# block 1

### Register map, names as in the netlist, block 1

Scale bar: 20 microns. Other sequential cells in the stronger grey, the rest of the logic in the fainter grey.
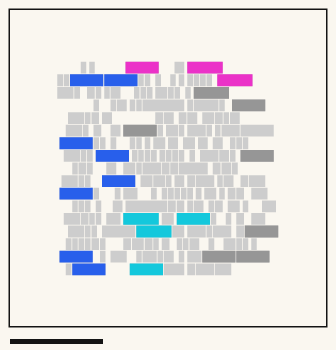
==> config.mk <==
export PLATFORM = sky130hd
export DESIGN_NAME = uart_tx_serializer
export DESIGN_NICKNAME = d
export VERILOG_FILES = /design/src/rtl/uart_tx_serializer.sv
export SDC_FILE = /design/constraint.sdc
export NUM_CORES = 1
export LEC_CHECK = 0
export ABC_AREA = 1
export CAP_MARGIN = 5
export CORE_MARGIN = 10
export CORE_UTILIZATION = 54
export DETAILED_ROUTE_END_ITERATION = 8
export PLACE_DENSITY = 0.78
export RECOVER_POWER = 50
export REMOVE_ABC_BUFFERS = 1
export SETUP_SLACK_MARGIN = 0.15
export SLEW_MARGIN = 25
export SYNTH_ARGS = -nofsm -noshare
export SYNTH_HDL_FRONTEND = slang
export SYNTH_SLANG_ARGS = --single-unit
export TNS_END_PERCENT = 50
==> constraint.sdc <==
create_clock -name clk -period 1.71 [get_ports clk]
set_clock_uncertainty 0.1 [all_clocks]
set_input_delay 0.4275 -clock clk [delete_from_list [all_inputs] [get_ports clk]]
set_output_delay 0.4275 -clock clk [all_outputs]
set_load 0.02 [all_outputs]
==> src/rtl/uart_tx_serializer.sv <==
// uart_tx_serializer
// Transmit half of the serial character link. Takes one parallel character
// over a valid/ready handshake and shifts it out as start bit, data bits
// (LSB first), optional parity bit and stop bit(s). Every bit is held for
// OVERSAMPLE ticks of the shared 16x baud sample tick.
module uart_tx_serializer #(
  parameter int DATA_BITS  = 8,
  parameter int OVERSAMPLE = 16,
  parameter int STOP_BITS  = 1,
  parameter int PARITY_EN  = 0,
  parameter int PARITY_ODD = 0
) (
  input  logic                 clk,
  input  logic                 reset,
  input  logic                 sampleTick,
  input  logic [DATA_BITS-1:0] txData,
  input  logic                 txValid,
  output logic                 txReady,
  output logic                 dataOut,
  output logic                 txBusy,
  output logic                 txDone
);

  // The stop field is timed with the same tick counter, extended to cover
  // STOP_BITS bit periods, so the counter is sized for the longest field.
  localparam int STOP_TICKS = STOP_BITS * OVERSAMPLE;
  localparam int TICK_W     = (STOP_TICKS > 1) ? $clog2(STOP_TICKS) : 1;
  localparam int IDX_W      = (DATA_BITS > 1) ? $clog2(DATA_BITS) : 1;

  localparam logic [TICK_W-1:0] BIT_LAST  = TICK_W'(OVERSAMPLE - 1);
  localparam logic [TICK_W-1:0] STOP_LAST = TICK_W'(STOP_TICKS - 1);
  localparam logic [IDX_W-1:0]  IDX_LAST  = IDX_W'(DATA_BITS - 1);
  localparam logic              ODD_SENSE = (PARITY_ODD != 0);
  localparam logic              USE_PAR   = (PARITY_EN != 0);

  typedef enum logic [2:0] {
    IDLE,
    START,
    DATA,
    PARITY,
    STOP
  } state_t;

  state_t               r_state;
  logic [TICK_W-1:0]    r_tickCnt;
  logic [IDX_W-1:0]     r_bitIdx;
  logic [DATA_BITS-1:0] r_shift;
  logic                 r_parity;
  logic                 r_dataOut;
  logic                 r_txReady;
  logic                 r_txBusy;
  logic                 r_txDone;

  state_t               w_nextState;
  logic [TICK_W-1:0]    w_nextTick;
  logic [IDX_W-1:0]     w_nextIdx;
  logic [DATA_BITS-1:0] w_nextShift;
  logic                 w_nextParity;
  logic                 w_nextDataOut;
  logic                 w_nextReady;
  logic                 w_nextBusy;
  logic                 w_nextDone;

  logic                 w_accept;
  logic                 w_bitEnd;
  logic                 w_stopEnd;
  logic [DATA_BITS-1:0] w_shifted;

  // A bit ends on the tick that completes OVERSAMPLE counts; the stop field
  // ends on the tick that completes STOP_BITS bit periods.
  assign w_accept  = txValid & r_txReady;
  assign w_bitEnd  = sampleTick && (r_tickCnt == BIT_LAST);
  assign w_stopEnd = sampleTick && (r_tickCnt == STOP_LAST);
  assign w_shifted = r_shift >> 1;

  // Next-state and next-output decode; every output is registered below so
  // each bit level appears on the same edge that ends the previous bit.
  always_comb begin
    w_nextState   = r_state;
    w_nextTick    = r_tickCnt;
    w_nextIdx     = r_bitIdx;
    w_nextShift   = r_shift;
    w_nextParity  = r_parity;
    w_nextDataOut = r_dataOut;
    w_nextReady   = r_txReady;
    w_nextBusy    = r_txBusy;
    w_nextDone    = 1'b0;

    if ((r_state != IDLE) && sampleTick) begin
      w_nextTick = r_tickCnt + 1'b1;
    end

    case (r_state)
      IDLE: begin
        w_nextDataOut = 1'b1;
        w_nextReady   = 1'b1;
        w_nextBusy    = 1'b0;
        if (w_accept) begin
          w_nextShift   = txData;
          w_nextParity  = (^txData) ^ ODD_SENSE;
          w_nextTick    = '0;
          w_nextIdx     = '0;
          w_nextState   = START;
          w_nextDataOut = 1'b0;
          w_nextReady   = 1'b0;
          w_nextBusy    = 1'b1;
        end
      end

      START: begin
        if (w_bitEnd) begin
          w_nextTick    = '0;
          w_nextState   = DATA;
          w_nextDataOut = r_shift[0];
        end
      end

      DATA: begin
        if (w_bitEnd) begin
          w_nextTick = '0;
          if (r_bitIdx == IDX_LAST) begin
            if (USE_PAR) begin
              w_nextState   = PARITY;
              w_nextDataOut = r_parity;
            end else begin
              w_nextState   = STOP;
              w_nextDataOut = 1'b1;
            end
          end else begin
            w_nextIdx     = r_bitIdx + 1'b1;
            w_nextShift   = w_shifted;
            w_nextDataOut = w_shifted[0];
          end
        end
      end

      PARITY: begin
        if (w_bitEnd) begin
          w_nextTick    = '0;
          w_nextState   = STOP;
          w_nextDataOut = 1'b1;
        end
      end

      STOP: begin
        w_nextDataOut = 1'b1;
        if (w_stopEnd) begin
          w_nextTick  = '0;
          w_nextIdx   = '0;
          w_nextState = IDLE;
          w_nextReady = 1'b1;
          w_nextBusy  = 1'b0;
          w_nextDone  = 1'b1;
        end
      end

      default: begin
        w_nextState   = IDLE;
        w_nextTick    = '0;
        w_nextIdx     = '0;
        w_nextDataOut = 1'b1;
        w_nextReady   = 1'b1;
        w_nextBusy    = 1'b0;
      end
    endcase
  end

  // State and output registers; reset aborts any frame and parks the line high.
  always_ff @(posedge clk) begin
    if (reset) begin
      r_state   <= IDLE;
      r_tickCnt <= '0;
      r_bitIdx  <= '0;
      r_shift   <= '0;
      r_parity  <= 1'b0;
      r_dataOut <= 1'b1;
      r_txReady <= 1'b1;
      r_txBusy  <= 1'b0;
      r_txDone  <= 1'b0;
    end else begin
      r_state   <= w_nextState;
      r_tickCnt <= w_nextTick;
      r_bitIdx  <= w_nextIdx;
      r_shift   <= w_nextShift;
      r_parity  <= w_nextParity;
      r_dataOut <= w_nextDataOut;
      r_txReady <= w_nextReady;
      r_txBusy  <= w_nextBusy;
      r_txDone  <= w_nextDone;
    end
  end

  assign dataOut = r_dataOut;
  assign txReady = r_txReady;
  assign txBusy  = r_txBusy;
  assign txDone  = r_txDone;

endmodule

==> run summary <==
impl run done, here's what came out: Biggest register r_shift, Slew @ Worst Pin 313.0 ps, Sequential cell area 446.7 sq um, Latency at later pin 310 ps, FMAX 660.5 MHz, CTS tree done, Post-Synth Adder-Cell Area 2.991%, worst path required time 1860 ps, Rel. slew slack 79.10%, count leader, synth nand2_1, Post-Syn Instances 191, WHS Endpoint r_shift[7], die width 68.21 microns, drt wl/cell 12.11 microns, Max VDD drop 1.429 mV, Post-Synth Simple-Gate Area 42.67%, run status complete, no violations, CTS max path bufs 2, Die Size 4652 sq um, Max FO, Critical Path 15, Hold Slack 382.2 ps, hold depth 2, Max-area cell class combinational gates, grt met3 use 3.426%, chip area in the Yosys report 1255 sq um, RePlAce Congestion 0.9941, seq_cells 22, P_leak 0.7756 nW, Pwr per Cell Area 1776 nW/um^2, grt ovf 0
## Picture notes: 'Register map, names as in the netlist' of block 1
- magenta: r_bitIdx (placed flops 3)
- cyan: r_tickCnt (placed flops 4)
- blue: r_shift (placed flops 8)

## power by group through the flow
stage               clock [mW]  sequential, mW  combinational (mW)
floorplan                    0           0.846                1.13
global placement             0           0.820                1.63
detailed placement           0           0.833                1.70
CTS                      0.246           0.820                1.70
global route             0.268           0.857                2.02
finish                   0.235           0.840                1.80
## tightest hold or removal path: stages (launching register included)
cell and delay (ps):
dfxtp_1 340, nand2_2 70, a21oi_2 40
## metrics by stage
stage	util, %	std cells	TNS, ps
global placement	69.00	242	-1945
CTS	70.36	246	0
global route	73.19	246	0
detailed placement	69.00	242	-2670
finish	73.19	246	0
floorplan	-	187	0

# block 2

### Register map, names as in the netlist, block 2

Scale bar: 20 microns. Other sequential cells in the stronger grey, the rest of the logic in the fainter grey.
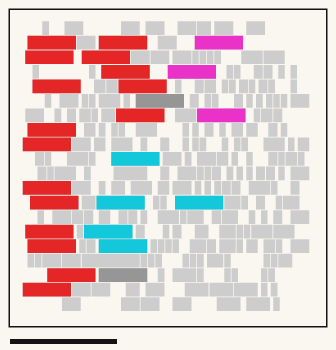
### Local utilization, block 2

12 x 12 tiles, from white (low) to dark blue (high), 0 to 100% covered.
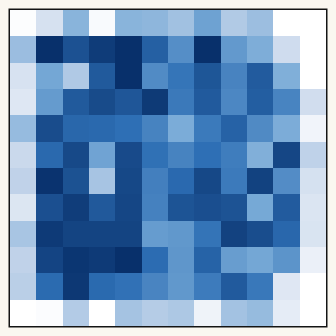
$ cat config.mk
export PLATFORM = sky130hd
export DESIGN_NAME = bound_flasher_ctrl_gen
export DESIGN_NICKNAME = d
export VERILOG_FILES = /design/src/rtl/bound_flasher_ctrl_gen.sv
export SDC_FILE = /design/constraint.sdc
export NUM_CORES = 1
export LEC_CHECK = 0
export ABC_AREA = 1
export CORE_MARGIN = 2
export CORE_UTILIZATION = 56
export DETAILED_ROUTE_END_ITERATION = 8
export HOLD_SLACK_MARGIN = 0.06
export PLACE_DENSITY_LB_ADDON = 0.08
export REMOVE_ABC_BUFFERS = 1
export SYNTH_ARGS = -nofsm -noshare
export SYNTH_HDL_FRONTEND = slang
export SYNTH_SLANG_ARGS = --single-unit
$ cat constraint.sdc
create_clock -name clk -period 4.2 [get_ports clk]
set_clock_uncertainty 0.2 [all_clocks]
set_input_delay 1.05 -clock clk [delete_from_list [all_inputs] [get_ports clk]]
set_output_delay 1.05 -clock clk [all_outputs]
set_load 0.1 [all_outputs]
$ cat src/rtl/bound_flasher_ctrl_gen.sv
// Bound-flasher lamp controller: runs fill/drain/refill/drain/fill/drain lamp-count sequence
// with configurable bounds, step prescaler, pause, kickback, loop mode and done pulse.
module bound_flasher_ctrl_gen #(
    parameter int LAMP_NUM  = 16,
    parameter int B_LO      = 5,
    parameter int B_MID     = 10,
    parameter int DIV_RATIO = 1,
    localparam int CNT_W    = $clog2(LAMP_NUM + 1)
) (
    input  logic                clk,
    input  logic                rst_n,
    input  logic                flick,
    input  logic                hold,
    input  logic                loop_mode,
    output logic [CNT_W-1:0]    counter,
    output logic [LAMP_NUM-1:0] lamps,
    output logic                busy,
    output logic                done,
    output logic [2:0]          state_dbg
);

    localparam int PS_W = (DIV_RATIO > 1) ? $clog2(DIV_RATIO) : 1;

    if (!(B_LO > 0 && B_LO < B_MID && B_MID < LAMP_NUM && DIV_RATIO >= 1)) begin : g_param_check
        $error("bound_flasher_ctrl_gen: need 0 < B_LO < B_MID < LAMP_NUM and DIV_RATIO >= 1");
    end

    typedef enum logic [2:0] {
        S_IDLE = 3'd0,
        S_UP1  = 3'd1,
        S_KB   = 3'd2,
        S_DN1  = 3'd3,
        S_UP2  = 3'd4,
        S_DN2  = 3'd5,
        S_UP3  = 3'd6,
        S_DN3  = 3'd7
    } state_t;

    state_t              state, state_n;
    logic [CNT_W-1:0]    counter_n;
    logic [PS_W-1:0]     presc, presc_n;
    logic [LAMP_NUM-1:0] lamps_n;
    logic                done_n;
    logic                tick;

    assign tick      = (state != S_IDLE) && !hold && (presc == PS_W'(DIV_RATIO - 1));
    assign busy      = (state != S_IDLE);
    assign state_dbg = state;

    always_comb begin
        state_n   = state;
        counter_n = counter;
        presc_n   = presc;
        done_n    = 1'b0;
        if (state == S_IDLE) begin
            counter_n = '0;
            presc_n   = '0;
            if (flick && !hold) begin
                state_n = S_UP1;
            end
        end else if (!hold) begin
            presc_n = tick ? '0 : presc + 1'b1;
            if (tick) begin
                case (state)
                    S_UP1: begin
                        if (flick && (counter == CNT_W'(B_LO) || counter == CNT_W'(B_MID))) begin
                            counter_n = counter - 1'b1;
                            // A kickback that already lands on 0 has nothing left to drain.
                            state_n   = (counter_n == '0) ? S_UP1 : S_KB;
                        end else begin
                            counter_n = counter + 1'b1;
                            if (counter_n == CNT_W'(LAMP_NUM)) state_n = S_DN1;
                        end
                    end
                    S_KB: begin
                        counter_n = counter - 1'b1;
                        if (counter_n == '0) state_n = S_UP1;
                    end
                    S_DN1: begin
                        counter_n = counter - 1'b1;
                        if (counter_n == CNT_W'(B_LO)) state_n = S_UP2;
                    end
                    S_UP2: begin
                        counter_n = counter + 1'b1;
                        if (counter_n == CNT_W'(B_MID)) state_n = S_DN2;
                    end
                    S_DN2: begin
                        counter_n = counter - 1'b1;
                        if (counter_n == '0) state_n = S_UP3;
                    end
                    S_UP3: begin
                        counter_n = counter + 1'b1;
                        if (counter_n == CNT_W'(B_LO)) state_n = S_DN3;
                    end
                    S_DN3: begin
                        counter_n = counter - 1'b1;
                        if (counter_n == '0) begin
                            state_n = loop_mode ? S_UP1 : S_IDLE;
                            done_n  = 1'b1;
                        end
                    end
                    default: begin
                        state_n   = S_IDLE;
                        counter_n = '0;
                    end
                endcase
            end
        end
    end

    always_comb begin
        lamps_n = '0;
        for (int i = 0; i < LAMP_NUM; i++) begin
            lamps_n[i] = (32'(counter_n) > 32'(i));
        end
    end

    always_ff @(posedge clk or negedge rst_n) begin
        if (!rst_n) begin
            state   <= S_IDLE;
            counter <= '0;
            lamps   <= '0;
            presc   <= '0;
            done    <= 1'b0;
        end else begin
            state   <= state_n;
            counter <= counter_n;
            lamps   <= lamps_n;
            presc   <= presc_n;
            done    <= done_n;
        end
    end

endmodule

==> run summary <==
impl run done, here's what came out: antenna cells 0, hold depth 2, Post-Place Cells 280, max-slew violations 0, Sequential cell area 650.6 sq um, slowest CP cell clkdlybuf4s50_1, H-tree Lvls 1, WHS Endpoint presc, layout net count 263, run status complete, no violations, Cell Area, Synth 1704 sq um, crit path buf inv count 1, FILL cells 261, worst path required time 2950 ps, Max-area cell class combinational gates, dpl hpwl 2753 microns, distinct cell type count after synthesis 25, Worst R2R End state_dbg[1], GRT Overall Usage 21.89%, aoi share 2.937%, Total Routed Length 3379 microns, # IOs 31, max_cap viols 0
## Picture notes: 'Register map, names as in the netlist' of block 2
- cyan: counter (placed flops 5)
- magenta: state_dbg (placed flops 3)
- red: lamps (placed flops 16)
- not coloured: 2

## Picture notes: 'Local utilization' of block 2
- emptiest ninth of the die: top right
- mean over tiles: 59%
- tiles over 75% full: 38%
- fullest tile: 100%

how the worst max path moves through the flow:
stage / end / slack [ps]
floorplan: state_dbg[2] / 1450
global placement: state_dbg[2] / 1280
detailed placement: state_dbg[2] / 1260
CTS: state_dbg[2] / 880
global route: state_dbg[2] / 840
finish: state_dbg[2] / 880
stage by stage:
stage	util [%]	setup slack (ps)	area (sq um)	hold WS, ps
finish	70.17	883.6	2090	395.5
global route	70.17	836.5	2090	427.4
CTS	70.17	878.7	2090	402.8
detailed placement	68.40	1260	2037	376.7
global placement	68.40	1279	2037	347.6
floorplan	-	1446	1693	337.7

# block 3

`config.mk`:
```
export PLATFORM = sky130hd
export DESIGN_NAME = instr_sequencer
export DESIGN_NICKNAME = d
export VERILOG_FILES = /design/src/rtl/cpu_isa_pkg.sv /design/src/rtl/instr_decoder.sv /design/src/rtl/instr_sequencer.sv
export SDC_FILE = /design/constraint.sdc
export NUM_CORES = 1
export LEC_CHECK = 0
export ABC_AREA = 0
export CAP_MARGIN = 20
export CORE_AREA = 3 3 88 90
export DETAILED_ROUTE_END_ITERATION = 10
export DIE_AREA = 0 0 91 93
export PLACE_DENSITY = 0.78
export RECOVER_POWER = 50
export SLEW_MARGIN = 20
export SYNTH_ARGS = -nofsm -noshare
export SYNTH_HDL_FRONTEND = slang
export SYNTH_SLANG_ARGS = --single-unit
```
`constraint.sdc`:
```
create_clock -name clk -period 2.1 [get_ports clk]
set_clock_uncertainty 0.1 [all_clocks]
set_input_delay 0.42 -clock clk [delete_from_list [all_inputs] [get_ports clk]]
set_output_delay 0.42 -clock clk [all_outputs]
set_load 0.03 [all_outputs]
```
`src/rtl/cpu_isa_pkg.sv`:
```
// ============================================================================
// Module   : cpu_isa_pkg
// Purpose  : Shared ISA definitions for the 16-bit CPU: instruction word
//            width, field bit positions, opcode encodings and the sequencer
//            state type.
// Ports    : none (package)
// Revision : 1.0 - initial release
// ============================================================================
`default_nettype none

package cpu_isa_pkg;

  localparam int INSTR_W = 27;

  // Instruction word field positions
  localparam int OPC_HI    = 26;
  localparam int OPC_LO    = 24;
  localparam int OPSEL_BIT = 23;
  localparam int SRCA_HI   = 22;
  localparam int SRCA_LO   = 21;
  localparam int SRCB_HI   = 20;
  localparam int SRCB_LO   = 19;
  localparam int DST_HI    = 18;
  localparam int DST_LO    = 17;
  localparam int IMM_HI    = 16;
  localparam int IMM_LO    = 1;
  localparam int VALID_BIT = 0;

  typedef enum logic [2:0] {
    OP_LOADI = 3'b000,
    OP_MOV   = 3'b001,
    OP_ADD   = 3'b010,
    OP_SUB   = 3'b011,
    OP_MUL   = 3'b100,
    OP_NAND  = 3'b101,
    OP_XOR   = 3'b110,
    OP_HALT  = 3'b111
  } opcode_e;

  typedef enum logic [2:0] {
    ST_IDLE     = 3'd0,
    ST_FETCH    = 3'd1,
    ST_DECODE   = 3'd2,
    ST_ALU_WAIT = 3'd3,
    ST_WB       = 3'd4,
    ST_HALT     = 3'd5
  } seq_state_e;

endpackage

`default_nettype wire

```
`src/rtl/instr_decoder.sv`:
```
// ============================================================================
// Module   : instr_decoder
// Purpose  : Combinational field extraction and instruction-class flags for
//            one 27-bit instruction word.
// Ports    : instr     in  27  instruction word
//            opcode    out 3   operation code
//            opsel     out 1   ALU operand-select bit
//            src_a     out 2   source register A
//            src_b     out 2   source register B
//            dst       out 2   destination register
//            imm       out 16  immediate field
//            is_halt   out 1   HALT opcode or invalid word
//            is_alu    out 1   valid ALU-class instruction
//            is_loadi  out 1   valid LOADI instruction
// Revision : 1.0 - initial release
// ============================================================================
`default_nettype none

module instr_decoder
  import cpu_isa_pkg::*;
(
  input  logic [INSTR_W-1:0] instr,
  output logic [2:0]         opcode,
  output logic               opsel,
  output logic [1:0]         src_a,
  output logic [1:0]         src_b,
  output logic [1:0]         dst,
  output logic [15:0]        imm,
  output logic               is_halt,
  output logic               is_alu,
  output logic               is_loadi
);

  logic valid;

  assign opcode = instr[OPC_HI:OPC_LO];
  assign opsel  = instr[OPSEL_BIT];
  assign src_a  = instr[SRCA_HI:SRCA_LO];
  assign src_b  = instr[SRCB_HI:SRCB_LO];
  assign dst    = instr[DST_HI:DST_LO];
  assign imm    = instr[IMM_HI:IMM_LO];
  assign valid  = instr[VALID_BIT];

  // An invalid word is treated exactly like HALT so the sequencer never
  // executes garbage fetched from an unprogrammed ROM location.
  assign is_halt  = !valid || (opcode == OP_HALT);
  assign is_loadi = valid && (opcode == OP_LOADI);
  assign is_alu   = valid && (opcode != OP_LOADI) && (opcode != OP_HALT);

endmodule

`default_nettype wire

```
`src/rtl/instr_sequencer.sv`:
```
// ============================================================================
// Module   : instr_sequencer
// Purpose  : Fetch/decode/execute controller. Holds the PC, latches the ROM
//            word into the instruction register and sequences the register
//            file and ALU one instruction at a time until HALT, an invalid
//            word, or an ALU timeout.
// Ports    : clk         in  1   system clock, rising edge
//            rst_n       in  1   asynchronous active-low reset
//            start       in  1   run from RESET_PC (IDLE/HALT only)
//            rom_addr    out 16  instruction ROM address (= PC)
//            rom_data    in  27  instruction word from ROM
//            rf_raddr_a  out 2   register file read address A
//            rf_raddr_b  out 2   register file read address B
//            rf_waddr    out 2   register file write address
//            rf_we       out 1   register file write enable (WB pulse)
//            rf_wsel     out 1   write data select: 0 imm, 1 ALU
//            imm         out 16  immediate field
//            alu_op      out 3   ALU operation
//            alu_opsel   out 1   ALU operand select
//            alu_start   out 1   ALU start pulse
//            alu_done    in  1   ALU result valid
//            busy        out 1   executing an instruction
//            halted      out 1   in HALT
//            err         out 1   ALU timeout occurred
//            retired     out 16  completed instruction count (saturating)
// Revision : 1.0 - initial release
// ============================================================================
`default_nettype none

module instr_sequencer
  import cpu_isa_pkg::*;
#(
  parameter logic [15:0] RESET_PC    = 16'h0000,
  parameter int          ALU_TIMEOUT = 16
) (
  input  logic        clk,
  input  logic        rst_n,
  input  logic        start,
  output logic [15:0] rom_addr,
  input  logic [26:0] rom_data,
  output logic [1:0]  rf_raddr_a,
  output logic [1:0]  rf_raddr_b,
  output logic [1:0]  rf_waddr,
  output logic        rf_we,
  output logic        rf_wsel,
  output logic [15:0] imm,
  output logic [2:0]  alu_op,
  output logic        alu_opsel,
  output logic        alu_start,
  input  logic        alu_done,
  output logic        busy,
  output logic        halted,
  output logic        err,
  output logic [15:0] retired
);

  // Counter runs 0 .. ALU_TIMEOUT-1, one step per ALU_WAIT cycle.
  localparam int            TO_W    = (ALU_TIMEOUT < 2) ? 1 : $clog2(ALU_TIMEOUT);
  localparam logic [TO_W-1:0] TO_LAST = TO_W'(ALU_TIMEOUT - 1);

  seq_state_e        state;
  seq_state_e        state_next;
  logic [15:0]       pc;
  logic [INSTR_W-1:0] ir;
  logic [TO_W-1:0]   to_cnt;
  logic [15:0]       retired_q;
  logic              err_q;

  logic              launch;
  logic              timeout_hit;

  logic [2:0]        dec_opcode;
  logic              dec_opsel;
  logic [1:0]        dec_src_a;
  logic [1:0]        dec_src_b;
  logic [1:0]        dec_dst;
  logic [15:0]       dec_imm;
  logic              dec_is_halt;
  logic              dec_is_alu;
  logic              dec_is_loadi;

  // Decode always works on the registered word so every decode output is
  // stable for the whole instruction, independent of ROM address changes.
  instr_decoder u_decoder (
    .instr    (ir),
    .opcode   (dec_opcode),
    .opsel    (dec_opsel),
    .src_a    (dec_src_a),
    .src_b    (dec_src_b),
    .dst      (dec_dst),
    .imm      (dec_imm),
    .is_halt  (dec_is_halt),
    .is_alu   (dec_is_alu),
    .is_loadi (dec_is_loadi)
  );

  // --------------------------------------------------------------------------
  // State register
  // --------------------------------------------------------------------------
  always_ff @(posedge clk or negedge rst_n) begin
    if (!rst_n) begin
      state <= ST_IDLE;
    end else begin
      state <= state_next;
    end
  end

  // --------------------------------------------------------------------------
  // Next-state and Moore outputs
  // --------------------------------------------------------------------------
  always_comb begin
    state_next  = state;
    rf_we       = 1'b0;
    alu_start   = 1'b0;
    busy        = 1'b0;
    halted      = 1'b0;
    launch      = 1'b0;
    timeout_hit = 1'b0;
    case (state)
      ST_IDLE: begin
        if (start) begin
          state_next = ST_FETCH;
          launch     = 1'b1;
        end
      end
      ST_FETCH: begin
        busy       = 1'b1;
        state_next = ST_DECODE;
      end
      ST_DECODE: begin
        busy = 1'b1;
        if (dec_is_halt) begin
          state_next = ST_HALT;
        end else if (dec_is_loadi) begin
          state_next = ST_WB;
        end else begin
          state_next = ST_ALU_WAIT;
          alu_start  = 1'b1;
        end
      end
      ST_ALU_WAIT: begin
        busy = 1'b1;
        if (alu_done) begin
          state_next = ST_WB;
        end else if (to_cnt == TO_LAST) begin
          state_next  = ST_HALT;
          timeout_hit = 1'b1;
        end
      end
      ST_WB: begin
        busy       = 1'b1;
        rf_we      = 1'b1;
        state_next = ST_FETCH;
      end
      ST_HALT: begin
        halted = 1'b1;
        if (start) begin
          state_next = ST_FETCH;
          launch     = 1'b1;
        end
      end
      default: begin
        state_next = ST_IDLE;
      end
    endcase
  end

  // --------------------------------------------------------------------------
  // Datapath registers: PC, instruction register, timeout and retire counters
  // --------------------------------------------------------------------------
  always_ff @(posedge clk or negedge rst_n) begin
    if (!rst_n) begin
      pc        <= RESET_PC;
      ir        <= '0;
      to_cnt    <= '0;
      retired_q <= '0;
      err_q     <= 1'b0;
    end else begin
      if (launch) begin
        pc        <= RESET_PC;
        err_q     <= 1'b0;
        retired_q <= '0;
      end
      if (state == ST_FETCH) begin
        ir <= rom_data;
      end
      // DECODE always precedes ALU_WAIT, so clearing here clears on entry.
      if (state == ST_DECODE) begin
        to_cnt <= '0;
      end else if (state == ST_ALU_WAIT) begin
        to_cnt <= to_cnt + TO_W'(1);
      end
      if (timeout_hit) begin
        err_q <= 1'b1;
      end
      if (state == ST_WB) begin
        pc <= pc + 16'd1;
        if (retired_q != 16'hFFFF) begin
          retired_q <= retired_q + 16'd1;
        end
      end
    end
  end

  assign rom_addr   = pc;
  assign rf_raddr_a = dec_src_a;
  assign rf_raddr_b = dec_src_b;
  assign rf_waddr   = dec_dst;
  assign rf_wsel    = dec_is_alu;
  assign imm        = dec_imm;
  assign alu_op     = dec_opcode;
  assign alu_opsel  = dec_opsel;
  assign err        = err_q;
  assign retired    = retired_q;

endmodule

`default_nettype wire

```
### Placement view, block 3

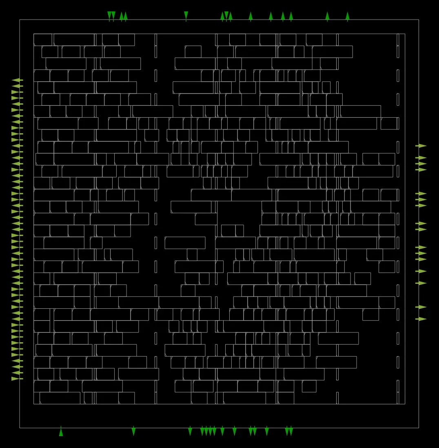
Seq area share: 36.89%
post-route insts no fill: 506
Finished Core Util: 63.78%

==> run summary <==
impl run done, here's what came out: Cell Area, Synth 3328 sq um, Core ar. 7137 sq um, Signal buffers 113, Worst-path clk slew 70 ps, DR top layer met4, Post-Synth Adder-Cell Area 1.128%, most frequent cells in the layout clkdlybuf4s50_1 (84), dfrtp_1 (65), nand2_1 (34), met2 wire len 3596 microns, Sw Share 39.16%, Hold Slack 381.5 ps, comb area leader simple AND/OR/NAND/NOR gates, CP Class register to primary output, Clock Sinks 67, Mux area share 11.54%, Post-Synth Simple-Gate Area 18.76%, DRC 0, seq_cells 67, dpl hpwl 5312 microns, asr flop ratio synth 100.0%, CP arrival 1560 ps, top cells by area dfrtp_1 (50%), mux2_2 (8.8%), buf_4 (6.1%), xor/xnor share 1.842%, run status complete, no violations, crit-path cells nor3_2, nor2_2, and3_4, and2_4, buf_6
-- power by group through the flow --
stage	clock network (mW)	logic, mW	registers (mW)
2_1_floorplan	0	1.96	1.97
6_report	1.07	2.80	1.94
4_1_cts	1.10	2.80	1.93
5_1_grt	1.16	3.00	1.99
3_5_place_dp	0	2.78	1.94
3_3_place_gp	0	2.74	1.92
-- worst paths after layout --
check                      startpoint     endpoint  cells past startpoint
min in group asynchronous       rst_n       ir[11]                      2
max reg2reg                retired[1]   retired[5]                      6
max                            ir[24]    alu_start                      5
max in group asynchronous       rst_n  rom_addr[7]                      3
min                               err          err                      2
min reg2reg                       err          err                      2

# block 4

### M3 wires, block 4

Scale bar: 20 microns.
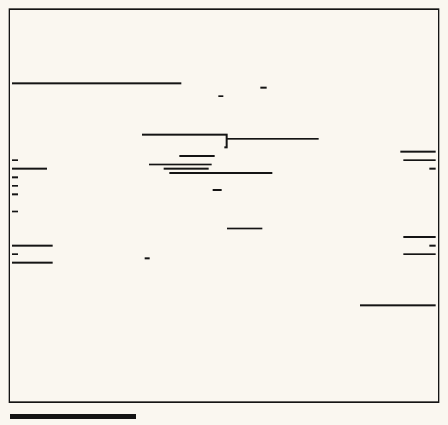
### Register map, names as in the netlist, block 4

Scale bar: 20 microns. Other sequential cells in the stronger grey, the rest of the logic in the fainter grey.
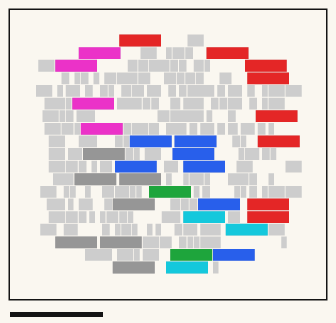
<file path="src/rtl/multiplicador_pkg.sv">
// Shared definitions for the sequential shift-add multiplier: FSM state
// encoding and the counter width helper.
package multiplicador_pkg;

  typedef enum logic [1:0] {
    IDLE = 2'd0,
    BUSY = 2'd1,
    DONE = 2'd2
  } state_t;

  localparam int unsigned N_DEFAULT = 4;

  // Counter must reach N, so it needs $clog2(N+1) bits.
  function automatic int unsigned cnt_width(input int unsigned n);
    return $clog2(n + 1);
  endfunction

endpackage

</file>
<file path="src/rtl/multiplicador_seq_n_dp.sv">
// Shift-add datapath: operand capture with sign/magnitude conversion,
// accumulator, (N+1)-bit adder, shifter and final sign correction.
module mult_shift_add_dp
  import multiplicador_pkg::*;
#(
  parameter int unsigned N = N_DEFAULT
) (
  input  logic           clk,
  input  logic           rst,
  input  logic           load,
  input  logic           step,
  input  logic           last,
  input  logic           sgn,
  input  logic [N-1:0]   multiplicand,
  input  logic [N-1:0]   multiplier,
  output logic [2*N-1:0] product
);

  // -2^(N-1) maps to 2^(N-1), which still fits in N unsigned bits.
  function automatic logic [N-1:0] magnitude(input logic [N-1:0] v);
    return v[N-1] ? (~v + 1'b1) : v;
  endfunction

  logic [N-1:0]   mcand;
  logic [N-1:0]   mplier;
  logic [2*N-1:0] acc;
  logic           sign_flag;
  logic           sgn_r;

  logic [N:0]     addend;
  logic [N:0]     sum;
  logic [2*N-1:0] acc_next;
  logic [2*N-1:0] result;

  assign addend   = mplier[0] ? {1'b0, mcand} : '0;
  assign sum      = {1'b0, acc[2*N-1:N]} + addend;
  assign acc_next = {sum, acc[N-1:1]};
  assign result   = (sign_flag && sgn_r) ? (~acc_next + 1'b1) : acc_next;

  // NOTE: every state register, product included, is cleared by the async
  // reset so an aborted operation leaves nothing stale behind.
  always_ff @(posedge clk or posedge rst) begin
    if (rst) begin
      mcand     <= '0;
      mplier    <= '0;
      acc       <= '0;
      sign_flag <= 1'b0;
      sgn_r     <= 1'b0;
      product   <= '0;
    end else if (load) begin
      mcand     <= sgn ? magnitude(multiplicand) : multiplicand;
      mplier    <= sgn ? magnitude(multiplier) : multiplier;
      acc       <= '0;
      sign_flag <= multiplicand[N-1] ^ multiplier[N-1];
      sgn_r     <= sgn;
    end else if (step) begin
      // NOTE: non-blocking assignments so every register sees pre-edge values.
      acc    <= acc_next;
      mplier <= mplier >> 1;
      if (last) begin
        product <= result;
      end
    end
  end

endmodule

</file>
<file path="src/rtl/multiplicador_seq_n.sv">
// Sequential N-bit signed/unsigned multiplier: IDLE/BUSY/DONE control and
// step counter around the shift-add datapath.
module multiplicador_seq_n
  import multiplicador_pkg::*;
#(
  parameter int unsigned N = N_DEFAULT
) (
  input  logic           Clk,
  input  logic           Rst,
  input  logic           St,
  input  logic           Sgn,
  input  logic [N-1:0]   Multiplicando,
  input  logic [N-1:0]   Multiplicador,
  output logic           Idle,
  output logic           Done,
  output logic [2*N-1:0] Produto
);

  localparam int unsigned CW = cnt_width(N);

  state_t        state;
  logic [CW-1:0] cnt;
  logic          load;
  logic          step;
  logic          last;

  assign load = (state == IDLE) && St;
  assign step = (state == BUSY);
  assign last = step && (cnt == CW'(N - 1));
  assign Idle = (state == IDLE);

  always_ff @(posedge Clk or posedge Rst) begin
    if (Rst) begin
      state <= IDLE;
      cnt   <= '0;
      Done  <= 1'b0;
    end else begin
      case (state)
        IDLE: begin
          Done <= 1'b0;
          if (St) begin
            cnt   <= '0;
            state <= BUSY;
          end
        end
        BUSY: begin
          cnt <= cnt + CW'(1);
          // Final step: the datapath loads Produto on this same edge.
          if (cnt == CW'(N - 1)) begin
            state <= DONE;
            Done  <= 1'b1;
          end
        end
        DONE: begin
          Done  <= 1'b0;
          state <= IDLE;
        end
        default: begin
          Done  <= 1'b0;
          state <= IDLE;
        end
      endcase
    end
  end

  mult_shift_add_dp #(.N(N)) u_dp (
    .clk          (Clk),
    .rst          (Rst),
    .load         (load),
    .step         (step),
    .last         (last),
    .sgn          (Sgn),
    .multiplicand (Multiplicando),
    .multiplier   (Multiplicador),
    .product      (Produto)
  );

endmodule
</file>
<file path="config.mk">
export PLATFORM = sky130hd
export DESIGN_NAME = multiplicador_seq_n
export DESIGN_NICKNAME = d
export VERILOG_FILES = /design/src/rtl/multiplicador_pkg.sv /design/src/rtl/multiplicador_seq_n_dp.sv /design/src/rtl/multiplicador_seq_n.sv
export SDC_FILE = /design/constraint.sdc
export NUM_CORES = 1
export LEC_CHECK = 0
export CORE_ASPECT_RATIO = 0.9
export CORE_MARGIN = 5
export CORE_UTILIZATION = 55
export DETAILED_ROUTE_END_ITERATION = 8
export PLACE_DENSITY = 0.83
export SLEW_MARGIN = 20
export SYNTH_ARGS = -nofsm -noshare
export SYNTH_HDL_FRONTEND = slang
export SYNTH_SLANG_ARGS = --single-unit
</file>
<file path="constraint.sdc">
create_clock -name Clk -period 6.2 [get_ports Clk]
set_input_delay 0.62 -clock Clk [delete_from_list [all_inputs] [get_ports Clk]]
set_output_delay 0.62 -clock Clk [all_outputs]
set_load 0.05 [all_outputs]
</file>
==> run summary <==
impl run done, here's what came out: Slew @ Worst Pin 887.9 ps, comb area leader AND-OR/OR-AND gates, FMAX 402.6 MHz, Mux area share 3.214%, Post-Syn Instances 172, final clock skew 4.233 ps, H-tree Lvls 2, GRT Overall Usage 17.67%, Hold Slack 486.8 ps, most numerous logic cell after layout dfrtp_1, Pwr per Cell Area 458.6 nW/um^2, count leader, synth dfrtp_1, GR Util met1 20.12%, crit end category primary output, sequential-to-total area share from yosys stat 46.34%, run status complete, no violations, post-route minimum period 2484 ps, xor/xnor share 4.634%, die height 62.34 microns, Yosys warning count 0, cell internal pwr 0.4967 mW, fp util 55.89%, vias in the first global route 1393, CP arrival 1860 ps, max-slew violations 0, CTS tree done
About 'M3 wires' of block 4:
- nets with wire on the layer: 23
- share of all routed wire: 4.9%

About 'Register map, names as in the netlist' of block 4:
- green: state (placed flops 2)
- red: u_dp.product (placed flops 8)
- blue: u_dp.acc (placed flops 7; where middle)
- magenta: u_dp.mcand (placed flops 4; where top left)
- cyan: cnt (placed flops 3)
- not coloured: 7

==> sequential cells by signal (all words and copies together) (netlist names) <==
| name | flops |
|---|---|
| u_dp.mplier | 4 |
| u_dp.acc | 7 |
| u_dp.sign_flag | 1 |
| u_dp.sgn_r | 1 |
| u_dp.product | 8 |
| state | 2 |
| cnt | 3 |
| Done | 1 |
| u_dp.mcand | 4 |
==> layout make-up <==
cell class	count	share of cell area (%)
Inverter	13	2.476
Tap cell	42	2.667
Sequential cell	31	39.37
Clock buffer	5	1.905
Timing Repair Buffer	21	10.67
Clock inverter	3	0.7619
Multi-Input combinational cell	124	42.16

# block 5

### Local utilization, block 5

26 x 27 tiles, from white (low) to dark blue (high), 0 to 100% covered.
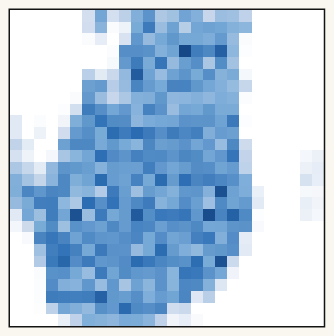
### Register map, names as in the netlist, block 5

Scale bar: 100 microns. Other sequential cells in the stronger grey, the rest of the logic in the fainter grey.
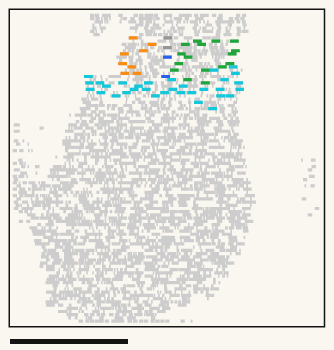
<file path="src/rtl/dsp_rf_pkg.sv">
// Shared types and constants for the DSP extension-register sequencer.
// Defines the FSM state encoding, the register indices and the stall counter helper.
package dsp_rf_pkg;

    typedef enum logic [1:0] {
        IDLE  = 2'd0,
        CALC  = 2'd1,
        WRITE = 2'd2,
        DONE  = 2'd3
    } state_t;

    localparam int REG_SRC_A = 16;
    localparam int REG_SRC_B = 17;
    localparam int REG_ACC   = 18;

    localparam int ADDR_W  = 5;
    localparam int DATA_W  = 32;
    localparam int STALL_W = 16;

    // Saturating increment: the counter sticks at all-ones instead of wrapping.
    function automatic logic [STALL_W-1:0] sat_inc(input logic [STALL_W-1:0] v);
        logic [STALL_W-1:0] r;
        if (v == {STALL_W{1'b1}}) begin
            r = v;
        end else begin
            r = v + {{(STALL_W-1){1'b0}}, 1'b1};
        end
        return r;
    endfunction

endpackage

</file>
<file path="src/rtl/dsp_rf_sequencer_if.sv">
// Bundle of start/count, core writeback, register taps and register-file write port.
// master drives commands and taps; slave is the sequencer.
interface dsp_rf_sequencer_if
    import dsp_rf_pkg::*;
#(
    parameter int CNT_W = 8
) ();

    logic                start;
    logic [CNT_W-1:0]    count;
    logic                core_we;
    logic [ADDR_W-1:0]   core_rd_addr;
    logic [DATA_W-1:0]   core_rd_data;
    logic [DATA_W-1:0]   r16_in;
    logic [DATA_W-1:0]   r17_in;
    logic [DATA_W-1:0]   r18_in;
    logic                rf_we;
    logic [ADDR_W-1:0]   rf_rd_addr;
    logic [DATA_W-1:0]   rf_rd_data;
    logic                busy;
    logic                done;
    logic [STALL_W-1:0]  stall_cnt;

    modport master (
        output start, count, core_we, core_rd_addr, core_rd_data,
               r16_in, r17_in, r18_in,
        input  rf_we, rf_rd_addr, rf_rd_data, busy, done, stall_cnt
    );

    modport slave (
        input  start, count, core_we, core_rd_addr, core_rd_data,
               r16_in, r17_in, r18_in,
        output rf_we, rf_rd_addr, rf_rd_data, busy, done, stall_cnt
    );

endinterface

</file>
<file path="src/rtl/dsp_mac32.sv">
// Combinational low-word multiply-accumulate: o_y = i_c + i_a * i_b (mod 2^32).
// Kept standalone so a pipelined version can drop in later.
module dsp_mac32
    import dsp_rf_pkg::*;
(
    input  logic [DATA_W-1:0] i_a,
    input  logic [DATA_W-1:0] i_b,
    input  logic [DATA_W-1:0] i_c,
    output logic [DATA_W-1:0] o_y
);

    // 32-bit context keeps only the low product word, identical for signed operands.
    assign o_y = i_c + (i_a * i_b);

endmodule

</file>
<file path="src/rtl/dsp_rf_sequencer.sv">
// Runs N iterations of ACC <= ACC + SRC_A*SRC_B through the register file's single
// write port, yielding the port to the core writeback stage with strict priority.
module dsp_rf_sequencer
    import dsp_rf_pkg::*;
#(
    parameter int SRC_A = REG_SRC_A,
    parameter int SRC_B = REG_SRC_B,
    parameter int ACC   = REG_ACC,
    parameter int CNT_W = 8
) (
    input  logic               clk,
    input  logic               rst_n,
    dsp_rf_sequencer_if.slave  bus
);

    localparam logic [ADDR_W-1:0] A_SRC_A = ADDR_W'(SRC_A);
    localparam logic [ADDR_W-1:0] A_SRC_B = ADDR_W'(SRC_B);
    localparam logic [ADDR_W-1:0] A_ACC   = ADDR_W'(ACC);
    localparam logic [CNT_W-1:0]  CNT_ONE = {{(CNT_W-1){1'b0}}, 1'b1};

    state_t              r_state;
    state_t              w_state_nxt;
    logic [CNT_W-1:0]    r_remaining;
    logic [CNT_W-1:0]    w_remaining_nxt;
    logic [DATA_W-1:0]   r_result;
    logic [DATA_W-1:0]   w_result_nxt;
    logic [STALL_W-1:0]  r_stall;
    logic [STALL_W-1:0]  w_stall_nxt;
    logic                r_busy;
    logic                r_done;
    logic [DATA_W-1:0]   w_mac;
    logic                w_hazard;

    dsp_mac32 u_mac (
        .i_a (bus.r16_in),
        .i_b (bus.r17_in),
        .i_c (bus.r18_in),
        .o_y (w_mac)
    );

    // A core write to any operand register makes the taps stale for this cycle.
    assign w_hazard = bus.core_we &&
                      ((bus.core_rd_addr == A_SRC_A) ||
                       (bus.core_rd_addr == A_SRC_B) ||
                       (bus.core_rd_addr == A_ACC));

    // State, iteration counter, latched result and stall counter registers.
    always_ff @(posedge clk) begin
        if (!rst_n) begin
            r_state     <= IDLE;
            r_remaining <= {CNT_W{1'b0}};
            r_result    <= {DATA_W{1'b0}};
            r_stall     <= {STALL_W{1'b0}};
            r_busy      <= 1'b0;
            r_done      <= 1'b0;
        end else begin
            r_state     <= w_state_nxt;
            r_remaining <= w_remaining_nxt;
            r_result    <= w_result_nxt;
            r_stall     <= w_stall_nxt;
            r_busy      <= (w_state_nxt != IDLE);
            r_done      <= (w_state_nxt == DONE);
        end
    end

    // Next-state logic and register updates for the iteration loop.
    always_comb begin
        w_state_nxt     = r_state;
        w_remaining_nxt = r_remaining;
        w_result_nxt    = r_result;
        w_stall_nxt     = r_stall;
        case (r_state)
            IDLE: begin
                if (bus.start) begin
                    if (bus.count == {CNT_W{1'b0}}) begin
                        w_state_nxt = DONE;
                    end else begin
                        w_state_nxt     = CALC;
                        w_remaining_nxt = bus.count;
                        w_stall_nxt     = {STALL_W{1'b0}};
                    end
                end else begin
                    w_state_nxt = IDLE;
                end
            end
            CALC: begin
                if (w_hazard) begin
                    w_state_nxt = CALC;
                end else begin
                    w_state_nxt  = WRITE;
                    w_result_nxt = w_mac;
                end
            end
            WRITE: begin
                if (w_hazard) begin
                    w_state_nxt = CALC;
                    w_stall_nxt = sat_inc(r_stall);
                end else if (bus.core_we) begin
                    w_state_nxt = WRITE;
                    w_stall_nxt = sat_inc(r_stall);
                end else begin
                    w_remaining_nxt = r_remaining - CNT_ONE;
                    if (r_remaining == CNT_ONE) begin
                        w_state_nxt = DONE;
                    end else begin
                        w_state_nxt = CALC;
                    end
                end
            end
            DONE: begin
                w_state_nxt = IDLE;
            end
            default: begin
                w_state_nxt = IDLE;
            end
        endcase
    end

    // Write-port mux: core always wins; the sequencer drives only in WRITE.
    always_comb begin
        bus.rf_we      = 1'b0;
        bus.rf_rd_addr = {ADDR_W{1'b0}};
        bus.rf_rd_data = {DATA_W{1'b0}};
        if (bus.core_we) begin
            bus.rf_we      = 1'b1;
            bus.rf_rd_addr = bus.core_rd_addr;
            bus.rf_rd_data = bus.core_rd_data;
        end else if (r_state == WRITE) begin
            bus.rf_we      = 1'b1;
            bus.rf_rd_addr = A_ACC;
            bus.rf_rd_data = r_result;
        end else begin
            bus.rf_we      = 1'b0;
        end
    end

    assign bus.busy      = r_busy;
    assign bus.done      = r_done;
    assign bus.stall_cnt = r_stall;

endmodule

</file>
<file path="src/flat_wrapper.sv">
// flat-port wrapper written by rule: the top's interface ports become plain ports
module dsp_rf_sequencer_flat import dsp_rf_pkg::*;
#(
    parameter int SRC_A = REG_SRC_A,
    parameter int SRC_B = REG_SRC_B,
    parameter int ACC   = REG_ACC,
    parameter int CNT_W = 8
)
  (clk, rst_n, bus_start, bus_count, bus_core_we, bus_core_rd_addr, bus_core_rd_data, bus_r16_in, bus_r17_in, bus_r18_in, bus_rf_we, bus_rf_rd_addr, bus_rf_rd_data, bus_busy, bus_done, bus_stall_cnt);
  dsp_rf_sequencer_if #(.CNT_W(CNT_W)) bus_i ();
  input  logic clk;
  input  logic rst_n;
  input wire logic [$bits(bus_i.start)-1:0] bus_start;
  input wire logic [$bits(bus_i.count)-1:0] bus_count;
  input wire logic [$bits(bus_i.core_we)-1:0] bus_core_we;
  input wire logic [$bits(bus_i.core_rd_addr)-1:0] bus_core_rd_addr;
  input wire logic [$bits(bus_i.core_rd_data)-1:0] bus_core_rd_data;
  input wire logic [$bits(bus_i.r16_in)-1:0] bus_r16_in;
  input wire logic [$bits(bus_i.r17_in)-1:0] bus_r17_in;
  input wire logic [$bits(bus_i.r18_in)-1:0] bus_r18_in;
  output wire logic [$bits(bus_i.rf_we)-1:0] bus_rf_we;
  output wire logic [$bits(bus_i.rf_rd_addr)-1:0] bus_rf_rd_addr;
  output wire logic [$bits(bus_i.rf_rd_data)-1:0] bus_rf_rd_data;
  output wire logic [$bits(bus_i.busy)-1:0] bus_busy;
  output wire logic [$bits(bus_i.done)-1:0] bus_done;
  output wire logic [$bits(bus_i.stall_cnt)-1:0] bus_stall_cnt;
  assign bus_i.start = bus_start;
  assign bus_i.count = bus_count;
  assign bus_i.core_we = bus_core_we;
  assign bus_i.core_rd_addr = bus_core_rd_addr;
  assign bus_i.core_rd_data = bus_core_rd_data;
  assign bus_i.r16_in = bus_r16_in;
  assign bus_i.r17_in = bus_r17_in;
  assign bus_i.r18_in = bus_r18_in;
  assign bus_rf_we = bus_i.rf_we;
  assign bus_rf_rd_addr = bus_i.rf_rd_addr;
  assign bus_rf_rd_data = bus_i.rf_rd_data;
  assign bus_busy = bus_i.busy;
  assign bus_done = bus_i.done;
  assign bus_stall_cnt = bus_i.stall_cnt;
  dsp_rf_sequencer #(.SRC_A(SRC_A), .SRC_B(SRC_B), .ACC(ACC), .CNT_W(CNT_W)) u_core (.clk(clk), .rst_n(rst_n), .bus(bus_i));
endmodule
</file>
<file path="config.mk">
export PLATFORM = sky130hd
export DESIGN_NAME = dsp_rf_sequencer_flat
export DESIGN_NICKNAME = d
export VERILOG_FILES = /design/src/rtl/dsp_rf_pkg.sv /design/src/rtl/dsp_rf_sequencer_if.sv /design/src/rtl/dsp_mac32.sv /design/src/rtl/dsp_rf_sequencer.sv /design/src/flat_wrapper.sv
export SDC_FILE = /design/constraint.sdc
export NUM_CORES = 1
export LEC_CHECK = 0
export CAP_MARGIN = 25
export CORE_AREA = 2 2 263 265
export CTS_CLUSTER_DIAMETER = 60
export DETAILED_ROUTE_END_ITERATION = 12
export DIE_AREA = 0 0 265 267
export GPL_TIMING_DRIVEN = 0
export SLEW_MARGIN = 30
export SYNTH_ARGS = -nofsm -noshare
export SYNTH_HDL_FRONTEND = slang
export SYNTH_HIERARCHICAL = 1
export SYNTH_SLANG_ARGS = --single-unit
</file>
<file path="constraint.sdc">
create_clock -name clk -period 12.4 [get_ports clk]
set_input_delay 2.48 -clock clk [delete_from_list [all_inputs] [get_ports clk]]
set_output_delay 2.48 -clock clk [all_outputs]
set_load 0.02 [all_outputs]
</file>
==> run summary <==
impl run done, here's what came out: Final TNS setup 0 ps, count of tool warnings 27, GR Util met1 26.28%, clk_buf instances 11, final clock skew 7.799 ps, cell repeated most along the worst path fa_1, sequential-to-total area share from yosys stat 5.968%, Finished Core Util 34.55%, antenna cells 0, Root Buffer clkbuf_16, Placement Setup Slack 1772 ps, CTS max path bufs 2, Post-Syn Instances 2338, Max FO, Critical Path 10, max-slew violations 0, first-pass GRT wire length 104200 microns, run status complete, no violations, Worst-path clk slew 50 ps, count leader, synth inv_1, port bufs 196, inverter count 491, postcts setup bufs 0
About 'Local utilization' of block 5:
- fullest tile: 91%
- mean over tiles: 32%
- emptiest ninth of the die: bottom right

About 'Register map, names as in the netlist' of block 5:
- orange: u_core/r_remaining (placed flops 8; where top middle)
- green: u_core/bus.stall_cnt (placed flops 16)
- cyan: u_core/r_result (placed flops 32; where top middle)
- blue: u_core/r_state (placed flops 2)
- not coloured: 2

## state kept, by name, indices dropped and copies added (netlist names)
register,cells
u_core/r_state,2
u_core/r_remaining,8
u_core/bus.done,1
u_core/r_result,32
u_core/bus.busy,1
u_core/bus.stall_cnt,16
## per-stage QoR
step / std cells
2_1_floorplan: 2338
3_3_place_gp: 3416
3_5_place_dp: 3416
4_1_cts: 3431
5_1_grt: 3431
6_report: 3431

# block 6

File: config.mk
export PLATFORM = sky130hd
export DESIGN_NAME = tril_matmul_sched
export DESIGN_NICKNAME = d
export VERILOG_FILES = /design/src/rtl/tril_matmul_sched.sv
export SDC_FILE = /design/constraint.sdc
export NUM_CORES = 1
export LEC_CHECK = 0
export ABC_AREA = 1
export CORE_ASPECT_RATIO = 2
export CORE_MARGIN = 4
export CORE_UTILIZATION = 50
export CTS_BUF_LIST = sky130_fd_sc_hd__clkbuf_8
export DETAILED_ROUTE_END_ITERATION = 10
export PLACE_DENSITY_LB_ADDON = 0.08
export SLEW_MARGIN = 20
export SYNTH_ARGS = -nofsm -noshare
export SYNTH_HDL_FRONTEND = slang
export SYNTH_SLANG_ARGS = --single-unit
File: constraint.sdc
create_clock -name clk -period 2.2 [get_ports clk]
set_clock_uncertainty 0.1 [all_clocks]
set_input_delay 0.22 -clock clk [delete_from_list [all_inputs] [get_ports clk]]
set_output_delay 0.22 -clock clk [all_outputs]
set_load 0.05 [all_outputs]
File: src/rtl/tril_matmul_sched.sv
// ---------------------------------------------------------------------------
// tril_matmul_sched
//
// Operation scheduler for C = A*B with A, B lower-triangular N x N. Walks
// only the structurally non-zero work C[i][j] = sum_{k=j..i} A[i][k]*B[k][j]
// for j <= i, issuing one (i, j, k) triple per accepted handshake. Order is
// row-major over (i, j) with k ascending inside each element.
//
// Optional feature (macro TRIL_SCHED_ZERO_FILL_EN): when defined, every
// upper-triangle element (j > i) also gets one write-zero op
// (op_zero = op_first = op_last = 1, op_k = 0) in its row-major slot.
// When undefined, the upper triangle is skipped and op_zero is tied 0.
//
// Handshake: a triple transfers on a rising edge where op_valid && op_ready.
// While op_valid && !op_ready every op_* output holds; op_valid stays high
// for the whole run and never depends combinationally on op_ready.
//
// Ports:
//   clk, rst    single rising-edge clock, synchronous active-high reset
//   start       launch a run (sampled only in IDLE)
//   dim         runtime dimension, latched on accepted start, clamped to N
//   busy        high while in RUN
//   done        one-cycle pulse at end of run
//   op_valid    operand triple valid
//   op_ready    MAC accepts triple
//   op_i/j/k    row, column and reduction index of current triple
//   op_first    clear accumulator before this product
//   op_last     write C[i][j] after this product
//   op_zero     write-zero op for the upper triangle
//   op_cnt      handshakes accepted in current/last run (saturating)
//   state_dbg   current FSM state encoding (IDLE=0, RUN=1, DONE=2)
// ---------------------------------------------------------------------------
module tril_matmul_sched #(
  parameter int N     = 8,
  parameter int IDX_W = $clog2(N),
  parameter int CNT_W = 16
) (
  input  logic             clk,
  input  logic             rst,
  input  logic             start,
  input  logic [IDX_W:0]   dim,
  output logic             busy,
  output logic             done,
  output logic             op_valid,
  input  logic             op_ready,
  output logic [IDX_W-1:0] op_i,
  output logic [IDX_W-1:0] op_j,
  output logic [IDX_W-1:0] op_k,
  output logic             op_first,
  output logic             op_last,
  output logic             op_zero,
  output logic [CNT_W-1:0] op_cnt,
  output logic [1:0]       state_dbg
);

  typedef enum logic [1:0] {
    IDLE = 2'd0,
    RUN  = 2'd1,
    DONE = 2'd2
  } state_t;

  localparam logic [IDX_W:0] N_MAX = (IDX_W+1)'(N);

  state_t           state_q, state_d;
  logic [IDX_W:0]   dim_eff_q, dim_eff_d;
  logic [IDX_W:0]   dim_clamp;
  logic [IDX_W-1:0] i_q, j_q, k_q;
  logic [IDX_W-1:0] i_d, j_d, k_d;
  logic [IDX_W-1:0] last_idx;
  logic [IDX_W-1:0] j_inc;
  logic [CNT_W-1:0] cnt_q, cnt_d;
  logic             in_run;
  logic             hs;
  logic             final_op;
  logic             accept_start;
  logic             zero_op;

  assign dim_clamp    = (dim > N_MAX) ? N_MAX : dim;
  assign in_run       = (state_q == RUN);
  assign hs           = in_run && op_ready;
  assign accept_start = (state_q == IDLE) && start;
  // dim_eff is never 0 in RUN, so last_idx is always a valid index there.
  assign last_idx     = IDX_W'(dim_eff_q - 1'b1);
  assign j_inc        = j_q + 1'b1;
  assign final_op     = (i_q == last_idx) && (j_q == last_idx) && (k_q == last_idx);

`ifdef TRIL_SCHED_ZERO_FILL_EN
  assign zero_op = in_run && (j_q > i_q);
`else
  assign zero_op = 1'b0;
`endif

  // FSM next state
  always_comb begin
    state_d = state_q;
    case (state_q)
      IDLE: if (start) state_d = (dim == '0) ? DONE : RUN;
      RUN:  if (hs && final_op) state_d = DONE;
      DONE: state_d = IDLE;
      default: state_d = IDLE;
    endcase
  end

  // Latched dimension and saturating handshake counter
  always_comb begin
    dim_eff_d = dim_eff_q;
    cnt_d     = cnt_q;
    if (accept_start) begin
      dim_eff_d = dim_clamp;
      cnt_d     = '0;
    end else if (hs && (cnt_q != '1)) begin
      cnt_d = cnt_q + 1'b1;
    end
  end

  // Index walk. Indices return to 0 after the final op so that idle
  // outputs match the reset values.
  always_comb begin
    i_d = i_q;
    j_d = j_q;
    k_d = k_q;
    if (accept_start) begin
      i_d = '0;
      j_d = '0;
      k_d = '0;
    end else if (hs) begin
      if (final_op) begin
        i_d = '0;
        j_d = '0;
        k_d = '0;
      end
`ifdef TRIL_SCHED_ZERO_FILL_EN
      else if (j_q > i_q) begin
        // Upper triangle: one op per element, then next column or row.
        if (j_q < last_idx) begin
          j_d = j_inc;
          k_d = '0;
        end else begin
          i_d = i_q + 1'b1;
          j_d = '0;
          k_d = '0;
        end
      end else if (k_q < i_q) begin
        k_d = k_q + 1'b1;
      end else if (j_q < last_idx) begin
        // Next column may cross into the upper triangle, where k is 0.
        j_d = j_inc;
        k_d = (j_inc <= i_q) ? j_inc : '0;
      end else begin
        i_d = i_q + 1'b1;
        j_d = '0;
        k_d = '0;
      end
`else
      else if (k_q < i_q) begin
        k_d = k_q + 1'b1;
      end else if (j_q < i_q) begin
        // Reduction for C[i][j] starts at k = j.
        j_d = j_inc;
        k_d = j_inc;
      end else begin
        i_d = i_q + 1'b1;
        j_d = '0;
        k_d = '0;
      end
`endif
    end
  end

  always_ff @(posedge clk) begin
    if (rst) begin
      state_q   <= IDLE;
      dim_eff_q <= '0;
      i_q       <= '0;
      j_q       <= '0;
      k_q       <= '0;
      cnt_q     <= '0;
    end else begin
      state_q   <= state_d;
      dim_eff_q <= dim_eff_d;
      i_q       <= i_d;
      j_q       <= j_d;
      k_q       <= k_d;
      cnt_q     <= cnt_d;
    end
  end

  assign busy      = in_run;
  assign done      = (state_q == DONE);
  assign op_valid  = in_run;
  assign op_i      = i_q;
  assign op_j      = j_q;
  assign op_k      = k_q;
  assign op_zero   = zero_op;
  assign op_first  = in_run && (zero_op || (k_q == j_q));
  assign op_last   = in_run && (zero_op || (k_q == i_q));
  assign op_cnt    = cnt_q;
  assign state_dbg = state_q;

endmodule

### M3 wires, block 6

Scale bar: 20 microns.
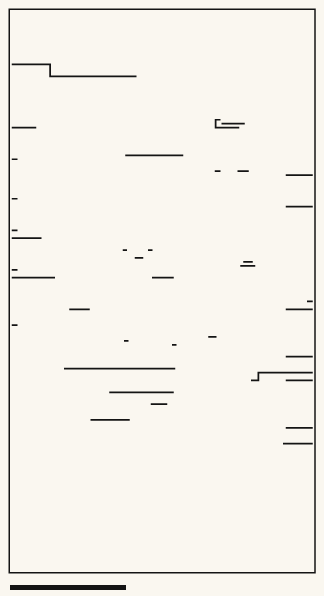
- share of all routed wire: 3.1%
- nets with wire on the layer: 28

### Register map, names as in the netlist, block 6

Scale bar: 20 microns. Other sequential cells in the stronger grey, the rest of the logic in the fainter grey.
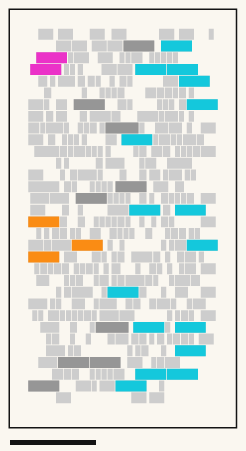
- orange: op_j (placed flops 3)
- magenta: state_dbg (placed flops 2)
- cyan: op_cnt (placed flops 16)

==> run summary <==
impl run done, here's what came out: Signal buffers 50, P_clk 0.426 mW, top cells by area dfxtp_1 (30%), nand2_1 (15%), nand3_1 (7.6%), Initial DRC Count 46, sequential-to-total area share from yosys stat 30.50%, cycle use final 89.77%, layout cells sized above 1 11.33%, Worst R2R Setup Slack 230 ps, Clock Sinks 30, Synth top cells by count nand2_1 (77), inv_1 (39), nor2_1 (34), FF-to-FF path depth 12, Yosys Instances 303, hold_sp op_cnt[9], initial antenna violation count 0, Seq area share 23.48%, Final TNS setup 0 ps, aoi share 11.88%, Yosys reg bits 30, drt via density 5.097, # IOs 41, Latency at later pin 280 ps, type of the most critical hold path register to register, run status complete, no violations, xor/xnor share 4.892%, Clk pwr share 30.5%, worst path required time 2260 ps
-- cells by family (layout without fill, tap and decap cells) --
kind of cell / after synthesis / in the layout
other cells: 1 / 1
xor+xnor: 11 / 11
compound gates: 42 / 42
buf+inv: 51 / 101
fa+ha+maj: 10 / 10
simple gates: 158 / 158
flops: 30 / 30
-- what timing repair did --
item / CTS / global route
setup buffers: 0 / 5
resized: 0 / 5
setup endpoints to repair: 0 / 11
hold endpoints to repair: 0 / 0
-- registers in the layout, indices dropped and copies added (netlist names) --
signal	flops
dim_eff_q	3
op_cnt	16
op_i	3
op_j	3
op_k	3
state_dbg	2

# block 7

--- src/rtl/ls74191_updown_counter.sv ---
// 74191-style synchronous presettable up/down binary counter with terminal-count outputs.
// Define LS74191_RCO_REG_EN to register rco_n instead of deriving it combinationally.
module ls74191_updown_counter #(
    parameter int unsigned WIDTH = 4
) (
    input  logic             clk,
    input  logic             rst_n,
    input  logic             load_n,
    input  logic [WIDTH-1:0] d,
    input  logic             cten_n,
    input  logic             down_up,
    output logic [WIDTH-1:0] q,
    output logic             max_min,
    output logic             rco_n
);

    logic [WIDTH-1:0] q_next;

    function automatic logic at_terminal(input logic [WIDTH-1:0] v, input logic dir);
        at_terminal = dir ? (v == '0) : (v == '1);
    endfunction

    always_comb begin
        q_next = q;
        if (!load_n) begin
            q_next = d;
        end else if (!cten_n) begin
            q_next = down_up ? q - WIDTH'(1) : q + WIDTH'(1);
        end
    end

    always_ff @(posedge clk or negedge rst_n) begin
        if (!rst_n) begin
            q <= '0;
        end else begin
            q <= q_next;
        end
    end

    assign max_min = at_terminal(q, down_up);

`ifdef LS74191_RCO_REG_EN
    // Anticipates the post-edge value, assuming direction and enable stay put across the edge.
    always_ff @(posedge clk or negedge rst_n) begin
        if (!rst_n) begin
            rco_n <= 1'b1;
        end else begin
            rco_n <= ~(at_terminal(q_next, down_up) & ~cten_n);
        end
    end
`else
    assign rco_n = ~(max_min & ~cten_n);
`endif

endmodule

--- config.mk ---
export PLATFORM = sky130hd
export DESIGN_NAME = ls74191_updown_counter
export DESIGN_NICKNAME = d
export VERILOG_FILES = /design/src/rtl/ls74191_updown_counter.sv
export SDC_FILE = /design/constraint.sdc
export NUM_CORES = 1
export LEC_CHECK = 0
export CORE_AREA = 4 4 41 43
export DETAILED_ROUTE_END_ITERATION = 10
export DIE_AREA = 0 0 45 47
export PLACE_DENSITY = 0.65
export SLEW_MARGIN = 20
export SYNTH_ARGS = -nofsm -noshare
export SYNTH_HDL_FRONTEND = slang
export SYNTH_SLANG_ARGS = --single-unit
--- constraint.sdc ---
create_clock -name clk -period 2.21 [get_ports clk]
set_input_delay 0.3315 -clock clk [delete_from_list [all_inputs] [get_ports clk]]
set_output_delay 0.3315 -clock clk [all_outputs]
set_load 0.05 [all_outputs]
### Local utilization, block 7

9 x 9 tiles, from white (low) to dark blue (high), 0 to 100% covered.
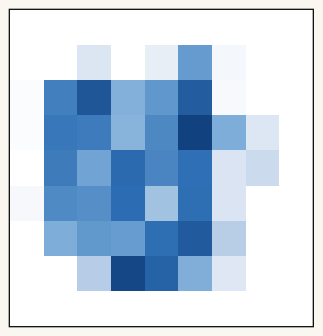
- emptiest ninth of the die: top right
- fullest tile: 93%
- densest ninth of the die: middle

==> run summary <==
impl run done, here's what came out: CP arrival 1780 ps, crit end category primary output, type of the most critical hold path primary input to asynchronous set/reset pin, Post-Synth Adder-Cell Area 12.50%, GR Layer Usage met2 14.69%, drt via density 4.904, met2 wire len 418 microns, die width 45 microns, seq_cells 4, vias in the first global route 338, crit path from down_up, layout cells sized above 1 22.41%, Sequential cell area 100.1 sq um, buffering overhead 30.41%, grt ovf 0, Signal buffers 18, run status complete, no violations, Most common reg cell dfrtp_1, logic share of the area 42.83%, FILL cells 137, n_taps 15
### The metal 2 layer, block 7

Scale bar: 10 microns.
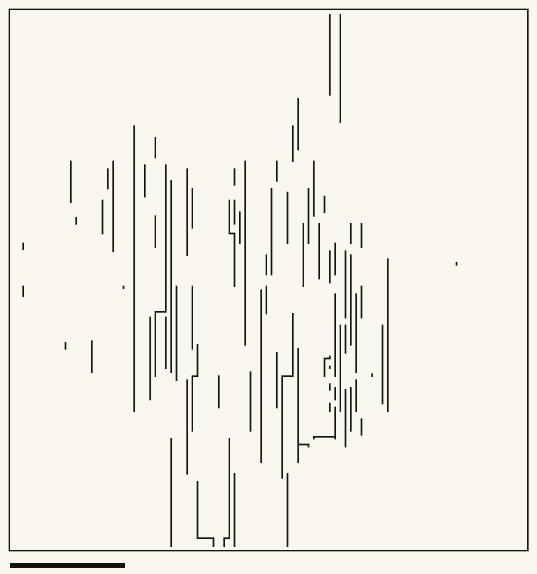
- nets with wire on the layer: 55
- wire length on this layer: 418 microns
- share of all routed wire: 50%
- longest straight run: 24.8 microns

[metrics by stage]
stage	worst slack, ps	instances	instance area, sq um	util (%)
floorplan	9.778	39	380.4	-
global placement	91.44	70	561.8	43.17
detailed placement	79.95	70	561.8	43.17
CTS	79.95	73	584.3	44.90
global route	39.53	73	584.3	44.90
finish	99.82	73	584.3	44.90
[critical path: stages]
cell and delay [ps]:
clkdlybuf4s50_1 470, or4b_1 490, mux2i_4 240, nand2b_4 60
buf_4 180

# block 8

### Register map, names as in the netlist, block 8

Scale bar: 20 microns. Other sequential cells in the stronger grey, the rest of the logic in the fainter grey.
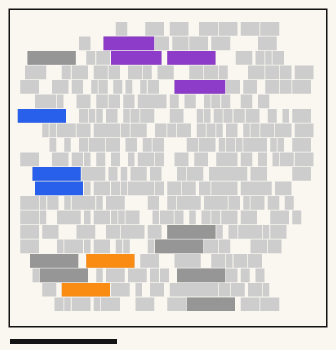
### Cell classes on the final placement, block 8

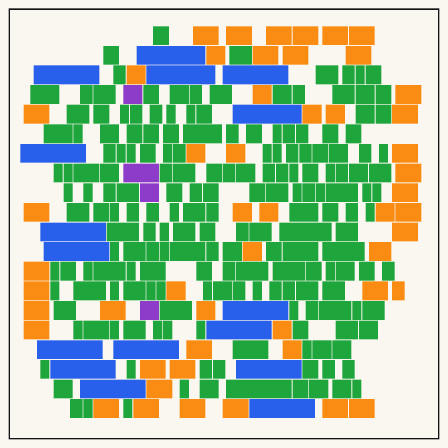
File: config.mk
export PLATFORM = sky130hd
export DESIGN_NAME = aes_round_sequencer
export DESIGN_NICKNAME = d
export VERILOG_FILES = /design/src/rtl/aes_round_sequencer.sv
export SDC_FILE = /design/constraint.sdc
export NUM_CORES = 1
export LEC_CHECK = 0
export CORE_UTILIZATION = 51
export CTS_CLUSTER_DIAMETER = 30
export DETAILED_ROUTE_END_ITERATION = 12
export PLACE_DENSITY = 0.81
export SLEW_MARGIN = 20
export SYNTH_ARGS = -nofsm -noshare
export SYNTH_HDL_FRONTEND = slang
export SYNTH_SLANG_ARGS = --single-unit
File: constraint.sdc
create_clock -name clock -period 3.1 [get_ports clock]
set_input_delay 0.775 -clock clock [delete_from_list [all_inputs] [get_ports clock]]
set_output_delay 0.775 -clock clock [all_outputs]
set_load 0.01 [all_outputs]
File: src/rtl/aes_round_sequencer.sv
// aes_round_sequencer
// Control FSM for an AES datapath with run-time key size (128/192/256) and
// direction. Sequences plaintext load, key load, key expansion handshake,
// the initial AddRoundKey, all cipher rounds and the ciphertext readout.
//
// Ports
//   clock, reset_n          rising-edge clock, async active-low reset
//   start_write_n           active-low start of plaintext+key load (IDLE only)
//   start_read_n            active-low start of ciphertext readout (DONE only)
//   key_len, decrypt        key size / direction, latched at start
//   key_expand_done         expander handshake, looked at in KEY_EXPAND only
//   abort                   synchronous return to IDLE, highest priority
//   done, busy, err         status; err is a 1-cycle pulse on reserved key_len
//   dbg_state, dbg_round    current state code and completed-round count
//   matrix_in_sel, matrix_write_enable, mat_row_col, mat_read_write, mat_idx
//                           state-matrix control
//   key_we, key_word_idx    key word load strobe and index
//   key_expand_start        1-cycle pulse on entering KEY_EXPAND
//   round_key_idx           round key used by the ARK states (0 elsewhere)
//
// state      | meaning
// IDLE       | waiting for start_write_n
// PT_WRITE   | COLS cycles, plaintext columns written
// KEY_WRITE  | Nk cycles, key words written
// KEY_EXPAND | waiting for key_expand_done
// INIT_ARK   | round-0 AddRoundKey
// SUB        | (Inv)SubBytes
// SHIFT      | (Inv)ShiftRows, row-wise
// MIX        | (Inv)MixColumns, skipped in the last round
// ARK        | AddRoundKey of the current round
// DONE       | ciphertext ready, waiting for start_read_n
// CT_READ    | COLS cycles, ciphertext columns read
module aes_round_sequencer #(
    parameter int COLS    = 4,
    parameter int MAX_NK  = 8,
    parameter int ROUND_W = 4
) (
    input  logic               clock,
    input  logic               reset_n,
    input  logic               start_write_n,
    input  logic               start_read_n,
    input  logic [1:0]         key_len,
    input  logic               decrypt,
    input  logic               key_expand_done,
    input  logic               abort,
    output logic               done,
    output logic               busy,
    output logic               err,
    output logic [3:0]         dbg_state,
    output logic [ROUND_W-1:0] dbg_round,
    output logic [2:0]         matrix_in_sel,
    output logic               matrix_write_enable,
    output logic               mat_row_col,
    output logic               mat_read_write,
    output logic [1:0]         mat_idx,
    output logic               key_we,
    output logic [2:0]         key_word_idx,
    output logic               key_expand_start,
    output logic [ROUND_W-1:0] round_key_idx
);

    localparam int LEN_MAX = (MAX_NK > COLS) ? MAX_NK : COLS;
    localparam int TW      = $clog2(LEN_MAX);
    localparam logic [TW-1:0] COLS_LAST = TW'(COLS - 1);

    typedef enum logic [3:0] {
        S_IDLE       = 4'd0,
        S_PT_WRITE   = 4'd1,
        S_KEY_WRITE  = 4'd2,
        S_KEY_EXPAND = 4'd3,
        S_INIT_ARK   = 4'd4,
        S_SUB        = 4'd5,
        S_SHIFT      = 4'd6,
        S_MIX        = 4'd7,
        S_ARK        = 4'd8,
        S_DONE       = 4'd9,
        S_CT_READ    = 4'd10
    } state_t;

    state_t             state, state_nxt;
    logic [TW-1:0]      tmr, tmr_nxt;
    logic [ROUND_W-1:0] round_q, round_nxt;
    logic [1:0]         kl_q, kl_nxt;
    logic               dec_q, dec_nxt;
    logic               err_q, err_nxt;
    logic               kes_q, kes_nxt;

    logic [TW-1:0]      nk_last;
    logic [ROUND_W-1:0] nr;
    logic [ROUND_W-1:0] cur_round;
    logic               tc;
    logic               last_round;
    logic               op;

    always_comb begin
        case (kl_q)
            2'd1:    begin nk_last = TW'(5); nr = ROUND_W'(12); end
            2'd2:    begin nk_last = TW'(7); nr = ROUND_W'(14); end
            default: begin nk_last = TW'(3); nr = ROUND_W'(10); end
        endcase
    end

    // round_q counts completed rounds, so the round being executed is one ahead
    assign cur_round  = round_q + ROUND_W'(1);
    assign last_round = (cur_round == nr);
    assign tc         = (tmr == '0);

    always_ff @(posedge clock or negedge reset_n) begin
        if (!reset_n) begin
            state   <= S_IDLE;
            tmr     <= '0;
            round_q <= '0;
            kl_q    <= '0;
            dec_q   <= 1'b0;
            err_q   <= 1'b0;
            kes_q   <= 1'b0;
        end else begin
            state   <= state_nxt;
            tmr     <= tmr_nxt;
            round_q <= round_nxt;
            kl_q    <= kl_nxt;
            dec_q   <= dec_nxt;
            err_q   <= err_nxt;
            kes_q   <= kes_nxt;
        end
    end

    always_comb begin
        state_nxt = state;
        tmr_nxt   = tc ? '0 : tmr - 1'b1;
        round_nxt = round_q;
        kl_nxt    = kl_q;
        dec_nxt   = dec_q;
        err_nxt   = 1'b0;
        kes_nxt   = 1'b0;
        case (state)
            S_IDLE: begin
                if (!start_write_n) begin
                    if (key_len == 2'b11) begin
                        err_nxt = 1'b1;
                    end else begin
                        kl_nxt    = key_len;
                        dec_nxt   = decrypt;
                        round_nxt = '0;
                        state_nxt = S_PT_WRITE;
                        tmr_nxt   = COLS_LAST;
                    end
                end
            end
            S_PT_WRITE: if (tc) begin
                state_nxt = S_KEY_WRITE;
                tmr_nxt   = nk_last;
            end
            S_KEY_WRITE: if (tc) begin
                state_nxt = S_KEY_EXPAND;
                kes_nxt   = 1'b1;
            end
            S_KEY_EXPAND: if (key_expand_done) begin
                state_nxt = S_INIT_ARK;
                tmr_nxt   = COLS_LAST;
            end
            S_INIT_ARK: if (tc) begin
                state_nxt = dec_q ? S_SHIFT : S_SUB;
                tmr_nxt   = COLS_LAST;
            end
            S_SUB: if (tc) begin
                state_nxt = dec_q ? S_ARK : S_SHIFT;
                tmr_nxt   = COLS_LAST;
            end
            S_SHIFT: if (tc) begin
                if (dec_q)           state_nxt = S_SUB;
                else if (last_round) state_nxt = S_ARK;
                else                 state_nxt = S_MIX;
                tmr_nxt = COLS_LAST;
            end
            S_MIX: if (tc) begin
                // inverse cipher ends a non-final round with MIX
                if (dec_q) begin
                    round_nxt = cur_round;
                    state_nxt = S_SHIFT;
                end else begin
                    state_nxt = S_ARK;
                end
                tmr_nxt = COLS_LAST;
            end
            S_ARK: if (tc) begin
                if (dec_q && !last_round) begin
                    state_nxt = S_MIX;
                    tmr_nxt   = COLS_LAST;
                end else begin
                    round_nxt = cur_round;
                    if (last_round) begin
                        state_nxt = S_DONE;
                    end else begin
                        state_nxt = S_SUB;
                        tmr_nxt   = COLS_LAST;
                    end
                end
            end
            S_DONE: if (!start_read_n) begin
                state_nxt = S_CT_READ;
                tmr_nxt   = COLS_LAST;
            end
            S_CT_READ: if (tc) begin
                state_nxt = S_IDLE;
                round_nxt = '0;
            end
            default: state_nxt = S_IDLE;
        endcase
        if (abort) begin
            state_nxt = S_IDLE;
            tmr_nxt   = '0;
            round_nxt = '0;
            err_nxt   = 1'b0;
            kes_nxt   = 1'b0;
        end
    end

    always_comb begin
        done                = 1'b0;
        busy                = 1'b0;
        matrix_in_sel       = 3'd0;
        matrix_write_enable = 1'b0;
        mat_row_col         = 1'b0;
        mat_read_write      = 1'b0;
        mat_idx             = 2'd0;
        key_we              = 1'b0;
        key_word_idx        = 3'd0;
        round_key_idx       = '0;
        op                  = 1'b0;
        case (state)
            S_PT_WRITE: begin
                op            = 1'b1;
                matrix_in_sel = 3'd0;
            end
            S_KEY_WRITE: begin
                busy         = 1'b1;
                key_we       = 1'b1;
                key_word_idx = 3'(nk_last - tmr);
            end
            S_KEY_EXPAND: busy = 1'b1;
            S_INIT_ARK: begin
                op            = 1'b1;
                matrix_in_sel = 3'd4;
                round_key_idx = dec_q ? nr : '0;
            end
            S_SUB: begin
                op            = 1'b1;
                matrix_in_sel = dec_q ? 3'd5 : 3'd1;
            end
            S_SHIFT: begin
                op            = 1'b1;
                matrix_in_sel = dec_q ? 3'd6 : 3'd2;
            end
            S_MIX: begin
                op            = 1'b1;
                matrix_in_sel = dec_q ? 3'd7 : 3'd3;
            end
            S_ARK: begin
                op            = 1'b1;
                matrix_in_sel = 3'd4;
                round_key_idx = dec_q ? nr - cur_round : cur_round;
            end
            S_DONE: done = 1'b1;
            S_CT_READ: begin
                done        = 1'b1;
                busy        = 1'b1;
                mat_row_col = 1'b1;
                mat_idx     = 2'(COLS_LAST - tmr);
            end
            default: ;
        endcase
        // every matrix-writing state walks the columns (rows for SHIFT)
        if (op) begin
            busy                = 1'b1;
            matrix_write_enable = 1'b1;
            mat_read_write      = 1'b1;
            mat_row_col         = (state != S_SHIFT);
            mat_idx             = 2'(COLS_LAST - tmr);
        end
    end

    assign dbg_state        = state;
    assign dbg_round        = round_q;
    assign err              = err_q;
    assign key_expand_start = kes_q;

endmodule

==> run summary <==
impl run done, here's what came out: final clock skew 4.595 ps, layout net count 278, family with the most delay on the worst path simple AND/OR/NAND/NOR gates, Mux area share 3.361%, run status complete, no violations, max incr delay on CP 550 ps, Post-Syn Instances 220, met3 WL 210 microns, Rel. slew slack 50.76%, CTS max path bufs 2, Max-area cell class combinational gates, CTS tree done, multi-input gates 178, largest net degree at the start of global routing 19, fp util 54.43%, n_taps 44, postcts setup bufs 0, Area leader share 23.90%, Core ar. 3078 sq um
About 'Register map, names as in the netlist' of block 8:
- orange: kl_q (placed flops 2)
- purple: dbg_state (placed flops 4; where top middle)
- blue: tmr (placed flops 3)
- not coloured: 7

About 'Cell classes on the final placement' of block 8:
- blue: sequential cells (cells 16; share of their area 19%)
- orange: remaining buffers and delay cells (cells 51; share of their area 22%)
- purple: clock drivers and dummy loads (cells 4; share of their area 1.7%)
- green: remaining logic cells (cells 189; share of their area 58%)

[stage by stage]
step | worst slack, ps | hold WS (ps) | util [%] | std cells | power (mW)
floorplan | 471.6 | 460.0 | - | 220 | 1.214
global placement | 166.7 | 474.5 | 68.70 | 298 | 1.664
detailed placement | 41.85 | 482.3 | 68.70 | 298 | 1.690
CTS | 43.37 | 522.1 | 70.00 | 302 | 1.839
global route | 6.965 | 570.7 | 71.26 | 304 | 2.040
finish | 110.9 | 520.8 | 71.26 | 304 | 1.869

# block 9

### Register map, names as in the netlist, block 9

Scale bar: 20 microns. Other sequential cells in the stronger grey, the rest of the logic in the fainter grey.
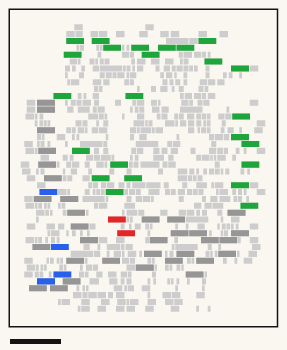
### M3 wires, block 9

Scale bar: 20 microns.
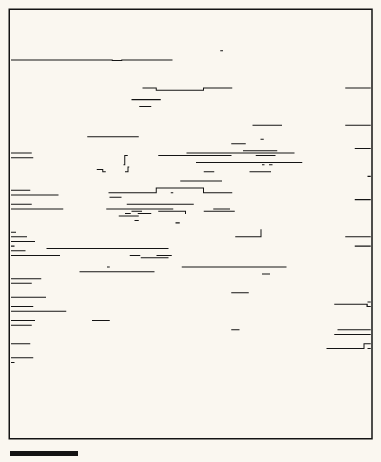
### Placement view, block 9

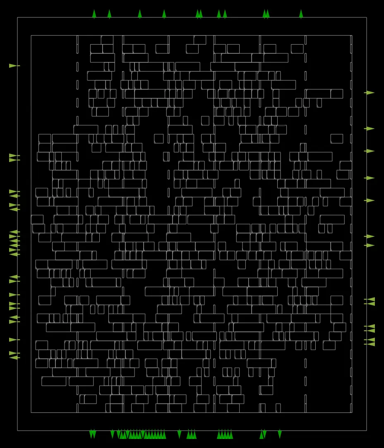
<file path="src/rtl/round_pipe_pkg.sv">
// -----------------------------------------------------------------------------
// round_pkg
//
// Shared types and helpers for the divide/sqrt rounding unit (round_pipe).
//
//   rnd_mode_t : rounding mode selector (3 bits)
//                RNE - round to nearest, ties to even
//                RZ  - round toward zero (truncate magnitude)
//                RDN - round toward -infinity
//                RUP - round toward +infinity
//                RMM - round to nearest, ties away from zero
//   rem_t      : remainder status reported by the iteration engine
//                ZERO - estimate is exact down to the remainder
//                POS  - true value lies just above the estimate
//                NEG  - true value lies just below the estimate
//   rnd_dir_t  : what stage 2 does to the truncated magnitude
//                HOLD - keep T, INC - T + ULP step, DEC - T - ULP step
//
// The magnitude is always non-negative, so the directed modes collapse into
// two classes depending on the result sign: "toward" zero (shrink or keep the
// magnitude) and "away" from zero (grow the magnitude).
// -----------------------------------------------------------------------------
package round_pkg;

    typedef enum logic [2:0] {
        RNE = 3'd0,
        RZ  = 3'd1,
        RDN = 3'd2,
        RUP = 3'd3,
        RMM = 3'd4
    } rnd_mode_t;

    typedef enum logic [1:0] {
        ZERO = 2'd0,
        POS  = 2'd1,
        NEG  = 2'd2
    } rem_t;

    typedef enum logic [1:0] {
        HOLD = 2'd0,
        INC  = 2'd1,
        DEC  = 2'd2
    } rnd_dir_t;

    // Magnitude must not grow: RZ always, RUP on a negative result,
    // RDN on a positive result.
    function automatic logic mode_is_toward(input rnd_mode_t mode, input logic sign);
        return (mode == RZ) || (mode == RUP && sign) || (mode == RDN && !sign);
    endfunction

    // Magnitude must grow whenever the value is inexact: RUP on a positive
    // result, RDN on a negative result.
    function automatic logic mode_is_away(input rnd_mode_t mode, input logic sign);
        return (mode == RUP && !sign) || (mode == RDN && sign);
    endfunction

    // Nearest modes ignore the sign entirely.
    function automatic logic mode_is_nearest(input rnd_mode_t mode);
        return (mode == RNE) || (mode == RMM);
    endfunction

endpackage : round_pkg

</file>
<file path="src/rtl/round_pipe_decide.sv">
// -----------------------------------------------------------------------------
// round_decide
//
// Purely combinational rounding decision. Looks at the guard bits below the
// result LSB, the remainder status, the mode, the result sign and the result
// LSB, and tells stage 2 whether the truncated magnitude T is kept,
// incremented or decremented by one result ULP. Also reports whether the
// rounded value differs from the exact one.
//
// Ports
//   i_g       in  ULP : guard bits, in_x[ULP-1:0]
//   i_rem     in  2   : remainder status (rem_t)
//   i_mode    in  3   : rounding mode (rnd_mode_t)
//   i_sign    in  1   : result sign, only used by RUP/RDN
//   i_lsb     in  1   : result LSB in_x[ULP], used to break RNE ties
//   o_dir     out 2   : HOLD / INC / DEC (rnd_dir_t)
//   o_inexact out 1   : rounded result differs from the true value
// -----------------------------------------------------------------------------
module round_decide
    import round_pkg::*;
#(
    parameter int ULP = 4
) (
    input  logic [ULP-1:0] i_g,
    input  rem_t           i_rem,
    input  rnd_mode_t      i_mode,
    input  logic           i_sign,
    input  logic           i_lsb,
    output rnd_dir_t       o_dir,
    output logic           o_inexact
);

    // Half of one result ULP, expressed in guard-bit units.
    localparam logic [ULP-1:0] HALF = {1'b1, {(ULP-1){1'b0}}};

    logic w_g_zero;
    logic w_g_half;
    logic w_g_above_half;
    logic w_toward;
    logic w_away;
    logic w_nearest;

    assign w_g_zero       = (i_g == '0);
    assign w_g_half       = (i_g == HALF);
    assign w_g_above_half = (i_g > HALF);
    assign w_toward       = mode_is_toward(i_mode, i_sign);
    assign w_away         = mode_is_away(i_mode, i_sign);
    assign w_nearest      = mode_is_nearest(i_mode);

    always_comb begin
        o_dir     = HOLD;
        o_inexact = 1'b1;

        if (w_g_zero && i_rem == ZERO) begin
            // The estimate is the true value: nothing to round.
            o_dir     = HOLD;
            o_inexact = 1'b0;
        end else if (w_g_zero && i_rem == NEG) begin
            // True value sits just under T, i.e. in (T-ULP, T). Only the
            // toward class has to fall back to the previous step; every other
            // mode lands on T, which is either the nearest or the upper bound.
            o_dir = w_toward ? DEC : HOLD;
        end else if (w_toward) begin
            o_dir = HOLD;
        end else if (w_away) begin
            o_dir = INC;
        end else if (w_nearest) begin
            if (w_g_above_half || (w_g_half && i_rem == POS)) begin
                o_dir = INC;
            end else if (w_g_half && i_rem == ZERO) begin
                // Exact tie: RMM goes away from zero, RNE goes to the even
                // neighbour, which means incrementing only when T is odd.
                if (i_mode == RMM) begin
                    o_dir = INC;
                end else begin
                    o_dir = i_lsb ? INC : HOLD;
                end
            end else begin
                o_dir = HOLD;
            end
        end else begin
            // Unencoded mode values degrade to truncation so the unit never
            // produces an undefined direction.
            o_dir = HOLD;
        end
    end

endmodule : round_decide

</file>
<file path="src/rtl/round_pipe.sv">
// -----------------------------------------------------------------------------
// round_pipe
//
// Two-stage valid/ready rounding unit placed between the divide/sqrt iteration
// engine and result packing. Stage 1 captures the truncated magnitude T, the
// rounding direction and the exact flag; stage 2 applies the +/- one-ULP step,
// saturates on carry-out and registers the result with its flags and tag.
// Full throughput, backpressure from out_ready, results leave in order.
//
// Parameters
//   WIDTH : estimate/result width (includes the guard bits)
//   ULP   : number of guard bits below the result LSB (2 <= ULP < WIDTH)
//   TAG_W : width of the opaque tag carried with each operand
//
// Ports
//   clk          in  1     : clock
//   reset        in  1     : synchronous, active-high
//   in_valid     in  1     : operand presented
//   in_ready     out 1     : operand accepted this cycle
//   in_x         in  WIDTH : magnitude estimate including guard bits
//   in_rem       in  2     : remainder status (rem_t)
//   in_sign      in  1     : result sign (directed modes only)
//   in_mode      in  3     : rounding mode (rnd_mode_t)
//   in_tag       in  TAG_W : passed through unchanged
//   out_valid    out 1     : result presented
//   out_ready    in  1     : consumer accepts the result
//   out_y        out WIDTH : rounded magnitude, low ULP bits always zero
//   out_inexact  out 1     : result differs from the exact value
//   out_overflow out 1     : increment carried out, result saturated
//   out_tag      out TAG_W : tag of the result
// -----------------------------------------------------------------------------
module round_pipe
    import round_pkg::*;
#(
    parameter int WIDTH = 28,
    parameter int ULP   = 4,
    parameter int TAG_W = 4
) (
    input  logic             clk,
    input  logic             reset,

    input  logic             in_valid,
    output logic             in_ready,
    input  logic [WIDTH-1:0] in_x,
    input  logic [1:0]       in_rem,
    input  logic             in_sign,
    input  logic [2:0]       in_mode,
    input  logic [TAG_W-1:0] in_tag,

    output logic             out_valid,
    input  logic             out_ready,
    output logic [WIDTH-1:0] out_y,
    output logic             out_inexact,
    output logic             out_overflow,
    output logic [TAG_W-1:0] out_tag
);

    // Only the bits above the guard field carry information after rounding,
    // so T is held and stepped in result-ULP units.
    localparam int HI_W = WIDTH - ULP;

    // ------------------------------------------------------------------
    // Handshake: each stage advances when its downstream slot is free or
    // is being emptied this cycle. in_ready therefore depends on out_ready
    // combinationally, but out_valid is purely registered.
    // ------------------------------------------------------------------
    logic w_s1_en;
    logic w_s2_en;

    logic r_s1_valid;
    logic r_s2_valid;

    assign w_s2_en  = ~r_s2_valid | out_ready;
    assign w_s1_en  = ~r_s1_valid | w_s2_en;
    assign in_ready = w_s1_en;

    // ------------------------------------------------------------------
    // Rounding decision, ahead of the stage-1 register
    // ------------------------------------------------------------------
    rnd_dir_t w_dir;
    logic     w_inexact;

    round_decide #(
        .ULP (ULP)
    ) u_decide (
        .i_g       (in_x[ULP-1:0]),
        .i_rem     (rem_t'(in_rem)),
        .i_mode    (rnd_mode_t'(in_mode)),
        .i_sign    (in_sign),
        .i_lsb     (in_x[ULP]),
        .o_dir     (w_dir),
        .o_inexact (w_inexact)
    );

    // ------------------------------------------------------------------
    // Stage 1: truncated magnitude, direction, exact flag, tag
    // ------------------------------------------------------------------
    logic [HI_W-1:0]  r_s1_t;
    rnd_dir_t         r_s1_dir;
    logic             r_s1_exact;
    logic [TAG_W-1:0] r_s1_tag;

    always_ff @(posedge clk) begin
        if (reset) begin
            r_s1_valid <= 1'b0;
            r_s1_t     <= '0;
            r_s1_dir   <= HOLD;
            r_s1_exact <= 1'b0;
            r_s1_tag   <= '0;
        end else if (w_s1_en) begin
            r_s1_valid <= in_valid;
            if (in_valid) begin
                r_s1_t     <= in_x[WIDTH-1:ULP];
                r_s1_dir   <= w_dir;
                r_s1_exact <= ~w_inexact;
                r_s1_tag   <= in_tag;
            end
        end
    end

    // ------------------------------------------------------------------
    // Stage 2 datapath: one-step increment/decrement with saturation
    // ------------------------------------------------------------------
    logic [HI_W:0]   w_inc_sum;
    logic [HI_W-1:0] w_dec_diff;
    logic            w_t_zero;
    logic [HI_W-1:0] w_y_hi;
    logic            w_ovf;

    // Extra carry bit on the increment detects T+ULP spilling past WIDTH.
    assign w_inc_sum  = {1'b0, r_s1_t} + (HI_W+1)'(1);
    assign w_dec_diff = r_s1_t - HI_W'(1);
    assign w_t_zero   = (r_s1_t == '0);

    always_comb begin
        w_y_hi = r_s1_t;
        w_ovf  = 1'b0;
        unique case (r_s1_dir)
            INC: begin
                if (w_inc_sum[HI_W]) begin
                    // Saturate to the largest representable rounded value.
                    w_y_hi = '1;
                    w_ovf  = 1'b1;
                end else begin
                    w_y_hi = w_inc_sum[HI_W-1:0];
                end
            end
            DEC: begin
                // Stepping below zero cannot happen for a real quotient or
                // root; clamp at zero instead of wrapping.
                w_y_hi = w_t_zero ? '0 : w_dec_diff;
            end
            default: begin
                w_y_hi = r_s1_t;
            end
        endcase
    end

    // ------------------------------------------------------------------
    // Stage 2 registers
    // ------------------------------------------------------------------
    logic [WIDTH-1:0] r_s2_y;
    logic             r_s2_inexact;
    logic             r_s2_overflow;
    logic [TAG_W-1:0] r_s2_tag;

    always_ff @(posedge clk) begin
        if (reset) begin
            r_s2_valid    <= 1'b0;
            r_s2_y        <= '0;
            r_s2_inexact  <= 1'b0;
            r_s2_overflow <= 1'b0;
            r_s2_tag      <= '0;
        end else if (w_s2_en) begin
            r_s2_valid <= r_s1_valid;
            if (r_s1_valid) begin
                r_s2_y        <= {w_y_hi, {ULP{1'b0}}};
                r_s2_inexact  <= ~r_s1_exact;
                r_s2_overflow <= w_ovf;
                r_s2_tag      <= r_s1_tag;
            end
        end
    end

    assign out_valid    = r_s2_valid;
    assign out_y        = r_s2_y;
    assign out_inexact  = r_s2_inexact;
    assign out_overflow = r_s2_overflow;
    assign out_tag      = r_s2_tag;

endmodule : round_pipe

</file>
<file path="config.mk">
export PLATFORM = sky130hd
export DESIGN_NAME = round_pipe
export DESIGN_NICKNAME = d
export VERILOG_FILES = /design/src/rtl/round_pipe_pkg.sv /design/src/rtl/round_pipe_decide.sv /design/src/rtl/round_pipe.sv
export SDC_FILE = /design/constraint.sdc
export NUM_CORES = 1
export LEC_CHECK = 0
export CAP_MARGIN = 40
export CORE_ASPECT_RATIO = 1.2
export CORE_MARGIN = 4
export CORE_UTILIZATION = 35
export CTS_CLUSTER_SIZE = 8
export DETAILED_ROUTE_END_ITERATION = 10
export PLACE_DENSITY_LB_ADDON = 0.15
export SKIP_LAST_GASP = 1
export SYNTH_ARGS = -nofsm -noshare
export SYNTH_HDL_FRONTEND = slang
export SYNTH_SLANG_ARGS = --single-unit
</file>
<file path="constraint.sdc">
create_clock -name clk -period 5.3 [get_ports clk]
set_input_delay 0.795 -clock clk [delete_from_list [all_inputs] [get_ports clk]]
set_output_delay 0.795 -clock clk [all_outputs]
set_load 0.02 [all_outputs]
</file>
==> run summary <==
impl run done, here's what came out: Mux area share 2.063%, Yosys reg bits 63, mean post-synth cell area 7.412 sq um, run status complete, no violations, Die Size 13220 sq um, DR top layer met4, initial antenna violation count 0, Post-Syn Instances 540, post-CTS sizing 0, Clock Sinks 63, Most common reg cell dfxtp_1, Worst-path clk slew 50 ps, drt via density 5.650, Worst Slack Setup Final 2245 ps, antenna cells 0
Notes on 'Register map, names as in the netlist' of block 9 above:
- red: r_s1_dir (placed flops 2)
- green: out_y (placed flops 24)
- blue: out_tag (placed flops 4; where bottom left)
- not coloured: 33

Notes on 'M3 wires' of block 9 above:
- nets with wire on the layer: 65
- main direction: horizontal
- longest straight run: 35.4 microns

Notes on 'Placement view' of block 9 above:
Core ar.: 11090 sq um
post-route insts no fill: 741

[per-stage QoR]
step	total power [mW]	hold slack, ps	utilization (%)	area (sq um)
2_1_floorplan	0.6779	414.4	-	4014
3_3_place_gp	0.7633	435.6	42.88	4755
3_5_place_dp	0.7669	438.5	43.08	4777
4_1_cts	1.309	445.9	45.49	5044
5_1_grt	1.355	484.4	45.49	5044
6_report	1.296	441.9	45.49	5044
[final timing paths]
path         slack, ps  cells past startpoint         to
max               2250                      4   in_ready
min                440                      2  out_y[18]
max reg2reg       2570                      5  out_y[23]
min reg2reg        440                      2  out_y[18]

# block 10

### Placement view, block 10

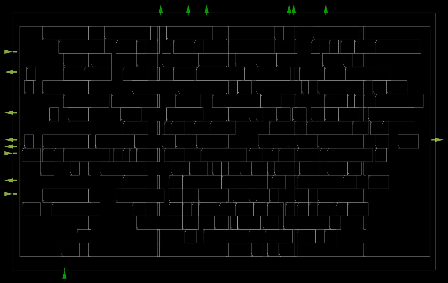
### Register map, names as in the netlist, block 10

Scale bar: 20 microns. Other sequential cells in the stronger grey, the rest of the logic in the fainter grey.
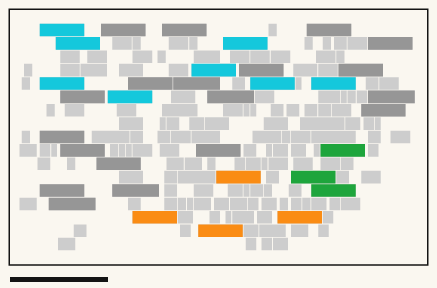
### Local utilization, block 10

8 x 5 tiles, from white (low) to dark blue (high), 0 to 100% covered.
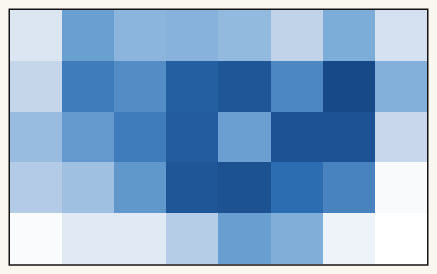
**src/rtl/uart_pkg.sv**
```systemverilog
// Shared types and defaults for the oversampling UART receiver.
package uart_pkg;

  typedef enum logic [2:0] {
    IDLE,
    START,
    DATA,
    PARITY,
    STOP,
    BREAK
  } rx_state_t;

  localparam int DEFAULT_OVERSAMPLE = 16;
  localparam int DEFAULT_DATA_BITS  = 8;

  function automatic logic majority3(input logic a, input logic b, input logic c);
    return (a & b) | (a & c) | (b & c);
  endfunction

endpackage

```
**src/rtl/bit_sync.sv**
```systemverilog
// Two-flop synchronizer for a single asynchronous input; reset value is a parameter.
module bit_sync #(
  parameter logic RESET_VAL = 1'b1
) (
  input  logic clk,
  input  logic reset_n,
  input  logic d,
  output logic q
);

  logic meta;

  always_ff @(posedge clk or negedge reset_n) begin
    if (!reset_n) begin
      meta <= RESET_VAL;
      q    <= RESET_VAL;
    end else begin
      meta <= d;
      q    <= meta;
    end
  end

endmodule

```
**src/rtl/uart_rx_oversampled.sv**
```systemverilog
// Oversampling UART receiver with a one-entry valid/ready holding register.
// Define UART_RX_PARITY_EN to add an even-parity bit and the parity_error port.
module uart_rx_oversampled
  import uart_pkg::*;
#(
  parameter int OVERSAMPLE = DEFAULT_OVERSAMPLE,
  parameter int DATA_BITS  = DEFAULT_DATA_BITS
) (
  input  logic                 clk,
  input  logic                 reset_n,
  input  logic                 rxd,
  output logic [DATA_BITS-1:0] rx_data,
  output logic                 rx_valid,
  input  logic                 rx_ready,
  output logic                 frame_error,
  output logic                 overrun,
`ifdef UART_RX_PARITY_EN
  output logic                 parity_error,
`endif
  output logic                 busy
);

  localparam int CNT_W = $clog2(OVERSAMPLE);
  localparam int IDX_W = $clog2(DATA_BITS + 1);
  localparam int M     = OVERSAMPLE / 2;

  rx_state_t            state, state_next;
  logic                 rxd_s;
  logic [CNT_W-1:0]     cnt;
  logic [IDX_W-1:0]     bit_idx;
  logic [DATA_BITS-1:0] shreg;
  logic                 s_early, s_mid;
  logic                 vote;
  logic                 at_m1, at_mid, at_dec, at_end;
  logic                 commit, ferr_next;
`ifdef UART_RX_PARITY_EN
  logic                 par_bit;
  logic                 perr_next;
`endif

  bit_sync #(.RESET_VAL(1'b1)) u_sync (
    .clk     (clk),
    .reset_n (reset_n),
    .d       (rxd),
    .q       (rxd_s)
  );

  assign at_m1  = (cnt == CNT_W'(M - 1));
  assign at_mid = (cnt == CNT_W'(M));
  assign at_dec = (cnt == CNT_W'(M + 1));
  assign at_end = (cnt == CNT_W'(OVERSAMPLE - 1));
  // Third vote sample is taken live in the decision cycle.
  assign vote   = majority3(s_early, s_mid, rxd_s);
  assign busy   = (state != IDLE);

  always_comb begin
    state_next = state;
    commit     = 1'b0;
    ferr_next  = 1'b0;
`ifdef UART_RX_PARITY_EN
    perr_next  = 1'b0;
`endif
    case (state)
      IDLE:  if (!rxd_s) state_next = START;
      START: begin
        if (at_dec && vote) state_next = IDLE;
        else if (at_end)    state_next = DATA;
      end
      DATA: begin
        if (at_end && bit_idx == IDX_W'(DATA_BITS - 1)) begin
`ifdef UART_RX_PARITY_EN
          state_next = PARITY;
`else
          state_next = STOP;
`endif
        end
      end
`ifdef UART_RX_PARITY_EN
      PARITY: if (at_end) state_next = STOP;
`endif
      // Stop decision ends the frame at mid-bit so the next start edge is caught.
      STOP: begin
        if (at_dec) begin
`ifdef UART_RX_PARITY_EN
          perr_next = vote & (^{shreg, par_bit});
`endif
          if (vote) begin
            commit     = 1'b1;
            state_next = IDLE;
          end else begin
            ferr_next  = 1'b1;
            state_next = BREAK;
          end
        end
      end
      BREAK:   if (rxd_s) state_next = IDLE;
      default: state_next = IDLE;
    endcase
  end

  always_ff @(posedge clk or negedge reset_n) begin
    if (!reset_n) state <= IDLE;
    else          state <= state_next;
  end

  always_ff @(posedge clk or negedge reset_n) begin
    if (!reset_n) begin
      cnt     <= '0;
      bit_idx <= '0;
      shreg   <= '0;
      s_early <= 1'b1;
      s_mid   <= 1'b1;
`ifdef UART_RX_PARITY_EN
      par_bit <= 1'b0;
`endif
    end else begin
      if (state == IDLE || at_end) cnt <= '0;
      else                         cnt <= cnt + 1'b1;
      if (at_m1)  s_early <= rxd_s;
      if (at_mid) s_mid   <= rxd_s;
      if (state == START && at_end) bit_idx <= '0;
      if (state == DATA) begin
        if (at_dec) shreg <= {vote, shreg[DATA_BITS-1:1]};
        if (at_end) bit_idx <= bit_idx + 1'b1;
      end
`ifdef UART_RX_PARITY_EN
      if (state == PARITY && at_dec) par_bit <= vote;
`endif
    end
  end

  always_ff @(posedge clk or negedge reset_n) begin
    if (!reset_n) begin
      rx_data     <= '0;
      rx_valid    <= 1'b0;
      overrun     <= 1'b0;
      frame_error <= 1'b0;
`ifdef UART_RX_PARITY_EN
      parity_error <= 1'b0;
`endif
    end else begin
      frame_error <= ferr_next;
`ifdef UART_RX_PARITY_EN
      parity_error <= perr_next;
`endif
      if (commit) begin
        if (!rx_valid || rx_ready) begin
          rx_data  <= shreg;
          rx_valid <= 1'b1;
        end else begin
          overrun <= 1'b1;
        end
      end else if (rx_valid && rx_ready) begin
        rx_valid <= 1'b0;
      end
    end
  end

endmodule
```
**config.mk**
```make
export PLATFORM = sky130hd
export DESIGN_NAME = uart_rx_oversampled
export DESIGN_NICKNAME = d
export VERILOG_FILES = /design/src/rtl/uart_pkg.sv /design/src/rtl/bit_sync.sv /design/src/rtl/uart_rx_oversampled.sv
export SDC_FILE = /design/constraint.sdc
export NUM_CORES = 1
export LEC_CHECK = 0
export CORE_ASPECT_RATIO = 0.6
export CORE_UTILIZATION = 40
export CTS_CLUSTER_DIAMETER = 30
export CTS_CLUSTER_SIZE = 25
export DETAILED_ROUTE_END_ITERATION = 10
export PLACE_DENSITY = 0.59
export SETUP_SLACK_MARGIN = 0.5
export SYNTH_ARGS = -nofsm -noshare
export SYNTH_HDL_FRONTEND = slang
export SYNTH_SLANG_ARGS = --single-unit
```
**constraint.sdc**
```tcl
create_clock -name clk -period 1.7 [get_ports clk]
set_input_delay 0.255 -clock clk [delete_from_list [all_inputs] [get_ports clk]]
set_output_delay 0.255 -clock clk [all_outputs]
set_load 0.03 [all_outputs]
```
==> run summary <==
impl run done, here's what came out: run status complete, no violations, DRC 0, cts hold-fix bufs 0, hold depth 0, met2 wire len 1547 microns, post-synthesis net count 140, port bufs 15, Signal buffers 42, clock-cell share of area 4.198%, Rel. slew slack 70.71%, max_cap viols 0, # setup viols final 0, hold_sp u_sync.meta, sequential-to-total area share from yosys stat 52.05%, Most common reg cell dfrtp_1, logic area 830.8 sq um, layout cells sized above 1 53.41%, register share of total power 37.4%, Psw 0.8881 mW, DR top layer met4, Finished Core Util 57.15%
Notes on 'Placement view' of block 10 above:
Core ar.: 3807 sq um
n_taps: 47
FP Rows: 17
Seq area share: 39.39%
seq_cells: 34

Notes on 'Register map, names as in the netlist' of block 10 above:
- green: state (placed flops 3)
- cyan: shreg (placed flops 8)
- orange: bit_idx (placed flops 4; where bottom middle)
- not coloured: 19

Notes on 'Local utilization' of block 10 above:
- densest ninth of the die: middle
- fullest tile: 90%
- tiles over 75% full: 23%
- nearly empty tiles: 2.5%

[power by group through the flow]
| stage | registers, mW | clock network, mW | logic [mW] |
|---|---|---|---|
| 6_report | 1.02 | 0.611 | 1.09 |
| 5_1_grt | 1.03 | 0.660 | 1.16 |
| 4_1_cts | 1.02 | 0.632 | 0.882 |
| 3_5_place_dp | 1.03 | 0 | 0.615 |
| 3_3_place_gp | 1.02 | 0 | 0.612 |
| 2_1_floorplan | 0.988 | 0 | 0.523 |

# block 11

### Placement view, block 11

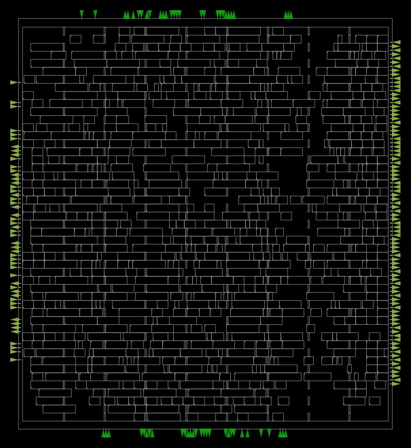
### Local utilization, block 11

13 x 14 tiles, from white (low) to dark blue (high), 0 to 100% covered.
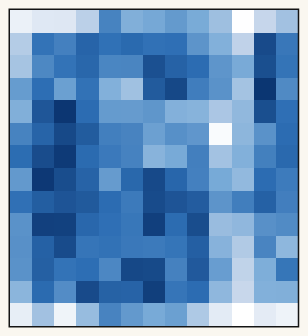
`src/rtl/fpu_issue.sv`:
```
// fpu_issue: request FIFO plus issue FSM driving the FPU request/response port.
// Optional BUSY watchdog: define FPU_ISSUE_TIMEOUT_EN to abort requests after TIMEOUT cycles.
module fpu_issue #(
  parameter int unsigned DEPTH   = 2,
  parameter int unsigned TIMEOUT = 64
) (
  input  logic        clk,
  input  logic        rstn,
  input  logic        req_valid,
  output logic        req_ready,
  input  logic [5:0]  req_op,
  input  logic [4:0]  req_fs,
  input  logic [4:0]  req_ft,
  input  logic [4:0]  req_fd,
  input  logic [4:0]  req_rd,
  input  logic [31:0] req_idata,
  output logic [4:0]  fpu_x1,
  output logic [4:0]  fpu_x2,
  output logic [4:0]  fpu_y,
  output logic [5:0]  fpu_operation,
  output logic [31:0] fpu_in_data,
  output logic        fpu_ready,
  input  logic        fpu_valid,
  input  logic        fpu_out_data1,
  input  logic [31:0] fpu_out_data32,
  output logic        wb_valid,
  output logic [4:0]  wb_rd,
  output logic [31:0] wb_data,
  output logic        flag_valid,
  output logic        flag,
  output logic        illegal,
  output logic        busy,
  output logic        err
);

  localparam int unsigned PW = $clog2(DEPTH);
  localparam int unsigned CW = $clog2(DEPTH + 1);

  // Elaboration-time guard on parameter ranges
  if (DEPTH < 2 || (DEPTH & (DEPTH - 1)) != 0 || TIMEOUT < 1) begin : g_param_check
    $error("fpu_issue: DEPTH must be a power of two >= 2 and TIMEOUT >= 1");
  end

  typedef struct packed {
    logic [5:0]  op;
    logic [4:0]  fs;
    logic [4:0]  ft;
    logic [4:0]  fd;
    logic [4:0]  rd;
    logic [31:0] idata;
  } req_t;

  typedef enum logic [1:0] {S_IDLE, S_BUSY, S_GAP} state_t;

  function automatic logic is_legal(input logic [5:0] op);
    case (op)
      6'b000000, 6'b000001, 6'b000010, 6'b000101, 6'b000110, 6'b010000,
      6'b100000, 6'b101000, 6'b111000, 6'b111001, 6'b111101, 6'b111110,
      6'b111111: is_legal = 1'b1;
      default:   is_legal = 1'b0;
    endcase
  endfunction

  function automatic logic is_wb(input logic [5:0] op);
    is_wb = (op == 6'b111000) || (op == 6'b111111);
  endfunction

  function automatic logic is_flag(input logic [5:0] op);
    is_flag = (op == 6'b100000) || (op == 6'b101000);
  endfunction

  state_t          state_q, state_d;
  req_t            fifo_mem [DEPTH];
  req_t            head;
  logic [PW-1:0]   wr_ptr, rd_ptr;
  logic [CW-1:0]   count_q, count_d;
  logic            push, pop, issue, drop, complete, tmo_hit;
  logic [4:0]      cur_rd;

  assign push = req_valid && req_ready;
  assign head = fifo_mem[rd_ptr];

`ifdef FPU_ISSUE_TIMEOUT_EN
  localparam int unsigned TW = $clog2(TIMEOUT + 1);
  logic [TW-1:0] tmo_cnt;
  logic          abort;

  assign tmo_hit = (tmo_cnt == TW'(TIMEOUT - 1));
  assign abort   = (state_q == S_BUSY) && !fpu_valid && tmo_hit;

  // Consecutive BUSY cycle counter, restarted on every issue
  always_ff @(posedge clk) begin
    if (!rstn)                  tmo_cnt <= '0;
    else if (issue)             tmo_cnt <= '0;
    else if (state_q == S_BUSY) tmo_cnt <= tmo_cnt + TW'(1);
  end

  // Sticky watchdog error
  always_ff @(posedge clk) begin
    if (!rstn)      err <= 1'b0;
    else if (abort) err <= 1'b1;
  end
`else
  assign tmo_hit = 1'b0;
  assign err     = 1'b0;
`endif

  // State register
  always_ff @(posedge clk) begin
    if (!rstn) state_q <= S_IDLE;
    else       state_q <= state_d;
  end

  // Next state: pop from IDLE/GAP, complete or abort out of BUSY
  always_comb begin
    state_d  = state_q;
    pop      = 1'b0;
    issue    = 1'b0;
    drop     = 1'b0;
    complete = 1'b0;
    unique case (state_q)
      S_IDLE, S_GAP: begin
        if (state_q == S_GAP) state_d = S_IDLE;
        if (count_q != '0) begin
          pop = 1'b1;
          if (is_legal(head.op)) begin
            issue   = 1'b1;
            state_d = S_BUSY;
          end else begin
            drop = 1'b1;
          end
        end
      end
      S_BUSY: begin
        if (fpu_valid) begin
          complete = 1'b1;
          state_d  = S_GAP;
        end else if (tmo_hit) begin
          state_d = S_GAP;
        end
      end
      default: state_d = S_IDLE;
    endcase
  end

  // FIFO occupancy after this cycle's push/pop
  always_comb begin
    count_d = count_q;
    case ({push, pop})
      2'b10:   count_d = count_q + CW'(1);
      2'b01:   count_d = count_q - CW'(1);
      default: count_d = count_q;
    endcase
  end

  // FIFO storage
  always_ff @(posedge clk) begin
    if (push) fifo_mem[wr_ptr] <= '{op: req_op, fs: req_fs, ft: req_ft, fd: req_fd,
                                    rd: req_rd, idata: req_idata};
  end

  // FIFO pointers and count
  always_ff @(posedge clk) begin
    if (!rstn) begin
      wr_ptr  <= '0;
      rd_ptr  <= '0;
      count_q <= '0;
    end else begin
      if (push) wr_ptr <= wr_ptr + PW'(1);
      if (pop)  rd_ptr <= rd_ptr + PW'(1);
      count_q <= count_d;
    end
  end

  // Handshake, status and strobe outputs
  always_ff @(posedge clk) begin
    if (!rstn) begin
      req_ready  <= 1'b1;
      busy       <= 1'b0;
      fpu_ready  <= 1'b0;
      illegal    <= 1'b0;
      wb_valid   <= 1'b0;
      flag_valid <= 1'b0;
    end else begin
      req_ready  <= (count_d != CW'(DEPTH));
      busy       <= (count_d != '0) || (state_d != S_IDLE);
      fpu_ready  <= (state_d == S_BUSY);
      illegal    <= drop;
      wb_valid   <= complete && is_wb(fpu_operation);
      flag_valid <= complete && is_flag(fpu_operation);
    end
  end

  // Operand bus, held stable from issue until the next issue
  always_ff @(posedge clk) begin
    if (!rstn) begin
      fpu_x1        <= '0;
      fpu_x2        <= '0;
      fpu_y         <= '0;
      fpu_operation <= '0;
      fpu_in_data   <= '0;
      cur_rd        <= '0;
    end else if (issue) begin
      fpu_x1        <= head.fs;
      fpu_x2        <= head.ft;
      fpu_y         <= head.fd;
      fpu_operation <= head.op;
      fpu_in_data   <= head.idata;
      cur_rd        <= head.rd;
    end
  end

  // Result capture on the completion edge, held until the next strobe
  always_ff @(posedge clk) begin
    if (!rstn) begin
      wb_rd   <= '0;
      wb_data <= '0;
      flag    <= 1'b0;
    end else if (complete) begin
      if (is_wb(fpu_operation)) begin
        wb_rd   <= cur_rd;
        wb_data <= fpu_out_data32;
      end
      if (is_flag(fpu_operation)) flag <= fpu_out_data1;
    end
  end

endmodule

```
`config.mk`:
```
export PLATFORM = sky130hd
export DESIGN_NAME = fpu_issue
export DESIGN_NICKNAME = d
export VERILOG_FILES = /design/src/rtl/fpu_issue.sv
export SDC_FILE = /design/constraint.sdc
export NUM_CORES = 1
export LEC_CHECK = 0
export CAP_MARGIN = 5
export CORE_ASPECT_RATIO = 1.1
export CORE_UTILIZATION = 49
export CTS_CLUSTER_DIAMETER = 40
export DETAILED_ROUTE_END_ITERATION = 10
export PLACE_DENSITY = 0.78
export SYNTH_ARGS = -nofsm -noshare
export SYNTH_HDL_FRONTEND = slang
export SYNTH_SLANG_ARGS = --single-unit
export TNS_END_PERCENT = 1
```
`constraint.sdc`:
```
create_clock -name clk -period 7.7 [get_ports clk]
set_input_delay 1.155 -clock clk [delete_from_list [all_inputs] [get_ports clk]]
set_output_delay 1.155 -clock clk [all_outputs]
set_load 0.01 [all_outputs]
```
==> run summary <==
impl run done, here's what came out: count leader, synth edfxtp_1, Synth top cells by count edfxtp_1 (116), dfxtp_1 (109), mux2i_1 (95), Max-area cell class flip-flops and latches, P_leak 3.885 nW, cts hold-fix bufs 0, TritonCTS buffer count 26, run status complete, no violations, max-slew violations 0, n_taps 204, dpl hpwl 11080 microns, Worst Slack Setup Final 3846 ps, P_clk 1.19 mW, DRC 0, Final Instance Area 11190 sq um, max incr delay on CP 1060 ps, Worst-path clk slew 60 ps, largest net degree at the start of global routing 66, Clock Sinks 225, vias in the first global route 5418, max_cap viols 0
About 'Placement view' of block 11:
FILL cells: 1139
seq_cells: 225
post-route insts no fill: 985
Core ar.: 16490 sq um
Seq area share: 50.67%

About 'Local utilization' of block 11:
- fullest tile: 98%
- emptiest ninth of the die: bottom right
- nearly empty tiles: 1.1%
- tiles over 75% full: 32%
- densest ninth of the die: left middle

## sequential cells by signal, summed over array words and instances, names as in the netlist, 6 cells and up, named ones only
signal and count:
fpu_operation 6, fpu_in_data 32, wb_data 32, fifo_mem 116
## worst register-to-register path: stages (launching register included)
cell and delay, ps:
dfxtp_4 1060, mux2i_4 440, ha_1 310, nand2b_1 80, a211oi_1 260, o221a_2 300, o21a_2 960, o221a_2 390
## metal layers
metal  GRT usage, %  routed length, microns
met5              0                       0
met4          5.961                     269
met3          5.170                    1337
met2          33.53                    8481
met1          24.30                    7419

# block 12

### M3 wires, block 12

Scale bar: 10 microns.
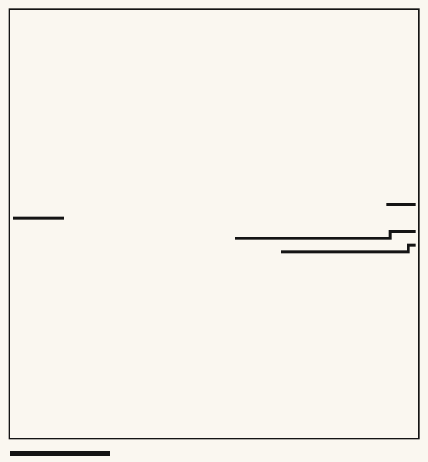
### Local utilization, block 12

8 x 9 tiles, from white (low) to dark blue (high), 0 to 100% covered.
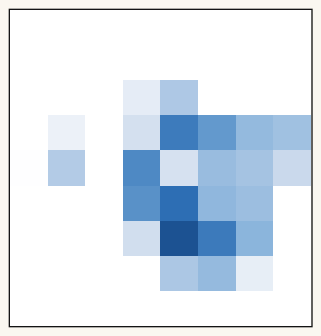
==> config.mk <==
export PLATFORM = sky130hd
export DESIGN_NAME = seq_detector_1011_moore_core
export DESIGN_NICKNAME = d
export VERILOG_FILES = /design/src/rtl/seq_detector_1011_moore_core.sv
export SDC_FILE = /design/constraint.sdc
export NUM_CORES = 1
export LEC_CHECK = 0
export CORE_AREA = 2 2 39 41
export CTS_BUF_LIST = sky130_fd_sc_hd__clkbuf_2 sky130_fd_sc_hd__clkbuf_4 sky130_fd_sc_hd__clkbuf_8
export DETAILED_ROUTE_END_ITERATION = 10
export DIE_AREA = 0 0 41 43
export PLACE_DENSITY = 0.38
export SYNTH_ARGS = -nofsm -noshare
export SYNTH_HDL_FRONTEND = slang
export SYNTH_SLANG_ARGS = --single-unit
==> constraint.sdc <==
create_clock -name clk -period 1.2 [get_ports clk]
set_clock_uncertainty 0.05 [all_clocks]
set_input_delay 0.3 -clock clk [delete_from_list [all_inputs] [get_ports clk]]
set_output_delay 0.3 -clock clk [all_outputs]
set_load 0.03 [all_outputs]
==> src/rtl/seq_detector_1011_moore_core.sv <==
// Moore FSM that detects the serial pattern 1011 on data_in (overlapping by default).
// Define SEQ_DET_NONOVERLAP_EN so that a completed match is not reused as a new prefix.
module seq_detector_1011_moore_core (
  input  logic clk,
  input  logic reset,
  input  logic data_in,
  output logic detected
);

  typedef enum logic [2:0] {
    S0 = 3'd0,
    S1 = 3'd1,
    S2 = 3'd2,
    S3 = 3'd3,
    S4 = 3'd4
  } state_e;

  state_e state_q, state_d;

  always_ff @(posedge clk or negedge reset) begin
    if (!reset) state_q <= S0;
    else        state_q <= state_d;
  end

  always_comb begin
    state_d  = S0;
    detected = 1'b0;
    case (state_q)
      S0: state_d = data_in ? S1 : S0;
      S1: state_d = data_in ? S1 : S2;
      S2: state_d = data_in ? S3 : S0;
      S3: state_d = data_in ? S4 : S2;
      S4: begin
        detected = 1'b1;
`ifdef SEQ_DET_NONOVERLAP_EN
        state_d = data_in ? S1 : S0;
`else
        // Trailing "1" of the match starts the next "1", and "10" overlaps too.
        state_d = data_in ? S1 : S2;
`endif
      end
      // Unused encodings recover to S0 with detected low.
      default: state_d = S0;
    endcase
  end

endmodule

==> run summary <==
impl run done, here's what came out: Logic pwr share 14.8%, Power Total 0.3713 mW, seq_cells 3, port bufs 3, Die Size 1763 sq um, first-pass GRT wire length 531 microns, failing checks setup timing, run status complete, but fails checks, crit path from state_q[1], Slew @ Worst Pin 221.4 ps, max-slew violations 0, # setup viols final 2, Finished Core Util 19.44%, crit start category register, met2 wire len 155 microns, cycle use final 111.1%, DR top layer met3, Worst Slack Setup Final -132.8 ps, asr flop ratio synth 100.0%, Cell Area, Synth 142.6 sq um, P_clk 0.197 mW, most frequent cells in the layout clkbuf_4 (4), buf_4 (4), dfrtp_2 (3), clock-cell share of area 11.16%
## Picture notes: 'M3 wires' of block 12
- longest straight run: 15.4 microns
- nets with wire on the layer: 4
- wire length on this layer: 39.9 microns
- main direction: horizontal
- share of all routed wire: 13%

## Picture notes: 'Local utilization' of block 12
- densest ninth of the die: middle
- mean over tiles: 14%
- nearly empty tiles: 65%
- fullest tile: 87%
- tiles over 75% full: 1.4%

[worst min-delay path by stage]
stage                       endpoint  slack [ps]  startpoint
final                     state_q[0]         200       reset
after global routing      state_q[1]         210       reset
after CTS                 state_q[0]         200       reset
after detailed placement  state_q[1]         440       reset
after global placement    state_q[1]         440       reset
after floorplan           state_q[0]         -50       reset
[critical path, cell delays in order, from the launching register on]
cell and delay (ps):
dfrtp_2 410, nor3b_4 190, buf_6 150
[cells by family after synthesis]
group,Yosys count
simple gates,7
compound gates,2
flops,3

# block 13

### M3 wires, block 13

Scale bar: 50 microns.
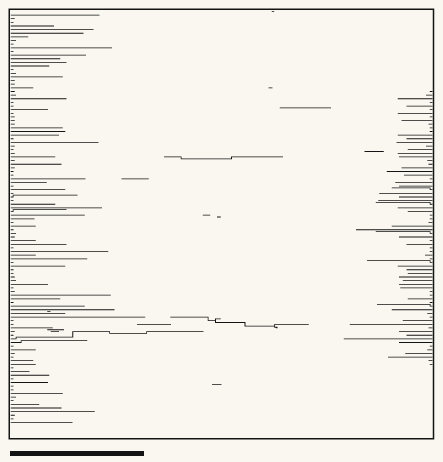
### Cell classes on the final placement, block 13

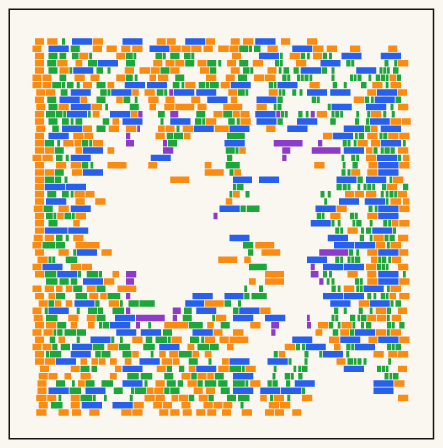
[src/rtl/dmem_arbiter.sv]
// rtl/dmem_arbiter.sv - two-port round-robin arbiter and strobe sequencer for the data memory
// Serializes port 0 (CPU) and port 1 (loader/debug) accesses: IDLE -> ACCESS -> RESP.
module dmem_arbiter #(
  parameter int DEPTH  = 32,
  parameter int DATA_W = 32
) (
  input  logic              clk,
  input  logic              reset,
  input  logic              req0,
  input  logic              we0,
  input  logic [31:0]       addr0,
  input  logic [DATA_W-1:0] wdata0,
  output logic              ack0,
  output logic [DATA_W-1:0] rdata0,
  input  logic              req1,
  input  logic              we1,
  input  logic [31:0]       addr1,
  input  logic [DATA_W-1:0] wdata1,
  output logic              ack1,
  output logic [DATA_W-1:0] rdata1,
  output logic              err,
  output logic              busy,
  output logic              MemRead,
  output logic              MemWrite,
  output logic [31:0]       Adress,
  output logic [DATA_W-1:0] WriteData,
  input  logic [DATA_W-1:0] ReadData
);

  typedef enum logic [1:0] {S_IDLE, S_ACCESS, S_RESP} state_t;

  localparam logic [31:0] DEPTH_W = 32'(DEPTH);

  state_t              state_q, state_d;
  logic                last_grant_q, last_grant_d;
  logic                gnt_q, gnt_d;
  logic                we_q, we_d;
  logic                oor_q, oor_d;
  logic [31:0]         addr_q, addr_d;
  logic [DATA_W-1:0]   wdata_q, wdata_d;
  logic [DATA_W-1:0]   rdata0_q, rdata0_d, rdata1_q, rdata1_d;
  logic                ack0_q, ack0_d, ack1_q, ack1_d, err_q, err_d, busy_q, busy_d;
  logic                mem_read_q, mem_read_d, mem_write_q, mem_write_d;

  logic                win;
  logic                win_we;
  logic [31:0]         win_addr;
  logic [DATA_W-1:0]   win_wdata;
  logic                win_oor;
  logic [DATA_W-1:0]   rd_capture;

  // Port 1 wins when it is the only requester or when port 0 was served last.
  assign win       = req1 & (~req0 | ~last_grant_q);
  assign win_we    = win ? we1 : we0;
  assign win_addr  = win ? addr1 : addr0;
  assign win_wdata = win ? wdata1 : wdata0;
  assign win_oor   = (win_addr >= DEPTH_W);
  assign rd_capture = oor_q ? '0 : ReadData;

  always_ff @(posedge clk) begin
    if (reset) state_q <= S_IDLE;
    else       state_q <= state_d;
  end

  always_comb begin
    state_d = state_q;
    case (state_q)
      S_IDLE:   if (req0 | req1) state_d = S_ACCESS;
      S_ACCESS: state_d = S_RESP;
      S_RESP:   state_d = S_IDLE;
      default:  state_d = S_IDLE;
    endcase
  end

  // Outputs are computed one cycle ahead and registered so strobes never glitch.
  always_comb begin
    last_grant_d = last_grant_q;
    gnt_d        = gnt_q;
    we_d         = we_q;
    oor_d        = oor_q;
    addr_d       = addr_q;
    wdata_d      = wdata_q;
    rdata0_d     = rdata0_q;
    rdata1_d     = rdata1_q;
    ack0_d       = 1'b0;
    ack1_d       = 1'b0;
    err_d        = 1'b0;
    mem_read_d   = 1'b0;
    mem_write_d  = 1'b0;
    busy_d       = (state_d != S_IDLE);
    case (state_q)
      S_IDLE: begin
        if (state_d == S_ACCESS) begin
          gnt_d        = win;
          last_grant_d = win;
          we_d         = win_we;
          oor_d        = win_oor;
          addr_d       = win_addr;
          wdata_d      = win_wdata;
          mem_write_d  = win_we & ~win_oor;
          mem_read_d   = ~win_we & ~win_oor;
        end
      end
      S_ACCESS: begin
        ack0_d = ~gnt_q;
        ack1_d = gnt_q;
        err_d  = oor_q;
        if (!we_q) begin
          if (gnt_q) rdata1_d = rd_capture;
          else       rdata0_d = rd_capture;
        end
      end
      default: ;
    endcase
  end

  always_ff @(posedge clk) begin
    if (reset) begin
      last_grant_q <= 1'b1;
      gnt_q        <= 1'b0;
      we_q         <= 1'b0;
      oor_q        <= 1'b0;
      addr_q       <= '0;
      wdata_q      <= '0;
      rdata0_q     <= '0;
      rdata1_q     <= '0;
      ack0_q       <= 1'b0;
      ack1_q       <= 1'b0;
      err_q        <= 1'b0;
      busy_q       <= 1'b0;
      mem_read_q   <= 1'b0;
      mem_write_q  <= 1'b0;
    end else begin
      last_grant_q <= last_grant_d;
      gnt_q        <= gnt_d;
      we_q         <= we_d;
      oor_q        <= oor_d;
      addr_q       <= addr_d;
      wdata_q      <= wdata_d;
      rdata0_q     <= rdata0_d;
      rdata1_q     <= rdata1_d;
      ack0_q       <= ack0_d;
      ack1_q       <= ack1_d;
      err_q        <= err_d;
      busy_q       <= busy_d;
      mem_read_q   <= mem_read_d;
      mem_write_q  <= mem_write_d;
    end
  end

  assign ack0      = ack0_q;
  assign ack1      = ack1_q;
  assign err       = err_q;
  assign busy      = busy_q;
  assign MemRead   = mem_read_q;
  assign MemWrite  = mem_write_q;
  assign Adress    = addr_q;
  assign WriteData = wdata_q;
  assign rdata0    = rdata0_q;
  assign rdata1    = rdata1_q;

endmodule

[config.mk]
export PLATFORM = sky130hd
export DESIGN_NAME = dmem_arbiter
export DESIGN_NICKNAME = d
export VERILOG_FILES = /design/src/rtl/dmem_arbiter.sv
export SDC_FILE = /design/constraint.sdc
export NUM_CORES = 1
export LEC_CHECK = 0
export ABC_AREA = 0
export CAP_MARGIN = 20
export CORE_AREA = 8 8 150 152
export CTS_BUF_LIST = sky130_fd_sc_hd__clkbuf_2
export DETAILED_ROUTE_END_ITERATION = 12
export DIE_AREA = 0 0 158 160
export PLACE_DENSITY = 0.71
export SKIP_CTS_REPAIR_TIMING = 1
export SLEW_MARGIN = 0
export SYNTH_ARGS = -nofsm -noshare
export SYNTH_HDL_FRONTEND = slang
export SYNTH_SLANG_ARGS = --single-unit
[constraint.sdc]
create_clock -name clk -period 1.57 [get_ports clk]
set_clock_uncertainty 0.1 [all_clocks]
set_input_delay 0.471 -clock clk [delete_from_list [all_inputs] [get_ports clk]]
set_output_delay 0.471 -clock clk [all_outputs]
set_load 0.01 [all_outputs]
==> run summary <==
impl run done, here's what came out: # setup viols final 134, Cell Area, Synth 5919 sq um, Finished Core Util 52.47%, TritonCTS buffer count 17, WHS Endpoint WriteData[20], failing checks setup timing, max-slew violations 0, area leader, netlist dfxtp_1, comb area leader simple AND/OR/NAND/NOR gates, Final TNS setup -21110 ps, Clock Sinks 140, run status complete, but fails checks, Worst Slack Setup Final -195.3 ps, Most common reg cell dfxtp_1, reg-to-reg critical path startpoint last_grant_q, hold_sp wdata0[20]
Notes on 'M3 wires' of block 13 above:
- nets with wire on the layer: 196
- share of all routed wire: 9.6%
- wire length on this layer: 2140 microns
- main direction: horizontal

Notes on 'Cell classes on the final placement' of block 13 above:
- green: remaining logic cells (cells 463; share of their area 28%)
- orange: remaining buffers and delay cells (cells 387; share of their area 40%)
- blue: sequential cells (cells 140; share of their area 29%)
- purple: clock drivers and dummy loads (cells 32; share of their area 2.9%)

==> power by group <==
group	total, mW	switching (mW)	internal (mW)
clock	2.57	1.48	1.09
sequential	4.06	0.187	3.87
combinational	2.49	1.06	1.43
total	9.12	2.73	6.38
==> how the worst max path moves through the flow <==
stage | end | slack (ps) | depth (start not counted)
finish | WriteData[1] | -200 | 1
floorplan | MemRead | -30 | 5
global route | Adress[1] | -360 | 1
detailed placement | MemRead | -630 | 6
global placement | MemWrite | -610 | 6
CTS | Adress[1] | -850 | 1

# block 14

===== src/rtl/reservation_station_pkg.sv =====
// Shared operand encoding for the reservation station: widths, the 33-bit operand
// type, and the operand-source mux used when an instruction is dispatched.
package reservation_station_pkg;

    localparam int TAG_W          = 6;
    localparam int DATA_W         = 32;
    localparam int OPND_W         = DATA_W + 1;
    localparam int OPND_READY_BIT = DATA_W;

    typedef logic [OPND_W-1:0] operand_t;

    typedef struct packed {
        logic              ready;
        logic [DATA_W-1:0] field;
    } opnd_state_t;

    // A pending operand whose producer is on the CDB this cycle is captured ready.
    function automatic opnd_state_t capture_operand(input operand_t          src,
                                                    input logic              cdb_hit,
                                                    input logic [DATA_W-1:0] cdb_data);
        opnd_state_t res;
        if (src[OPND_READY_BIT]) begin
            res = '{ready: 1'b1, field: src[DATA_W-1:0]};
        end else if (cdb_hit) begin
            res = '{ready: 1'b1, field: cdb_data};
        end else begin
            res = '{ready: 1'b0, field: src[DATA_W-1:0]};
        end
        return res;
    endfunction

endpackage


===== src/rtl/reservation_station_select.sv =====
// Lowest-index priority encoder producing a one-hot grant; shared by entry
// allocation and issue selection.
module rs_select #(
    parameter int N = 4
) (
    input  logic [N-1:0] req,
    output logic [N-1:0] grant
);

    // Two's-complement trick isolates the lowest set bit.
    assign grant = req & (~req + N'(1));

endmodule


===== src/rtl/reservation_station.sv =====
// Reservation station: buffers dispatched instructions, wakes pending operands from
// the CDB, and issues the lowest-index entry whose operands are both ready.
module reservation_station #(
    parameter int ENTRIES = 4,
    parameter int OP_W    = 8,
    parameter int TAG_W   = reservation_station_pkg::TAG_W
) (
    input  logic                                      clk,
    input  logic                                      rst,
    input  logic                                      dispatch_valid,
    output logic                                      dispatch_ready,
    input  logic [OP_W-1:0]                           dispatch_op,
    input  logic [TAG_W-1:0]                          dispatch_dest_tag,
    input  reservation_station_pkg::operand_t         dispatch_src1,
    input  reservation_station_pkg::operand_t         dispatch_src2,
    input  logic                                      cdb_valid,
    input  logic [TAG_W-1:0]                          cdb_tag,
    input  logic [reservation_station_pkg::DATA_W-1:0] cdb_data,
    input  logic                                      flush,
    output logic                                      issue_valid,
    input  logic                                      issue_ready,
    output logic [OP_W-1:0]                           issue_op,
    output logic [TAG_W-1:0]                          issue_dest_tag,
    output logic [reservation_station_pkg::DATA_W-1:0] issue_data1,
    output logic [reservation_station_pkg::DATA_W-1:0] issue_data2
);

    import reservation_station_pkg::*;

    logic [ENTRIES-1:0] valid;
    logic [ENTRIES-1:0] rdy1;
    logic [ENTRIES-1:0] rdy2;
    logic [OP_W-1:0]    op_q   [ENTRIES];
    logic [TAG_W-1:0]   dest_q [ENTRIES];
    logic [DATA_W-1:0]  fld1   [ENTRIES];
    logic [DATA_W-1:0]  fld2   [ENTRIES];

    logic [ENTRIES-1:0] eligible;
    logic [ENTRIES-1:0] alloc_grant;
    logic [ENTRIES-1:0] issue_grant;
    logic               dispatch_fire;
    logic               issue_fire;
    logic               hit1;
    logic               hit2;
    opnd_state_t        new1;
    opnd_state_t        new2;

    assign eligible = valid & rdy1 & rdy2;

    rs_select #(.N(ENTRIES)) u_alloc_sel (.req(~valid),   .grant(alloc_grant));
    rs_select #(.N(ENTRIES)) u_issue_sel (.req(eligible), .grant(issue_grant));

    assign dispatch_ready = ~&valid;
    assign issue_valid    = |eligible;
    assign dispatch_fire  = dispatch_valid && dispatch_ready;
    assign issue_fire     = issue_valid && issue_ready;

    assign hit1 = cdb_valid && !dispatch_src1[OPND_READY_BIT] && (dispatch_src1[TAG_W-1:0] == cdb_tag);
    assign hit2 = cdb_valid && !dispatch_src2[OPND_READY_BIT] && (dispatch_src2[TAG_W-1:0] == cdb_tag);
    assign new1 = capture_operand(dispatch_src1, hit1, cdb_data);
    assign new2 = capture_operand(dispatch_src2, hit2, cdb_data);

    // The slot freed by issue is not in alloc_grant this cycle, so the two never collide.
    always_ff @(posedge clk or posedge rst) begin
        if (rst) begin
            valid <= '0;
        end else if (flush) begin
            valid <= '0;
        end else begin
            valid <= (valid & ~(issue_fire ? issue_grant : '0))
                   | (dispatch_fire ? alloc_grant : '0);
        end
    end

    // NOTE: payload and ready flags are never read unless valid is set, so they carry no reset.
    always_ff @(posedge clk) begin
        for (int i = 0; i < ENTRIES; i++) begin
            if (dispatch_fire && alloc_grant[i]) begin
                op_q[i]   <= dispatch_op;
                dest_q[i] <= dispatch_dest_tag;
                rdy1[i]   <= new1.ready;
                fld1[i]   <= new1.field;
                rdy2[i]   <= new2.ready;
                fld2[i]   <= new2.field;
            end else if (valid[i] && cdb_valid) begin
                if (!rdy1[i] && fld1[i][TAG_W-1:0] == cdb_tag) begin
                    rdy1[i] <= 1'b1;
                    fld1[i] <= cdb_data;
                end
                if (!rdy2[i] && fld2[i][TAG_W-1:0] == cdb_tag) begin
                    rdy2[i] <= 1'b1;
                    fld2[i] <= cdb_data;
                end
            end
        end
    end

    // NOTE: every output gets a zero default first, so no latch and zero when nothing is eligible.
    always_comb begin
        issue_op       = '0;
        issue_dest_tag = '0;
        issue_data1    = '0;
        issue_data2    = '0;
        for (int i = 0; i < ENTRIES; i++) begin
            if (issue_grant[i]) begin
                issue_op       = issue_op | op_q[i];
                issue_dest_tag = issue_dest_tag | dest_q[i];
                issue_data1    = issue_data1 | fld1[i];
                issue_data2    = issue_data2 | fld2[i];
            end
        end
    end

endmodule


===== config.mk =====
export PLATFORM = sky130hd
export DESIGN_NAME = reservation_station
export DESIGN_NICKNAME = d
export VERILOG_FILES = /design/src/rtl/reservation_station_pkg.sv /design/src/rtl/reservation_station_select.sv /design/src/rtl/reservation_station.sv
export SDC_FILE = /design/constraint.sdc
export NUM_CORES = 1
export LEC_CHECK = 0
export CELL_PAD_IN_SITES_DETAIL_PLACEMENT = 1
export CELL_PAD_IN_SITES_GLOBAL_PLACEMENT = 1
export CORE_ASPECT_RATIO = 1.25
export CORE_MARGIN = 3
export CORE_UTILIZATION = 46
export DETAILED_ROUTE_END_ITERATION = 7
export GPL_TIMING_DRIVEN = 0
export HOLD_SLACK_MARGIN = 0.15
export PLACE_DENSITY_LB_ADDON = 0.1
export SKIP_CTS_REPAIR_TIMING = 1
export SYNTH_ARGS = -nofsm -noshare
export SYNTH_HDL_FRONTEND = slang
export SYNTH_SLANG_ARGS = --single-unit

===== constraint.sdc =====
create_clock -name clk -period 2.3 [get_ports clk]
set_input_delay 0.575 -clock clk [delete_from_list [all_inputs] [get_ports clk]]
set_output_delay 0.575 -clock clk [all_outputs]
set_load 0.005 [all_outputs]

### Cell classes on the final placement, block 14

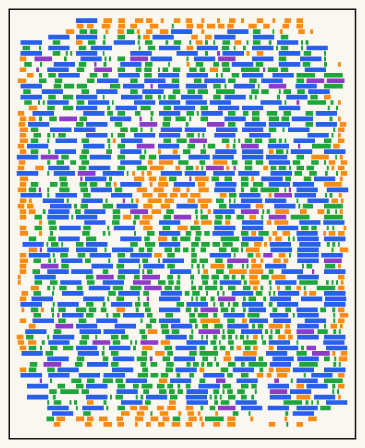
- green: remaining logic cells (cells 727; share of their area 32%)
- orange: remaining buffers and delay cells (cells 304; share of their area 15%)
- blue: sequential cells (cells 324; share of their area 48%)
- purple: clock drivers and dummy loads (cells 63; share of their area 5.5%)

### Placement view, block 14

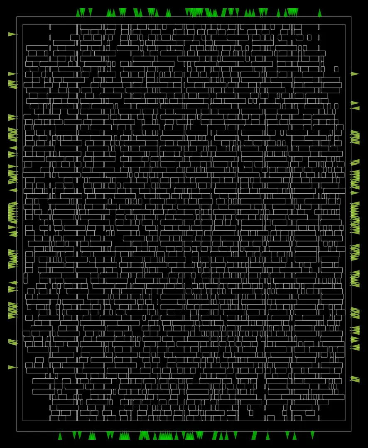
FILL cells: 3163
seq_cells: 324
Finished Core Util: 61.95%
n_taps: 423
FP Rows: 75

### Local utilization, block 14

17 x 21 tiles, from white (low) to dark blue (high), 0 to 100% covered.
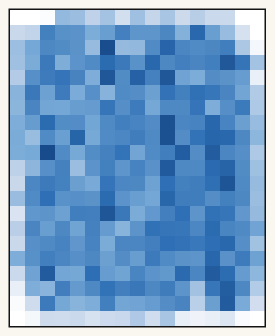
- tiles over 75% full: 10%
- nearly empty tiles: 2.2%
- fullest tile: 89%
- mean over tiles: 56%

==> run summary <==
impl run done, here's what came out: run status complete, but fails checks, failing checks setup timing, Max VDD drop 0.5043 mV, # IOs 204, Via Count 10890, Post-Syn Instances 1124, comb pwr 1.39 mW, Worst Slack Setup Final -588.8 ps, crit end category primary output, Worst-path clk slew 60 ps, # setup viols final 119, TritonCTS buffer count 36, Pre-antenna DRT Iters 5, family with the most delay on the worst path buffers and inverters, GR Layer Usage met2 44.97%, Placement Setup Slack -1453 ps
layout make-up:
type / count / area (sq um) / share of cell area, %
flip-flops and latches: 324 / 9712 / 46.40
clock buffers: 46 / 989.7 / 4.729
repair buffers: 232 / 2262 / 10.81
plain buffers: 72 / 857.1 / 4.095
multi-input cells: 721 / 6427 / 30.71
clock inverters: 17 / 125.1 / 0.5978
inverters: 6 / 26.28 / 0.1255
well taps: 423 / 529.3 / 2.529
logic make-up after synthesis:
logic type	share of synthesized area, %
compound gates	7.058
flops	61.33
buf+inv	3.596
mux	18.21
simple gates	6.489
xor+xnor	3.319

# block 15

### Placement view, block 15

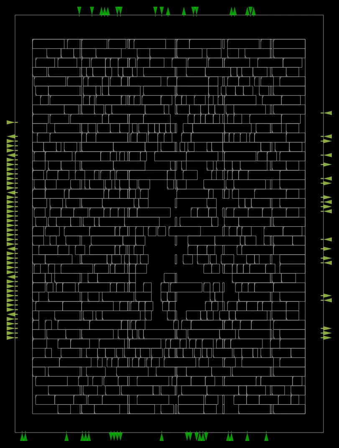
### Cell classes on the final placement, block 15

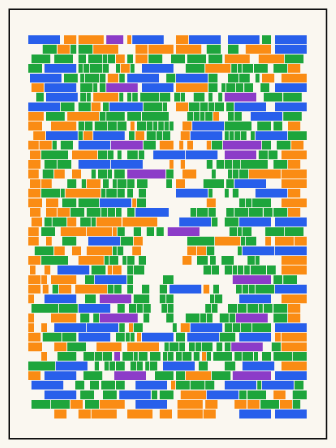
`config.mk`:
```
export PLATFORM = sky130hd
export DESIGN_NAME = timer_irq_unit
export DESIGN_NICKNAME = d
export VERILOG_FILES = /design/src/rtl/timer_irq_unit.sv
export SDC_FILE = /design/constraint.sdc
export NUM_CORES = 1
export LEC_CHECK = 0
export CAP_MARGIN = 10
export CORE_ASPECT_RATIO = 1.4
export CORE_MARGIN = 5
export CORE_UTILIZATION = 51
export CTS_CLUSTER_SIZE = 24
export DETAILED_ROUTE_END_ITERATION = 10
export GPL_TIMING_DRIVEN = 0
export PLACE_DENSITY = 0.81
export SYNTH_ARGS = -nofsm -noshare
export SYNTH_HDL_FRONTEND = slang
export SYNTH_SLANG_ARGS = --single-unit
```
`constraint.sdc`:
```
create_clock -name clk -period 2.7 [get_ports clk]
set_clock_uncertainty 0.15 [all_clocks]
set_input_delay 0.54 -clock clk [delete_from_list [all_inputs] [get_ports clk]]
set_output_delay 0.54 -clock clk [all_outputs]
set_load 0.1 [all_outputs]
```
`src/rtl/timer_irq_unit.sv`:
```
// timer_irq_unit: memory-mapped countdown timer with a level interrupt output.
// Bus reads are combinational; writes and all timer state update on the clock edge.
// Optional feature macro: TIMER_PRESCALE_EN adds a PRESCALE register at offset 3
// and a clock divider that gates the COUNT decrement.
module timer_irq_unit #(
   parameter logic [31:0] BASE_ADDR  = 32'h0000_7F00,
   parameter int          PRESCALE_W = 8
) (
   input  logic        clk,
   input  logic        reset,
   input  logic [31:0] addr,
   input  logic [3:0]  byteen,
   input  logic [31:0] wdata,
   output logic        hit,
   output logic [31:0] rdata,
   output logic        irq
);

   localparam logic [1:0] S_IDLE = 2'd0;
   localparam logic [1:0] S_LOAD = 2'd1;
   localparam logic [1:0] S_CNT  = 2'd2;
   localparam logic [1:0] S_INT  = 2'd3;

   localparam logic [1:0] OFF_CTRL     = 2'd0;
   localparam logic [1:0] OFF_PRESET   = 2'd1;
   localparam logic [1:0] OFF_COUNT    = 2'd2;
   localparam logic [1:0] OFF_PRESCALE = 2'd3;

   // CTRL bit positions
   localparam int CTRL_EN = 0;
   localparam int CTRL_IM = 3;

   logic [3:0]  ctrl_q,    ctrl_d;
   logic [31:0] preset_q,  preset_d;
   logic [31:0] count_q,   count_d;
   logic        pending_q, pending_d;
   logic [1:0]  state_q,   state_d;

   logic [1:0]  offset;
   logic        bus_wr;
   logic        wr_ctrl;
   logic        wr_preset;
   logic        tick;
   logic        auto_reload;
   logic        fsm_set_pending;
   logic        fsm_clr_pending;
   logic        fsm_clr_en;

   // Word-aligned decode: the two byte-offset bits select nothing here.
   logic        unused_addr_bits;
   assign unused_addr_bits = ^addr[1:0];

`ifdef TIMER_PRESCALE_EN
   logic [PRESCALE_W-1:0] prescale_q, prescale_d;
   logic [PRESCALE_W-1:0] div_q,      div_d;
   logic                  wr_prescale;
`else
   localparam int unused_prescale_w = PRESCALE_W;
`endif

   // Address decode and write strobes
   assign hit       = (addr[31:4] == BASE_ADDR[31:4]);
   assign offset    = addr[3:2];
   assign bus_wr    = hit && (byteen != 4'b0000);
   assign wr_ctrl   = bus_wr && (offset == OFF_CTRL);
   assign wr_preset = bus_wr && (offset == OFF_PRESET);
`ifdef TIMER_PRESCALE_EN
   assign wr_prescale = bus_wr && (offset == OFF_PRESCALE);
   assign tick        = (div_q == prescale_q);
`else
   assign tick        = 1'b1;
`endif

   // MODE 1 is the only auto-reload encoding; 0, 2 and 3 all behave as one-shot.
   assign auto_reload = (ctrl_q[2:1] == 2'd1);

   // Interrupt is purely register-derived, so no bus-to-irq combinational path.
   assign irq = pending_q & ctrl_q[CTRL_IM];

   // Combinational read mux; everything outside the window reads 0.
   always_comb begin
      // NOTE: every always_comb output gets a default first so no path leaves it unassigned (no latch).
      rdata = '0;
      if (hit) begin
         case (offset)
            OFF_CTRL:     rdata = {28'd0, ctrl_q};
            OFF_PRESET:   rdata = preset_q;
            OFF_COUNT:    rdata = count_q;
            OFF_PRESCALE: begin
`ifdef TIMER_PRESCALE_EN
               rdata[PRESCALE_W-1:0] = prescale_q;
`else
               rdata = '0;
`endif
            end
            default:      rdata = '0;
         endcase
      end
   end

   // Timer FSM: state, COUNT and divider advance from pre-edge register values.
   always_comb begin
      state_d         = state_q;
      count_d         = count_q;
      fsm_set_pending = 1'b0;
      fsm_clr_pending = 1'b0;
      fsm_clr_en      = 1'b0;
`ifdef TIMER_PRESCALE_EN
      div_d           = div_q;
`endif
      case (state_q)
         S_IDLE: begin
            if (ctrl_q[CTRL_EN]) state_d = S_LOAD;
         end
         S_LOAD: begin
            count_d = preset_q;
            state_d = S_CNT;
`ifdef TIMER_PRESCALE_EN
            div_d   = '0;
`endif
         end
         S_CNT: begin
            if (!ctrl_q[CTRL_EN]) begin
               state_d = S_IDLE;
            end else if (count_q == 32'd0) begin
               // Expiry check is not gated by the prescaler tick.
               state_d         = S_INT;
               fsm_set_pending = 1'b1;
            end else if (tick) begin
               count_d = count_q - 32'd1;
`ifdef TIMER_PRESCALE_EN
               div_d   = '0;
`endif
            end else begin
`ifdef TIMER_PRESCALE_EN
               div_d = div_q + 1'b1;
`endif
            end
         end
         S_INT: begin
            if (auto_reload) begin
               // Pending is a one-cycle pulse per expiry in auto-reload mode.
               fsm_clr_pending = 1'b1;
               state_d         = ctrl_q[CTRL_EN] ? S_LOAD : S_IDLE;
            end else begin
               fsm_clr_en = 1'b1;
               state_d    = S_IDLE;
            end
         end
         default: state_d = S_IDLE;
      endcase
   end

   // Register writes and pending flag; CPU write to CTRL beats the FSM's EN clear,
   // and an FSM pending set beats any clear on the same edge.
   always_comb begin
      ctrl_d    = ctrl_q;
      preset_d  = preset_q;
      pending_d = pending_q;
`ifdef TIMER_PRESCALE_EN
      prescale_d = prescale_q;
`endif

      if (fsm_clr_en) ctrl_d[CTRL_EN] = 1'b0;
      if (wr_ctrl && byteen[0]) ctrl_d = wdata[3:0];

      if (wr_preset) begin
         for (int b = 0; b < 4; b++) begin
            if (byteen[b]) preset_d[8*b +: 8] = wdata[8*b +: 8];
         end
      end

`ifdef TIMER_PRESCALE_EN
      if (wr_prescale) begin
         for (int i = 0; i < PRESCALE_W; i++) begin
            if (byteen[i/8]) prescale_d[i] = wdata[i];
         end
      end
`endif

      if (fsm_set_pending) begin
         pending_d = 1'b1;
      end else if (fsm_clr_pending || wr_ctrl) begin
         pending_d = 1'b0;
      end
   end

   // State registers with asynchronous active-high reset.
   always_ff @(posedge clk or posedge reset) begin
      // NOTE: sequential state uses non-blocking assignments so every flop samples pre-edge values.
      if (reset) begin
         ctrl_q    <= '0;
         preset_q  <= '0;
         count_q   <= '0;
         pending_q <= 1'b0;
         state_q   <= S_IDLE;
`ifdef TIMER_PRESCALE_EN
         prescale_q <= '0;
         div_q      <= '0;
`endif
      end else begin
         ctrl_q    <= ctrl_d;
         preset_q  <= preset_d;
         count_q   <= count_d;
         pending_q <= pending_d;
         state_q   <= state_d;
`ifdef TIMER_PRESCALE_EN
         prescale_q <= prescale_d;
         div_q      <= div_d;
`endif
      end
   end

endmodule

```
==> run summary <==
impl run done, here's what came out: run status complete, but fails checks, failing checks setup timing, Finished Core Util 80.94%, antenna-violating nets left 0, cycle use final 110.0%, Pwr per Cell Area 404.9 nW/um^2, chip area in the Yosys report 4511 sq um, Area leader share 39.39%, Crit path depth 8, register share of total power 37.7%, largest net degree at the start of global routing 72, first-pass GRT wire length 25880 microns, Logic pwr share 5.4%, GR peak layer met2, GR Layer Usage met2 53.78%, Worst Slack Setup Final -270.2 ps, type of the most critical hold path register to register, Final Instance Area 6968 sq um, die width 89.48 microns, P_leak 2.922 nW, GR Util met1 36.61%, cell repeated most along the worst path buf_12, WHS Endpoint ctrl_q[3], CTS max path bufs 2, # setup viols final 33, P_seq 1.06 mW, Sequential cell area 1779 sq um, met3 WL 1448 microns
## Picture notes: 'Placement view' of block 15
Core ar.: 8608 sq um
FILL cells: 476
seq_cells: 71

## Picture notes: 'Cell classes on the final placement' of block 15
- purple: clock drivers and dummy loads (cells 16; share of their area 5.8%)
- green: remaining logic cells (cells 361; share of their area 42%)
- blue: sequential cells (cells 71; share of their area 26%)
- orange: remaining buffers and delay cells (cells 153; share of their area 27%)

## timing repair
item,4_1_cts,5_1_grt
setup buffers,6,5
gates resized,375,32
pin swaps,13,9
setup endpoints to repair,83,60
cloned,4,0
## metrics by stage
step                      cells  worst slack [ps]  power (mW)  setup TNS (ps)
after global routing        706            -319.2       2.875           -9597
final                       706            -270.2       2.821           -7767
after floorplan             470            -227.5       1.122           -6894
after detailed placement    675             -1702       1.243          -68030
after CTS                   701            -268.2       2.804           -7210
after global placement      675             -1606       1.238         -135910

# block 16

### src/rtl/mem_stage_lsu_pkg.sv
// mem_stage_lsu_pkg: shared widths, access-size codes and LSU state encodings
package mem_stage_lsu_pkg;
    localparam int WIDTH = 32;
    localparam int R_WIDTH = 5;
    localparam int WB_CTRL_WIDTH = 2;
    localparam logic [1:0] SZ_BYTE = 2'b00;
    localparam logic [1:0] SZ_HALF = 2'b01;
    localparam logic [1:0] SZ_WORD = 2'b10;
    typedef enum logic [1:0] {
        LSU_IDLE = 2'b00,
        LSU_BUSY = 2'b01,
        LSU_DONE = 2'b10
    } lsu_state_e;
endpackage

### src/rtl/mem_stage_lsu_lane_format.sv
// lsu_lane_format: store lane steering / byte enables and load lane extraction / extension
module lsu_lane_format
    import mem_stage_lsu_pkg::*;
(
    input  logic [1:0]       st_size,
    input  logic [1:0]       st_addr,
    input  logic [WIDTH-1:0] st_data,
    output logic [3:0]       st_be,
    output logic [WIDTH-1:0] st_lanes,
    input  logic [1:0]       ld_size,
    input  logic [1:0]       ld_addr,
    input  logic             ld_uns,
    input  logic [WIDTH-1:0] ld_data,
    output logic [WIDTH-1:0] ld_result
);
    logic [7:0]  ld_byte;
    logic [15:0] ld_half;
    always_comb begin
        st_be    = st_size == SZ_BYTE ? 4'b0001 << st_addr :
                   st_size == SZ_HALF ? (st_addr[1] ? 4'b1100 : 4'b0011) : 4'b1111;
        st_lanes = st_size == SZ_BYTE ? {4{st_data[7:0]}} :
                   st_size == SZ_HALF ? {2{st_data[15:0]}} : st_data;
        ld_byte   = ld_data[{ld_addr, 3'b000} +: 8];
        ld_half   = ld_addr[1] ? ld_data[31:16] : ld_data[15:0];
        ld_result = ld_size == SZ_BYTE ? {{(WIDTH-8){~ld_uns & ld_byte[7]}}, ld_byte} :
                    ld_size == SZ_HALF ? {{(WIDTH-16){~ld_uns & ld_half[15]}}, ld_half} : ld_data;
    end
endmodule

### src/rtl/mem_stage_lsu.sv
// mem_stage_lsu: MEM-stage load/store unit on a multi-cycle data bus; LSU_ALIGN_CHECK_EN traps misaligned accesses
module mem_stage_lsu
    import mem_stage_lsu_pkg::*;
#(
    parameter int BUS_TIMEOUT = 16
) (
    input  logic             clk_i,
    input  logic             rst_n_i,
    input  logic             mem_read_i,
    input  logic             mem_write_i,
    input  logic [1:0]       size_i,
    input  logic             unsigned_i,
    input  logic [WIDTH-1:0] addr_i,
    input  logic [WIDTH-1:0] wdata_i,
    output logic             dbus_req_o,
    output logic             dbus_we_o,
    output logic [WIDTH-1:0] dbus_addr_o,
    output logic [3:0]       dbus_be_o,
    output logic [WIDTH-1:0] dbus_wdata_o,
    input  logic [WIDTH-1:0] dbus_rdata_i,
    input  logic             dbus_ack_i,
    output logic [WIDTH-1:0] read_data_o,
    output logic             stall_o,
    output logic             err_o
);
    localparam int CW = $clog2(BUS_TIMEOUT + 1);
    lsu_state_e       state, state_d;
    logic [CW-1:0]    cnt;
    logic [WIDTH-1:0] addr_q, wdata_q, wdata_st, rdata_fmt;
    logic [3:0]       be_q, be_st;
    logic [1:0]       size_q;
    logic             we_q, uns_q, err_q;
    logic             access, misaligned, ack, timeout;
    assign access  = mem_read_i | mem_write_i;
    assign ack     = state == LSU_BUSY && dbus_ack_i;
    assign timeout = state == LSU_BUSY && cnt == CW'(BUS_TIMEOUT - 1);
`ifdef LSU_ALIGN_CHECK_EN
    assign misaligned = (size_i == SZ_HALF && addr_i[0]) || (size_i[1] && addr_i[1:0] != 2'b00);
`else
    assign misaligned = 1'b0;
`endif
    lsu_lane_format u_fmt (
        .st_size   (size_i),
        .st_addr   (addr_i[1:0]),
        .st_data   (wdata_i),
        .st_be     (be_st),
        .st_lanes  (wdata_st),
        .ld_size   (size_q),
        .ld_addr   (addr_q[1:0]),
        .ld_uns    (uns_q),
        .ld_data   (dbus_rdata_i),
        .ld_result (rdata_fmt)
    );
    always_ff @(posedge clk_i or negedge rst_n_i) begin
        if (!rst_n_i) state <= LSU_IDLE;
        else          state <= state_d;
    end
    always_comb begin
        state_d = state == LSU_IDLE ? (access ? (misaligned ? LSU_DONE : LSU_BUSY) : LSU_IDLE) :
                  state == LSU_BUSY ? (dbus_ack_i || timeout ? LSU_DONE : LSU_BUSY) : LSU_IDLE;
    end
    always_comb begin
        dbus_req_o   = state == LSU_BUSY;
        stall_o      = (state == LSU_IDLE && access) || state == LSU_BUSY;
        dbus_we_o    = we_q;
        dbus_addr_o  = {addr_q[WIDTH-1:2], 2'b00};
        dbus_be_o    = be_q;
        dbus_wdata_o = wdata_q;
        err_o        = err_q;
    end
    // err_q is only ever set on the way into DONE, so it is high for that cycle alone
    always_ff @(posedge clk_i or negedge rst_n_i) begin
        if (!rst_n_i) begin
            cnt         <= '0;
            addr_q      <= '0;
            wdata_q     <= '0;
            be_q        <= '0;
            size_q      <= '0;
            we_q        <= 1'b0;
            uns_q       <= 1'b0;
            err_q       <= 1'b0;
            read_data_o <= '0;
        end else begin
            err_q <= 1'b0;
            cnt   <= state == LSU_BUSY ? cnt + 1'b1 : '0;
            if (state == LSU_IDLE && access) begin
                addr_q  <= addr_i;
                be_q    <= be_st;
                wdata_q <= wdata_st;
                we_q    <= mem_write_i;
                size_q  <= size_i;
                uns_q   <= unsigned_i;
                if (misaligned) begin
                    err_q       <= 1'b1;
                    read_data_o <= '0;
                end
            end
            if (ack) begin
                read_data_o <= we_q ? '0 : rdata_fmt;
            end else if (timeout) begin
                read_data_o <= '0;
                err_q       <= 1'b1;
            end
        end
    end
endmodule
### config.mk
export PLATFORM = sky130hd
export DESIGN_NAME = mem_stage_lsu
export DESIGN_NICKNAME = d
export VERILOG_FILES = /design/src/rtl/mem_stage_lsu_pkg.sv /design/src/rtl/mem_stage_lsu_lane_format.sv /design/src/rtl/mem_stage_lsu.sv
export SDC_FILE = /design/constraint.sdc
export NUM_CORES = 1
export LEC_CHECK = 0
export ABC_AREA = 1
export CORE_MARGIN = 3
export CORE_UTILIZATION = 45
export DETAILED_ROUTE_END_ITERATION = 7
export PLACE_DENSITY_LB_ADDON = 0.08
export SYNTH_ARGS = -nofsm -noshare
export SYNTH_HDL_FRONTEND = slang
export SYNTH_SLANG_ARGS = --single-unit
### constraint.sdc
create_clock -name clk_i -period 4.5 [get_ports clk_i]
set_input_delay 0.9 -clock clk_i [delete_from_list [all_inputs] [get_ports clk_i]]
set_output_delay 0.9 -clock clk_i [all_outputs]
set_load 0.01 [all_outputs]
### M3 wires, block 16

Scale bar: 20 microns.
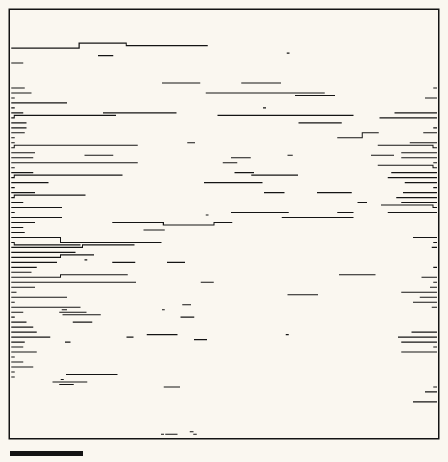
- longest straight run: 36.8 microns
- wire length on this layer: 1330 microns
- share of all routed wire: 8.2%

## kinds of logic after synthesis
logic type | synth area share (%)
simple gates | 34.77
flops | 50.71
buf+inv | 9.350
compound gates | 4.641
fa+ha+maj | 0.4527
other cells | 0.06785
## sequential cells by signal, indices dropped and copies added, names as in the netlist
register / flops
state: 2
uns_q: 1
dbus_wdata_o: 32
addr_q: 32
dbus_we_o: 1
size_q: 2
cnt: 5
read_data_o: 32
err_o: 1
dbus_be_o: 4
## where the power goes
part | leakage [nW] | switching [mW] | internal, mW
registers | 1.38 | 0.332 | 1.45
clock network | 0.161 | 0.379 | 0.506
logic | 2.13 | 1.33 | 1.19
==> run summary <==
impl run done, here's what came out: run status complete, no violations, GR Util met1 32.59%, antenna cells 0, RSZ-0062 raised after global routing no, Placement Setup Slack 1449 ps, Most common reg cell dfrtp_1, logic share of the area 28.76%, crit path buf inv count 3, Die Size 13650 sq um, crit path to stall_o, Yosys reg bits 112, H-tree Lvls 3, sequential-to-total area share from yosys stat 50.71%, FILL cells 1046, Synth top cells by count nand2_1 (287), dfrtp_1 (112), nand3_1 (106), # IOs 208, max incr delay on CP 520 ps, Signal buffers 209, top cells by area dfrtp_1 (51%), nand2_1 (19%), nand3_1 (9.6%), Cell Area, Synth 5527 sq um, mean post-synth cell area 7.697 sq um, largest net degree at the start of global routing 72, family with the most delay on the worst path buffers and inverters, post-route insts no fill 1016, WHS Endpoint cnt[0], Latency at later pin 350 ps, TritonCTS buffer count 9, grt ovf 0, postcts setup bufs 0, cycle use final 67.16%

# block 17

File: config.mk
export PLATFORM = sky130hd
export DESIGN_NAME = pkt_framer_tx
export DESIGN_NICKNAME = d
export VERILOG_FILES = /design/src/rtl/pkt_link_pkg.sv /design/src/rtl/pkt_framer_tx.sv
export SDC_FILE = /design/constraint.sdc
export NUM_CORES = 1
export LEC_CHECK = 0
export CAP_MARGIN = 20
export CORE_MARGIN = 2
export CORE_UTILIZATION = 47
export DETAILED_ROUTE_END_ITERATION = 8
export GPL_ROUTABILITY_DRIVEN = 0
export GPL_TIMING_DRIVEN = 0
export PLACE_DENSITY = 0.76
export SYNTH_ARGS = -nofsm -noshare
export SYNTH_HDL_FRONTEND = slang
export SYNTH_SLANG_ARGS = --single-unit
File: constraint.sdc
create_clock -name clk -period 2.3 [get_ports clk]
set_input_delay 0.345 -clock clk [delete_from_list [all_inputs] [get_ports clk]]
set_output_delay 0.345 -clock clk [all_outputs]
set_load 0.02 [all_outputs]
File: src/rtl/pkt_link_pkg.sv
// Shared types and constants for the head/data/tail packet link.
package pkt_link_pkg;

  // Transmit framer states
  typedef enum logic [1:0] {
    IDLE      = 2'b00,
    SEND_HEAD = 2'b01,
    SEND_BODY = 2'b10,
    GAP       = 2'b11
  } tx_state_t;

  // Shortest legal packet: one head beat plus one tail beat
  localparam int unsigned MIN_PKT_LEN = 2;

  // Width of the inter-packet gap counter (MIN_GAP range 0..15)
  localparam int unsigned GAP_CNT_W = 4;

  // Receiver-side state encodings for reference models
  localparam logic [1:0] RX_IDLE = 2'b00;
  localparam logic [1:0] RX_HEAD = 2'b01;
  localparam logic [1:0] RX_DATA = 2'b10;
  localparam logic [1:0] RX_TAIL = 2'b11;

endpackage

File: src/rtl/pkt_framer_tx.sv
// Packet framer: turns a length request plus a word stream into
// head/data/tail beats, with a minimum idle gap between packets.
module pkt_framer_tx
  import pkt_link_pkg::*;
#(
  parameter int unsigned DATA_W  = 8,
  parameter int unsigned LEN_W   = 8,
  parameter int unsigned MIN_GAP = 2
) (
  input  logic              clk,
  input  logic              reset,
  input  logic              req_valid,
  output logic              req_ready,
  input  logic [LEN_W-1:0]  req_len,
  input  logic              din_valid,
  output logic              din_ready,
  input  logic [DATA_W-1:0] din,
  output logic              valid,
  output logic              head,
  output logic              tail,
  output logic [DATA_W-1:0] dout,
  output logic              busy,
  output logic              err_len
);

  // Gap counter load value; the counter expires after MIN_GAP GAP cycles
  localparam logic [GAP_CNT_W-1:0] GAP_LOAD =
    (MIN_GAP != 0) ? GAP_CNT_W'(MIN_GAP - 1) : '0;

  tx_state_t             state_q, state_d;
  logic [LEN_W-1:0]      remaining_q, remaining_d;
  logic [GAP_CNT_W-1:0]  gap_cnt_q, gap_cnt_d;
  logic                  valid_d, head_d, tail_d, err_len_d;
  logic [DATA_W-1:0]     dout_d;

  // Handshake enables follow the state register; req_ready is also held low in reset
  assign req_ready = reset && (state_q == IDLE);
  assign din_ready = (state_q == SEND_HEAD) || (state_q == SEND_BODY);
  assign busy      = (state_q != IDLE);

  // State, counters and registered beat outputs
  always_ff @(posedge clk or negedge reset) begin
    if (!reset) begin
      state_q     <= IDLE;
      remaining_q <= '0;
      gap_cnt_q   <= '0;
      valid       <= 1'b0;
      head        <= 1'b0;
      tail        <= 1'b0;
      dout        <= '0;
      err_len     <= 1'b0;
    end else begin
      state_q     <= state_d;
      remaining_q <= remaining_d;
      gap_cnt_q   <= gap_cnt_d;
      valid       <= valid_d;
      head        <= head_d;
      tail        <= tail_d;
      dout        <= dout_d;
      err_len     <= err_len_d;
    end
  end

  // Next-state, counter and beat decode; no din handshake means a bubble
  always_comb begin
    state_d     = state_q;
    remaining_d = remaining_q;
    gap_cnt_d   = gap_cnt_q;
    valid_d     = 1'b0;
    head_d      = 1'b0;
    tail_d      = 1'b0;
    dout_d      = dout;
    err_len_d   = 1'b0;
    case (state_q)
      IDLE: begin
        if (req_valid) begin
          if (req_len >= LEN_W'(MIN_PKT_LEN)) begin
            remaining_d = req_len;
            state_d     = SEND_HEAD;
          end else begin
            err_len_d = 1'b1;
          end
        end
      end
      SEND_HEAD: begin
        if (din_valid) begin
          valid_d     = 1'b1;
          head_d      = 1'b1;
          dout_d      = din;
          remaining_d = remaining_q - LEN_W'(1);
          state_d     = SEND_BODY;
        end
      end
      SEND_BODY: begin
        if (din_valid) begin
          valid_d     = 1'b1;
          dout_d      = din;
          remaining_d = remaining_q - LEN_W'(1);
          if (remaining_q == LEN_W'(1)) begin
            tail_d = 1'b1;
            if (MIN_GAP != 0) begin
              state_d   = GAP;
              gap_cnt_d = GAP_LOAD;
            end else begin
              state_d = IDLE;
            end
          end
        end
      end
      GAP: begin
        if (gap_cnt_q == '0) begin
          state_d = IDLE;
        end else begin
          gap_cnt_d = gap_cnt_q - GAP_CNT_W'(1);
        end
      end
      default: state_d = IDLE;
    endcase
  end

endmodule
### M3 wires, block 17

Scale bar: 20 microns.
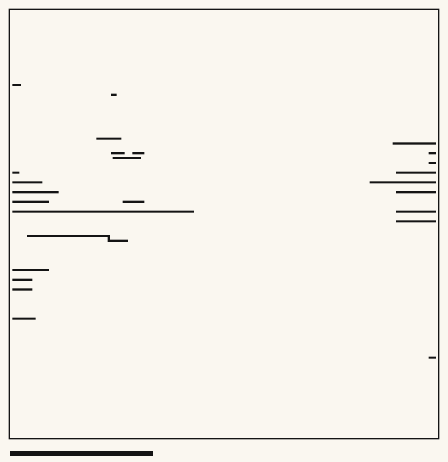
- share of all routed wire: 3.9%
- longest straight run: 25.1 microns
- main direction: horizontal
- wire length on this layer: 120 microns

==> run summary <==
impl run done, here's what came out: initial antenna violation count 0, Clock Sinks 26, count leader, synth dfrtp_1, crit end category register, Worst Slack Setup Final 169.4 ps, max incr delay on CP 570 ps, cts hold-fix bufs 0, Via Count 1186, RSZ-0062 raised after global routing no, Rel. slew slack 55.30%, grt met3 use 3.247%, Initial DRC Count 53, Worst-path clk slew 150 ps, GR Util met1 20.93%, post-route minimum period 2131 ps, CTS tree done, Max FO, Critical Path 9, run status complete, no violations, comb pwr 1.67 mW
### Local utilization, block 17

12 x 12 tiles, from white (low) to dark blue (high), 0 to 100% covered.
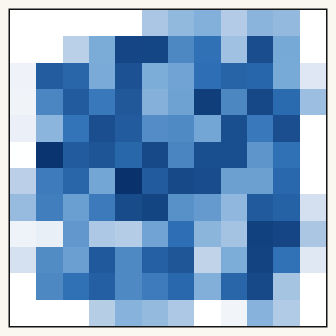
- fullest tile: 99%
- nearly empty tiles: 14%
- mean over tiles: 52%
- tiles over 75% full: 31%
- emptiest ninth of the die: top left
- densest ninth of the die: middle

==> layout make-up <==
cell class              count  area [sq um]  area share [%]
multi-input cells          94         748.2           39.11
plain buffers               3         12.51          0.6540
clock buffers               4         36.28           1.897
flip-flops and latches     26         650.6           34.01
well taps                  33         41.29           2.158
inverters                  14         52.55           2.747
repair buffers             35         371.6           19.42
==> sequential cells by signal (all words and copies together), names as in the netlist <==
register	cells
dout	8
err_len	1
gap_cnt_q	4
head	1
remaining_q	8
state_q	2
tail	1
valid	1

# block 18

### Register map, names as in the netlist, block 18

Scale bar: 20 microns. Other sequential cells in the stronger grey, the rest of the logic in the fainter grey.
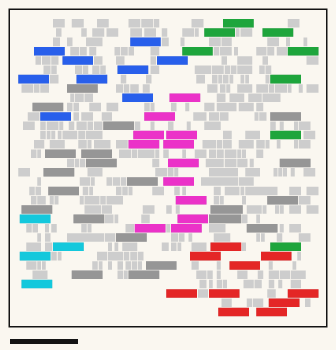
### Cell classes on the final placement, block 18

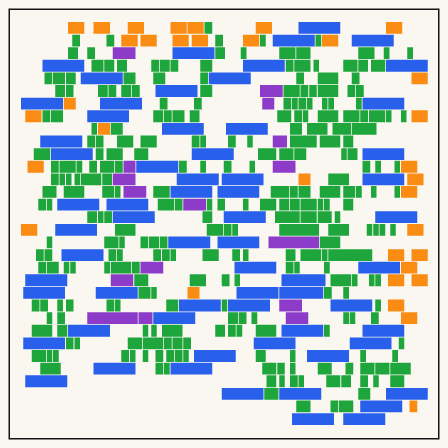
### M3 wires, block 18

Scale bar: 20 microns.
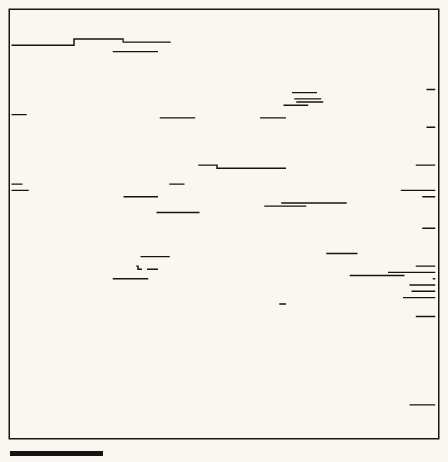
**src/rtl/sseg_scan_display.sv**
```systemverilog
`default_nettype none
// ============================================================================
//  Module      : sseg_scan_display
//  Description : Multiplexed seven-segment display driver.
//                A captured binary value is converted to BCD by a serial
//                double-dabble engine (or passed through as hex nibbles),
//                latched into a display register, then scanned across
//                DIGITS positions at a divided refresh rate. Leading-zero
//                blanking, per-digit decimal points, overflow dashes and
//                configurable output polarity are supported.
//
//  Ports       : clk            - system clock, rising edge
//                reset          - asynchronous active-low reset
//                value          - binary value to display (DATA_WIDTH)
//                load           - one-cycle capture request for value/hex_mode
//                hex_mode       - 1 = hexadecimal, 0 = decimal
//                blank_zeros    - 1 = blank leading zeros (live)
//                dp_mask        - decimal point per position (live)
//                busy           - conversion in progress
//                sseg_indicator - {dp,g,f,e,d,c,b,a}, registered
//                digits         - one-hot position select, registered
//
//  Revision    : 1.0 - initial release
// ============================================================================
module sseg_scan_display #(
    parameter int DATA_WIDTH     = 9,
    parameter int DIGITS         = 4,
    parameter int REFRESH_DIV    = 1024,
    parameter bit SEG_ACTIVE_LOW = 1'b1,
    parameter bit DIG_ACTIVE_LOW = 1'b0
) (
    input  logic                  clk,
    input  logic                  reset,
    input  logic [DATA_WIDTH-1:0] value,
    input  logic                  load,
    input  logic                  hex_mode,
    input  logic                  blank_zeros,
    input  logic [DIGITS-1:0]     dp_mask,
    output logic                  busy,
    output logic [7:0]            sseg_indicator,
    output logic [DIGITS-1:0]     digits
);

    // ------------------------------------------------------------------
    // Derived sizes
    // ------------------------------------------------------------------
    // Enough BCD nibbles to hold the largest DATA_WIDTH-bit value.
    localparam int BCD_N  = (DATA_WIDTH * 3) / 10 + 1;
    localparam int BCD_W  = 4 * BCD_N;
    localparam int DISP_W = 4 * DIGITS;
    localparam int CNT_W  = $clog2(DATA_WIDTH + 1);
    localparam int PRE_W  = $clog2(REFRESH_DIV);
    localparam int IDX_W  = (DIGITS > 1) ? $clog2(DIGITS) : 1;

    localparam logic [CNT_W-1:0] LAST_STEP = CNT_W'(DATA_WIDTH - 1);
    localparam logic [PRE_W-1:0] PRE_LAST  = PRE_W'(REFRESH_DIV - 1);
    localparam logic [IDX_W-1:0] IDX_LAST  = IDX_W'(DIGITS - 1);

    localparam logic [6:0] GLYPH_DASH = 7'h40;

    // ------------------------------------------------------------------
    // Converter FSM
    // ------------------------------------------------------------------
    typedef enum logic [1:0] {
        S_IDLE  = 2'd0,
        S_SHIFT = 2'd1,
        S_DONE  = 2'd2
    } conv_state_t;

    conv_state_t state;
    conv_state_t state_next;

    logic [DATA_WIDTH-1:0] value_sr;   // captured value, shifted out MSB first
    logic                  hex_r;      // captured display mode
    logic [BCD_W-1:0]      bcd;        // double-dabble accumulator
    logic [BCD_W-1:0]      bcd_adj;    // accumulator after the add-3 correction
    logic [BCD_W-1:0]      bcd_next;   // accumulator after one full step
    logic [CNT_W-1:0]      step_cnt;

    logic [DISP_W-1:0]     disp;       // display register, nibble per position
    logic                  ovf;        // display register overflow flag
    logic [DISP_W-1:0]     disp_new;
    logic                  ovf_new;

    always_ff @(posedge clk or negedge reset) begin
        if (!reset) begin
            state <= S_IDLE;
        end else begin
            state <= state_next;
        end
    end

    always_comb begin
        state_next = state;
        case (state)
            S_IDLE: begin
                if (load) begin
                    state_next = hex_mode ? S_DONE : S_SHIFT;
                end
            end
            S_SHIFT: begin
                if (step_cnt == LAST_STEP) begin
                    state_next = S_DONE;
                end
            end
            S_DONE: begin
                state_next = S_IDLE;
            end
            default: begin
                state_next = S_IDLE;
            end
        endcase
    end

    assign busy = (state != S_IDLE);

    // ------------------------------------------------------------------
    // Double-dabble step: correct every nibble >= 5, then shift in the
    // next value bit. The correction keeps each nibble a valid BCD digit
    // after the doubling implied by the shift.
    // ------------------------------------------------------------------
    always_comb begin
        bcd_adj = '0;
        for (int i = 0; i < BCD_N; i++) begin
            if (bcd[4*i +: 4] >= 4'd5) begin
                bcd_adj[4*i +: 4] = bcd[4*i +: 4] + 4'd3;
            end else begin
                bcd_adj[4*i +: 4] = bcd[4*i +: 4];
            end
        end
    end

    // The top accumulator bit is shifted out; sizing guarantees it is zero.
    assign bcd_next = BCD_W'({bcd_adj, value_sr[DATA_WIDTH-1]});

    // ------------------------------------------------------------------
    // Display register content and overflow, evaluated in DONE.
    // Hex nibbles are the value zero-extended (or truncated) to the
    // display width; anything that does not fit raises the overflow.
    // ------------------------------------------------------------------
    always_comb begin
        disp_new = '0;
        ovf_new  = 1'b0;
        if (hex_r) begin
            disp_new = DISP_W'(value_sr);
            ovf_new  = ((value_sr >> DISP_W) != '0);
        end else begin
            disp_new = DISP_W'(bcd);
            ovf_new  = ((bcd >> DISP_W) != '0);
        end
    end

    always_ff @(posedge clk or negedge reset) begin
        if (!reset) begin
            value_sr <= '0;
            hex_r    <= 1'b0;
            bcd      <= '0;
            step_cnt <= '0;
            disp     <= '0;
            ovf      <= 1'b0;
        end else begin
            case (state)
                S_IDLE: begin
                    if (load) begin
                        value_sr <= value;
                        hex_r    <= hex_mode;
                        bcd      <= '0;
                        step_cnt <= '0;
                    end
                end
                S_SHIFT: begin
                    bcd      <= bcd_next;
                    value_sr <= value_sr << 1;
                    step_cnt <= step_cnt + 1'b1;
                end
                S_DONE: begin
                    disp <= disp_new;
                    ovf  <= ovf_new;
                end
                default: begin
                    disp <= disp;
                end
            endcase
        end
    end

    // ------------------------------------------------------------------
    // Glyph table, active-high {g,f,e,d,c,b,a}
    // ------------------------------------------------------------------
    function automatic logic [6:0] hex_glyph(input logic [3:0] nib);
        logic [6:0] g;
        case (nib)
            4'h0:    g = 7'h3F;
            4'h1:    g = 7'h06;
            4'h2:    g = 7'h5B;
            4'h3:    g = 7'h4F;
            4'h4:    g = 7'h66;
            4'h5:    g = 7'h6D;
            4'h6:    g = 7'h7D;
            4'h7:    g = 7'h07;
            4'h8:    g = 7'h7F;
            4'h9:    g = 7'h6F;
            4'hA:    g = 7'h77;
            4'hB:    g = 7'h7C;
            4'hC:    g = 7'h39;
            4'hD:    g = 7'h5E;
            4'hE:    g = 7'h79;
            default: g = 7'h71;
        endcase
        return g;
    endfunction

    // ------------------------------------------------------------------
    // Leading-zero blanking: walk from the top position down, tracking
    // whether this nibble and everything above it is zero.
    // ------------------------------------------------------------------
    logic [DIGITS-1:0] blank_vec;

    always_comb begin
        logic zero_run;
        blank_vec = '0;
        zero_run  = 1'b1;
        for (int i = DIGITS - 1; i >= 0; i--) begin
            zero_run = zero_run & (disp[4*i +: 4] == 4'h0);
            if (i != 0) begin
                blank_vec[i] = blank_zeros & zero_run & ~ovf;
            end
        end
    end

    // ------------------------------------------------------------------
    // Scan: prescaler and position index. The pattern for the position
    // about to be selected is computed ahead so that the select and the
    // segments are registered on the same edge.
    // ------------------------------------------------------------------
    logic [PRE_W-1:0]  prescaler;
    logic [IDX_W-1:0]  scan_idx;
    logic [IDX_W-1:0]  scan_next;
    logic [7:0]        seg_next;
    logic [DIGITS-1:0] dig_next;
    logic [7:0]        seg_r;
    logic [DIGITS-1:0] dig_r;

    assign scan_next = (scan_idx == IDX_LAST) ? '0 : scan_idx + 1'b1;

    always_comb begin
        logic [6:0] glyph;
        if (ovf) begin
            glyph = GLYPH_DASH;
        end else if (blank_vec[scan_next]) begin
            glyph = 7'h00;
        end else begin
            glyph = hex_glyph(disp[4*scan_next +: 4]);
        end
        seg_next = {dp_mask[scan_next], glyph};
    end

    always_comb begin
        dig_next            = '0;
        dig_next[scan_next] = 1'b1;
    end

    always_ff @(posedge clk or negedge reset) begin
        if (!reset) begin
            prescaler <= '0;
            scan_idx  <= IDX_LAST;
            seg_r     <= '0;
            dig_r     <= '0;
        end else begin
            if (prescaler == PRE_LAST) begin
                prescaler <= '0;
                scan_idx  <= scan_next;
                seg_r     <= seg_next;
                dig_r     <= dig_next;
            end else begin
                prescaler <= prescaler + 1'b1;
            end
        end
    end

    // Polarity is a constant XOR after the output register.
    assign sseg_indicator = seg_r ^ {8{SEG_ACTIVE_LOW}};
    assign digits         = dig_r ^ {DIGITS{DIG_ACTIVE_LOW}};

endmodule
`default_nettype wire

```
**config.mk**
```make
export PLATFORM = sky130hd
export DESIGN_NAME = sseg_scan_display
export DESIGN_NICKNAME = d
export VERILOG_FILES = /design/src/rtl/sseg_scan_display.sv
export SDC_FILE = /design/constraint.sdc
export NUM_CORES = 1
export LEC_CHECK = 0
export CELL_PAD_IN_SITES_DETAIL_PLACEMENT = 0
export CELL_PAD_IN_SITES_GLOBAL_PLACEMENT = 1
export CORE_MARGIN = 2
export CORE_UTILIZATION = 45
export CTS_CLUSTER_SIZE = 10
export DETAILED_ROUTE_END_ITERATION = 16
export PLACE_DENSITY_LB_ADDON = 0.1
export SETUP_SLACK_MARGIN = 0.2
export SLEW_MARGIN = 10
export SYNTH_ARGS = -nofsm -noshare
export SYNTH_HDL_FRONTEND = slang
export SYNTH_SLANG_ARGS = --single-unit
export TNS_END_PERCENT = 5
```
**constraint.sdc**
```tcl
create_clock -name clk -period 4.5 [get_ports clk]
set_clock_uncertainty 0.05 [all_clocks]
set_input_delay 0.9 -clock clk [delete_from_list [all_inputs] [get_ports clk]]
set_output_delay 0.9 -clock clk [all_outputs]
set_load 0.03 [all_outputs]
```
==> run summary <==
impl run done, here's what came out: Max-area cell class combinational gates, Final Instance Area 4098 sq um, drt via density 5.339, antenna cells 0, Post-Synth Adder-Cell Area 7.138%, Logic pwr share 30.8%, fp util 45.84%, Sw Share 37.19%, Area leader share 44.25%, seq_cells 64, Pwr per Cell Area 514.6 nW/um^2, Metal-1 WL 3453 microns, FMAX 307.0 MHz, Finished Core Util 53.58%, run status complete, no violations, Placement Setup Slack 1313 ps, comb pwr 0.649 mW, xor/xnor share 3.248%, Psw 0.7842 mW, Latency at later pin 350 ps, post-route minimum period 3257 ps, GRT Overall Usage 18.90%
## Picture notes: 'Register map, names as in the netlist' of block 18
- blue: value_sr (placed flops 9)
- magenta: disp (placed flops 12; where middle)
- cyan: step_cnt (placed flops 4; where bottom left)
- red: prescaler (placed flops 10)
- green: seg_r (placed flops 8)
- not coloured: 21

## Picture notes: 'Cell classes on the final placement' of block 18
- blue: sequential cells (cells 64; share of their area 40%)
- orange: remaining buffers and delay cells (cells 34; share of their area 8.2%)
- purple: clock drivers and dummy loads (cells 16; share of their area 5.8%)
- green: remaining logic cells (cells 282; share of their area 46%)

## Picture notes: 'M3 wires' of block 18
- share of all routed wire: 3.4%
- main direction: horizontal
- longest straight run: 14.7 microns

[flip-flops by register name (all words and copies together) (netlist names)]
register and flops:
step_cnt 4, digits 4, hex_r 1, seg_r 8
scan_idx 2, disp 12, value_sr 9, prescaler 10
state 2, bcd 12
[per-layer routing]
metal | up-vias | global-route usage [%]
li1 | 1323 | -
met1 | 1276 | 26.14
met2 | 51 | 29.53
met3 | 9 | 3.287
met4 | 0 | 7.587
met5 | - | 0

# block 19

### M3 wires, block 19

Scale bar: 50 microns.
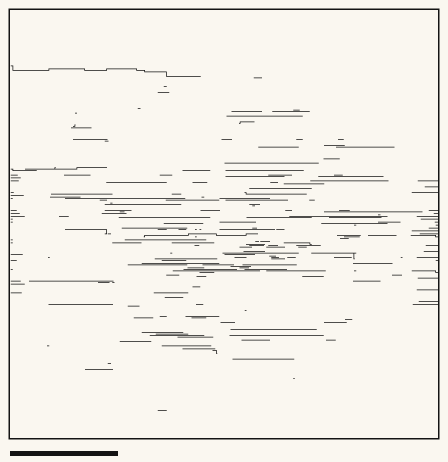
### Local utilization, block 19

20 x 20 tiles, from white (low) to dark blue (high), 0 to 100% covered.
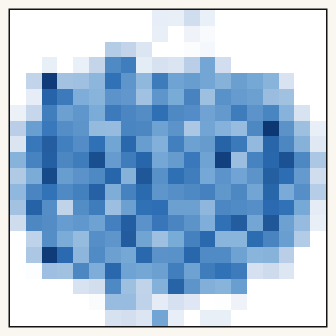
==> config.mk <==
export PLATFORM = sky130hd
export DESIGN_NAME = pc_sequencer
export DESIGN_NICKNAME = d
export VERILOG_FILES = /design/src/rtl/pc_sequencer_pkg.sv /design/src/rtl/return_addr_stack.sv /design/src/rtl/pc_sequencer.sv
export SDC_FILE = /design/constraint.sdc
export NUM_CORES = 1
export LEC_CHECK = 0
export ABC_AREA = 1
export CAP_MARGIN = 20
export CORE_MARGIN = 2
export CORE_UTILIZATION = 35
export CTS_CLUSTER_DIAMETER = 200
export DETAILED_ROUTE_END_ITERATION = 16
export GPL_TIMING_DRIVEN = 1
export PLACE_DENSITY = 0.63
export SYNTH_ARGS = -nofsm -noshare
export SYNTH_HDL_FRONTEND = slang
export SYNTH_SLANG_ARGS = --single-unit
==> constraint.sdc <==
create_clock -name clk -period 7.88 [get_ports clk]
set_input_delay 0.788 -clock clk [delete_from_list [all_inputs] [get_ports clk]]
set_output_delay 0.788 -clock clk [all_outputs]
set_load 0.005 [all_outputs]
==> src/rtl/pc_sequencer_pkg.sv <==
// Shared definitions for the program-counter stage: PC increment,
// default reset vector and the next-PC source selector.
package pc_sequencer_pkg;

    localparam int          PC_INC           = 4;
    localparam logic [31:0] RESET_PC_DEFAULT = 32'h0000_0000;

    // Which source feeds the PC register on the next edge.
    typedef enum logic [1:0] {
        SEQ,
        BRANCH,
        CALL,
        RET
    } pcSrc_t;

endpackage

==> src/rtl/return_addr_stack.sv <==
// Circular return-address stack. When full, a push overwrites the oldest
// entry so the most recent RAS_DEPTH return addresses are always kept.
// Overflow/underflow are sticky until reset.
module return_addr_stack #(
    parameter int ADDR_W    = 32,
    parameter int RAS_DEPTH = 8
) (
    input  logic              clk,
    input  logic              reset,
    input  logic              push,
    input  logic              pop,
    input  logic [ADDR_W-1:0] dataIn,
    output logic [ADDR_W-1:0] dataOut,
    output logic              full,
    output logic              empty,
    output logic              overflow,
    output logic              underflow
);
    localparam int PTR_W = $clog2(RAS_DEPTH);
    localparam int CNT_W = PTR_W + 1;

    logic [ADDR_W-1:0] mem [RAS_DEPTH];
    logic [PTR_W-1:0]  ptr_reg;
    logic [CNT_W-1:0]  count_reg;
    logic              overflow_reg;
    logic              underflow_reg;

    // When full, ptr already points at the oldest entry, so writing at ptr
    // is exactly the circular overwrite.
    assign empty     = (count_reg == '0);
    assign full      = (count_reg == CNT_W'(RAS_DEPTH));
    assign dataOut   = mem[ptr_reg - PTR_W'(1)];
    assign overflow  = overflow_reg;
    assign underflow = underflow_reg;

    // Entry storage: no reset needed, validity is tracked by count.
    always_ff @(posedge clk) begin
        if (!reset && push && !pop) begin
            mem[ptr_reg] <= dataIn;
        end
    end

    // Pointer, occupancy and sticky error flags; pop has priority over push.
    always_ff @(posedge clk) begin
        if (reset) begin
            ptr_reg       <= '0;
            count_reg     <= '0;
            overflow_reg  <= 1'b0;
            underflow_reg <= 1'b0;
        end else if (pop) begin
            if (count_reg != '0) begin
                ptr_reg   <= ptr_reg - PTR_W'(1);
                count_reg <= count_reg - CNT_W'(1);
            end else begin
                underflow_reg <= 1'b1;
            end
        end else if (push) begin
            ptr_reg <= ptr_reg + PTR_W'(1);
            if (full) begin
                overflow_reg <= 1'b1;
            end else begin
                count_reg <= count_reg + CNT_W'(1);
            end
        end
    end

endmodule

==> src/rtl/pc_sequencer.sv <==
// Program-counter stage after the branch comparator. Chooses between
// sequential, branch, call and return sources, keeps call return addresses
// on a return-address stack, and pulses flush after every redirect.
module pc_sequencer
    import pc_sequencer_pkg::*;
#(
    parameter int               ADDR_W    = 32,
    parameter int               RAS_DEPTH = 8,
    parameter logic [ADDR_W-1:0] RESET_PC = ADDR_W'(RESET_PC_DEFAULT)
) (
    input  logic              clk,
    input  logic              reset,
    input  logic              stall,
    input  logic              branchIdea,
    input  logic              fC,
    input  logic              isReturn,
    input  logic [ADDR_W-1:0] target,
    output logic [ADDR_W-1:0] pc,
    output logic              flush,
    output logic              rasEmpty,
    output logic              rasFull,
    output logic              rasOverflow,
    output logic              rasUnderflow
);
    logic [ADDR_W-1:0] pc_reg, pc_next;
    logic              flush_reg, flush_next;
    logic [ADDR_W-1:0] pcSeq;
    logic [ADDR_W-1:0] targetAligned;
    logic [ADDR_W-1:0] rasTop;
    logic              rasPush;
    logic              rasPop;
    pcSrc_t            pcSrc;

    assign pcSeq         = pc_reg + ADDR_W'(PC_INC);
    assign targetAligned = {target[ADDR_W-1:2], 2'b00};
    assign pc            = pc_reg;
    assign flush         = flush_reg;

    return_addr_stack #(
        .ADDR_W    (ADDR_W),
        .RAS_DEPTH (RAS_DEPTH)
    ) u_ras (
        .clk       (clk),
        .reset     (reset),
        .push      (rasPush),
        .pop       (rasPop),
        .dataIn    (pcSeq),
        .dataOut   (rasTop),
        .full      (rasFull),
        .empty     (rasEmpty),
        .overflow  (rasOverflow),
        .underflow (rasUnderflow)
    );

    // Priority select: stall > return > branch/call > sequential. A return
    // on an empty stack still pops so the stack records the underflow.
    always_comb begin
        pcSrc      = SEQ;
        rasPop     = 1'b0;
        rasPush    = 1'b0;
        pc_next    = pcSeq;
        flush_next = 1'b0;
        if (!stall) begin
            if (isReturn) begin
                rasPop = 1'b1;
                if (!rasEmpty) begin
                    pcSrc = RET;
                end
            end else if (branchIdea) begin
                pcSrc = fC ? CALL : BRANCH;
            end
        end
        rasPush = (pcSrc == CALL);
        case (pcSrc)
            BRANCH, CALL: pc_next = targetAligned;
            RET:          pc_next = rasTop;
            default:      pc_next = pcSeq;
        endcase
        flush_next = (pcSrc != SEQ);
    end

    // PC and flush registers; a stall holds pc and drops flush.
    always_ff @(posedge clk) begin
        if (reset) begin
            pc_reg    <= RESET_PC;
            flush_reg <= 1'b0;
        end else begin
            if (!stall) begin
                pc_reg <= pc_next;
            end
            flush_reg <= flush_next;
        end
    end

endmodule

==> run summary <==
impl run done, here's what came out: Max VDD drop 0.2114 mV, Power Total 3.773 mW, GR peak layer met2, Mux area share 0%, grt ovf 0, Worst-path clk slew 60 ps, Synth top cells by count nand2_1 (320), edfxtp_1 (256), nor2_1 (218), postcts setup bufs 0, sequential-to-total area share from yosys stat 65.05%, family with the most delay on the worst path buffers and inverters, cts hold-fix bufs 0, Yosys warning count 0, GRT Overall Usage 18.78%, antenna cells 0, RSZ-0062 raised after global routing no, met2 wire len 17260 microns, drt wl/cell 19.75 microns, Pwr per Cell Area 246.3 nW/um^2, GR Layer Usage met2 31.22%, final hold violation count 0, final clock skew 15.25 ps, P_leak 5.502 nW, Worst Slack Setup Final 4373 ps, CP arrival 3720 ps, run status complete, no violations, P_clk 1.44 mW, dpl cell area 14320 sq um, DR top layer met4
Notes on 'M3 wires' of block 19 above:
- wire length on this layer: 2610 microns
- longest straight run: 55.2 microns
- share of all routed wire: 7.1%
- nets with wire on the layer: 136
- main direction: horizontal

Notes on 'Local utilization' of block 19 above:
- fullest tile: 97%
- nearly empty tiles: 27%
- tiles over 75% full: 8.7%
- emptiest ninth of the die: top right

[area by class of cell]
| cell class | instances | area (sq um) |
|---|---|---|
| Timing Repair Buffer | 94 | 885.9 |
| Tap cell | 468 | 585.6 |
| Inverter | 56 | 211.5 |
| Sequential cell | 298 | 8532 |
| Multi-Input combinational cell | 886 | 4104 |
| Clock buffer | 42 | 837.1 |
| Fill cell | 3566 | 21470 |
| Clock inverter | 15 | 160.2 |
[worst register-to-register path: stages (launching register included)]
cell and delay (ps):
dfxtp_4 340, clkinv_2 60, buf_4 560, buf_4 740
nand2_1 420, nor2_4 590, buf_4 460

# block 20

### Placement view, block 20

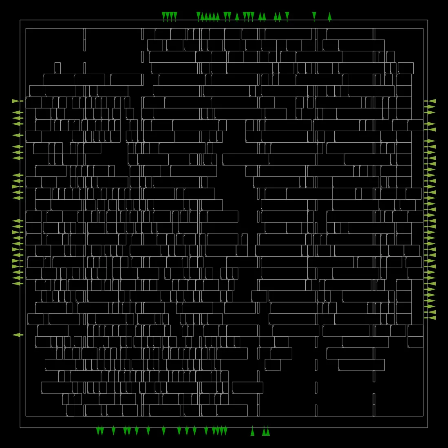
### M3 wires, block 20

Scale bar: 20 microns.
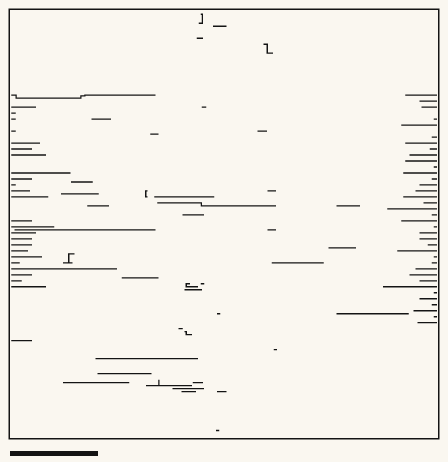
File: config.mk
export PLATFORM = sky130hd
export DESIGN_NAME = pipe_stage_queue
export DESIGN_NICKNAME = d
export VERILOG_FILES = /design/src/rtl/pipe_stage_queue.sv
export SDC_FILE = /design/constraint.sdc
export NUM_CORES = 1
export LEC_CHECK = 0
export ABC_AREA = 1
export ABC_CLOCK_PERIOD_IN_PS = 5500
export CORE_UTILIZATION = 50
export DETAILED_ROUTE_END_ITERATION = 10
export PLACE_DENSITY = 0.82
export SYNTH_ARGS = -nofsm -noshare
export SYNTH_HDL_FRONTEND = slang
export SYNTH_SLANG_ARGS = --single-unit
File: constraint.sdc
create_clock -name clk -period 5.5 [get_ports clk]
set_input_delay 1.1 -clock clk [delete_from_list [all_inputs] [get_ports clk]]
set_output_delay 1.1 -clock clk [all_outputs]
set_load 0.02 [all_outputs]
File: src/rtl/pipe_stage_queue.sv
// -----------------------------------------------------------------------------
// pipe_stage_queue
//   Elastic inter-stage pipeline register. Holds up to DEPTH payloads in a
//   circular buffer with a valid/ready handshake on each side, so an upstream
//   stage can keep issuing while the downstream stage stalls. A flush discards
//   every held entry plus any same-cycle push. Two saturating counters report
//   downstream back-pressure cycles and flush cycles.
//
// Parameters
//   DATA_W  payload width
//   DEPTH   number of entries (>=1, any value, not only powers of two)
//   CNT_W   width of stall_cnt / flush_cnt
//
// Ports
//   clk        clock, all state changes on the rising edge
//   reset      synchronous active-high reset (wins over flush)
//   in_valid   upstream offers in_data
//   in_ready   a push is accepted this cycle (registered state only)
//   in_data    payload to push
//   flush      drop all held and incoming entries
//   out_valid  out_data holds the oldest entry
//   out_ready  downstream consumes the oldest entry
//   out_data   oldest entry, zero when out_valid is low
//   occupancy  number of entries held
//   stall_cnt  cycles with out_valid=1, out_ready=0 and no flush (saturating)
//   flush_cnt  cycles with flush=1 (saturating)
// -----------------------------------------------------------------------------
module pipe_stage_queue #(
    parameter int DATA_W = 32,
    parameter int DEPTH  = 2,
    parameter int CNT_W  = 16
) (
    input  logic                       clk,
    input  logic                       reset,
    input  logic                       in_valid,
    output logic                       in_ready,
    input  logic [DATA_W-1:0]          in_data,
    input  logic                       flush,
    output logic                       out_valid,
    input  logic                       out_ready,
    output logic [DATA_W-1:0]          out_data,
    output logic [$clog2(DEPTH+1)-1:0] occupancy,
    output logic [CNT_W-1:0]           stall_cnt,
    output logic [CNT_W-1:0]           flush_cnt
);

    localparam int OCC_W = $clog2(DEPTH + 1);
    localparam int PTR_W = (DEPTH > 1) ? $clog2(DEPTH) : 1;

    localparam logic [OCC_W-1:0] OCC_FULL = OCC_W'(DEPTH);
    localparam logic [PTR_W-1:0] PTR_LAST = PTR_W'(DEPTH - 1);
    localparam logic [CNT_W-1:0] CNT_MAX  = '1;

    // Explicit wrap so a non-power-of-two DEPTH never indexes past the end.
    function automatic logic [PTR_W-1:0] ptr_inc(input logic [PTR_W-1:0] p);
        return (p == PTR_LAST) ? '0 : p + 1'b1;
    endfunction

    function automatic logic [CNT_W-1:0] sat_inc(input logic [CNT_W-1:0] c);
        return (c == CNT_MAX) ? c : c + 1'b1;
    endfunction

    logic [DATA_W-1:0] mem_q [DEPTH];

    logic [OCC_W-1:0] occ_q,       occ_d;
    logic [PTR_W-1:0] wr_ptr_q,    wr_ptr_d;
    logic [PTR_W-1:0] rd_ptr_q,    rd_ptr_d;
    logic [CNT_W-1:0] stall_cnt_q, stall_cnt_d;
    logic [CNT_W-1:0] flush_cnt_q, flush_cnt_d;

    logic push;
    logic pop;

    // Handshake outputs come from registered state only.
    assign in_ready  = (occ_q != OCC_FULL);
    assign out_valid = (occ_q != '0);
    assign out_data  = out_valid ? mem_q[rd_ptr_q] : '0;
    assign occupancy = occ_q;
    assign stall_cnt = stall_cnt_q;
    assign flush_cnt = flush_cnt_q;

    // Flush masks both handshakes so neither pointer moves on its own.
    assign push = in_valid & in_ready & ~flush;
    assign pop  = out_valid & out_ready & ~flush;

    always_comb begin
        occ_d       = occ_q;
        wr_ptr_d    = wr_ptr_q;
        rd_ptr_d    = rd_ptr_q;
        stall_cnt_d = stall_cnt_q;
        flush_cnt_d = flush_cnt_q;

        if (flush) begin
            occ_d       = '0;
            rd_ptr_d    = wr_ptr_q;
            flush_cnt_d = sat_inc(flush_cnt_q);
        end else begin
            if (push) begin
                wr_ptr_d = ptr_inc(wr_ptr_q);
            end
            if (pop) begin
                rd_ptr_d = ptr_inc(rd_ptr_q);
            end
            unique case ({push, pop})
                2'b10:   occ_d = occ_q + 1'b1;
                2'b01:   occ_d = occ_q - 1'b1;
                default: occ_d = occ_q;
            endcase
            if (out_valid && !out_ready) begin
                stall_cnt_d = sat_inc(stall_cnt_q);
            end
        end
    end

    always_ff @(posedge clk) begin
        if (reset) begin
            occ_q       <= '0;
            wr_ptr_q    <= '0;
            rd_ptr_q    <= '0;
            stall_cnt_q <= '0;
            flush_cnt_q <= '0;
        end else begin
            occ_q       <= occ_d;
            wr_ptr_q    <= wr_ptr_d;
            rd_ptr_q    <= rd_ptr_d;
            stall_cnt_q <= stall_cnt_d;
            flush_cnt_q <= flush_cnt_d;
        end
    end

    // Storage is never cleared; occupancy alone decides what is visible.
    always_ff @(posedge clk) begin
        if (push && !reset) begin
            mem_q[wr_ptr_q] <= in_data;
        end
    end

endmodule

==> run summary <==
impl run done, here's what came out: Most common reg cell edfxtp_1, multi-input gates 349, Rel. slew slack 32.13%, sequential-to-total area share from yosys stat 58.77%, Final Instance Area 5814 sq um, Via Count 3773, drt via density 5.204, distinct cell type count after synthesis 26, Mux area share 0%, mean post-synth cell area 8.832 sq um, Cell Area, Synth 4531 sq um, P_leak 2.105 nW, GR Layer Usage met2 35.32%, largest net degree at the start of global routing 35, Pwr per Cell Area 239.6 nW/um^2, Sw Share 24.88%, clk_buf instances 9, run status complete, no violations, first-pass GRT wire length 16280 microns, Max VDD drop 0.1400 mV, final clock skew 15.39 ps, Synth top cells by count nand2_1 (146), nor2_1 (67), edfxtp_1 (64)
## Picture notes: 'Placement view' of block 20
post-route insts no fill: 725
seq_cells: 101
FP Rows: 34

## Picture notes: 'M3 wires' of block 20
- share of all routed wire: 5.8%
- nets with wire on the layer: 91
- main direction: horizontal
- longest straight run: 31.7 microns

[sequential cells by signal (all words and copies together) (netlist names), named ones only]
register and flops:
wr_ptr_q 1, mem_q 64, stall_cnt 16, flush_cnt 16
rd_ptr_q 1, occupancy 2
[how the worst min path moves through the flow]
stage                    end  slack (ps)  depth (start not counted)
finish              wr_ptr_q         500                          2
CTS                 wr_ptr_q         500                          2
floorplan           wr_ptr_q         450                          2
global route        wr_ptr_q         520                          2
detailed placement  wr_ptr_q         490                          2
global placement    wr_ptr_q         470                          2

# block 21

### M3 wires, block 21

Scale bar: 20 microns.
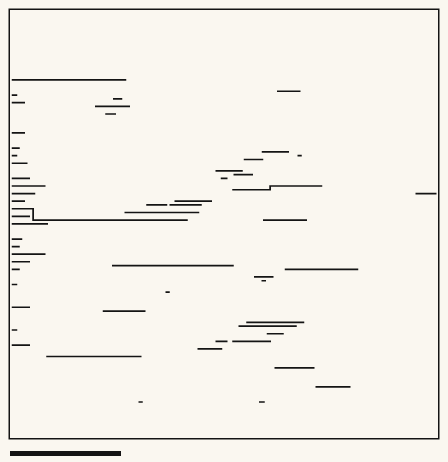
File: config.mk
export PLATFORM = sky130hd
export DESIGN_NAME = uart_word_tx
export DESIGN_NICKNAME = d
export VERILOG_FILES = /design/src/rtl/uart_word_tx.sv
export SDC_FILE = /design/constraint.sdc
export NUM_CORES = 1
export LEC_CHECK = 0
export CAP_MARGIN = 20
export CORE_MARGIN = 2
export CORE_UTILIZATION = 59
export CTS_CLUSTER_DIAMETER = 200
export DETAILED_ROUTE_END_ITERATION = 10
export PLACE_DENSITY = 0.91
export SYNTH_ARGS = -nofsm -noshare
export SYNTH_HDL_FRONTEND = slang
export SYNTH_SLANG_ARGS = --single-unit
File: constraint.sdc
create_clock -name clock -period 4.4 [get_ports clock]
set_input_delay 0.44 -clock clock [delete_from_list [all_inputs] [get_ports clock]]
set_output_delay 0.44 -clock clock [all_outputs]
set_load 0.03 [all_outputs]
File: src/rtl/uart_word_tx.sv
// Word-wide UART transmitter: sends up to four bytes of a 32-bit word, LSB byte
// first, skipping masked byte slots; bit timing comes from an external tick.
module uart_word_tx #(
  parameter int unsigned BITLENGTH = 16
) (
  input  logic        clock,
  input  logic        reset,
  input  logic        tick,
  input  logic [31:0] data,
  input  logic [3:0]  disabled_groups,
  input  logic        write,
  output logic        tx,
  output logic        busy
);

  typedef enum logic [1:0] {
    IDLE,
    NEXT,
    SEND
  } state_t;

  localparam logic [7:0] LAST_TICK = 8'(BITLENGTH - 1);
  localparam logic [3:0] STOP_BIT  = 4'd9;

  state_t      state_q, state_d;
  logic [31:0] data_q, data_d;
  logic [3:0]  mask_q, mask_d;
  logic [1:0]  byte_idx_q, byte_idx_d;
  logic [3:0]  bit_idx_q, bit_idx_d;
  logic [7:0]  tick_cnt_q, tick_cnt_d;
  logic [8:0]  frame_q, frame_d;
  logic        tx_q, tx_d;
  logic        busy_q, busy_d;
  logic [7:0]  cur_byte;

  assign cur_byte = data_q[{byte_idx_q, 3'b000} +: 8];
  assign tx       = tx_q;
  assign busy     = busy_q;

  always_comb begin
    state_d    = state_q;
    data_d     = data_q;
    mask_d     = mask_q;
    byte_idx_d = byte_idx_q;
    bit_idx_d  = bit_idx_q;
    tick_cnt_d = tick_cnt_q;
    frame_d    = frame_q;
    tx_d       = tx_q;
    busy_d     = busy_q;

    unique case (state_q)
      IDLE: begin
        tx_d = 1'b1;
        if (write) begin
          data_d     = data;
          mask_d     = disabled_groups;
          byte_idx_d = '0;
          busy_d     = 1'b1;
          state_d    = NEXT;
        end
      end

      NEXT: begin
        tx_d = 1'b1;
        if (!mask_q[byte_idx_q]) begin
          // start bit goes straight to tx; frame holds the remaining {stop, data}
          frame_d    = {1'b1, cur_byte};
          bit_idx_d  = '0;
          tick_cnt_d = '0;
          tx_d       = 1'b0;
          state_d    = SEND;
        end else if (byte_idx_q == 2'd3) begin
          busy_d  = 1'b0;
          state_d = IDLE;
        end else begin
          byte_idx_d = byte_idx_q + 2'd1;
        end
      end

      SEND: begin
        if (tick) begin
          if (tick_cnt_q == LAST_TICK) begin
            tick_cnt_d = '0;
            if (bit_idx_q == STOP_BIT) begin
              tx_d = 1'b1;
              if (byte_idx_q == 2'd3) begin
                busy_d  = 1'b0;
                state_d = IDLE;
              end else begin
                byte_idx_d = byte_idx_q + 2'd1;
                state_d    = NEXT;
              end
            end else begin
              tx_d      = frame_q[0];
              frame_d   = {1'b1, frame_q[8:1]};
              bit_idx_d = bit_idx_q + 4'd1;
            end
          end else begin
            tick_cnt_d = tick_cnt_q + 8'd1;
          end
        end
      end

      default: begin
        state_d = IDLE;
        tx_d    = 1'b1;
        busy_d  = 1'b0;
      end
    endcase
  end

  always_ff @(posedge clock or posedge reset) begin
    if (reset) begin
      state_q    <= IDLE;
      data_q     <= '0;
      mask_q     <= '0;
      byte_idx_q <= '0;
      bit_idx_q  <= '0;
      tick_cnt_q <= '0;
      frame_q    <= '0;
      tx_q       <= 1'b1;
      busy_q     <= 1'b0;
    end else begin
      state_q    <= state_d;
      data_q     <= data_d;
      mask_q     <= mask_d;
      byte_idx_q <= byte_idx_d;
      bit_idx_q  <= bit_idx_d;
      tick_cnt_q <= tick_cnt_d;
      frame_q    <= frame_d;
      tx_q       <= tx_d;
      busy_q     <= busy_d;
    end
  end

endmodule

==> run summary <==
impl run done, here's what came out: run status complete, no violations, Post-Syn Instances 258, GR Util met1 31.49%, FMAX 350.1 MHz, cts hold-fix bufs 0, buffering overhead 11.36%, largest net degree at the start of global routing 46, dpl cell area 3590 sq um, Worst Slack Setup Final 1544 ps, met3 WL 303 microns, crit end category register, GR peak layer met2, GR Layer Usage met2 44.30%, Worst-path clk slew 70 ps, Yosys Instances 258, type of the most critical hold path register to register, count of tool warnings 31, Rel. slew slack 40.02%, layout net count 347, Metal-1 WL 2822 microns, mean post-synth cell area 12.12 sq um, grt met3 use 5.176%, max incr delay on CP 750 ps, Clk pwr share 21.3%, Slew @ Worst Pin 898.3 ps, Initial DRC Count 254, drt wl/cell 18.55 microns, Layout Area Growth over Synthesis 21.85%, Logic pwr share 40.2%
Notes on 'M3 wires' of block 21 above:
- share of all routed wire: 4.4%
- longest straight run: 27.6 microns
- main direction: horizontal

-- power by group through the flow --
stage,combinational (mW),clock [mW],sequential (mW)
floorplan,0.849,0,0.951
global placement,0.986,0,1.00
detailed placement,1.04,0,1.02
CTS,1.06,0.568,1.02
global route,1.16,0.594,1.05
finish,1.06,0.564,1.02
-- state kept, by name, indices dropped and copies added (netlist names) --
signal and cells:
data_q 32, byte_idx_q 2, tx 1, frame_q 9
tick_cnt_q 8, bit_idx_q 4, mask_q 4, busy 1
state_q 2

# block 22

### Cell classes on the final placement, block 22

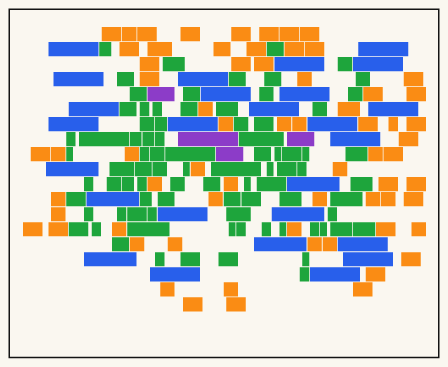
--- config.mk ---
export PLATFORM = sky130hd
export DESIGN_NAME = instruction_fetch_unit
export DESIGN_NICKNAME = d
export VERILOG_FILES = /design/src/rtl/instruction_fetch_unit.sv
export SDC_FILE = /design/constraint.sdc
export NUM_CORES = 1
export LEC_CHECK = 0
export ABC_AREA = 0
export CAP_MARGIN = 10
export CELL_PAD_IN_SITES_DETAIL_PLACEMENT = 0
export CELL_PAD_IN_SITES_GLOBAL_PLACEMENT = 1
export CORE_ASPECT_RATIO = 0.8
export CORE_MARGIN = 2
export CORE_UTILIZATION = 30
export DETAILED_ROUTE_END_ITERATION = 10
export PLACE_DENSITY = 0.8
export RECOVER_POWER = 25
export SYNTH_ARGS = -nofsm -noshare
export SYNTH_HDL_FRONTEND = slang
export SYNTH_SLANG_ARGS = --single-unit
export TNS_END_PERCENT = 50
--- constraint.sdc ---
create_clock -name Clk -period 2.1 [get_ports Clk]
set_clock_uncertainty 0.15 [all_clocks]
set_input_delay 0.42 -clock Clk [delete_from_list [all_inputs] [get_ports Clk]]
set_output_delay 0.42 -clock Clk [all_outputs]
set_load 0.05 [all_outputs]
--- src/rtl/instruction_fetch_unit.sv ---
// Fetch stage: drives PC to instruction memory, registers the returned byte into IF/ID,
// resolves relative jmp in fetch and stops fetching past the end of the loaded program.
module instruction_fetch_unit #(
    parameter int unsigned PC_WIDTH   = 8,
    parameter int unsigned PROG_LEN   = 6,
    parameter logic [1:0]  JMP_OPCODE = 2'b11
) (
    input  logic                Clk,
    input  logic                Reset,
    input  logic [7:0]          Instruction_Code,
    input  logic                Stall,
    input  logic                Flush,
    input  logic                Redirect_En,
    input  logic [PC_WIDTH-1:0] Redirect_PC,
    output logic [PC_WIDTH-1:0] PC,
    output logic [7:0]          IF_ID_Instr,
    output logic [PC_WIDTH-1:0] IF_ID_PC,
    output logic                IF_ID_Valid,
    output logic                Halted
);

    localparam int unsigned INSTR_W = 8;
    localparam int unsigned OFF_W   = 6;

    typedef enum logic {
        ST_RUN  = 1'b0,
        ST_HALT = 1'b1
    } state_e;

    state_e               state_q, state_d;
    logic [PC_WIDTH-1:0]  pc_q, pc_d;
    logic [INSTR_W-1:0]   instr_q, instr_d;
    logic [PC_WIDTH-1:0]  if_pc_q, if_pc_d;
    logic                 valid_q, valid_d;

    logic                 fetch_ok_c;
    logic                 is_jmp_c;
    logic signed [OFF_W-1:0] jmp_off_c;
    logic [PC_WIDTH-1:0]  jmp_target_c;
    logic [PC_WIDTH-1:0]  next_pc_c;

    // Memory contents are only meaningful while RUN and inside the program.
    assign fetch_ok_c   = (state_q == ST_RUN) && (pc_q < PC_WIDTH'(PROG_LEN));
    assign is_jmp_c     = (Instruction_Code[7:6] == JMP_OPCODE);
    assign jmp_off_c    = $signed(Instruction_Code[OFF_W-1:0]);
    assign jmp_target_c = pc_q + PC_WIDTH'(jmp_off_c);
    assign next_pc_c    = is_jmp_c ? jmp_target_c : pc_q + PC_WIDTH'(1);

    always_ff @(posedge Clk or negedge Reset) begin
        if (!Reset) begin
            state_q <= ST_RUN;
            pc_q    <= '0;
            instr_q <= '0;
            if_pc_q <= '0;
            valid_q <= 1'b0;
        end else begin
            state_q <= state_d;
            pc_q    <= pc_d;
            instr_q <= instr_d;
            if_pc_q <= if_pc_d;
            valid_q <= valid_d;
        end
    end

    // Redirect always reopens fetch; running off the program end halts unless stalled.
    always_comb begin
        state_d = state_q;
        if (Redirect_En) begin
            state_d = ST_RUN;
        end else if (!Stall && (state_q == ST_RUN) && !fetch_ok_c) begin
            state_d = ST_HALT;
        end
    end

    always_comb begin
        pc_d    = pc_q;
        instr_d = instr_q;
        if_pc_d = if_pc_q;
        valid_d = valid_q;
        if (Redirect_En) begin
            pc_d    = Redirect_PC;
            instr_d = '0;
            valid_d = 1'b0;
        end else if (Flush) begin
            instr_d = '0;
            valid_d = 1'b0;
            if (!Stall && fetch_ok_c) begin
                pc_d = next_pc_c;
            end
        end else if (!Stall) begin
            if (fetch_ok_c) begin
                instr_d = Instruction_Code;
                if_pc_d = pc_q;
                valid_d = 1'b1;
                pc_d    = next_pc_c;
            end else begin
                instr_d = '0;
                valid_d = 1'b0;
            end
        end
    end

    assign PC          = pc_q;
    assign IF_ID_Instr = instr_q;
    assign IF_ID_PC    = if_pc_q;
    assign IF_ID_Valid = valid_q;
    assign Halted      = (state_q == ST_HALT);

endmodule

==> run summary <==
impl run done, here's what came out: run status complete, no violations, antenna cells 0, Power Total 1.329 mW, initial antenna violation count 0, P_leak 0.9701 nW, crit path buf inv count 1, clk_buf instances 3, logic area 695.7 sq um, Post-Syn Instances 113, WHS Endpoint IF_ID_Instr[3], first-pass GRT wire length 5727 microns, mean post-synth cell area 11.49 sq um, met2 wire len 1550 microns, Mux area share 9.634%, die width 77.56 microns, seq_cells 26, largest net degree at the start of global routing 27, vias in the first global route 1163, crit path to PC[4], DRC 0, post-synthesis net count 140, FMAX 489.0 MHz, max incr delay on CP 500 ps, FILL cells 382, layout cells sized above 1 32.78%, aoi share 15.41%, asr flop ratio synth 100.0%, DR top layer met4, die height 62.85 microns
About 'Cell classes on the final placement' of block 22:
- blue: sequential cells (cells 26; share of their area 32%)
- purple: clock drivers and dummy loads (cells 4; share of their area 3.5%)
- orange: remaining buffers and delay cells (cells 66; share of their area 29%)
- green: remaining logic cells (cells 84; share of their area 35%)

## cell usage after synthesis (4+ instances only)
library cell / instances / area (sq um)
a21oi_1: 5 / 25.02
a22o_1: 8 / 70.07
and2b_1: 4 / 30.03
and3_1: 4 / 25.02
dfrtp_1: 26 / 650.6
ha_1: 5 / 62.56
inv_1: 5 / 18.77
mux2_2: 4 / 45.04
mux2i_1: 8 / 80.08
nand2_1: 4 / 15.01
o21ai_0: 9 / 45.04
## power breakdown
group          internal [mW]  total, mW  switching (mW)
Clock                  0.255      0.417           0.162
Combinational          0.166      0.361           0.195
Sequential             0.526      0.551          0.0246

# block 23

--- config.mk ---
export PLATFORM = sky130hd
export DESIGN_NAME = adfifo_uart_sched
export DESIGN_NICKNAME = d
export VERILOG_FILES = /design/src/rtl/adfifo_uart_sched_pkg.sv /design/src/rtl/adfifo_uart_sched_gap_timer.sv /design/src/rtl/adfifo_uart_sched.sv
export SDC_FILE = /design/constraint.sdc
export NUM_CORES = 1
export LEC_CHECK = 0
export ABC_AREA = 0
export CAP_MARGIN = 25
export CELL_PAD_IN_SITES_DETAIL_PLACEMENT = 0
export CELL_PAD_IN_SITES_GLOBAL_PLACEMENT = 1
export CORE_MARGIN = 10
export CORE_UTILIZATION = 32
export CTS_CLUSTER_DIAMETER = 40
export DETAILED_ROUTE_END_ITERATION = 10
export PLACE_DENSITY_LB_ADDON = 0.12
export SLEW_MARGIN = 20
export SYNTH_ARGS = -nofsm -noshare
export SYNTH_HDL_FRONTEND = slang
export SYNTH_SLANG_ARGS = --single-unit
export TNS_END_PERCENT = 10
--- constraint.sdc ---
create_clock -name clk -period 1.9 [get_ports clk]
set_input_delay 0.285 -clock clk [delete_from_list [all_inputs] [get_ports clk]]
set_output_delay 0.285 -clock clk [all_outputs]
set_load 0.02 [all_outputs]
--- src/rtl/adfifo_uart_sched_pkg.sv ---
// Shared definitions for the AD-FIFO to UART drain scheduler:
// state encoding, line terminator bytes and the default inter-byte gap.
package adfifo_uart_sched_pkg;

  typedef enum logic [3:0] {
    S_IDLE = 4'd0,
    S_RD   = 4'd1,
    S_LAT  = 4'd2,
    S_SEND = 4'd3,
    S_ACK  = 4'd4,
    S_BUSY = 4'd5,
    S_GAP  = 4'd6,
    S_CSUM = 4'd7
  } state_e;

  localparam logic [7:0]  LF = 8'h0a;
  localparam logic [7:0]  CR = 8'h0d;

  localparam logic [15:0] DEFAULT_GAP_CYCLES = 16'd0;

endpackage

--- src/rtl/adfifo_uart_sched_gap_timer.sv ---
// Inter-byte gap timer: 16-bit counter that is cleared on entry to the gap
// state, counts while the gap state is active and reports when the
// programmed number of idle cycles has been reached.
module adfifo_gap_timer
  import adfifo_uart_sched_pkg::*;
#(
  parameter logic [15:0] GAP_CYCLES = DEFAULT_GAP_CYCLES
) (
  input  logic clk,
  input  logic reset_n,
  input  logic clear_i,
  input  logic run_i,
  output logic done_o
);

  logic [15:0] count_q;

  assign done_o = (count_q >= GAP_CYCLES);

  // Counter clears on request, then advances while running until done.
  always_ff @(posedge clk) begin
    if (!reset_n) begin
      count_q <= 16'd0;
    end else if (clear_i) begin
      count_q <= 16'd0;
    end else if (run_i && !done_o) begin
      count_q <= count_q + 16'd1;
    end
  end

endmodule

--- src/rtl/adfifo_uart_sched.sv ---
// Drain scheduler: pops one byte at a time from the AD sample FIFO and hands
// it to the UART with a start/busy handshake, followed by a programmable
// idle gap. Optional per-line checksum byte after every data LF is built
// only when the macro CSUM_ADD_EN is defined.
module adfifo_uart_sched
  import adfifo_uart_sched_pkg::*;
#(
  parameter logic [15:0] GAP_CYCLES = DEFAULT_GAP_CYCLES
) (
  input  logic        clk,
  input  logic        reset_n,
  input  logic        tx_en,
  input  logic        empty,
  input  logic [7:0]  q,
  output logic        rdreq,
  output logic [7:0]  tx_data,
  output logic        tx_start,
  input  logic        tx_busy,
  output logic [15:0] sent_cnt,
  output logic [3:0]  SS_state
);

  state_e      state_q, state_d;
  logic [7:0]  tx_data_q;
  logic [15:0] sent_cnt_q;
  logic        gap_done;
  logic        byte_done;

  // A byte is complete on the cycle the UART drops busy while we wait on it.
  assign byte_done = (state_q == S_BUSY) && !tx_busy;

  adfifo_gap_timer #(
    .GAP_CYCLES(GAP_CYCLES)
  ) u_gap_timer (
    .clk     (clk),
    .reset_n (reset_n),
    .clear_i (byte_done),
    .run_i   (state_q == S_GAP),
    .done_o  (gap_done)
  );

`ifdef CSUM_ADD_EN
  logic [7:0] line_sum_q;
  logic       csum_flag_q;

  // Running line sum of completed data bytes and the "this is a checksum" flag.
  always_ff @(posedge clk) begin
    if (!reset_n) begin
      line_sum_q  <= 8'd0;
      csum_flag_q <= 1'b0;
    end else begin
      if (state_q == S_LAT) begin
        csum_flag_q <= 1'b0;
      end
      if (state_q == S_CSUM) begin
        csum_flag_q <= 1'b1;
        line_sum_q  <= 8'd0;
      end
      if (byte_done && !csum_flag_q && (tx_data_q != LF)) begin
        line_sum_q <= line_sum_q + tx_data_q;
      end
    end
  end
`endif

  // Next-state logic; tx_en is only consulted when idle so a byte in flight
  // (and any checksum it triggers) always completes.
  always_comb begin
    state_d = state_q;
    case (state_q)
      S_IDLE: if (tx_en && !empty) state_d = S_RD;
      S_RD:   state_d = S_LAT;
      S_LAT:  state_d = S_SEND;
      S_SEND: state_d = S_ACK;
      S_ACK:  state_d = S_BUSY;
      S_BUSY: if (!tx_busy) state_d = S_GAP;
      S_GAP: begin
        if (gap_done) begin
`ifdef CSUM_ADD_EN
          if ((tx_data_q == LF) && !csum_flag_q) state_d = S_CSUM;
          else                                   state_d = S_IDLE;
`else
          state_d = S_IDLE;
`endif
        end
      end
`ifdef CSUM_ADD_EN
      S_CSUM: state_d = S_SEND;
`endif
      default: state_d = S_IDLE;
    endcase
  end

  // State register, transmit data holding register and sent-byte counter.
  always_ff @(posedge clk) begin
    if (!reset_n) begin
      state_q    <= S_IDLE;
      tx_data_q  <= 8'd0;
      sent_cnt_q <= 16'd0;
    end else begin
      state_q <= state_d;
      if (state_q == S_LAT) begin
        tx_data_q <= q;
      end
`ifdef CSUM_ADD_EN
      if (state_q == S_CSUM) begin
        tx_data_q <= line_sum_q;
      end
`endif
      if (byte_done) begin
        sent_cnt_q <= sent_cnt_q + 16'd1;
      end
    end
  end

  assign rdreq    = (state_q == S_RD) && !empty;
  assign tx_start = (state_q == S_SEND);
  assign tx_data  = tx_data_q;
  assign sent_cnt = sent_cnt_q;
  assign SS_state = state_q;

endmodule

### Placement view, block 23

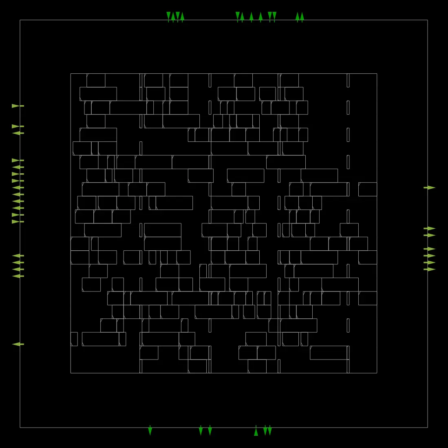
post-route insts no fill: 223
Seq area share: 31.11%
n_taps: 48

## where the power goes
part	internal, mW	total [mW]	switching (mW)
Clock	0.150	0.317	0.167
Sequential	0.597	0.625	0.0285
Combinational	0.137	0.258	0.121
## final timing paths
path	slack, ps	depth (start not counted)	endpoint
max	100	3	tx_start
min	490	2	sent_cnt[15]
max reg2reg	240	5	sent_cnt[14]
min reg2reg	490	2	sent_cnt[15]
## what timing repair did
action / 4_1_cts / 5_1_grt
endpoints found under the setup margin: 1 / 0
hold endpoints to repair: 0 / 0
resized: 2 / 0
## registers in the layout (all words and copies together), names as in the netlist
name,count
SS_state,3
sent_cnt,16
tx_data,8
==> run summary <==
impl run done, here's what came out: run status complete, no violations, grt ovf 0, Metal-1 WL 1381 microns, Post-Place Cells 219, layout cells sized above 1 10.86%, crit path from SS_state[1], Initial DRC Count 34, TritonCTS buffer count 3, Post-Synth Adder-Cell Area 1.036%, clock-cell share of area 2.586%, met2 wire len 1322 microns, Yosys Instances 128, reg-to-reg critical path startpoint SS_state[2], largest net degree at the start of global routing 15, Final Instance Area 1742 sq um, Latency at later pin 260 ps, type of the most critical hold path register to register, Max FO, Critical Path 6, RSZ-0062 raised after global routing no, Yosys warning count 0, Hold Slack 488.6 ps, CP arrival 1520 ps, RePlAce Congestion 0.7336

# block 24

`src/rtl/hires_pkg.sv`:
```
// rtl/hires_pkg.sv - shared constants, option bit indices and FSM states for the hires port A arbiter
package hires_pkg;

  localparam logic [7:0] HIRES_X_PORT    = 8'h80;
  localparam logic [7:0] HIRES_Y_PORT    = 8'h81;
  localparam logic [7:0] HIRES_DATA_PORT = 8'h82;
  localparam logic [7:0] HIRES_OPT_PORT  = 8'h83;
  localparam logic [7:0] HIRES_OPT_RESET = 8'hFC;

  localparam int          X_LAST    = 79;
  localparam logic [14:0] FILL_LAST = 15'd20479;

  // options register bit positions; a set *_HOLD bit suppresses that step
  localparam int OPT_ENABLE    = 0;
  localparam int OPT_X_DEC     = 2;
  localparam int OPT_Y_DEC     = 3;
  localparam int OPT_RD_X_HOLD = 4;
  localparam int OPT_RD_Y_HOLD = 5;
  localparam int OPT_WR_X_HOLD = 6;
  localparam int OPT_WR_Y_HOLD = 7;

  typedef enum logic [2:0] {
    ST_IDLE,
    ST_ZRD1,
    ST_ZRD2,
    ST_ZRD3,
    ST_ZWR,
    ST_HWR,
    ST_FILL
  } hires_state_t;

endpackage

```
`src/rtl/hires_port_arbiter_if.sv`:
```
// rtl/hires_port_arbiter_if.sv - Z80 I/O, host engine and RAM port A signal bundle
interface hires_port_arbiter_if;

  logic [7:0]  TRS_A;
  logic [7:0]  TRS_D;
  logic        TRS_OUT;
  logic        TRS_IN;
  logic        io_access;

  logic        host_fill_req;
  logic [7:0]  host_fill_val;
  logic        host_wr_req;
  logic [14:0] host_addr;
  logic [7:0]  host_wdata;
  logic        host_ack;
  logic        host_busy;

  logic        ram_ce;
  logic        ram_we;
  logic        ram_oce;
  logic [14:0] ram_addr;
  logic [7:0]  ram_din;
  logic [7:0]  ram_dout;

  logic [7:0]  hires_dout;
  logic        hires_dout_rdy;
  logic        hires_enable;

  modport slave (
    input  TRS_A, TRS_D, TRS_OUT, TRS_IN, io_access,
    input  host_fill_req, host_fill_val, host_wr_req, host_addr, host_wdata,
    input  ram_dout,
    output host_ack, host_busy,
    output ram_ce, ram_we, ram_oce, ram_addr, ram_din,
    output hires_dout, hires_dout_rdy, hires_enable
  );

  modport master (
    output TRS_A, TRS_D, TRS_OUT, TRS_IN, io_access,
    output host_fill_req, host_fill_val, host_wr_req, host_addr, host_wdata,
    output ram_dout,
    input  host_ack, host_busy,
    input  ram_ce, ram_we, ram_oce, ram_addr, ram_din,
    input  hires_dout, hires_dout_rdy, hires_enable
  );

endinterface

```
`src/rtl/hires_addr_step.sv`:
```
// rtl/hires_addr_step.sv - next X/Y after a Z80 access; X wraps at 7 bits, Y at 8 bits
module hires_addr_step
  import hires_pkg::*;
(
  input  logic [6:0] x,
  input  logic [7:0] y,
  input  logic [7:2] opt,
  input  logic       is_write,
  output logic [6:0] x_next,
  output logic [7:0] y_next
);

  logic x_hold;
  logic y_hold;

  always_comb begin
    x_hold = is_write ? opt[OPT_WR_X_HOLD] : opt[OPT_RD_X_HOLD];
    y_hold = is_write ? opt[OPT_WR_Y_HOLD] : opt[OPT_RD_Y_HOLD];
    x_next = x;
    y_next = y;
    if (!x_hold) x_next = opt[OPT_X_DEC] ? x - 7'd1 : x + 7'd1;
    if (!y_hold) y_next = opt[OPT_Y_DEC] ? y - 8'd1 : y + 8'd1;
  end

endmodule

```
`src/rtl/hires_port_arbiter.sv`:
```
// rtl/hires_port_arbiter.sv - port A owner: Z80 80h-83h decode, X/Y/options, host write and fill in idle slots
module hires_port_arbiter
  import hires_pkg::*;
(
  input  logic                clk,
  input  logic                srst,
  hires_port_arbiter_if.slave bus
);

  hires_state_t state, state_nxt;
  logic [6:0]  x_q, x_nxt;
  logic [7:0]  y_q, y_nxt;
  logic [7:2]  opt_q;
  logic        opt_en_q;
  logic        out_prev, in_prev;
  logic        rd_pend, wr_pend, hw_pend, fill_active;
  logic [7:0]  wr_data, hw_data, fill_val, dout_q;
  logic [14:0] hw_addr, fill_cnt;

  logic out_act, in_act, out_edge, in_edge;
  logic ld_x, ld_y, ld_opt, z_wr_req, z_rd_req, step_en;

  // one request per I/O cycle however long the strobe is held
  assign out_act  = bus.io_access & ~bus.TRS_OUT;
  assign in_act   = bus.io_access & ~bus.TRS_IN;
  assign out_edge = out_act & ~out_prev;
  assign in_edge  = in_act & ~in_prev;
  assign ld_x     = out_edge && (bus.TRS_A == HIRES_X_PORT);
  assign ld_y     = out_edge && (bus.TRS_A == HIRES_Y_PORT);
  assign ld_opt   = out_edge && (bus.TRS_A == HIRES_OPT_PORT);
  assign z_wr_req = out_edge && (bus.TRS_A == HIRES_DATA_PORT);
  assign z_rd_req = in_edge && (bus.TRS_A == HIRES_DATA_PORT);
  assign step_en  = (state == ST_ZRD1) || (state == ST_ZWR);

  hires_addr_step u_step (
    .x        (x_q),
    .y        (y_q),
    .opt      (opt_q),
    .is_write (state == ST_ZWR),
    .x_next   (x_nxt),
    .y_next   (y_nxt)
  );

  always_ff @(posedge clk or posedge srst) begin
    if (srst) begin
      state       <= ST_IDLE;
      x_q         <= '0;
      y_q         <= '0;
      opt_q       <= HIRES_OPT_RESET[7:2];
      opt_en_q    <= HIRES_OPT_RESET[OPT_ENABLE];
      out_prev    <= 1'b0;
      in_prev     <= 1'b0;
      rd_pend     <= 1'b0;
      wr_pend     <= 1'b0;
      hw_pend     <= 1'b0;
      fill_active <= 1'b0;
      wr_data     <= '0;
      hw_data     <= '0;
      hw_addr     <= '0;
      fill_val    <= '0;
      fill_cnt    <= '0;
      dout_q      <= '0;
    end else begin
      state    <= state_nxt;
      out_prev <= out_act;
      in_prev  <= in_act;

      // a register load on the same clk as a step takes priority
      if (ld_x)         x_q <= bus.TRS_D[6:0];
      else if (step_en) x_q <= x_nxt;
      if (ld_y)         y_q <= bus.TRS_D;
      else if (step_en) y_q <= y_nxt;
      if (ld_opt) begin
        opt_q    <= bus.TRS_D[7:2];
        opt_en_q <= bus.TRS_D[OPT_ENABLE];
      end

      if (state == ST_ZRD1) rd_pend <= 1'b0;
      if (z_rd_req)         rd_pend <= 1'b1;
      if (state == ST_ZWR)  wr_pend <= 1'b0;
      if (z_wr_req) begin
        wr_pend <= 1'b1;
        wr_data <= bus.TRS_D;
      end

      if (state == ST_HWR) begin
        hw_pend <= 1'b0;
      end else if (bus.host_wr_req && !hw_pend) begin
        hw_pend <= 1'b1;
        hw_addr <= bus.host_addr;
        hw_data <= bus.host_wdata;
      end

      if (bus.host_fill_req && !(fill_active || hw_pend)) begin
        fill_active <= 1'b1;
        fill_cnt    <= '0;
        fill_val    <= bus.host_fill_val;
      end else if (state == ST_FILL) begin
        if (fill_cnt == FILL_LAST) fill_active <= 1'b0;
        else                       fill_cnt    <= fill_cnt + 15'd1;
      end

      if (state == ST_ZRD3) dout_q <= bus.ram_dout;
    end
  end

  always_comb begin
    state_nxt          = state;
    bus.ram_ce         = 1'b0;
    bus.ram_we         = 1'b0;
    bus.ram_oce        = 1'b0;
    bus.ram_addr       = {x_q, y_q};
    bus.ram_din        = wr_data;
    bus.host_ack       = 1'b0;
    bus.hires_dout_rdy = 1'b0;
    case (state)
      ST_IDLE: begin
        if (rd_pend)          state_nxt = ST_ZRD1;
        else if (wr_pend)     state_nxt = ST_ZWR;
        else if (hw_pend)     state_nxt = ST_HWR;
        else if (fill_active) state_nxt = ST_FILL;
      end
      ST_ZRD1: begin
        bus.ram_ce = 1'b1;
        state_nxt  = ST_ZRD2;
      end
      ST_ZRD2: begin
        bus.ram_oce = 1'b1;
        state_nxt   = ST_ZRD3;
      end
      ST_ZRD3: begin
        bus.hires_dout_rdy = 1'b1;
        state_nxt          = ST_IDLE;
      end
      ST_ZWR: begin
        bus.ram_ce = 1'b1;
        bus.ram_we = 1'b1;
        state_nxt  = ST_IDLE;
      end
      ST_HWR: begin
        bus.ram_ce   = 1'b1;
        bus.ram_we   = 1'b1;
        bus.ram_addr = hw_addr;
        bus.ram_din  = hw_data;
        bus.host_ack = 1'b1;
        state_nxt    = ST_IDLE;
      end
      ST_FILL: begin
        bus.ram_ce   = 1'b1;
        bus.ram_we   = 1'b1;
        bus.ram_addr = fill_cnt;
        bus.ram_din  = fill_val;
        state_nxt    = ST_IDLE;
      end
      default: state_nxt = ST_IDLE;
    endcase
  end

  // the output register is valid during ZRD3, so present it directly then hold it
  assign bus.hires_dout   = (state == ST_ZRD3) ? bus.ram_dout : dout_q;
  assign bus.host_busy    = fill_active | hw_pend;
  assign bus.hires_enable = opt_en_q;

endmodule

```
`src/flat_wrapper.sv`:
```
// flat-port wrapper written by rule: the top's interface ports become plain ports
module hires_port_arbiter_flat import hires_pkg::*;
  (clk, srst, bus_TRS_A, bus_TRS_D, bus_TRS_OUT, bus_TRS_IN, bus_io_access, bus_host_fill_req, bus_host_fill_val, bus_host_wr_req, bus_host_addr, bus_host_wdata, bus_ram_dout, bus_host_ack, bus_host_busy, bus_ram_ce, bus_ram_we, bus_ram_oce, bus_ram_addr, bus_ram_din, bus_hires_dout, bus_hires_dout_rdy, bus_hires_enable);
  hires_port_arbiter_if bus_i ();
  input  logic clk;
  input  logic srst;
  input wire logic [$bits(bus_i.TRS_A)-1:0] bus_TRS_A;
  input wire logic [$bits(bus_i.TRS_D)-1:0] bus_TRS_D;
  input wire logic [$bits(bus_i.TRS_OUT)-1:0] bus_TRS_OUT;
  input wire logic [$bits(bus_i.TRS_IN)-1:0] bus_TRS_IN;
  input wire logic [$bits(bus_i.io_access)-1:0] bus_io_access;
  input wire logic [$bits(bus_i.host_fill_req)-1:0] bus_host_fill_req;
  input wire logic [$bits(bus_i.host_fill_val)-1:0] bus_host_fill_val;
  input wire logic [$bits(bus_i.host_wr_req)-1:0] bus_host_wr_req;
  input wire logic [$bits(bus_i.host_addr)-1:0] bus_host_addr;
  input wire logic [$bits(bus_i.host_wdata)-1:0] bus_host_wdata;
  input wire logic [$bits(bus_i.ram_dout)-1:0] bus_ram_dout;
  output wire logic [$bits(bus_i.host_ack)-1:0] bus_host_ack;
  output wire logic [$bits(bus_i.host_busy)-1:0] bus_host_busy;
  output wire logic [$bits(bus_i.ram_ce)-1:0] bus_ram_ce;
  output wire logic [$bits(bus_i.ram_we)-1:0] bus_ram_we;
  output wire logic [$bits(bus_i.ram_oce)-1:0] bus_ram_oce;
  output wire logic [$bits(bus_i.ram_addr)-1:0] bus_ram_addr;
  output wire logic [$bits(bus_i.ram_din)-1:0] bus_ram_din;
  output wire logic [$bits(bus_i.hires_dout)-1:0] bus_hires_dout;
  output wire logic [$bits(bus_i.hires_dout_rdy)-1:0] bus_hires_dout_rdy;
  output wire logic [$bits(bus_i.hires_enable)-1:0] bus_hires_enable;
  assign bus_i.TRS_A = bus_TRS_A;
  assign bus_i.TRS_D = bus_TRS_D;
  assign bus_i.TRS_OUT = bus_TRS_OUT;
  assign bus_i.TRS_IN = bus_TRS_IN;
  assign bus_i.io_access = bus_io_access;
  assign bus_i.host_fill_req = bus_host_fill_req;
  assign bus_i.host_fill_val = bus_host_fill_val;
  assign bus_i.host_wr_req = bus_host_wr_req;
  assign bus_i.host_addr = bus_host_addr;
  assign bus_i.host_wdata = bus_host_wdata;
  assign bus_i.ram_dout = bus_ram_dout;
  assign bus_host_ack = bus_i.host_ack;
  assign bus_host_busy = bus_i.host_busy;
  assign bus_ram_ce = bus_i.ram_ce;
  assign bus_ram_we = bus_i.ram_we;
  assign bus_ram_oce = bus_i.ram_oce;
  assign bus_ram_addr = bus_i.ram_addr;
  assign bus_ram_din = bus_i.ram_din;
  assign bus_hires_dout = bus_i.hires_dout;
  assign bus_hires_dout_rdy = bus_i.hires_dout_rdy;
  assign bus_hires_enable = bus_i.hires_enable;
  hires_port_arbiter u_core (.clk(clk), .srst(srst), .bus(bus_i));
endmodule
```
`config.mk`:
```
export PLATFORM = sky130hd
export DESIGN_NAME = hires_port_arbiter_flat
export DESIGN_NICKNAME = d
export VERILOG_FILES = /design/src/rtl/hires_pkg.sv /design/src/rtl/hires_port_arbiter_if.sv /design/src/rtl/hires_addr_step.sv /design/src/rtl/hires_port_arbiter.sv /design/src/flat_wrapper.sv
export SDC_FILE = /design/constraint.sdc
export NUM_CORES = 1
export LEC_CHECK = 0
export CAP_MARGIN = 20
export CORE_UTILIZATION = 52
export CTS_CLUSTER_SIZE = 40
export DETAILED_ROUTE_END_ITERATION = 8
export GPL_ROUTABILITY_DRIVEN = 1
export MAX_ROUTING_LAYER = met4
export PLACE_DENSITY_LB_ADDON = 0.1
export SYNTH_ARGS = -nofsm -noshare
export SYNTH_HDL_FRONTEND = slang
export SYNTH_SLANG_ARGS = --single-unit
```
`constraint.sdc`:
```
create_clock -name clk -period 3.4 [get_ports clk]
set_input_delay 0.51 -clock clk [delete_from_list [all_inputs] [get_ports clk]]
set_output_delay 0.51 -clock clk [all_outputs]
set_load 0.02 [all_outputs]
```
### Cell classes on the final placement, block 24

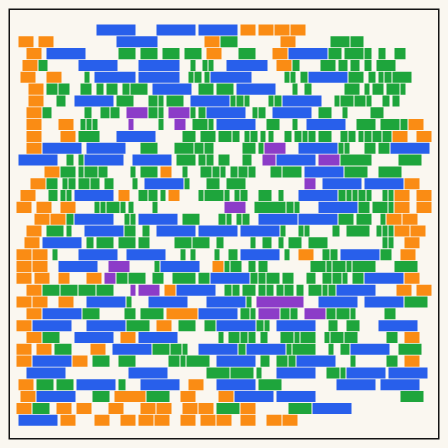
- blue: sequential cells (cells 93; share of their area 39%)
- green: remaining logic cells (cells 344; share of their area 40%)
- purple: clock drivers and dummy loads (cells 16; share of their area 3.2%)
- orange: remaining buffers and delay cells (cells 107; share of their area 18%)

### Register map, names as in the netlist, block 24

Scale bar: 20 microns. Other sequential cells in the stronger grey, the rest of the logic in the fainter grey.
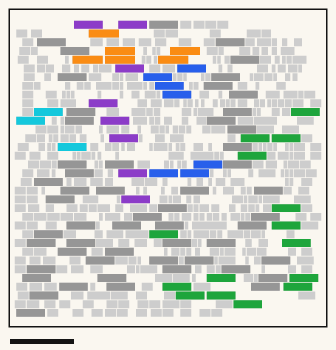
- blue: u_core.x_q (placed flops 7)
- cyan: u_core.state (placed flops 3)
- orange: u_core.opt_q (placed flops 6)
- green: u_core.hw_addr (placed flops 15)
- purple: u_core.wr_data (placed flops 8)
- not coloured: 54

==> run summary <==
impl run done, here's what came out: crit end category primary output, seq_cells 93, FP Rows 34, run status complete, but fails checks, inverter count 12, clk_buf instances 11, failing checks DRC, Via Count 3798, cts hold-fix bufs 0, crit path to bus_ram_addr[9], RePlAce Congestion 0.9143, DRC 5, Finished Core Util 69.54%, worst path required time 2890 ps, comb area leader multiplexers, post-route minimum period 3096 ps, n_taps 108
### M3 wires, block 24

Scale bar: 20 microns.
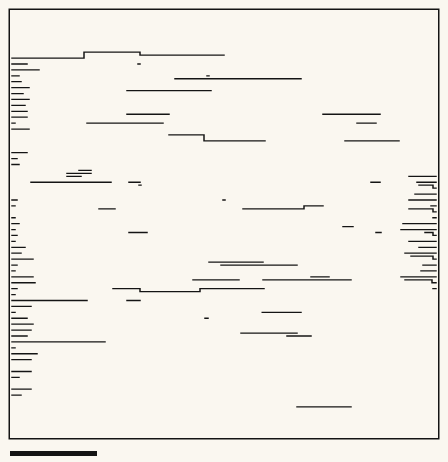
- wire length on this layer: 648 microns
- main direction: horizontal
- nets with wire on the layer: 91

-- power by group --
part           internal (mW)  switching (mW)  total, mW
registers               1.46           0.287       1.75
logic                   1.30            1.29       2.59
clock network          0.342           0.385      0.727
-- layer usage --
metal / global-route usage [%] / share of wire (%)
met1: 33.35 / 44
met2: 41.55 / 48
met3: 5.248 / 5.7
met4: 8.037 / 1.8
met5: - / 0
-- per-stage QoR --
stage	cells	area, sq um
floorplan	455	4836
global placement	652	5961
detailed placement	652	5961
CTS	668	6153
global route	668	6153
finish	668	6153

# block 25

### Placement view, block 25

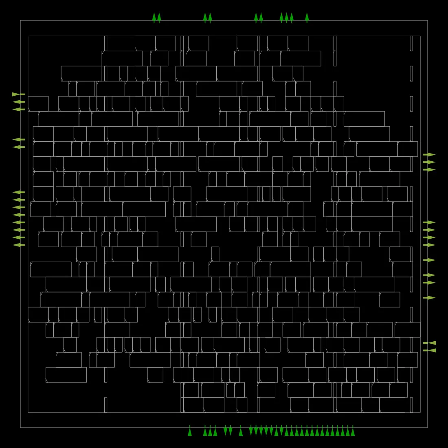
### Local utilization, block 25

7 x 7 tiles, from white (low) to dark blue (high), 0 to 100% covered.
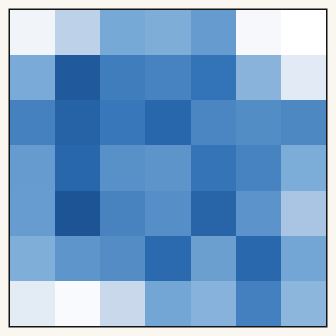
**src/rtl/pipeline_hazard_ctrl_pkg.sv**
```systemverilog
// Shared types for the pipeline hazard controller: FSM states, per-cycle actions
// and the packed set of stage enable/flush controls.
package pipe_ctrl_pkg;

   typedef enum logic [1:0] {RUN, MEM_WAIT, ERROR} pipe_state_t;

   typedef enum logic [1:0] {IDLE, STALL, FLUSH, FREEZE} pipe_action_t;

   localparam logic [4:0] XZR = 5'd31;

   typedef struct packed {
      logic pc_en;
      logic ifid_en;
      logic ifid_flush;
      logic idex_en;
      logic idex_flush;
      logic exmem_en;
      logic exmem_flush;
      logic memwb_flush;
   } pipe_ctrl_t;

   localparam pipe_ctrl_t CTRL_IDLE = '{pc_en: 1'b1, ifid_en: 1'b1, ifid_flush: 1'b0,
                                        idex_en: 1'b1, idex_flush: 1'b0, exmem_en: 1'b1,
                                        exmem_flush: 1'b0, memwb_flush: 1'b0};

   // Every enable dropped, only the MEM/WB bubble inserted.
   localparam pipe_ctrl_t CTRL_HALT = '{pc_en: 1'b0, ifid_en: 1'b0, ifid_flush: 1'b0,
                                        idex_en: 1'b0, idex_flush: 1'b0, exmem_en: 1'b0,
                                        exmem_flush: 1'b0, memwb_flush: 1'b1};

   function automatic pipe_ctrl_t action_ctrl(input pipe_action_t a);
      pipe_ctrl_t c;
      c = CTRL_IDLE;
      case (a)
         STALL: begin
            c.pc_en      = 1'b0;
            c.ifid_en    = 1'b0;
            c.idex_flush = 1'b1;
         end
         FLUSH: begin
            c.ifid_flush  = 1'b1;
            c.idex_flush  = 1'b1;
            c.exmem_flush = 1'b1;
         end
         FREEZE:  c = CTRL_HALT;
         default: c = CTRL_IDLE;
      endcase
      return c;
   endfunction

endpackage

```
**src/rtl/pipeline_hazard_ctrl_if.sv**
```systemverilog
// Hazard-controller bundle: stage status in, stage enables/flushes and perf counters out.
// The pipeline side uses the master modport, the controller the slave modport.
interface pipeline_hazard_ctrl_if #(
   parameter int CNT_W = 16
);
   logic             id_valid;
   logic [4:0]       id_ra1;
   logic [4:0]       id_ra2;
   logic             ex_memread;
   logic [4:0]       ex_rd;
   logic             mem_branch_taken;
   logic             mem_memread;
   logic             mem_memwrite;
   logic             dmem_ready;

   logic             pc_en;
   logic             ifid_en;
   logic             ifid_flush;
   logic             idex_en;
   logic             idex_flush;
   logic             exmem_en;
   logic             exmem_flush;
   logic             memwb_flush;
   logic             mem_err;
   logic [CNT_W-1:0] stall_cnt;
   logic [CNT_W-1:0] flush_cnt;

   modport master (
      output id_valid, id_ra1, id_ra2, ex_memread, ex_rd,
             mem_branch_taken, mem_memread, mem_memwrite, dmem_ready,
      input  pc_en, ifid_en, ifid_flush, idex_en, idex_flush,
             exmem_en, exmem_flush, memwb_flush, mem_err, stall_cnt, flush_cnt
   );

   modport slave (
      input  id_valid, id_ra1, id_ra2, ex_memread, ex_rd,
             mem_branch_taken, mem_memread, mem_memwrite, dmem_ready,
      output pc_en, ifid_en, ifid_flush, idex_en, idex_flush,
             exmem_en, exmem_flush, memwb_flush, mem_err, stall_cnt, flush_cnt
   );

endinterface

```
**src/rtl/pipeline_hazard_ctrl_sat_counter.sv**
```systemverilog
// Saturating up-counter: increments by one on inc, holds at all-ones, never wraps.
// Result is registered (one-cycle latency); there is no backpressure.
module sat_counter #(
   parameter int W = 16
) (
   input  logic         clk,
   input  logic         reset,
   input  logic         inc,
   output logic [W-1:0] q
);

   logic [W-1:0] cnt_q;
   logic [W-1:0] cnt_d;

   always_comb begin
      cnt_d = cnt_q;
      if (inc && (cnt_q != '1)) begin
         cnt_d = cnt_q + W'(1);
      end
   end

   always_ff @(posedge clk) begin
      if (reset) begin
         cnt_q <= '0;
      end else begin
         cnt_q <= cnt_d;
      end
   end

   assign q = cnt_q;

endmodule

```
**src/rtl/pipeline_hazard_ctrl.sv**
```systemverilog
// Stall/flush sequencer for the 5-stage pipeline; controls are combinational (zero latency).
// A pending data-memory access freezes the pipe; a wait longer than TIMEOUT latches a sticky error.
module pipeline_hazard_ctrl
   import pipe_ctrl_pkg::*;
#(
   parameter int TIMEOUT = 16,
   parameter int CNT_W   = 16
) (
   input logic                   clk,
   input logic                   reset,
   pipeline_hazard_ctrl_if.slave hz
);

   localparam int                WAIT_W    = $clog2(TIMEOUT + 1);
   localparam logic [WAIT_W-1:0] TIMEOUT_W = WAIT_W'(TIMEOUT);

   pipe_state_t       state_q, state_d;
   logic [WAIT_W-1:0] wait_cnt_q, wait_cnt_d;

   logic         mem_pend;
   logic         load_use;
   pipe_action_t action;
   pipe_ctrl_t   ctrl;
   logic         stall_inc;
   logic         flush_inc;

   assign mem_pend = (hz.mem_memread | hz.mem_memwrite) & ~hz.dmem_ready;
   assign load_use = hz.id_valid & hz.ex_memread & (hz.ex_rd != XZR) &
                     ((hz.id_ra1 == hz.ex_rd) | (hz.id_ra2 == hz.ex_rd));

   always_comb begin
      state_d    = state_q;
      wait_cnt_d = wait_cnt_q;
      action     = IDLE;
      ctrl       = CTRL_IDLE;
      stall_inc  = 1'b0;
      flush_inc  = 1'b0;

      // Freeze outranks the branch: the branch re-resolves once MEM resumes.
      if (mem_pend) begin
         action = FREEZE;
      end else if (hz.mem_branch_taken) begin
         action = FLUSH;
      end else if (load_use) begin
         action = STALL;
      end

      case (state_q)
         RUN: begin
            if (mem_pend) begin
               state_d    = MEM_WAIT;
               wait_cnt_d = WAIT_W'(1);
            end
         end
         MEM_WAIT: begin
            if (hz.dmem_ready) begin
               state_d    = RUN;
               wait_cnt_d = '0;
            end else if (wait_cnt_q == TIMEOUT_W) begin
               state_d = ERROR;
            end else begin
               wait_cnt_d = wait_cnt_q + WAIT_W'(1);
            end
         end
         ERROR: begin
            state_d = ERROR;
         end
         default: begin
            state_d    = RUN;
            wait_cnt_d = '0;
         end
      endcase

      if (reset) begin
         ctrl = CTRL_IDLE;
      end else if (state_q == ERROR) begin
         ctrl = CTRL_HALT;
      end else begin
         ctrl      = action_ctrl(action);
         stall_inc = (action == STALL) || (action == FREEZE);
         flush_inc = (action == FLUSH);
      end
   end

   always_ff @(posedge clk) begin
      if (reset) begin
         state_q    <= RUN;
         wait_cnt_q <= '0;
      end else begin
         state_q    <= state_d;
         wait_cnt_q <= wait_cnt_d;
      end
   end

   sat_counter #(.W(CNT_W)) u_stall_cnt (
      .clk   (clk),
      .reset (reset),
      .inc   (stall_inc),
      .q     (hz.stall_cnt)
   );

   sat_counter #(.W(CNT_W)) u_flush_cnt (
      .clk   (clk),
      .reset (reset),
      .inc   (flush_inc),
      .q     (hz.flush_cnt)
   );

   assign hz.pc_en       = ctrl.pc_en;
   assign hz.ifid_en     = ctrl.ifid_en;
   assign hz.ifid_flush  = ctrl.ifid_flush;
   assign hz.idex_en     = ctrl.idex_en;
   assign hz.idex_flush  = ctrl.idex_flush;
   assign hz.exmem_en    = ctrl.exmem_en;
   assign hz.exmem_flush = ctrl.exmem_flush;
   assign hz.memwb_flush = ctrl.memwb_flush;
   assign hz.mem_err     = (state_q == ERROR) & ~reset;

endmodule

```
**src/flat_wrapper.sv**
```systemverilog
// flat-port wrapper written by rule: the top's interface ports become plain ports
module pipeline_hazard_ctrl_flat import pipe_ctrl_pkg::*;
#(
   parameter int TIMEOUT = 16,
   parameter int CNT_W   = 16
)
  (clk, reset, hz_id_valid, hz_id_ra1, hz_id_ra2, hz_ex_memread, hz_ex_rd, hz_mem_branch_taken, hz_mem_memread, hz_mem_memwrite, hz_dmem_ready, hz_pc_en, hz_ifid_en, hz_ifid_flush, hz_idex_en, hz_idex_flush, hz_exmem_en, hz_exmem_flush, hz_memwb_flush, hz_mem_err, hz_stall_cnt, hz_flush_cnt);
  pipeline_hazard_ctrl_if #(.CNT_W(CNT_W)) hz_i ();
  input logic clk;
  input logic reset;
  input wire logic [$bits(hz_i.id_valid)-1:0] hz_id_valid;
  input wire logic [$bits(hz_i.id_ra1)-1:0] hz_id_ra1;
  input wire logic [$bits(hz_i.id_ra2)-1:0] hz_id_ra2;
  input wire logic [$bits(hz_i.ex_memread)-1:0] hz_ex_memread;
  input wire logic [$bits(hz_i.ex_rd)-1:0] hz_ex_rd;
  input wire logic [$bits(hz_i.mem_branch_taken)-1:0] hz_mem_branch_taken;
  input wire logic [$bits(hz_i.mem_memread)-1:0] hz_mem_memread;
  input wire logic [$bits(hz_i.mem_memwrite)-1:0] hz_mem_memwrite;
  input wire logic [$bits(hz_i.dmem_ready)-1:0] hz_dmem_ready;
  output wire logic [$bits(hz_i.pc_en)-1:0] hz_pc_en;
  output wire logic [$bits(hz_i.ifid_en)-1:0] hz_ifid_en;
  output wire logic [$bits(hz_i.ifid_flush)-1:0] hz_ifid_flush;
  output wire logic [$bits(hz_i.idex_en)-1:0] hz_idex_en;
  output wire logic [$bits(hz_i.idex_flush)-1:0] hz_idex_flush;
  output wire logic [$bits(hz_i.exmem_en)-1:0] hz_exmem_en;
  output wire logic [$bits(hz_i.exmem_flush)-1:0] hz_exmem_flush;
  output wire logic [$bits(hz_i.memwb_flush)-1:0] hz_memwb_flush;
  output wire logic [$bits(hz_i.mem_err)-1:0] hz_mem_err;
  output wire logic [$bits(hz_i.stall_cnt)-1:0] hz_stall_cnt;
  output wire logic [$bits(hz_i.flush_cnt)-1:0] hz_flush_cnt;
  assign hz_i.id_valid = hz_id_valid;
  assign hz_i.id_ra1 = hz_id_ra1;
  assign hz_i.id_ra2 = hz_id_ra2;
  assign hz_i.ex_memread = hz_ex_memread;
  assign hz_i.ex_rd = hz_ex_rd;
  assign hz_i.mem_branch_taken = hz_mem_branch_taken;
  assign hz_i.mem_memread = hz_mem_memread;
  assign hz_i.mem_memwrite = hz_mem_memwrite;
  assign hz_i.dmem_ready = hz_dmem_ready;
  assign hz_pc_en = hz_i.pc_en;
  assign hz_ifid_en = hz_i.ifid_en;
  assign hz_ifid_flush = hz_i.ifid_flush;
  assign hz_idex_en = hz_i.idex_en;
  assign hz_idex_flush = hz_i.idex_flush;
  assign hz_exmem_en = hz_i.exmem_en;
  assign hz_exmem_flush = hz_i.exmem_flush;
  assign hz_memwb_flush = hz_i.memwb_flush;
  assign hz_mem_err = hz_i.mem_err;
  assign hz_stall_cnt = hz_i.stall_cnt;
  assign hz_flush_cnt = hz_i.flush_cnt;
  pipeline_hazard_ctrl #(.TIMEOUT(TIMEOUT), .CNT_W(CNT_W)) u_core (.clk(clk), .reset(reset), .hz(hz_i));
endmodule
```
**config.mk**
```make
export PLATFORM = sky130hd
export DESIGN_NAME = pipeline_hazard_ctrl_flat
export DESIGN_NICKNAME = d
export VERILOG_FILES = /design/src/rtl/pipeline_hazard_ctrl_pkg.sv /design/src/rtl/pipeline_hazard_ctrl_if.sv /design/src/rtl/pipeline_hazard_ctrl_sat_counter.sv /design/src/rtl/pipeline_hazard_ctrl.sv /design/src/flat_wrapper.sv
export SDC_FILE = /design/constraint.sdc
export NUM_CORES = 1
export LEC_CHECK = 0
export CORE_UTILIZATION = 41
export DETAILED_ROUTE_END_ITERATION = 8
export PLACE_DENSITY = 0.71
export SYNTH_ARGS = -nofsm -noshare
export SYNTH_HDL_FRONTEND = slang
export SYNTH_SLANG_ARGS = --single-unit
```
**constraint.sdc**
```tcl
create_clock -name clk -period 2.8 [get_ports clk]
set_input_delay 0.56 -clock clk [delete_from_list [all_inputs] [get_ports clk]]
set_output_delay 0.56 -clock clk [all_outputs]
set_load 0.01 [all_outputs]
```
==> run summary <==
impl run done, here's what came out: inverter count 11, drt via density 5.077, Slew @ Worst Pin 487.7 ps, slowest CP cell clkdlybuf4s50_1, max incr delay on CP 560 ps, die width 73.54 microns, dpl cell area 2895 sq um, aoi share 12.10%, type of the most critical hold path register to register, P_clk 0.359 mW, largest net degree at the start of global routing 29, clk_buf instances 7, RePlAce Congestion 0.8528, run status complete, no violations, max-slew violations 0, logic area 1219 sq um, P_leak 1.162 nW, Latency at later pin 280 ps, Max FO, Critical Path 4, Synth top cells by count dfxtp_1 (39), nor2_1 (33), nand2_1 (25), n_taps 67, asr flop ratio synth 0%, Root Buffer clkbuf_8
About 'Placement view' of block 25:
Core ar.: 4817 sq um
FILL cells: 432
Seq area share: 26.05%

About 'Local utilization' of block 25:
- tiles over 75% full: 16%
- mean over tiles: 54%
- nearly empty tiles: 2.0%

## sequential cells by signal, summed over array words and instances, names as in the netlist
name,count
u_core.wait_cnt_q,5
u_core.u_stall_cnt.q,16
u_core.state_q,2
u_core.u_flush_cnt.q,16
## worst reg2reg max path, delay by kind of cell (launching register included)
kind	cells	cell delay [ps]
adders and majority gates	1	250
DFF	1	360
and+or+nand+nor	3	760
AOI/OAI and AO/OA	2	420
buffers and inverters	1	220
## layer usage
layer  track usage [%]  vias up  part of all wire [%]
li1                  -     1052                     -
met2             32.72       38                    48
met1             23.31      939                    47
met5                 0        -                     0
met3             3.567        7                   3.9
met4             5.769        0                   1.3

# block 26

### Cell classes on the final placement, block 26

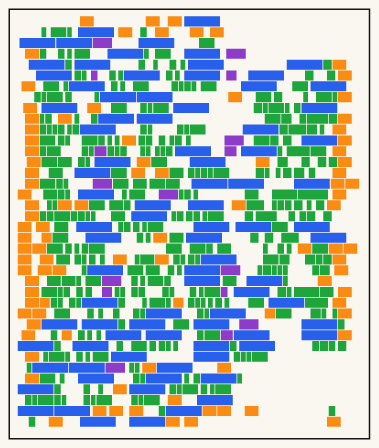
File: src/rtl/reverse_bits_pkg.sv
// Shared types and the word reorder transform
// for the reverse_bits_stream block.
package reverse_bits_pkg;

  typedef enum logic [1:0] {
    REV_PASS      = 2'b00,
    REV_FULL      = 2'b01,
    REV_BYTE_BITS = 2'b10,
    REV_BYTE_SWAP = 2'b11
  } rev_mode_e;

  localparam int MAX_DW = 256;

  // Bits at or above w are left zero; callers truncate to w.
  function automatic logic [MAX_DW-1:0] rev_transform(
    input logic [MAX_DW-1:0] d,
    input rev_mode_e         m,
    input int                w
  );
    logic [MAX_DW-1:0] r;
    r = '0;
    for (int i = 0; i < MAX_DW; i++) begin
      if (i < w) begin
        case (m)
          REV_PASS:      r[i] = d[i];
          REV_FULL:      r[i] = d[w-1-i];
          REV_BYTE_BITS: r[i] = d[(i/8)*8 + 7 - (i%8)];
          REV_BYTE_SWAP: r[i] = d[(w/8-1-(i/8))*8 + (i%8)];
          default:       r[i] = d[i];
        endcase
      end
    end
    return r;
  endfunction

endpackage

File: src/rtl/reverse_bits_stream_if.sv
// Valid/ready stream bundle: input side and
// output side of the reorder stage.
interface reverse_bits_stream_if #(
  parameter int DATA_WIDTH = 32
);
  logic                  in_valid;
  logic                  in_ready;
  logic [DATA_WIDTH-1:0] in_data;
  logic [1:0]            in_mode;
  logic                  out_valid;
  logic                  out_ready;
  logic [DATA_WIDTH-1:0] out_data;
  logic [1:0]            out_mode;

  modport master (
    output in_valid, in_data, in_mode, out_ready,
    input  in_ready, out_valid, out_data, out_mode
  );

  modport slave (
    input  in_valid, in_data, in_mode, out_ready,
    output in_ready, out_valid, out_data, out_mode
  );
endinterface

File: src/rtl/reverse_bits_stream_skid.sv
// Two-entry valid/ready stage: main output
// register plus one skid register.
module rev_skid_buffer #(
  parameter int WIDTH = 34
) (
  input  logic             clk,
  input  logic             reset,
  input  logic             in_valid,
  output logic             in_ready,
  input  logic [WIDTH-1:0] in_data,
  output logic             out_valid,
  input  logic             out_ready,
  output logic [WIDTH-1:0] out_data
);
  logic             main_valid_q, main_valid_d;
  logic [WIDTH-1:0] main_data_q, main_data_d;
  logic             skid_valid_q, skid_valid_d;
  logic [WIDTH-1:0] skid_data_q, skid_data_d;
  logic             accept;
  logic             drain;

  assign in_ready  = !skid_valid_q;
  assign out_valid = main_valid_q;
  assign out_data  = main_data_q;

  always_comb begin
    main_valid_d = main_valid_q;
    main_data_d  = main_data_q;
    skid_valid_d = skid_valid_q;
    skid_data_d  = skid_data_q;
    accept = in_valid && !skid_valid_q;
    drain  = main_valid_q && out_ready;
    if (drain) begin
      main_valid_d = skid_valid_q;
      skid_valid_d = 1'b0;
      if (skid_valid_q) main_data_d = skid_data_q;
    end
    // accept implies skid empty, so drain left main free
    if (accept) begin
      if (!main_valid_q || drain) begin
        main_valid_d = 1'b1;
        main_data_d  = in_data;
      end else begin
        skid_valid_d = 1'b1;
        skid_data_d  = in_data;
      end
    end
  end

  always_ff @(posedge clk or posedge reset) begin
    if (reset) begin
      main_valid_q <= 1'b0;
      main_data_q  <= '0;
      skid_valid_q <= 1'b0;
      skid_data_q  <= '0;
    end else begin
      main_valid_q <= main_valid_d;
      main_data_q  <= main_data_d;
      skid_valid_q <= skid_valid_d;
      skid_data_q  <= skid_data_d;
    end
  end
endmodule

File: src/rtl/reverse_bits_stream.sv
// Streaming bit/byte reorder with a skid stage
// and a saturating count of reordered words.
module reverse_bits_stream #(
  parameter int DATA_WIDTH = 32,
  parameter int CNT_WIDTH  = 16
) (
  input  logic                 clk,
  input  logic                 reset,
  reverse_bits_stream_if.slave io,
  input  logic                 clear_count,
  output logic [CNT_WIDTH-1:0] word_count
);
  import reverse_bits_pkg::*;

  localparam int PW = DATA_WIDTH + 2;

  logic [DATA_WIDTH-1:0] xf_data;
  logic [PW-1:0]         out_pl;
  logic                  out_fire;
  logic [CNT_WIDTH-1:0]  cnt_q, cnt_d;

  always_comb begin
    xf_data = DATA_WIDTH'(rev_transform(
      MAX_DW'(io.in_data),
      rev_mode_e'(io.in_mode),
      DATA_WIDTH));
  end

  rev_skid_buffer #(
    .WIDTH(PW)
  ) u_skid (
    .clk       (clk),
    .reset     (reset),
    .in_valid  (io.in_valid),
    .in_ready  (io.in_ready),
    .in_data   ({io.in_mode, xf_data}),
    .out_valid (io.out_valid),
    .out_ready (io.out_ready),
    .out_data  (out_pl)
  );

  assign io.out_mode = out_pl[PW-1 -: 2];
  assign io.out_data = out_pl[DATA_WIDTH-1:0];
  assign out_fire    = io.out_valid && io.out_ready;
  assign word_count  = cnt_q;

  always_comb begin
    cnt_d = cnt_q;
    if (out_fire && io.out_mode != REV_PASS
        && cnt_q != '1)
      cnt_d = cnt_q + 1'b1;
    if (clear_count) cnt_d = '0;
  end

  always_ff @(posedge clk or posedge reset) begin
    if (reset) cnt_q <= '0;
    else       cnt_q <= cnt_d;
  end
endmodule

File: src/flat_wrapper.sv
// flat-port wrapper written by rule: the top's interface ports become plain ports
module reverse_bits_stream_flat import reverse_bits_pkg::*;
#(
  parameter int DATA_WIDTH = 32,
  parameter int CNT_WIDTH  = 16
)
  (clk, reset, clear_count, word_count, io_in_valid, io_in_data, io_in_mode, io_out_ready, io_in_ready, io_out_valid, io_out_data, io_out_mode);
  reverse_bits_stream_if #(.DATA_WIDTH(DATA_WIDTH)) io_i ();
  input  logic clk;
  input  logic reset;
  input  logic clear_count;
  output logic [CNT_WIDTH-1:0] word_count;
  input wire logic [$bits(io_i.in_valid)-1:0] io_in_valid;
  input wire logic [$bits(io_i.in_data)-1:0] io_in_data;
  input wire logic [$bits(io_i.in_mode)-1:0] io_in_mode;
  input wire logic [$bits(io_i.out_ready)-1:0] io_out_ready;
  output wire logic [$bits(io_i.in_ready)-1:0] io_in_ready;
  output wire logic [$bits(io_i.out_valid)-1:0] io_out_valid;
  output wire logic [$bits(io_i.out_data)-1:0] io_out_data;
  output wire logic [$bits(io_i.out_mode)-1:0] io_out_mode;
  assign io_i.in_valid = io_in_valid;
  assign io_i.in_data = io_in_data;
  assign io_i.in_mode = io_in_mode;
  assign io_i.out_ready = io_out_ready;
  assign io_in_ready = io_i.in_ready;
  assign io_out_valid = io_i.out_valid;
  assign io_out_data = io_i.out_data;
  assign io_out_mode = io_i.out_mode;
  reverse_bits_stream #(.DATA_WIDTH(DATA_WIDTH), .CNT_WIDTH(CNT_WIDTH)) u_core (.clk(clk), .reset(reset), .io(io_i), .clear_count(clear_count), .word_count(word_count));
endmodule
File: config.mk
export PLATFORM = sky130hd
export DESIGN_NAME = reverse_bits_stream_flat
export DESIGN_NICKNAME = d
export VERILOG_FILES = /design/src/rtl/reverse_bits_pkg.sv /design/src/rtl/reverse_bits_stream_if.sv /design/src/rtl/reverse_bits_stream_skid.sv /design/src/rtl/reverse_bits_stream.sv /design/src/flat_wrapper.sv
export SDC_FILE = /design/constraint.sdc
export NUM_CORES = 1
export LEC_CHECK = 0
export CAP_MARGIN = 20
export CORE_ASPECT_RATIO = 1.2
export CORE_MARGIN = 1.5
export CORE_UTILIZATION = 50
export DETAILED_ROUTE_END_ITERATION = 10
export HOLD_SLACK_MARGIN = 0.05
export PLACE_DENSITY = 0.78
export SYNTH_ARGS = -nofsm -noshare
export SYNTH_HDL_FRONTEND = slang
export SYNTH_SLANG_ARGS = --single-unit
export TNS_END_PERCENT = 10
File: constraint.sdc
create_clock -name clk -period 5.7 [get_ports clk]
set_input_delay 1.14 -clock clk [delete_from_list [all_inputs] [get_ports clk]]
set_output_delay 1.14 -clock clk [all_outputs]
set_load 0.02 [all_outputs]
==> run summary <==
impl run done, here's what came out: post-route insts no fill 675, Via Count 3649, max-slew violations 0, logic share of the area 39.70%, xor/xnor share 0%, P_leak 2.504 nW, crit path buf inv count 2, # setup viols final 0, vias in the first global route 3603, max incr delay on CP 750 ps, FP Rows 38, clock-cell share of area 3.074%, drt wl/cell 15.44 microns, Pwr per Cell Area 424.5 nW/um^2, Synth top cells by count nand2_1 (101), o21ai_0 (97), dfrtp_1 (86), Yosys Instances 476, area leader, netlist dfrtp_1, Signal buffers 95, distinct cell type count after synthesis 42, run status complete, no violations, Area leader share 47.23%, layout cells sized above 1 16.94%, drt via density 5.406, Rel. slew slack 32.25%
## Picture notes: 'Cell classes on the final placement' of block 26
- purple: clock drivers and dummy loads (cells 16; share of their area 3.2%)
- orange: remaining buffers and delay cells (cells 95; share of their area 17%)
- blue: sequential cells (cells 86; share of their area 39%)
- green: remaining logic cells (cells 358; share of their area 41%)

-- routing by layer --
| layer | part of all wire, % | global-route usage (%) | vias to the layer above | wire, microns |
|---|---|---|---|---|
| met5 | 0 | 0 | - | 0 |
| met4 | 2.1 | 10.09 | 0 | 222 |
| met3 | 6.6 | 5.508 | 17 | 685 |
| met2 | 49 | 39.50 | 114 | 5150 |
| met1 | 42 | 26.48 | 1719 | 4363 |
| li1 | - | - | 1799 | - |
-- worst min-delay path, cell delays in order (launching register included) --
cell     delay (ps)
dfrtp_1         350
nand2_1          40
o21ai_0          60

# block 27

### config.mk
export PLATFORM = sky130hd
export DESIGN_NAME = hack_fetch_pc
export DESIGN_NICKNAME = d
export VERILOG_FILES = /design/src/rtl/hack_fetch_pc_pkg.sv /design/src/rtl/hack_fetch_pc_inc16.sv /design/src/rtl/hack_fetch_pc.sv
export SDC_FILE = /design/constraint.sdc
export NUM_CORES = 1
export LEC_CHECK = 0
export ABC_AREA = 1
export CAP_MARGIN = 20
export CORE_MARGIN = 1
export CORE_UTILIZATION = 49
export DETAILED_ROUTE_END_ITERATION = 16
export GPL_ROUTABILITY_DRIVEN = 0
export PLACE_DENSITY = 0.85
export REMOVE_ABC_BUFFERS = 1
export SKIP_CTS_REPAIR_TIMING = 1
export SYNTH_ARGS = -nofsm -noshare
export SYNTH_HDL_FRONTEND = slang
export SYNTH_HIERARCHICAL = 1
export SYNTH_SLANG_ARGS = --single-unit
### constraint.sdc
create_clock -name clk -period 6.9 [get_ports clk]
set_input_delay 0.69 -clock clk [delete_from_list [all_inputs] [get_ports clk]]
set_output_delay 0.69 -clock clk [all_outputs]
set_load 0.01 [all_outputs]
### src/rtl/hack_fetch_pc_pkg.sv
// Shared constants and FSM state encoding for the Hack CPU fetch stage.
package hack_fetch_pc_pkg;

  // Only 16 is supported: the incrementer is fixed at 16 bits.
  localparam int                      FETCH_WIDTH      = 16;
  localparam logic [FETCH_WIDTH-1:0]  FETCH_RESET_ADDR = 16'h0000;

  typedef enum logic [1:0] {
    ST_IDLE    = 2'd0,
    ST_FETCH   = 2'd1,
    ST_PRESENT = 2'd2,
    ST_DRAIN   = 2'd3
  } fetch_state_e;

endpackage

### src/rtl/hack_fetch_pc_inc16.sv
// Hack-style 16-bit incrementer: a ripple chain of half adders, out = in + 1 mod 2^16.
module Inc16 (
  input  logic [15:0] i_a,
  output logic [15:0] o_sum
);

  logic [15:0] w_carry;

  assign w_carry[0] = 1'b1;

  for (genvar g = 0; g < 16; g++) begin : g_half_add
    assign o_sum[g] = i_a[g] ^ w_carry[g];
    // The carry out of bit 15 is dropped: FFFF wraps to 0000.
    if (g < 15) begin : g_carry
      assign w_carry[g+1] = i_a[g] & w_carry[g];
    end
  end

endmodule

### src/rtl/hack_fetch_pc.sv
// Hack CPU program counter and instruction fetch: ROM req/ack on one side,
// instruction valid/ready toward decode on the other, jump targets taken back.
module hack_fetch_pc
  import hack_fetch_pc_pkg::*;
#(
  parameter int                     WIDTH      = FETCH_WIDTH,
  parameter logic [WIDTH-1:0]       RESET_ADDR = FETCH_RESET_ADDR
) (
  input  logic             clk,
  input  logic             reset,
  input  logic             restart,
  output logic             rom_req,
  output logic [WIDTH-1:0] rom_addr,
  input  logic             rom_ack,
  input  logic [WIDTH-1:0] rom_data,
  output logic             instr_valid,
  input  logic             instr_ready,
  output logic [WIDTH-1:0] instr,
  output logic [WIDTH-1:0] pc,
  input  logic             jump,
  input  logic [WIDTH-1:0] jump_addr
);

  fetch_state_e     r_state;
  fetch_state_e     w_state_nxt;
  logic [WIDTH-1:0] r_fetch_addr;
  logic [WIDTH-1:0] w_fetch_addr_nxt;
  logic [WIDTH-1:0] r_instr;
  logic [WIDTH-1:0] r_pc;
  logic [WIDTH-1:0] w_pc_inc;
  logic             w_load_instr;

  Inc16 u_inc16 (
    .i_a   (r_pc),
    .o_sum (w_pc_inc)
  );

  // NOTE: every signal gets a default before the case so no path leaves one
  // unassigned, which would otherwise infer a latch.
  always_comb begin
    w_state_nxt      = r_state;
    w_fetch_addr_nxt = r_fetch_addr;
    w_load_instr     = 1'b0;
    unique case (r_state)
      ST_IDLE: begin
        w_state_nxt      = ST_FETCH;
        w_fetch_addr_nxt = RESET_ADDR;
      end
      ST_FETCH: begin
        if (restart) begin
          // An outstanding request cannot be withdrawn; wait it out in DRAIN.
          if (rom_ack) begin
            w_state_nxt      = ST_FETCH;
            w_fetch_addr_nxt = RESET_ADDR;
          end else begin
            w_state_nxt = ST_DRAIN;
          end
        end else if (rom_ack) begin
          w_state_nxt  = ST_PRESENT;
          w_load_instr = 1'b1;
        end
      end
      ST_PRESENT: begin
        if (restart) begin
          w_state_nxt      = ST_FETCH;
          w_fetch_addr_nxt = RESET_ADDR;
        end else if (instr_ready) begin
          w_state_nxt      = ST_FETCH;
          w_fetch_addr_nxt = jump ? jump_addr : w_pc_inc;
        end
      end
      ST_DRAIN: begin
        if (rom_ack) begin
          w_state_nxt      = ST_FETCH;
          w_fetch_addr_nxt = RESET_ADDR;
        end
      end
      default: begin
        w_state_nxt      = ST_IDLE;
        w_fetch_addr_nxt = RESET_ADDR;
      end
    endcase
  end

  // NOTE: state registers use non-blocking assignments so every flop samples
  // the pre-edge values, independent of block ordering.
  always_ff @(posedge clk or posedge reset) begin
    if (reset) begin
      r_state      <= ST_IDLE;
      r_fetch_addr <= RESET_ADDR;
    end else begin
      r_state      <= w_state_nxt;
      r_fetch_addr <= w_fetch_addr_nxt;
    end
  end

  // NOTE: the instruction/pc holding registers are reset too, so decode never
  // sees stale data after reset even though instr_valid already gates them.
  always_ff @(posedge clk or posedge reset) begin
    if (reset) begin
      r_instr <= '0;
      r_pc    <= '0;
    end else if (w_load_instr) begin
      r_instr <= rom_data;
      r_pc    <= r_fetch_addr;
    end
  end

  assign rom_req     = (r_state == ST_FETCH) || (r_state == ST_DRAIN);
  assign rom_addr    = r_fetch_addr;
  assign instr_valid = (r_state == ST_PRESENT);
  assign instr       = r_instr;
  assign pc          = r_pc;

  // Protocol invariants: a pending request and a held instruction stay put.
  a_req_stable : assert property (@(posedge clk) disable iff (reset)
    (rom_req && !rom_ack) |=> (rom_req && $stable(rom_addr)));

  a_instr_stable : assert property (@(posedge clk) disable iff (reset)
    (instr_valid && !instr_ready && !restart) |=>
      (instr_valid && $stable(instr) && $stable(pc)));

endmodule

### Register map, names as in the netlist, block 27

Scale bar: 20 microns. Other sequential cells in the stronger grey, the rest of the logic in the fainter grey.
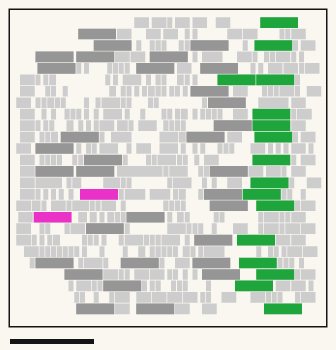
- green: instr (placed flops 16)
- magenta: r_state (placed flops 2)
- not coloured: 32

==> run summary <==
impl run done, here's what came out: antenna-violating nets left 0, max incr delay on CP 420 ps, crit path to rom_addr[15], comb pwr 0.186 mW, drt wl/cell 12.34 microns, Pwr per Cell Area 205.2 nW/um^2, Worst R2R Setup Slack 3210 ps, aoi share 0%, run status complete, no violations, Rel. slew slack 46.41%, Post-Synth Simple-Gate Area 34.67%, crit start category register, Metal-1 WL 2637 microns, worst path required time 7150 ps, CTS max path bufs 2, Initial DRC Count 99, slowest CP cell dfrtp_1, post-route insts no fill 499, Max FO, Critical Path 4
### Placement view, block 27

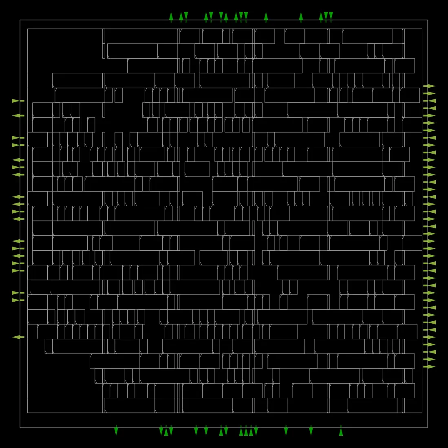
Finished Core Util: 69.91%
FP Rows: 26
FILL cells: 436

-- area by class of cell --
| type | count | area (sq um) |
|---|---|---|
| multi-input combinational | 238 | 1082 |
| timing repair buffer | 88 | 890.9 |
| clock buffer | 6 | 72.57 |
| fill | 436 | 1546 |
| clock inverter | 2 | 37.54 |
| inverter | 45 | 171.4 |
| tap | 70 | 87.58 |
| sequential | 50 | 1251 |
-- synth_stat cells (all sizes together) --
| master | instances |
|---|---|
| nand2 | 183 |
| dfrtp | 50 |
| inv | 45 |
| nor2 | 21 |
| nand3 | 19 |
| ha | 14 |
| buf | 13 |
| clkbuf | 1 |
| nor4 | 1 |


==> screenshots <==
M3 wires.
picture 1
Scale bar: 20 microns.
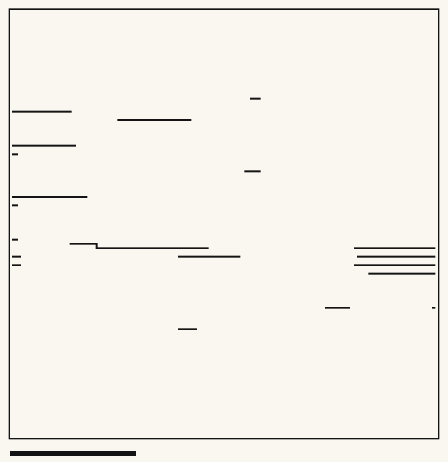
picture 2
Scale bar: 20 microns.
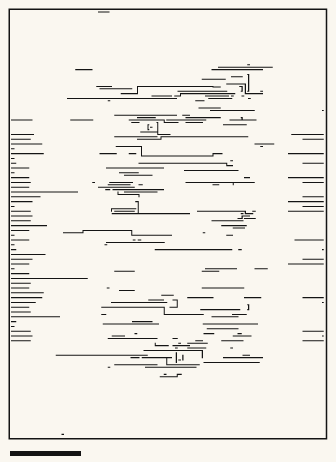
picture 3
Scale bar: 50 microns.
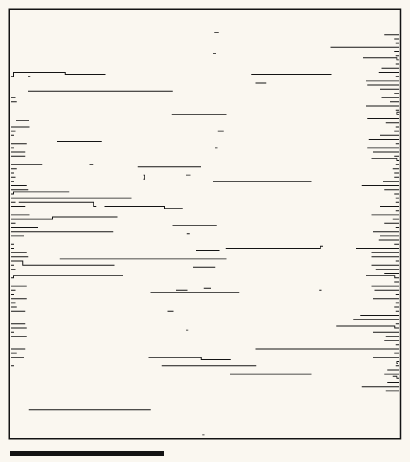
picture 4
Scale bar: 20 microns.
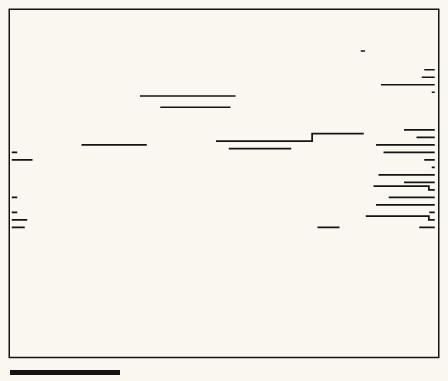
picture 5
Scale bar: 20 microns.
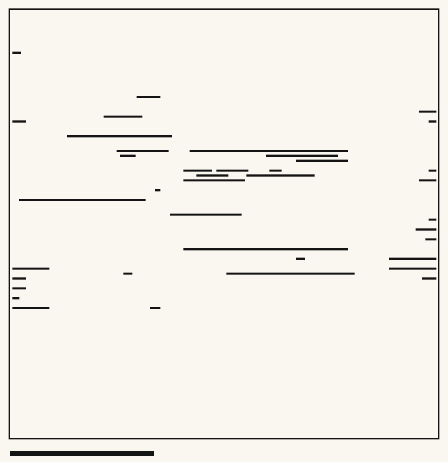
picture 6
Scale bar: 100 microns.
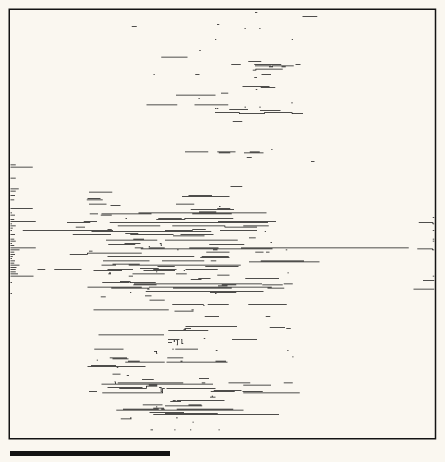
| from | picture |
|---|---|
| block 8 | picture 5 |
| block 11 | picture 3 |
| block 1 | picture 1 |
| block 5 | picture 6 |
| block 22 | picture 4 |
| block 15 | picture 2 |
Of these, smallest die: picture 5
Of these, largest die: picture 6

Key to picture 2:
- main direction: horizontal
- share of all routed wire: 8.5%


==> notes/layouts.md <==
Pictures saved along the way, in no particular order.

Cell classes on the final placement.
Plate I
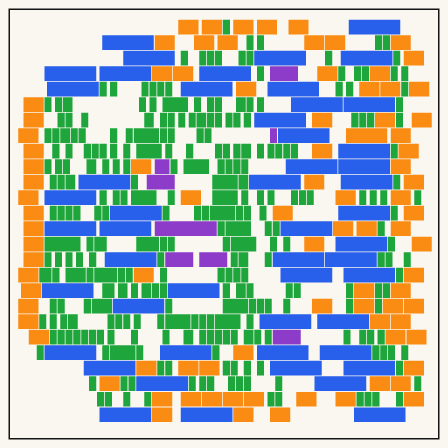
Plate II
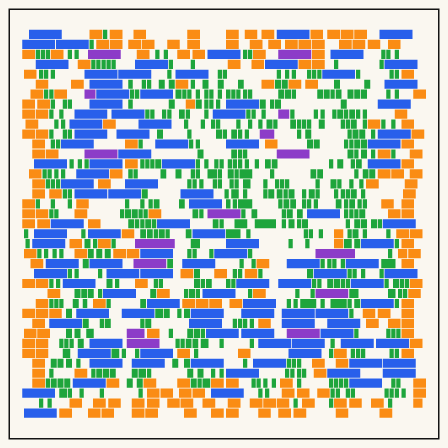
Plate III
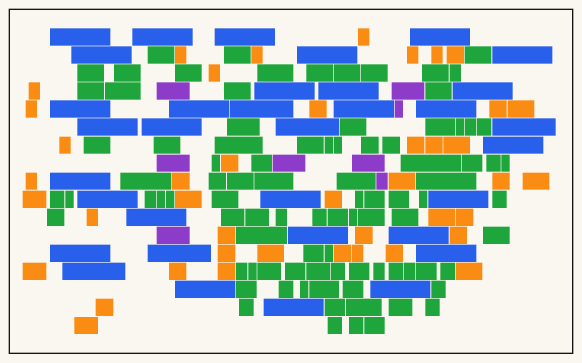
Plate IV
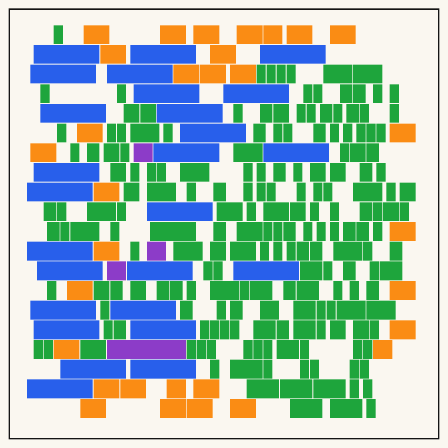
Plate V
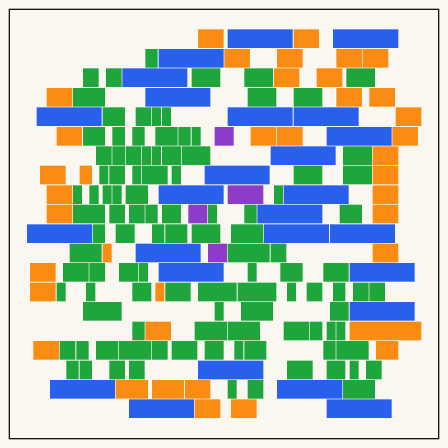
Plate VI
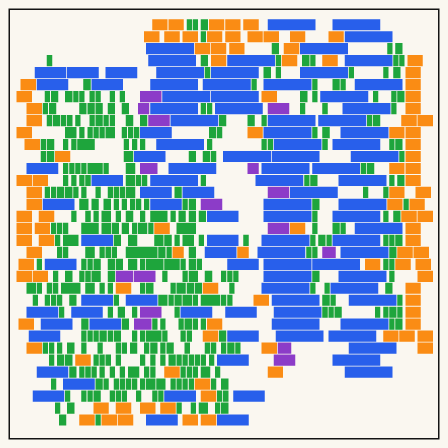
For block 10, see Plate III.
For block 16, see Plate II.
For block 17, see Plate V.
For block 27, see Plate I.
For block 2, see Plate IV.
For block 20, see Plate VI.
- most cells: Plate II

No activity file was given, so power comes from the tool's default toggle rates.
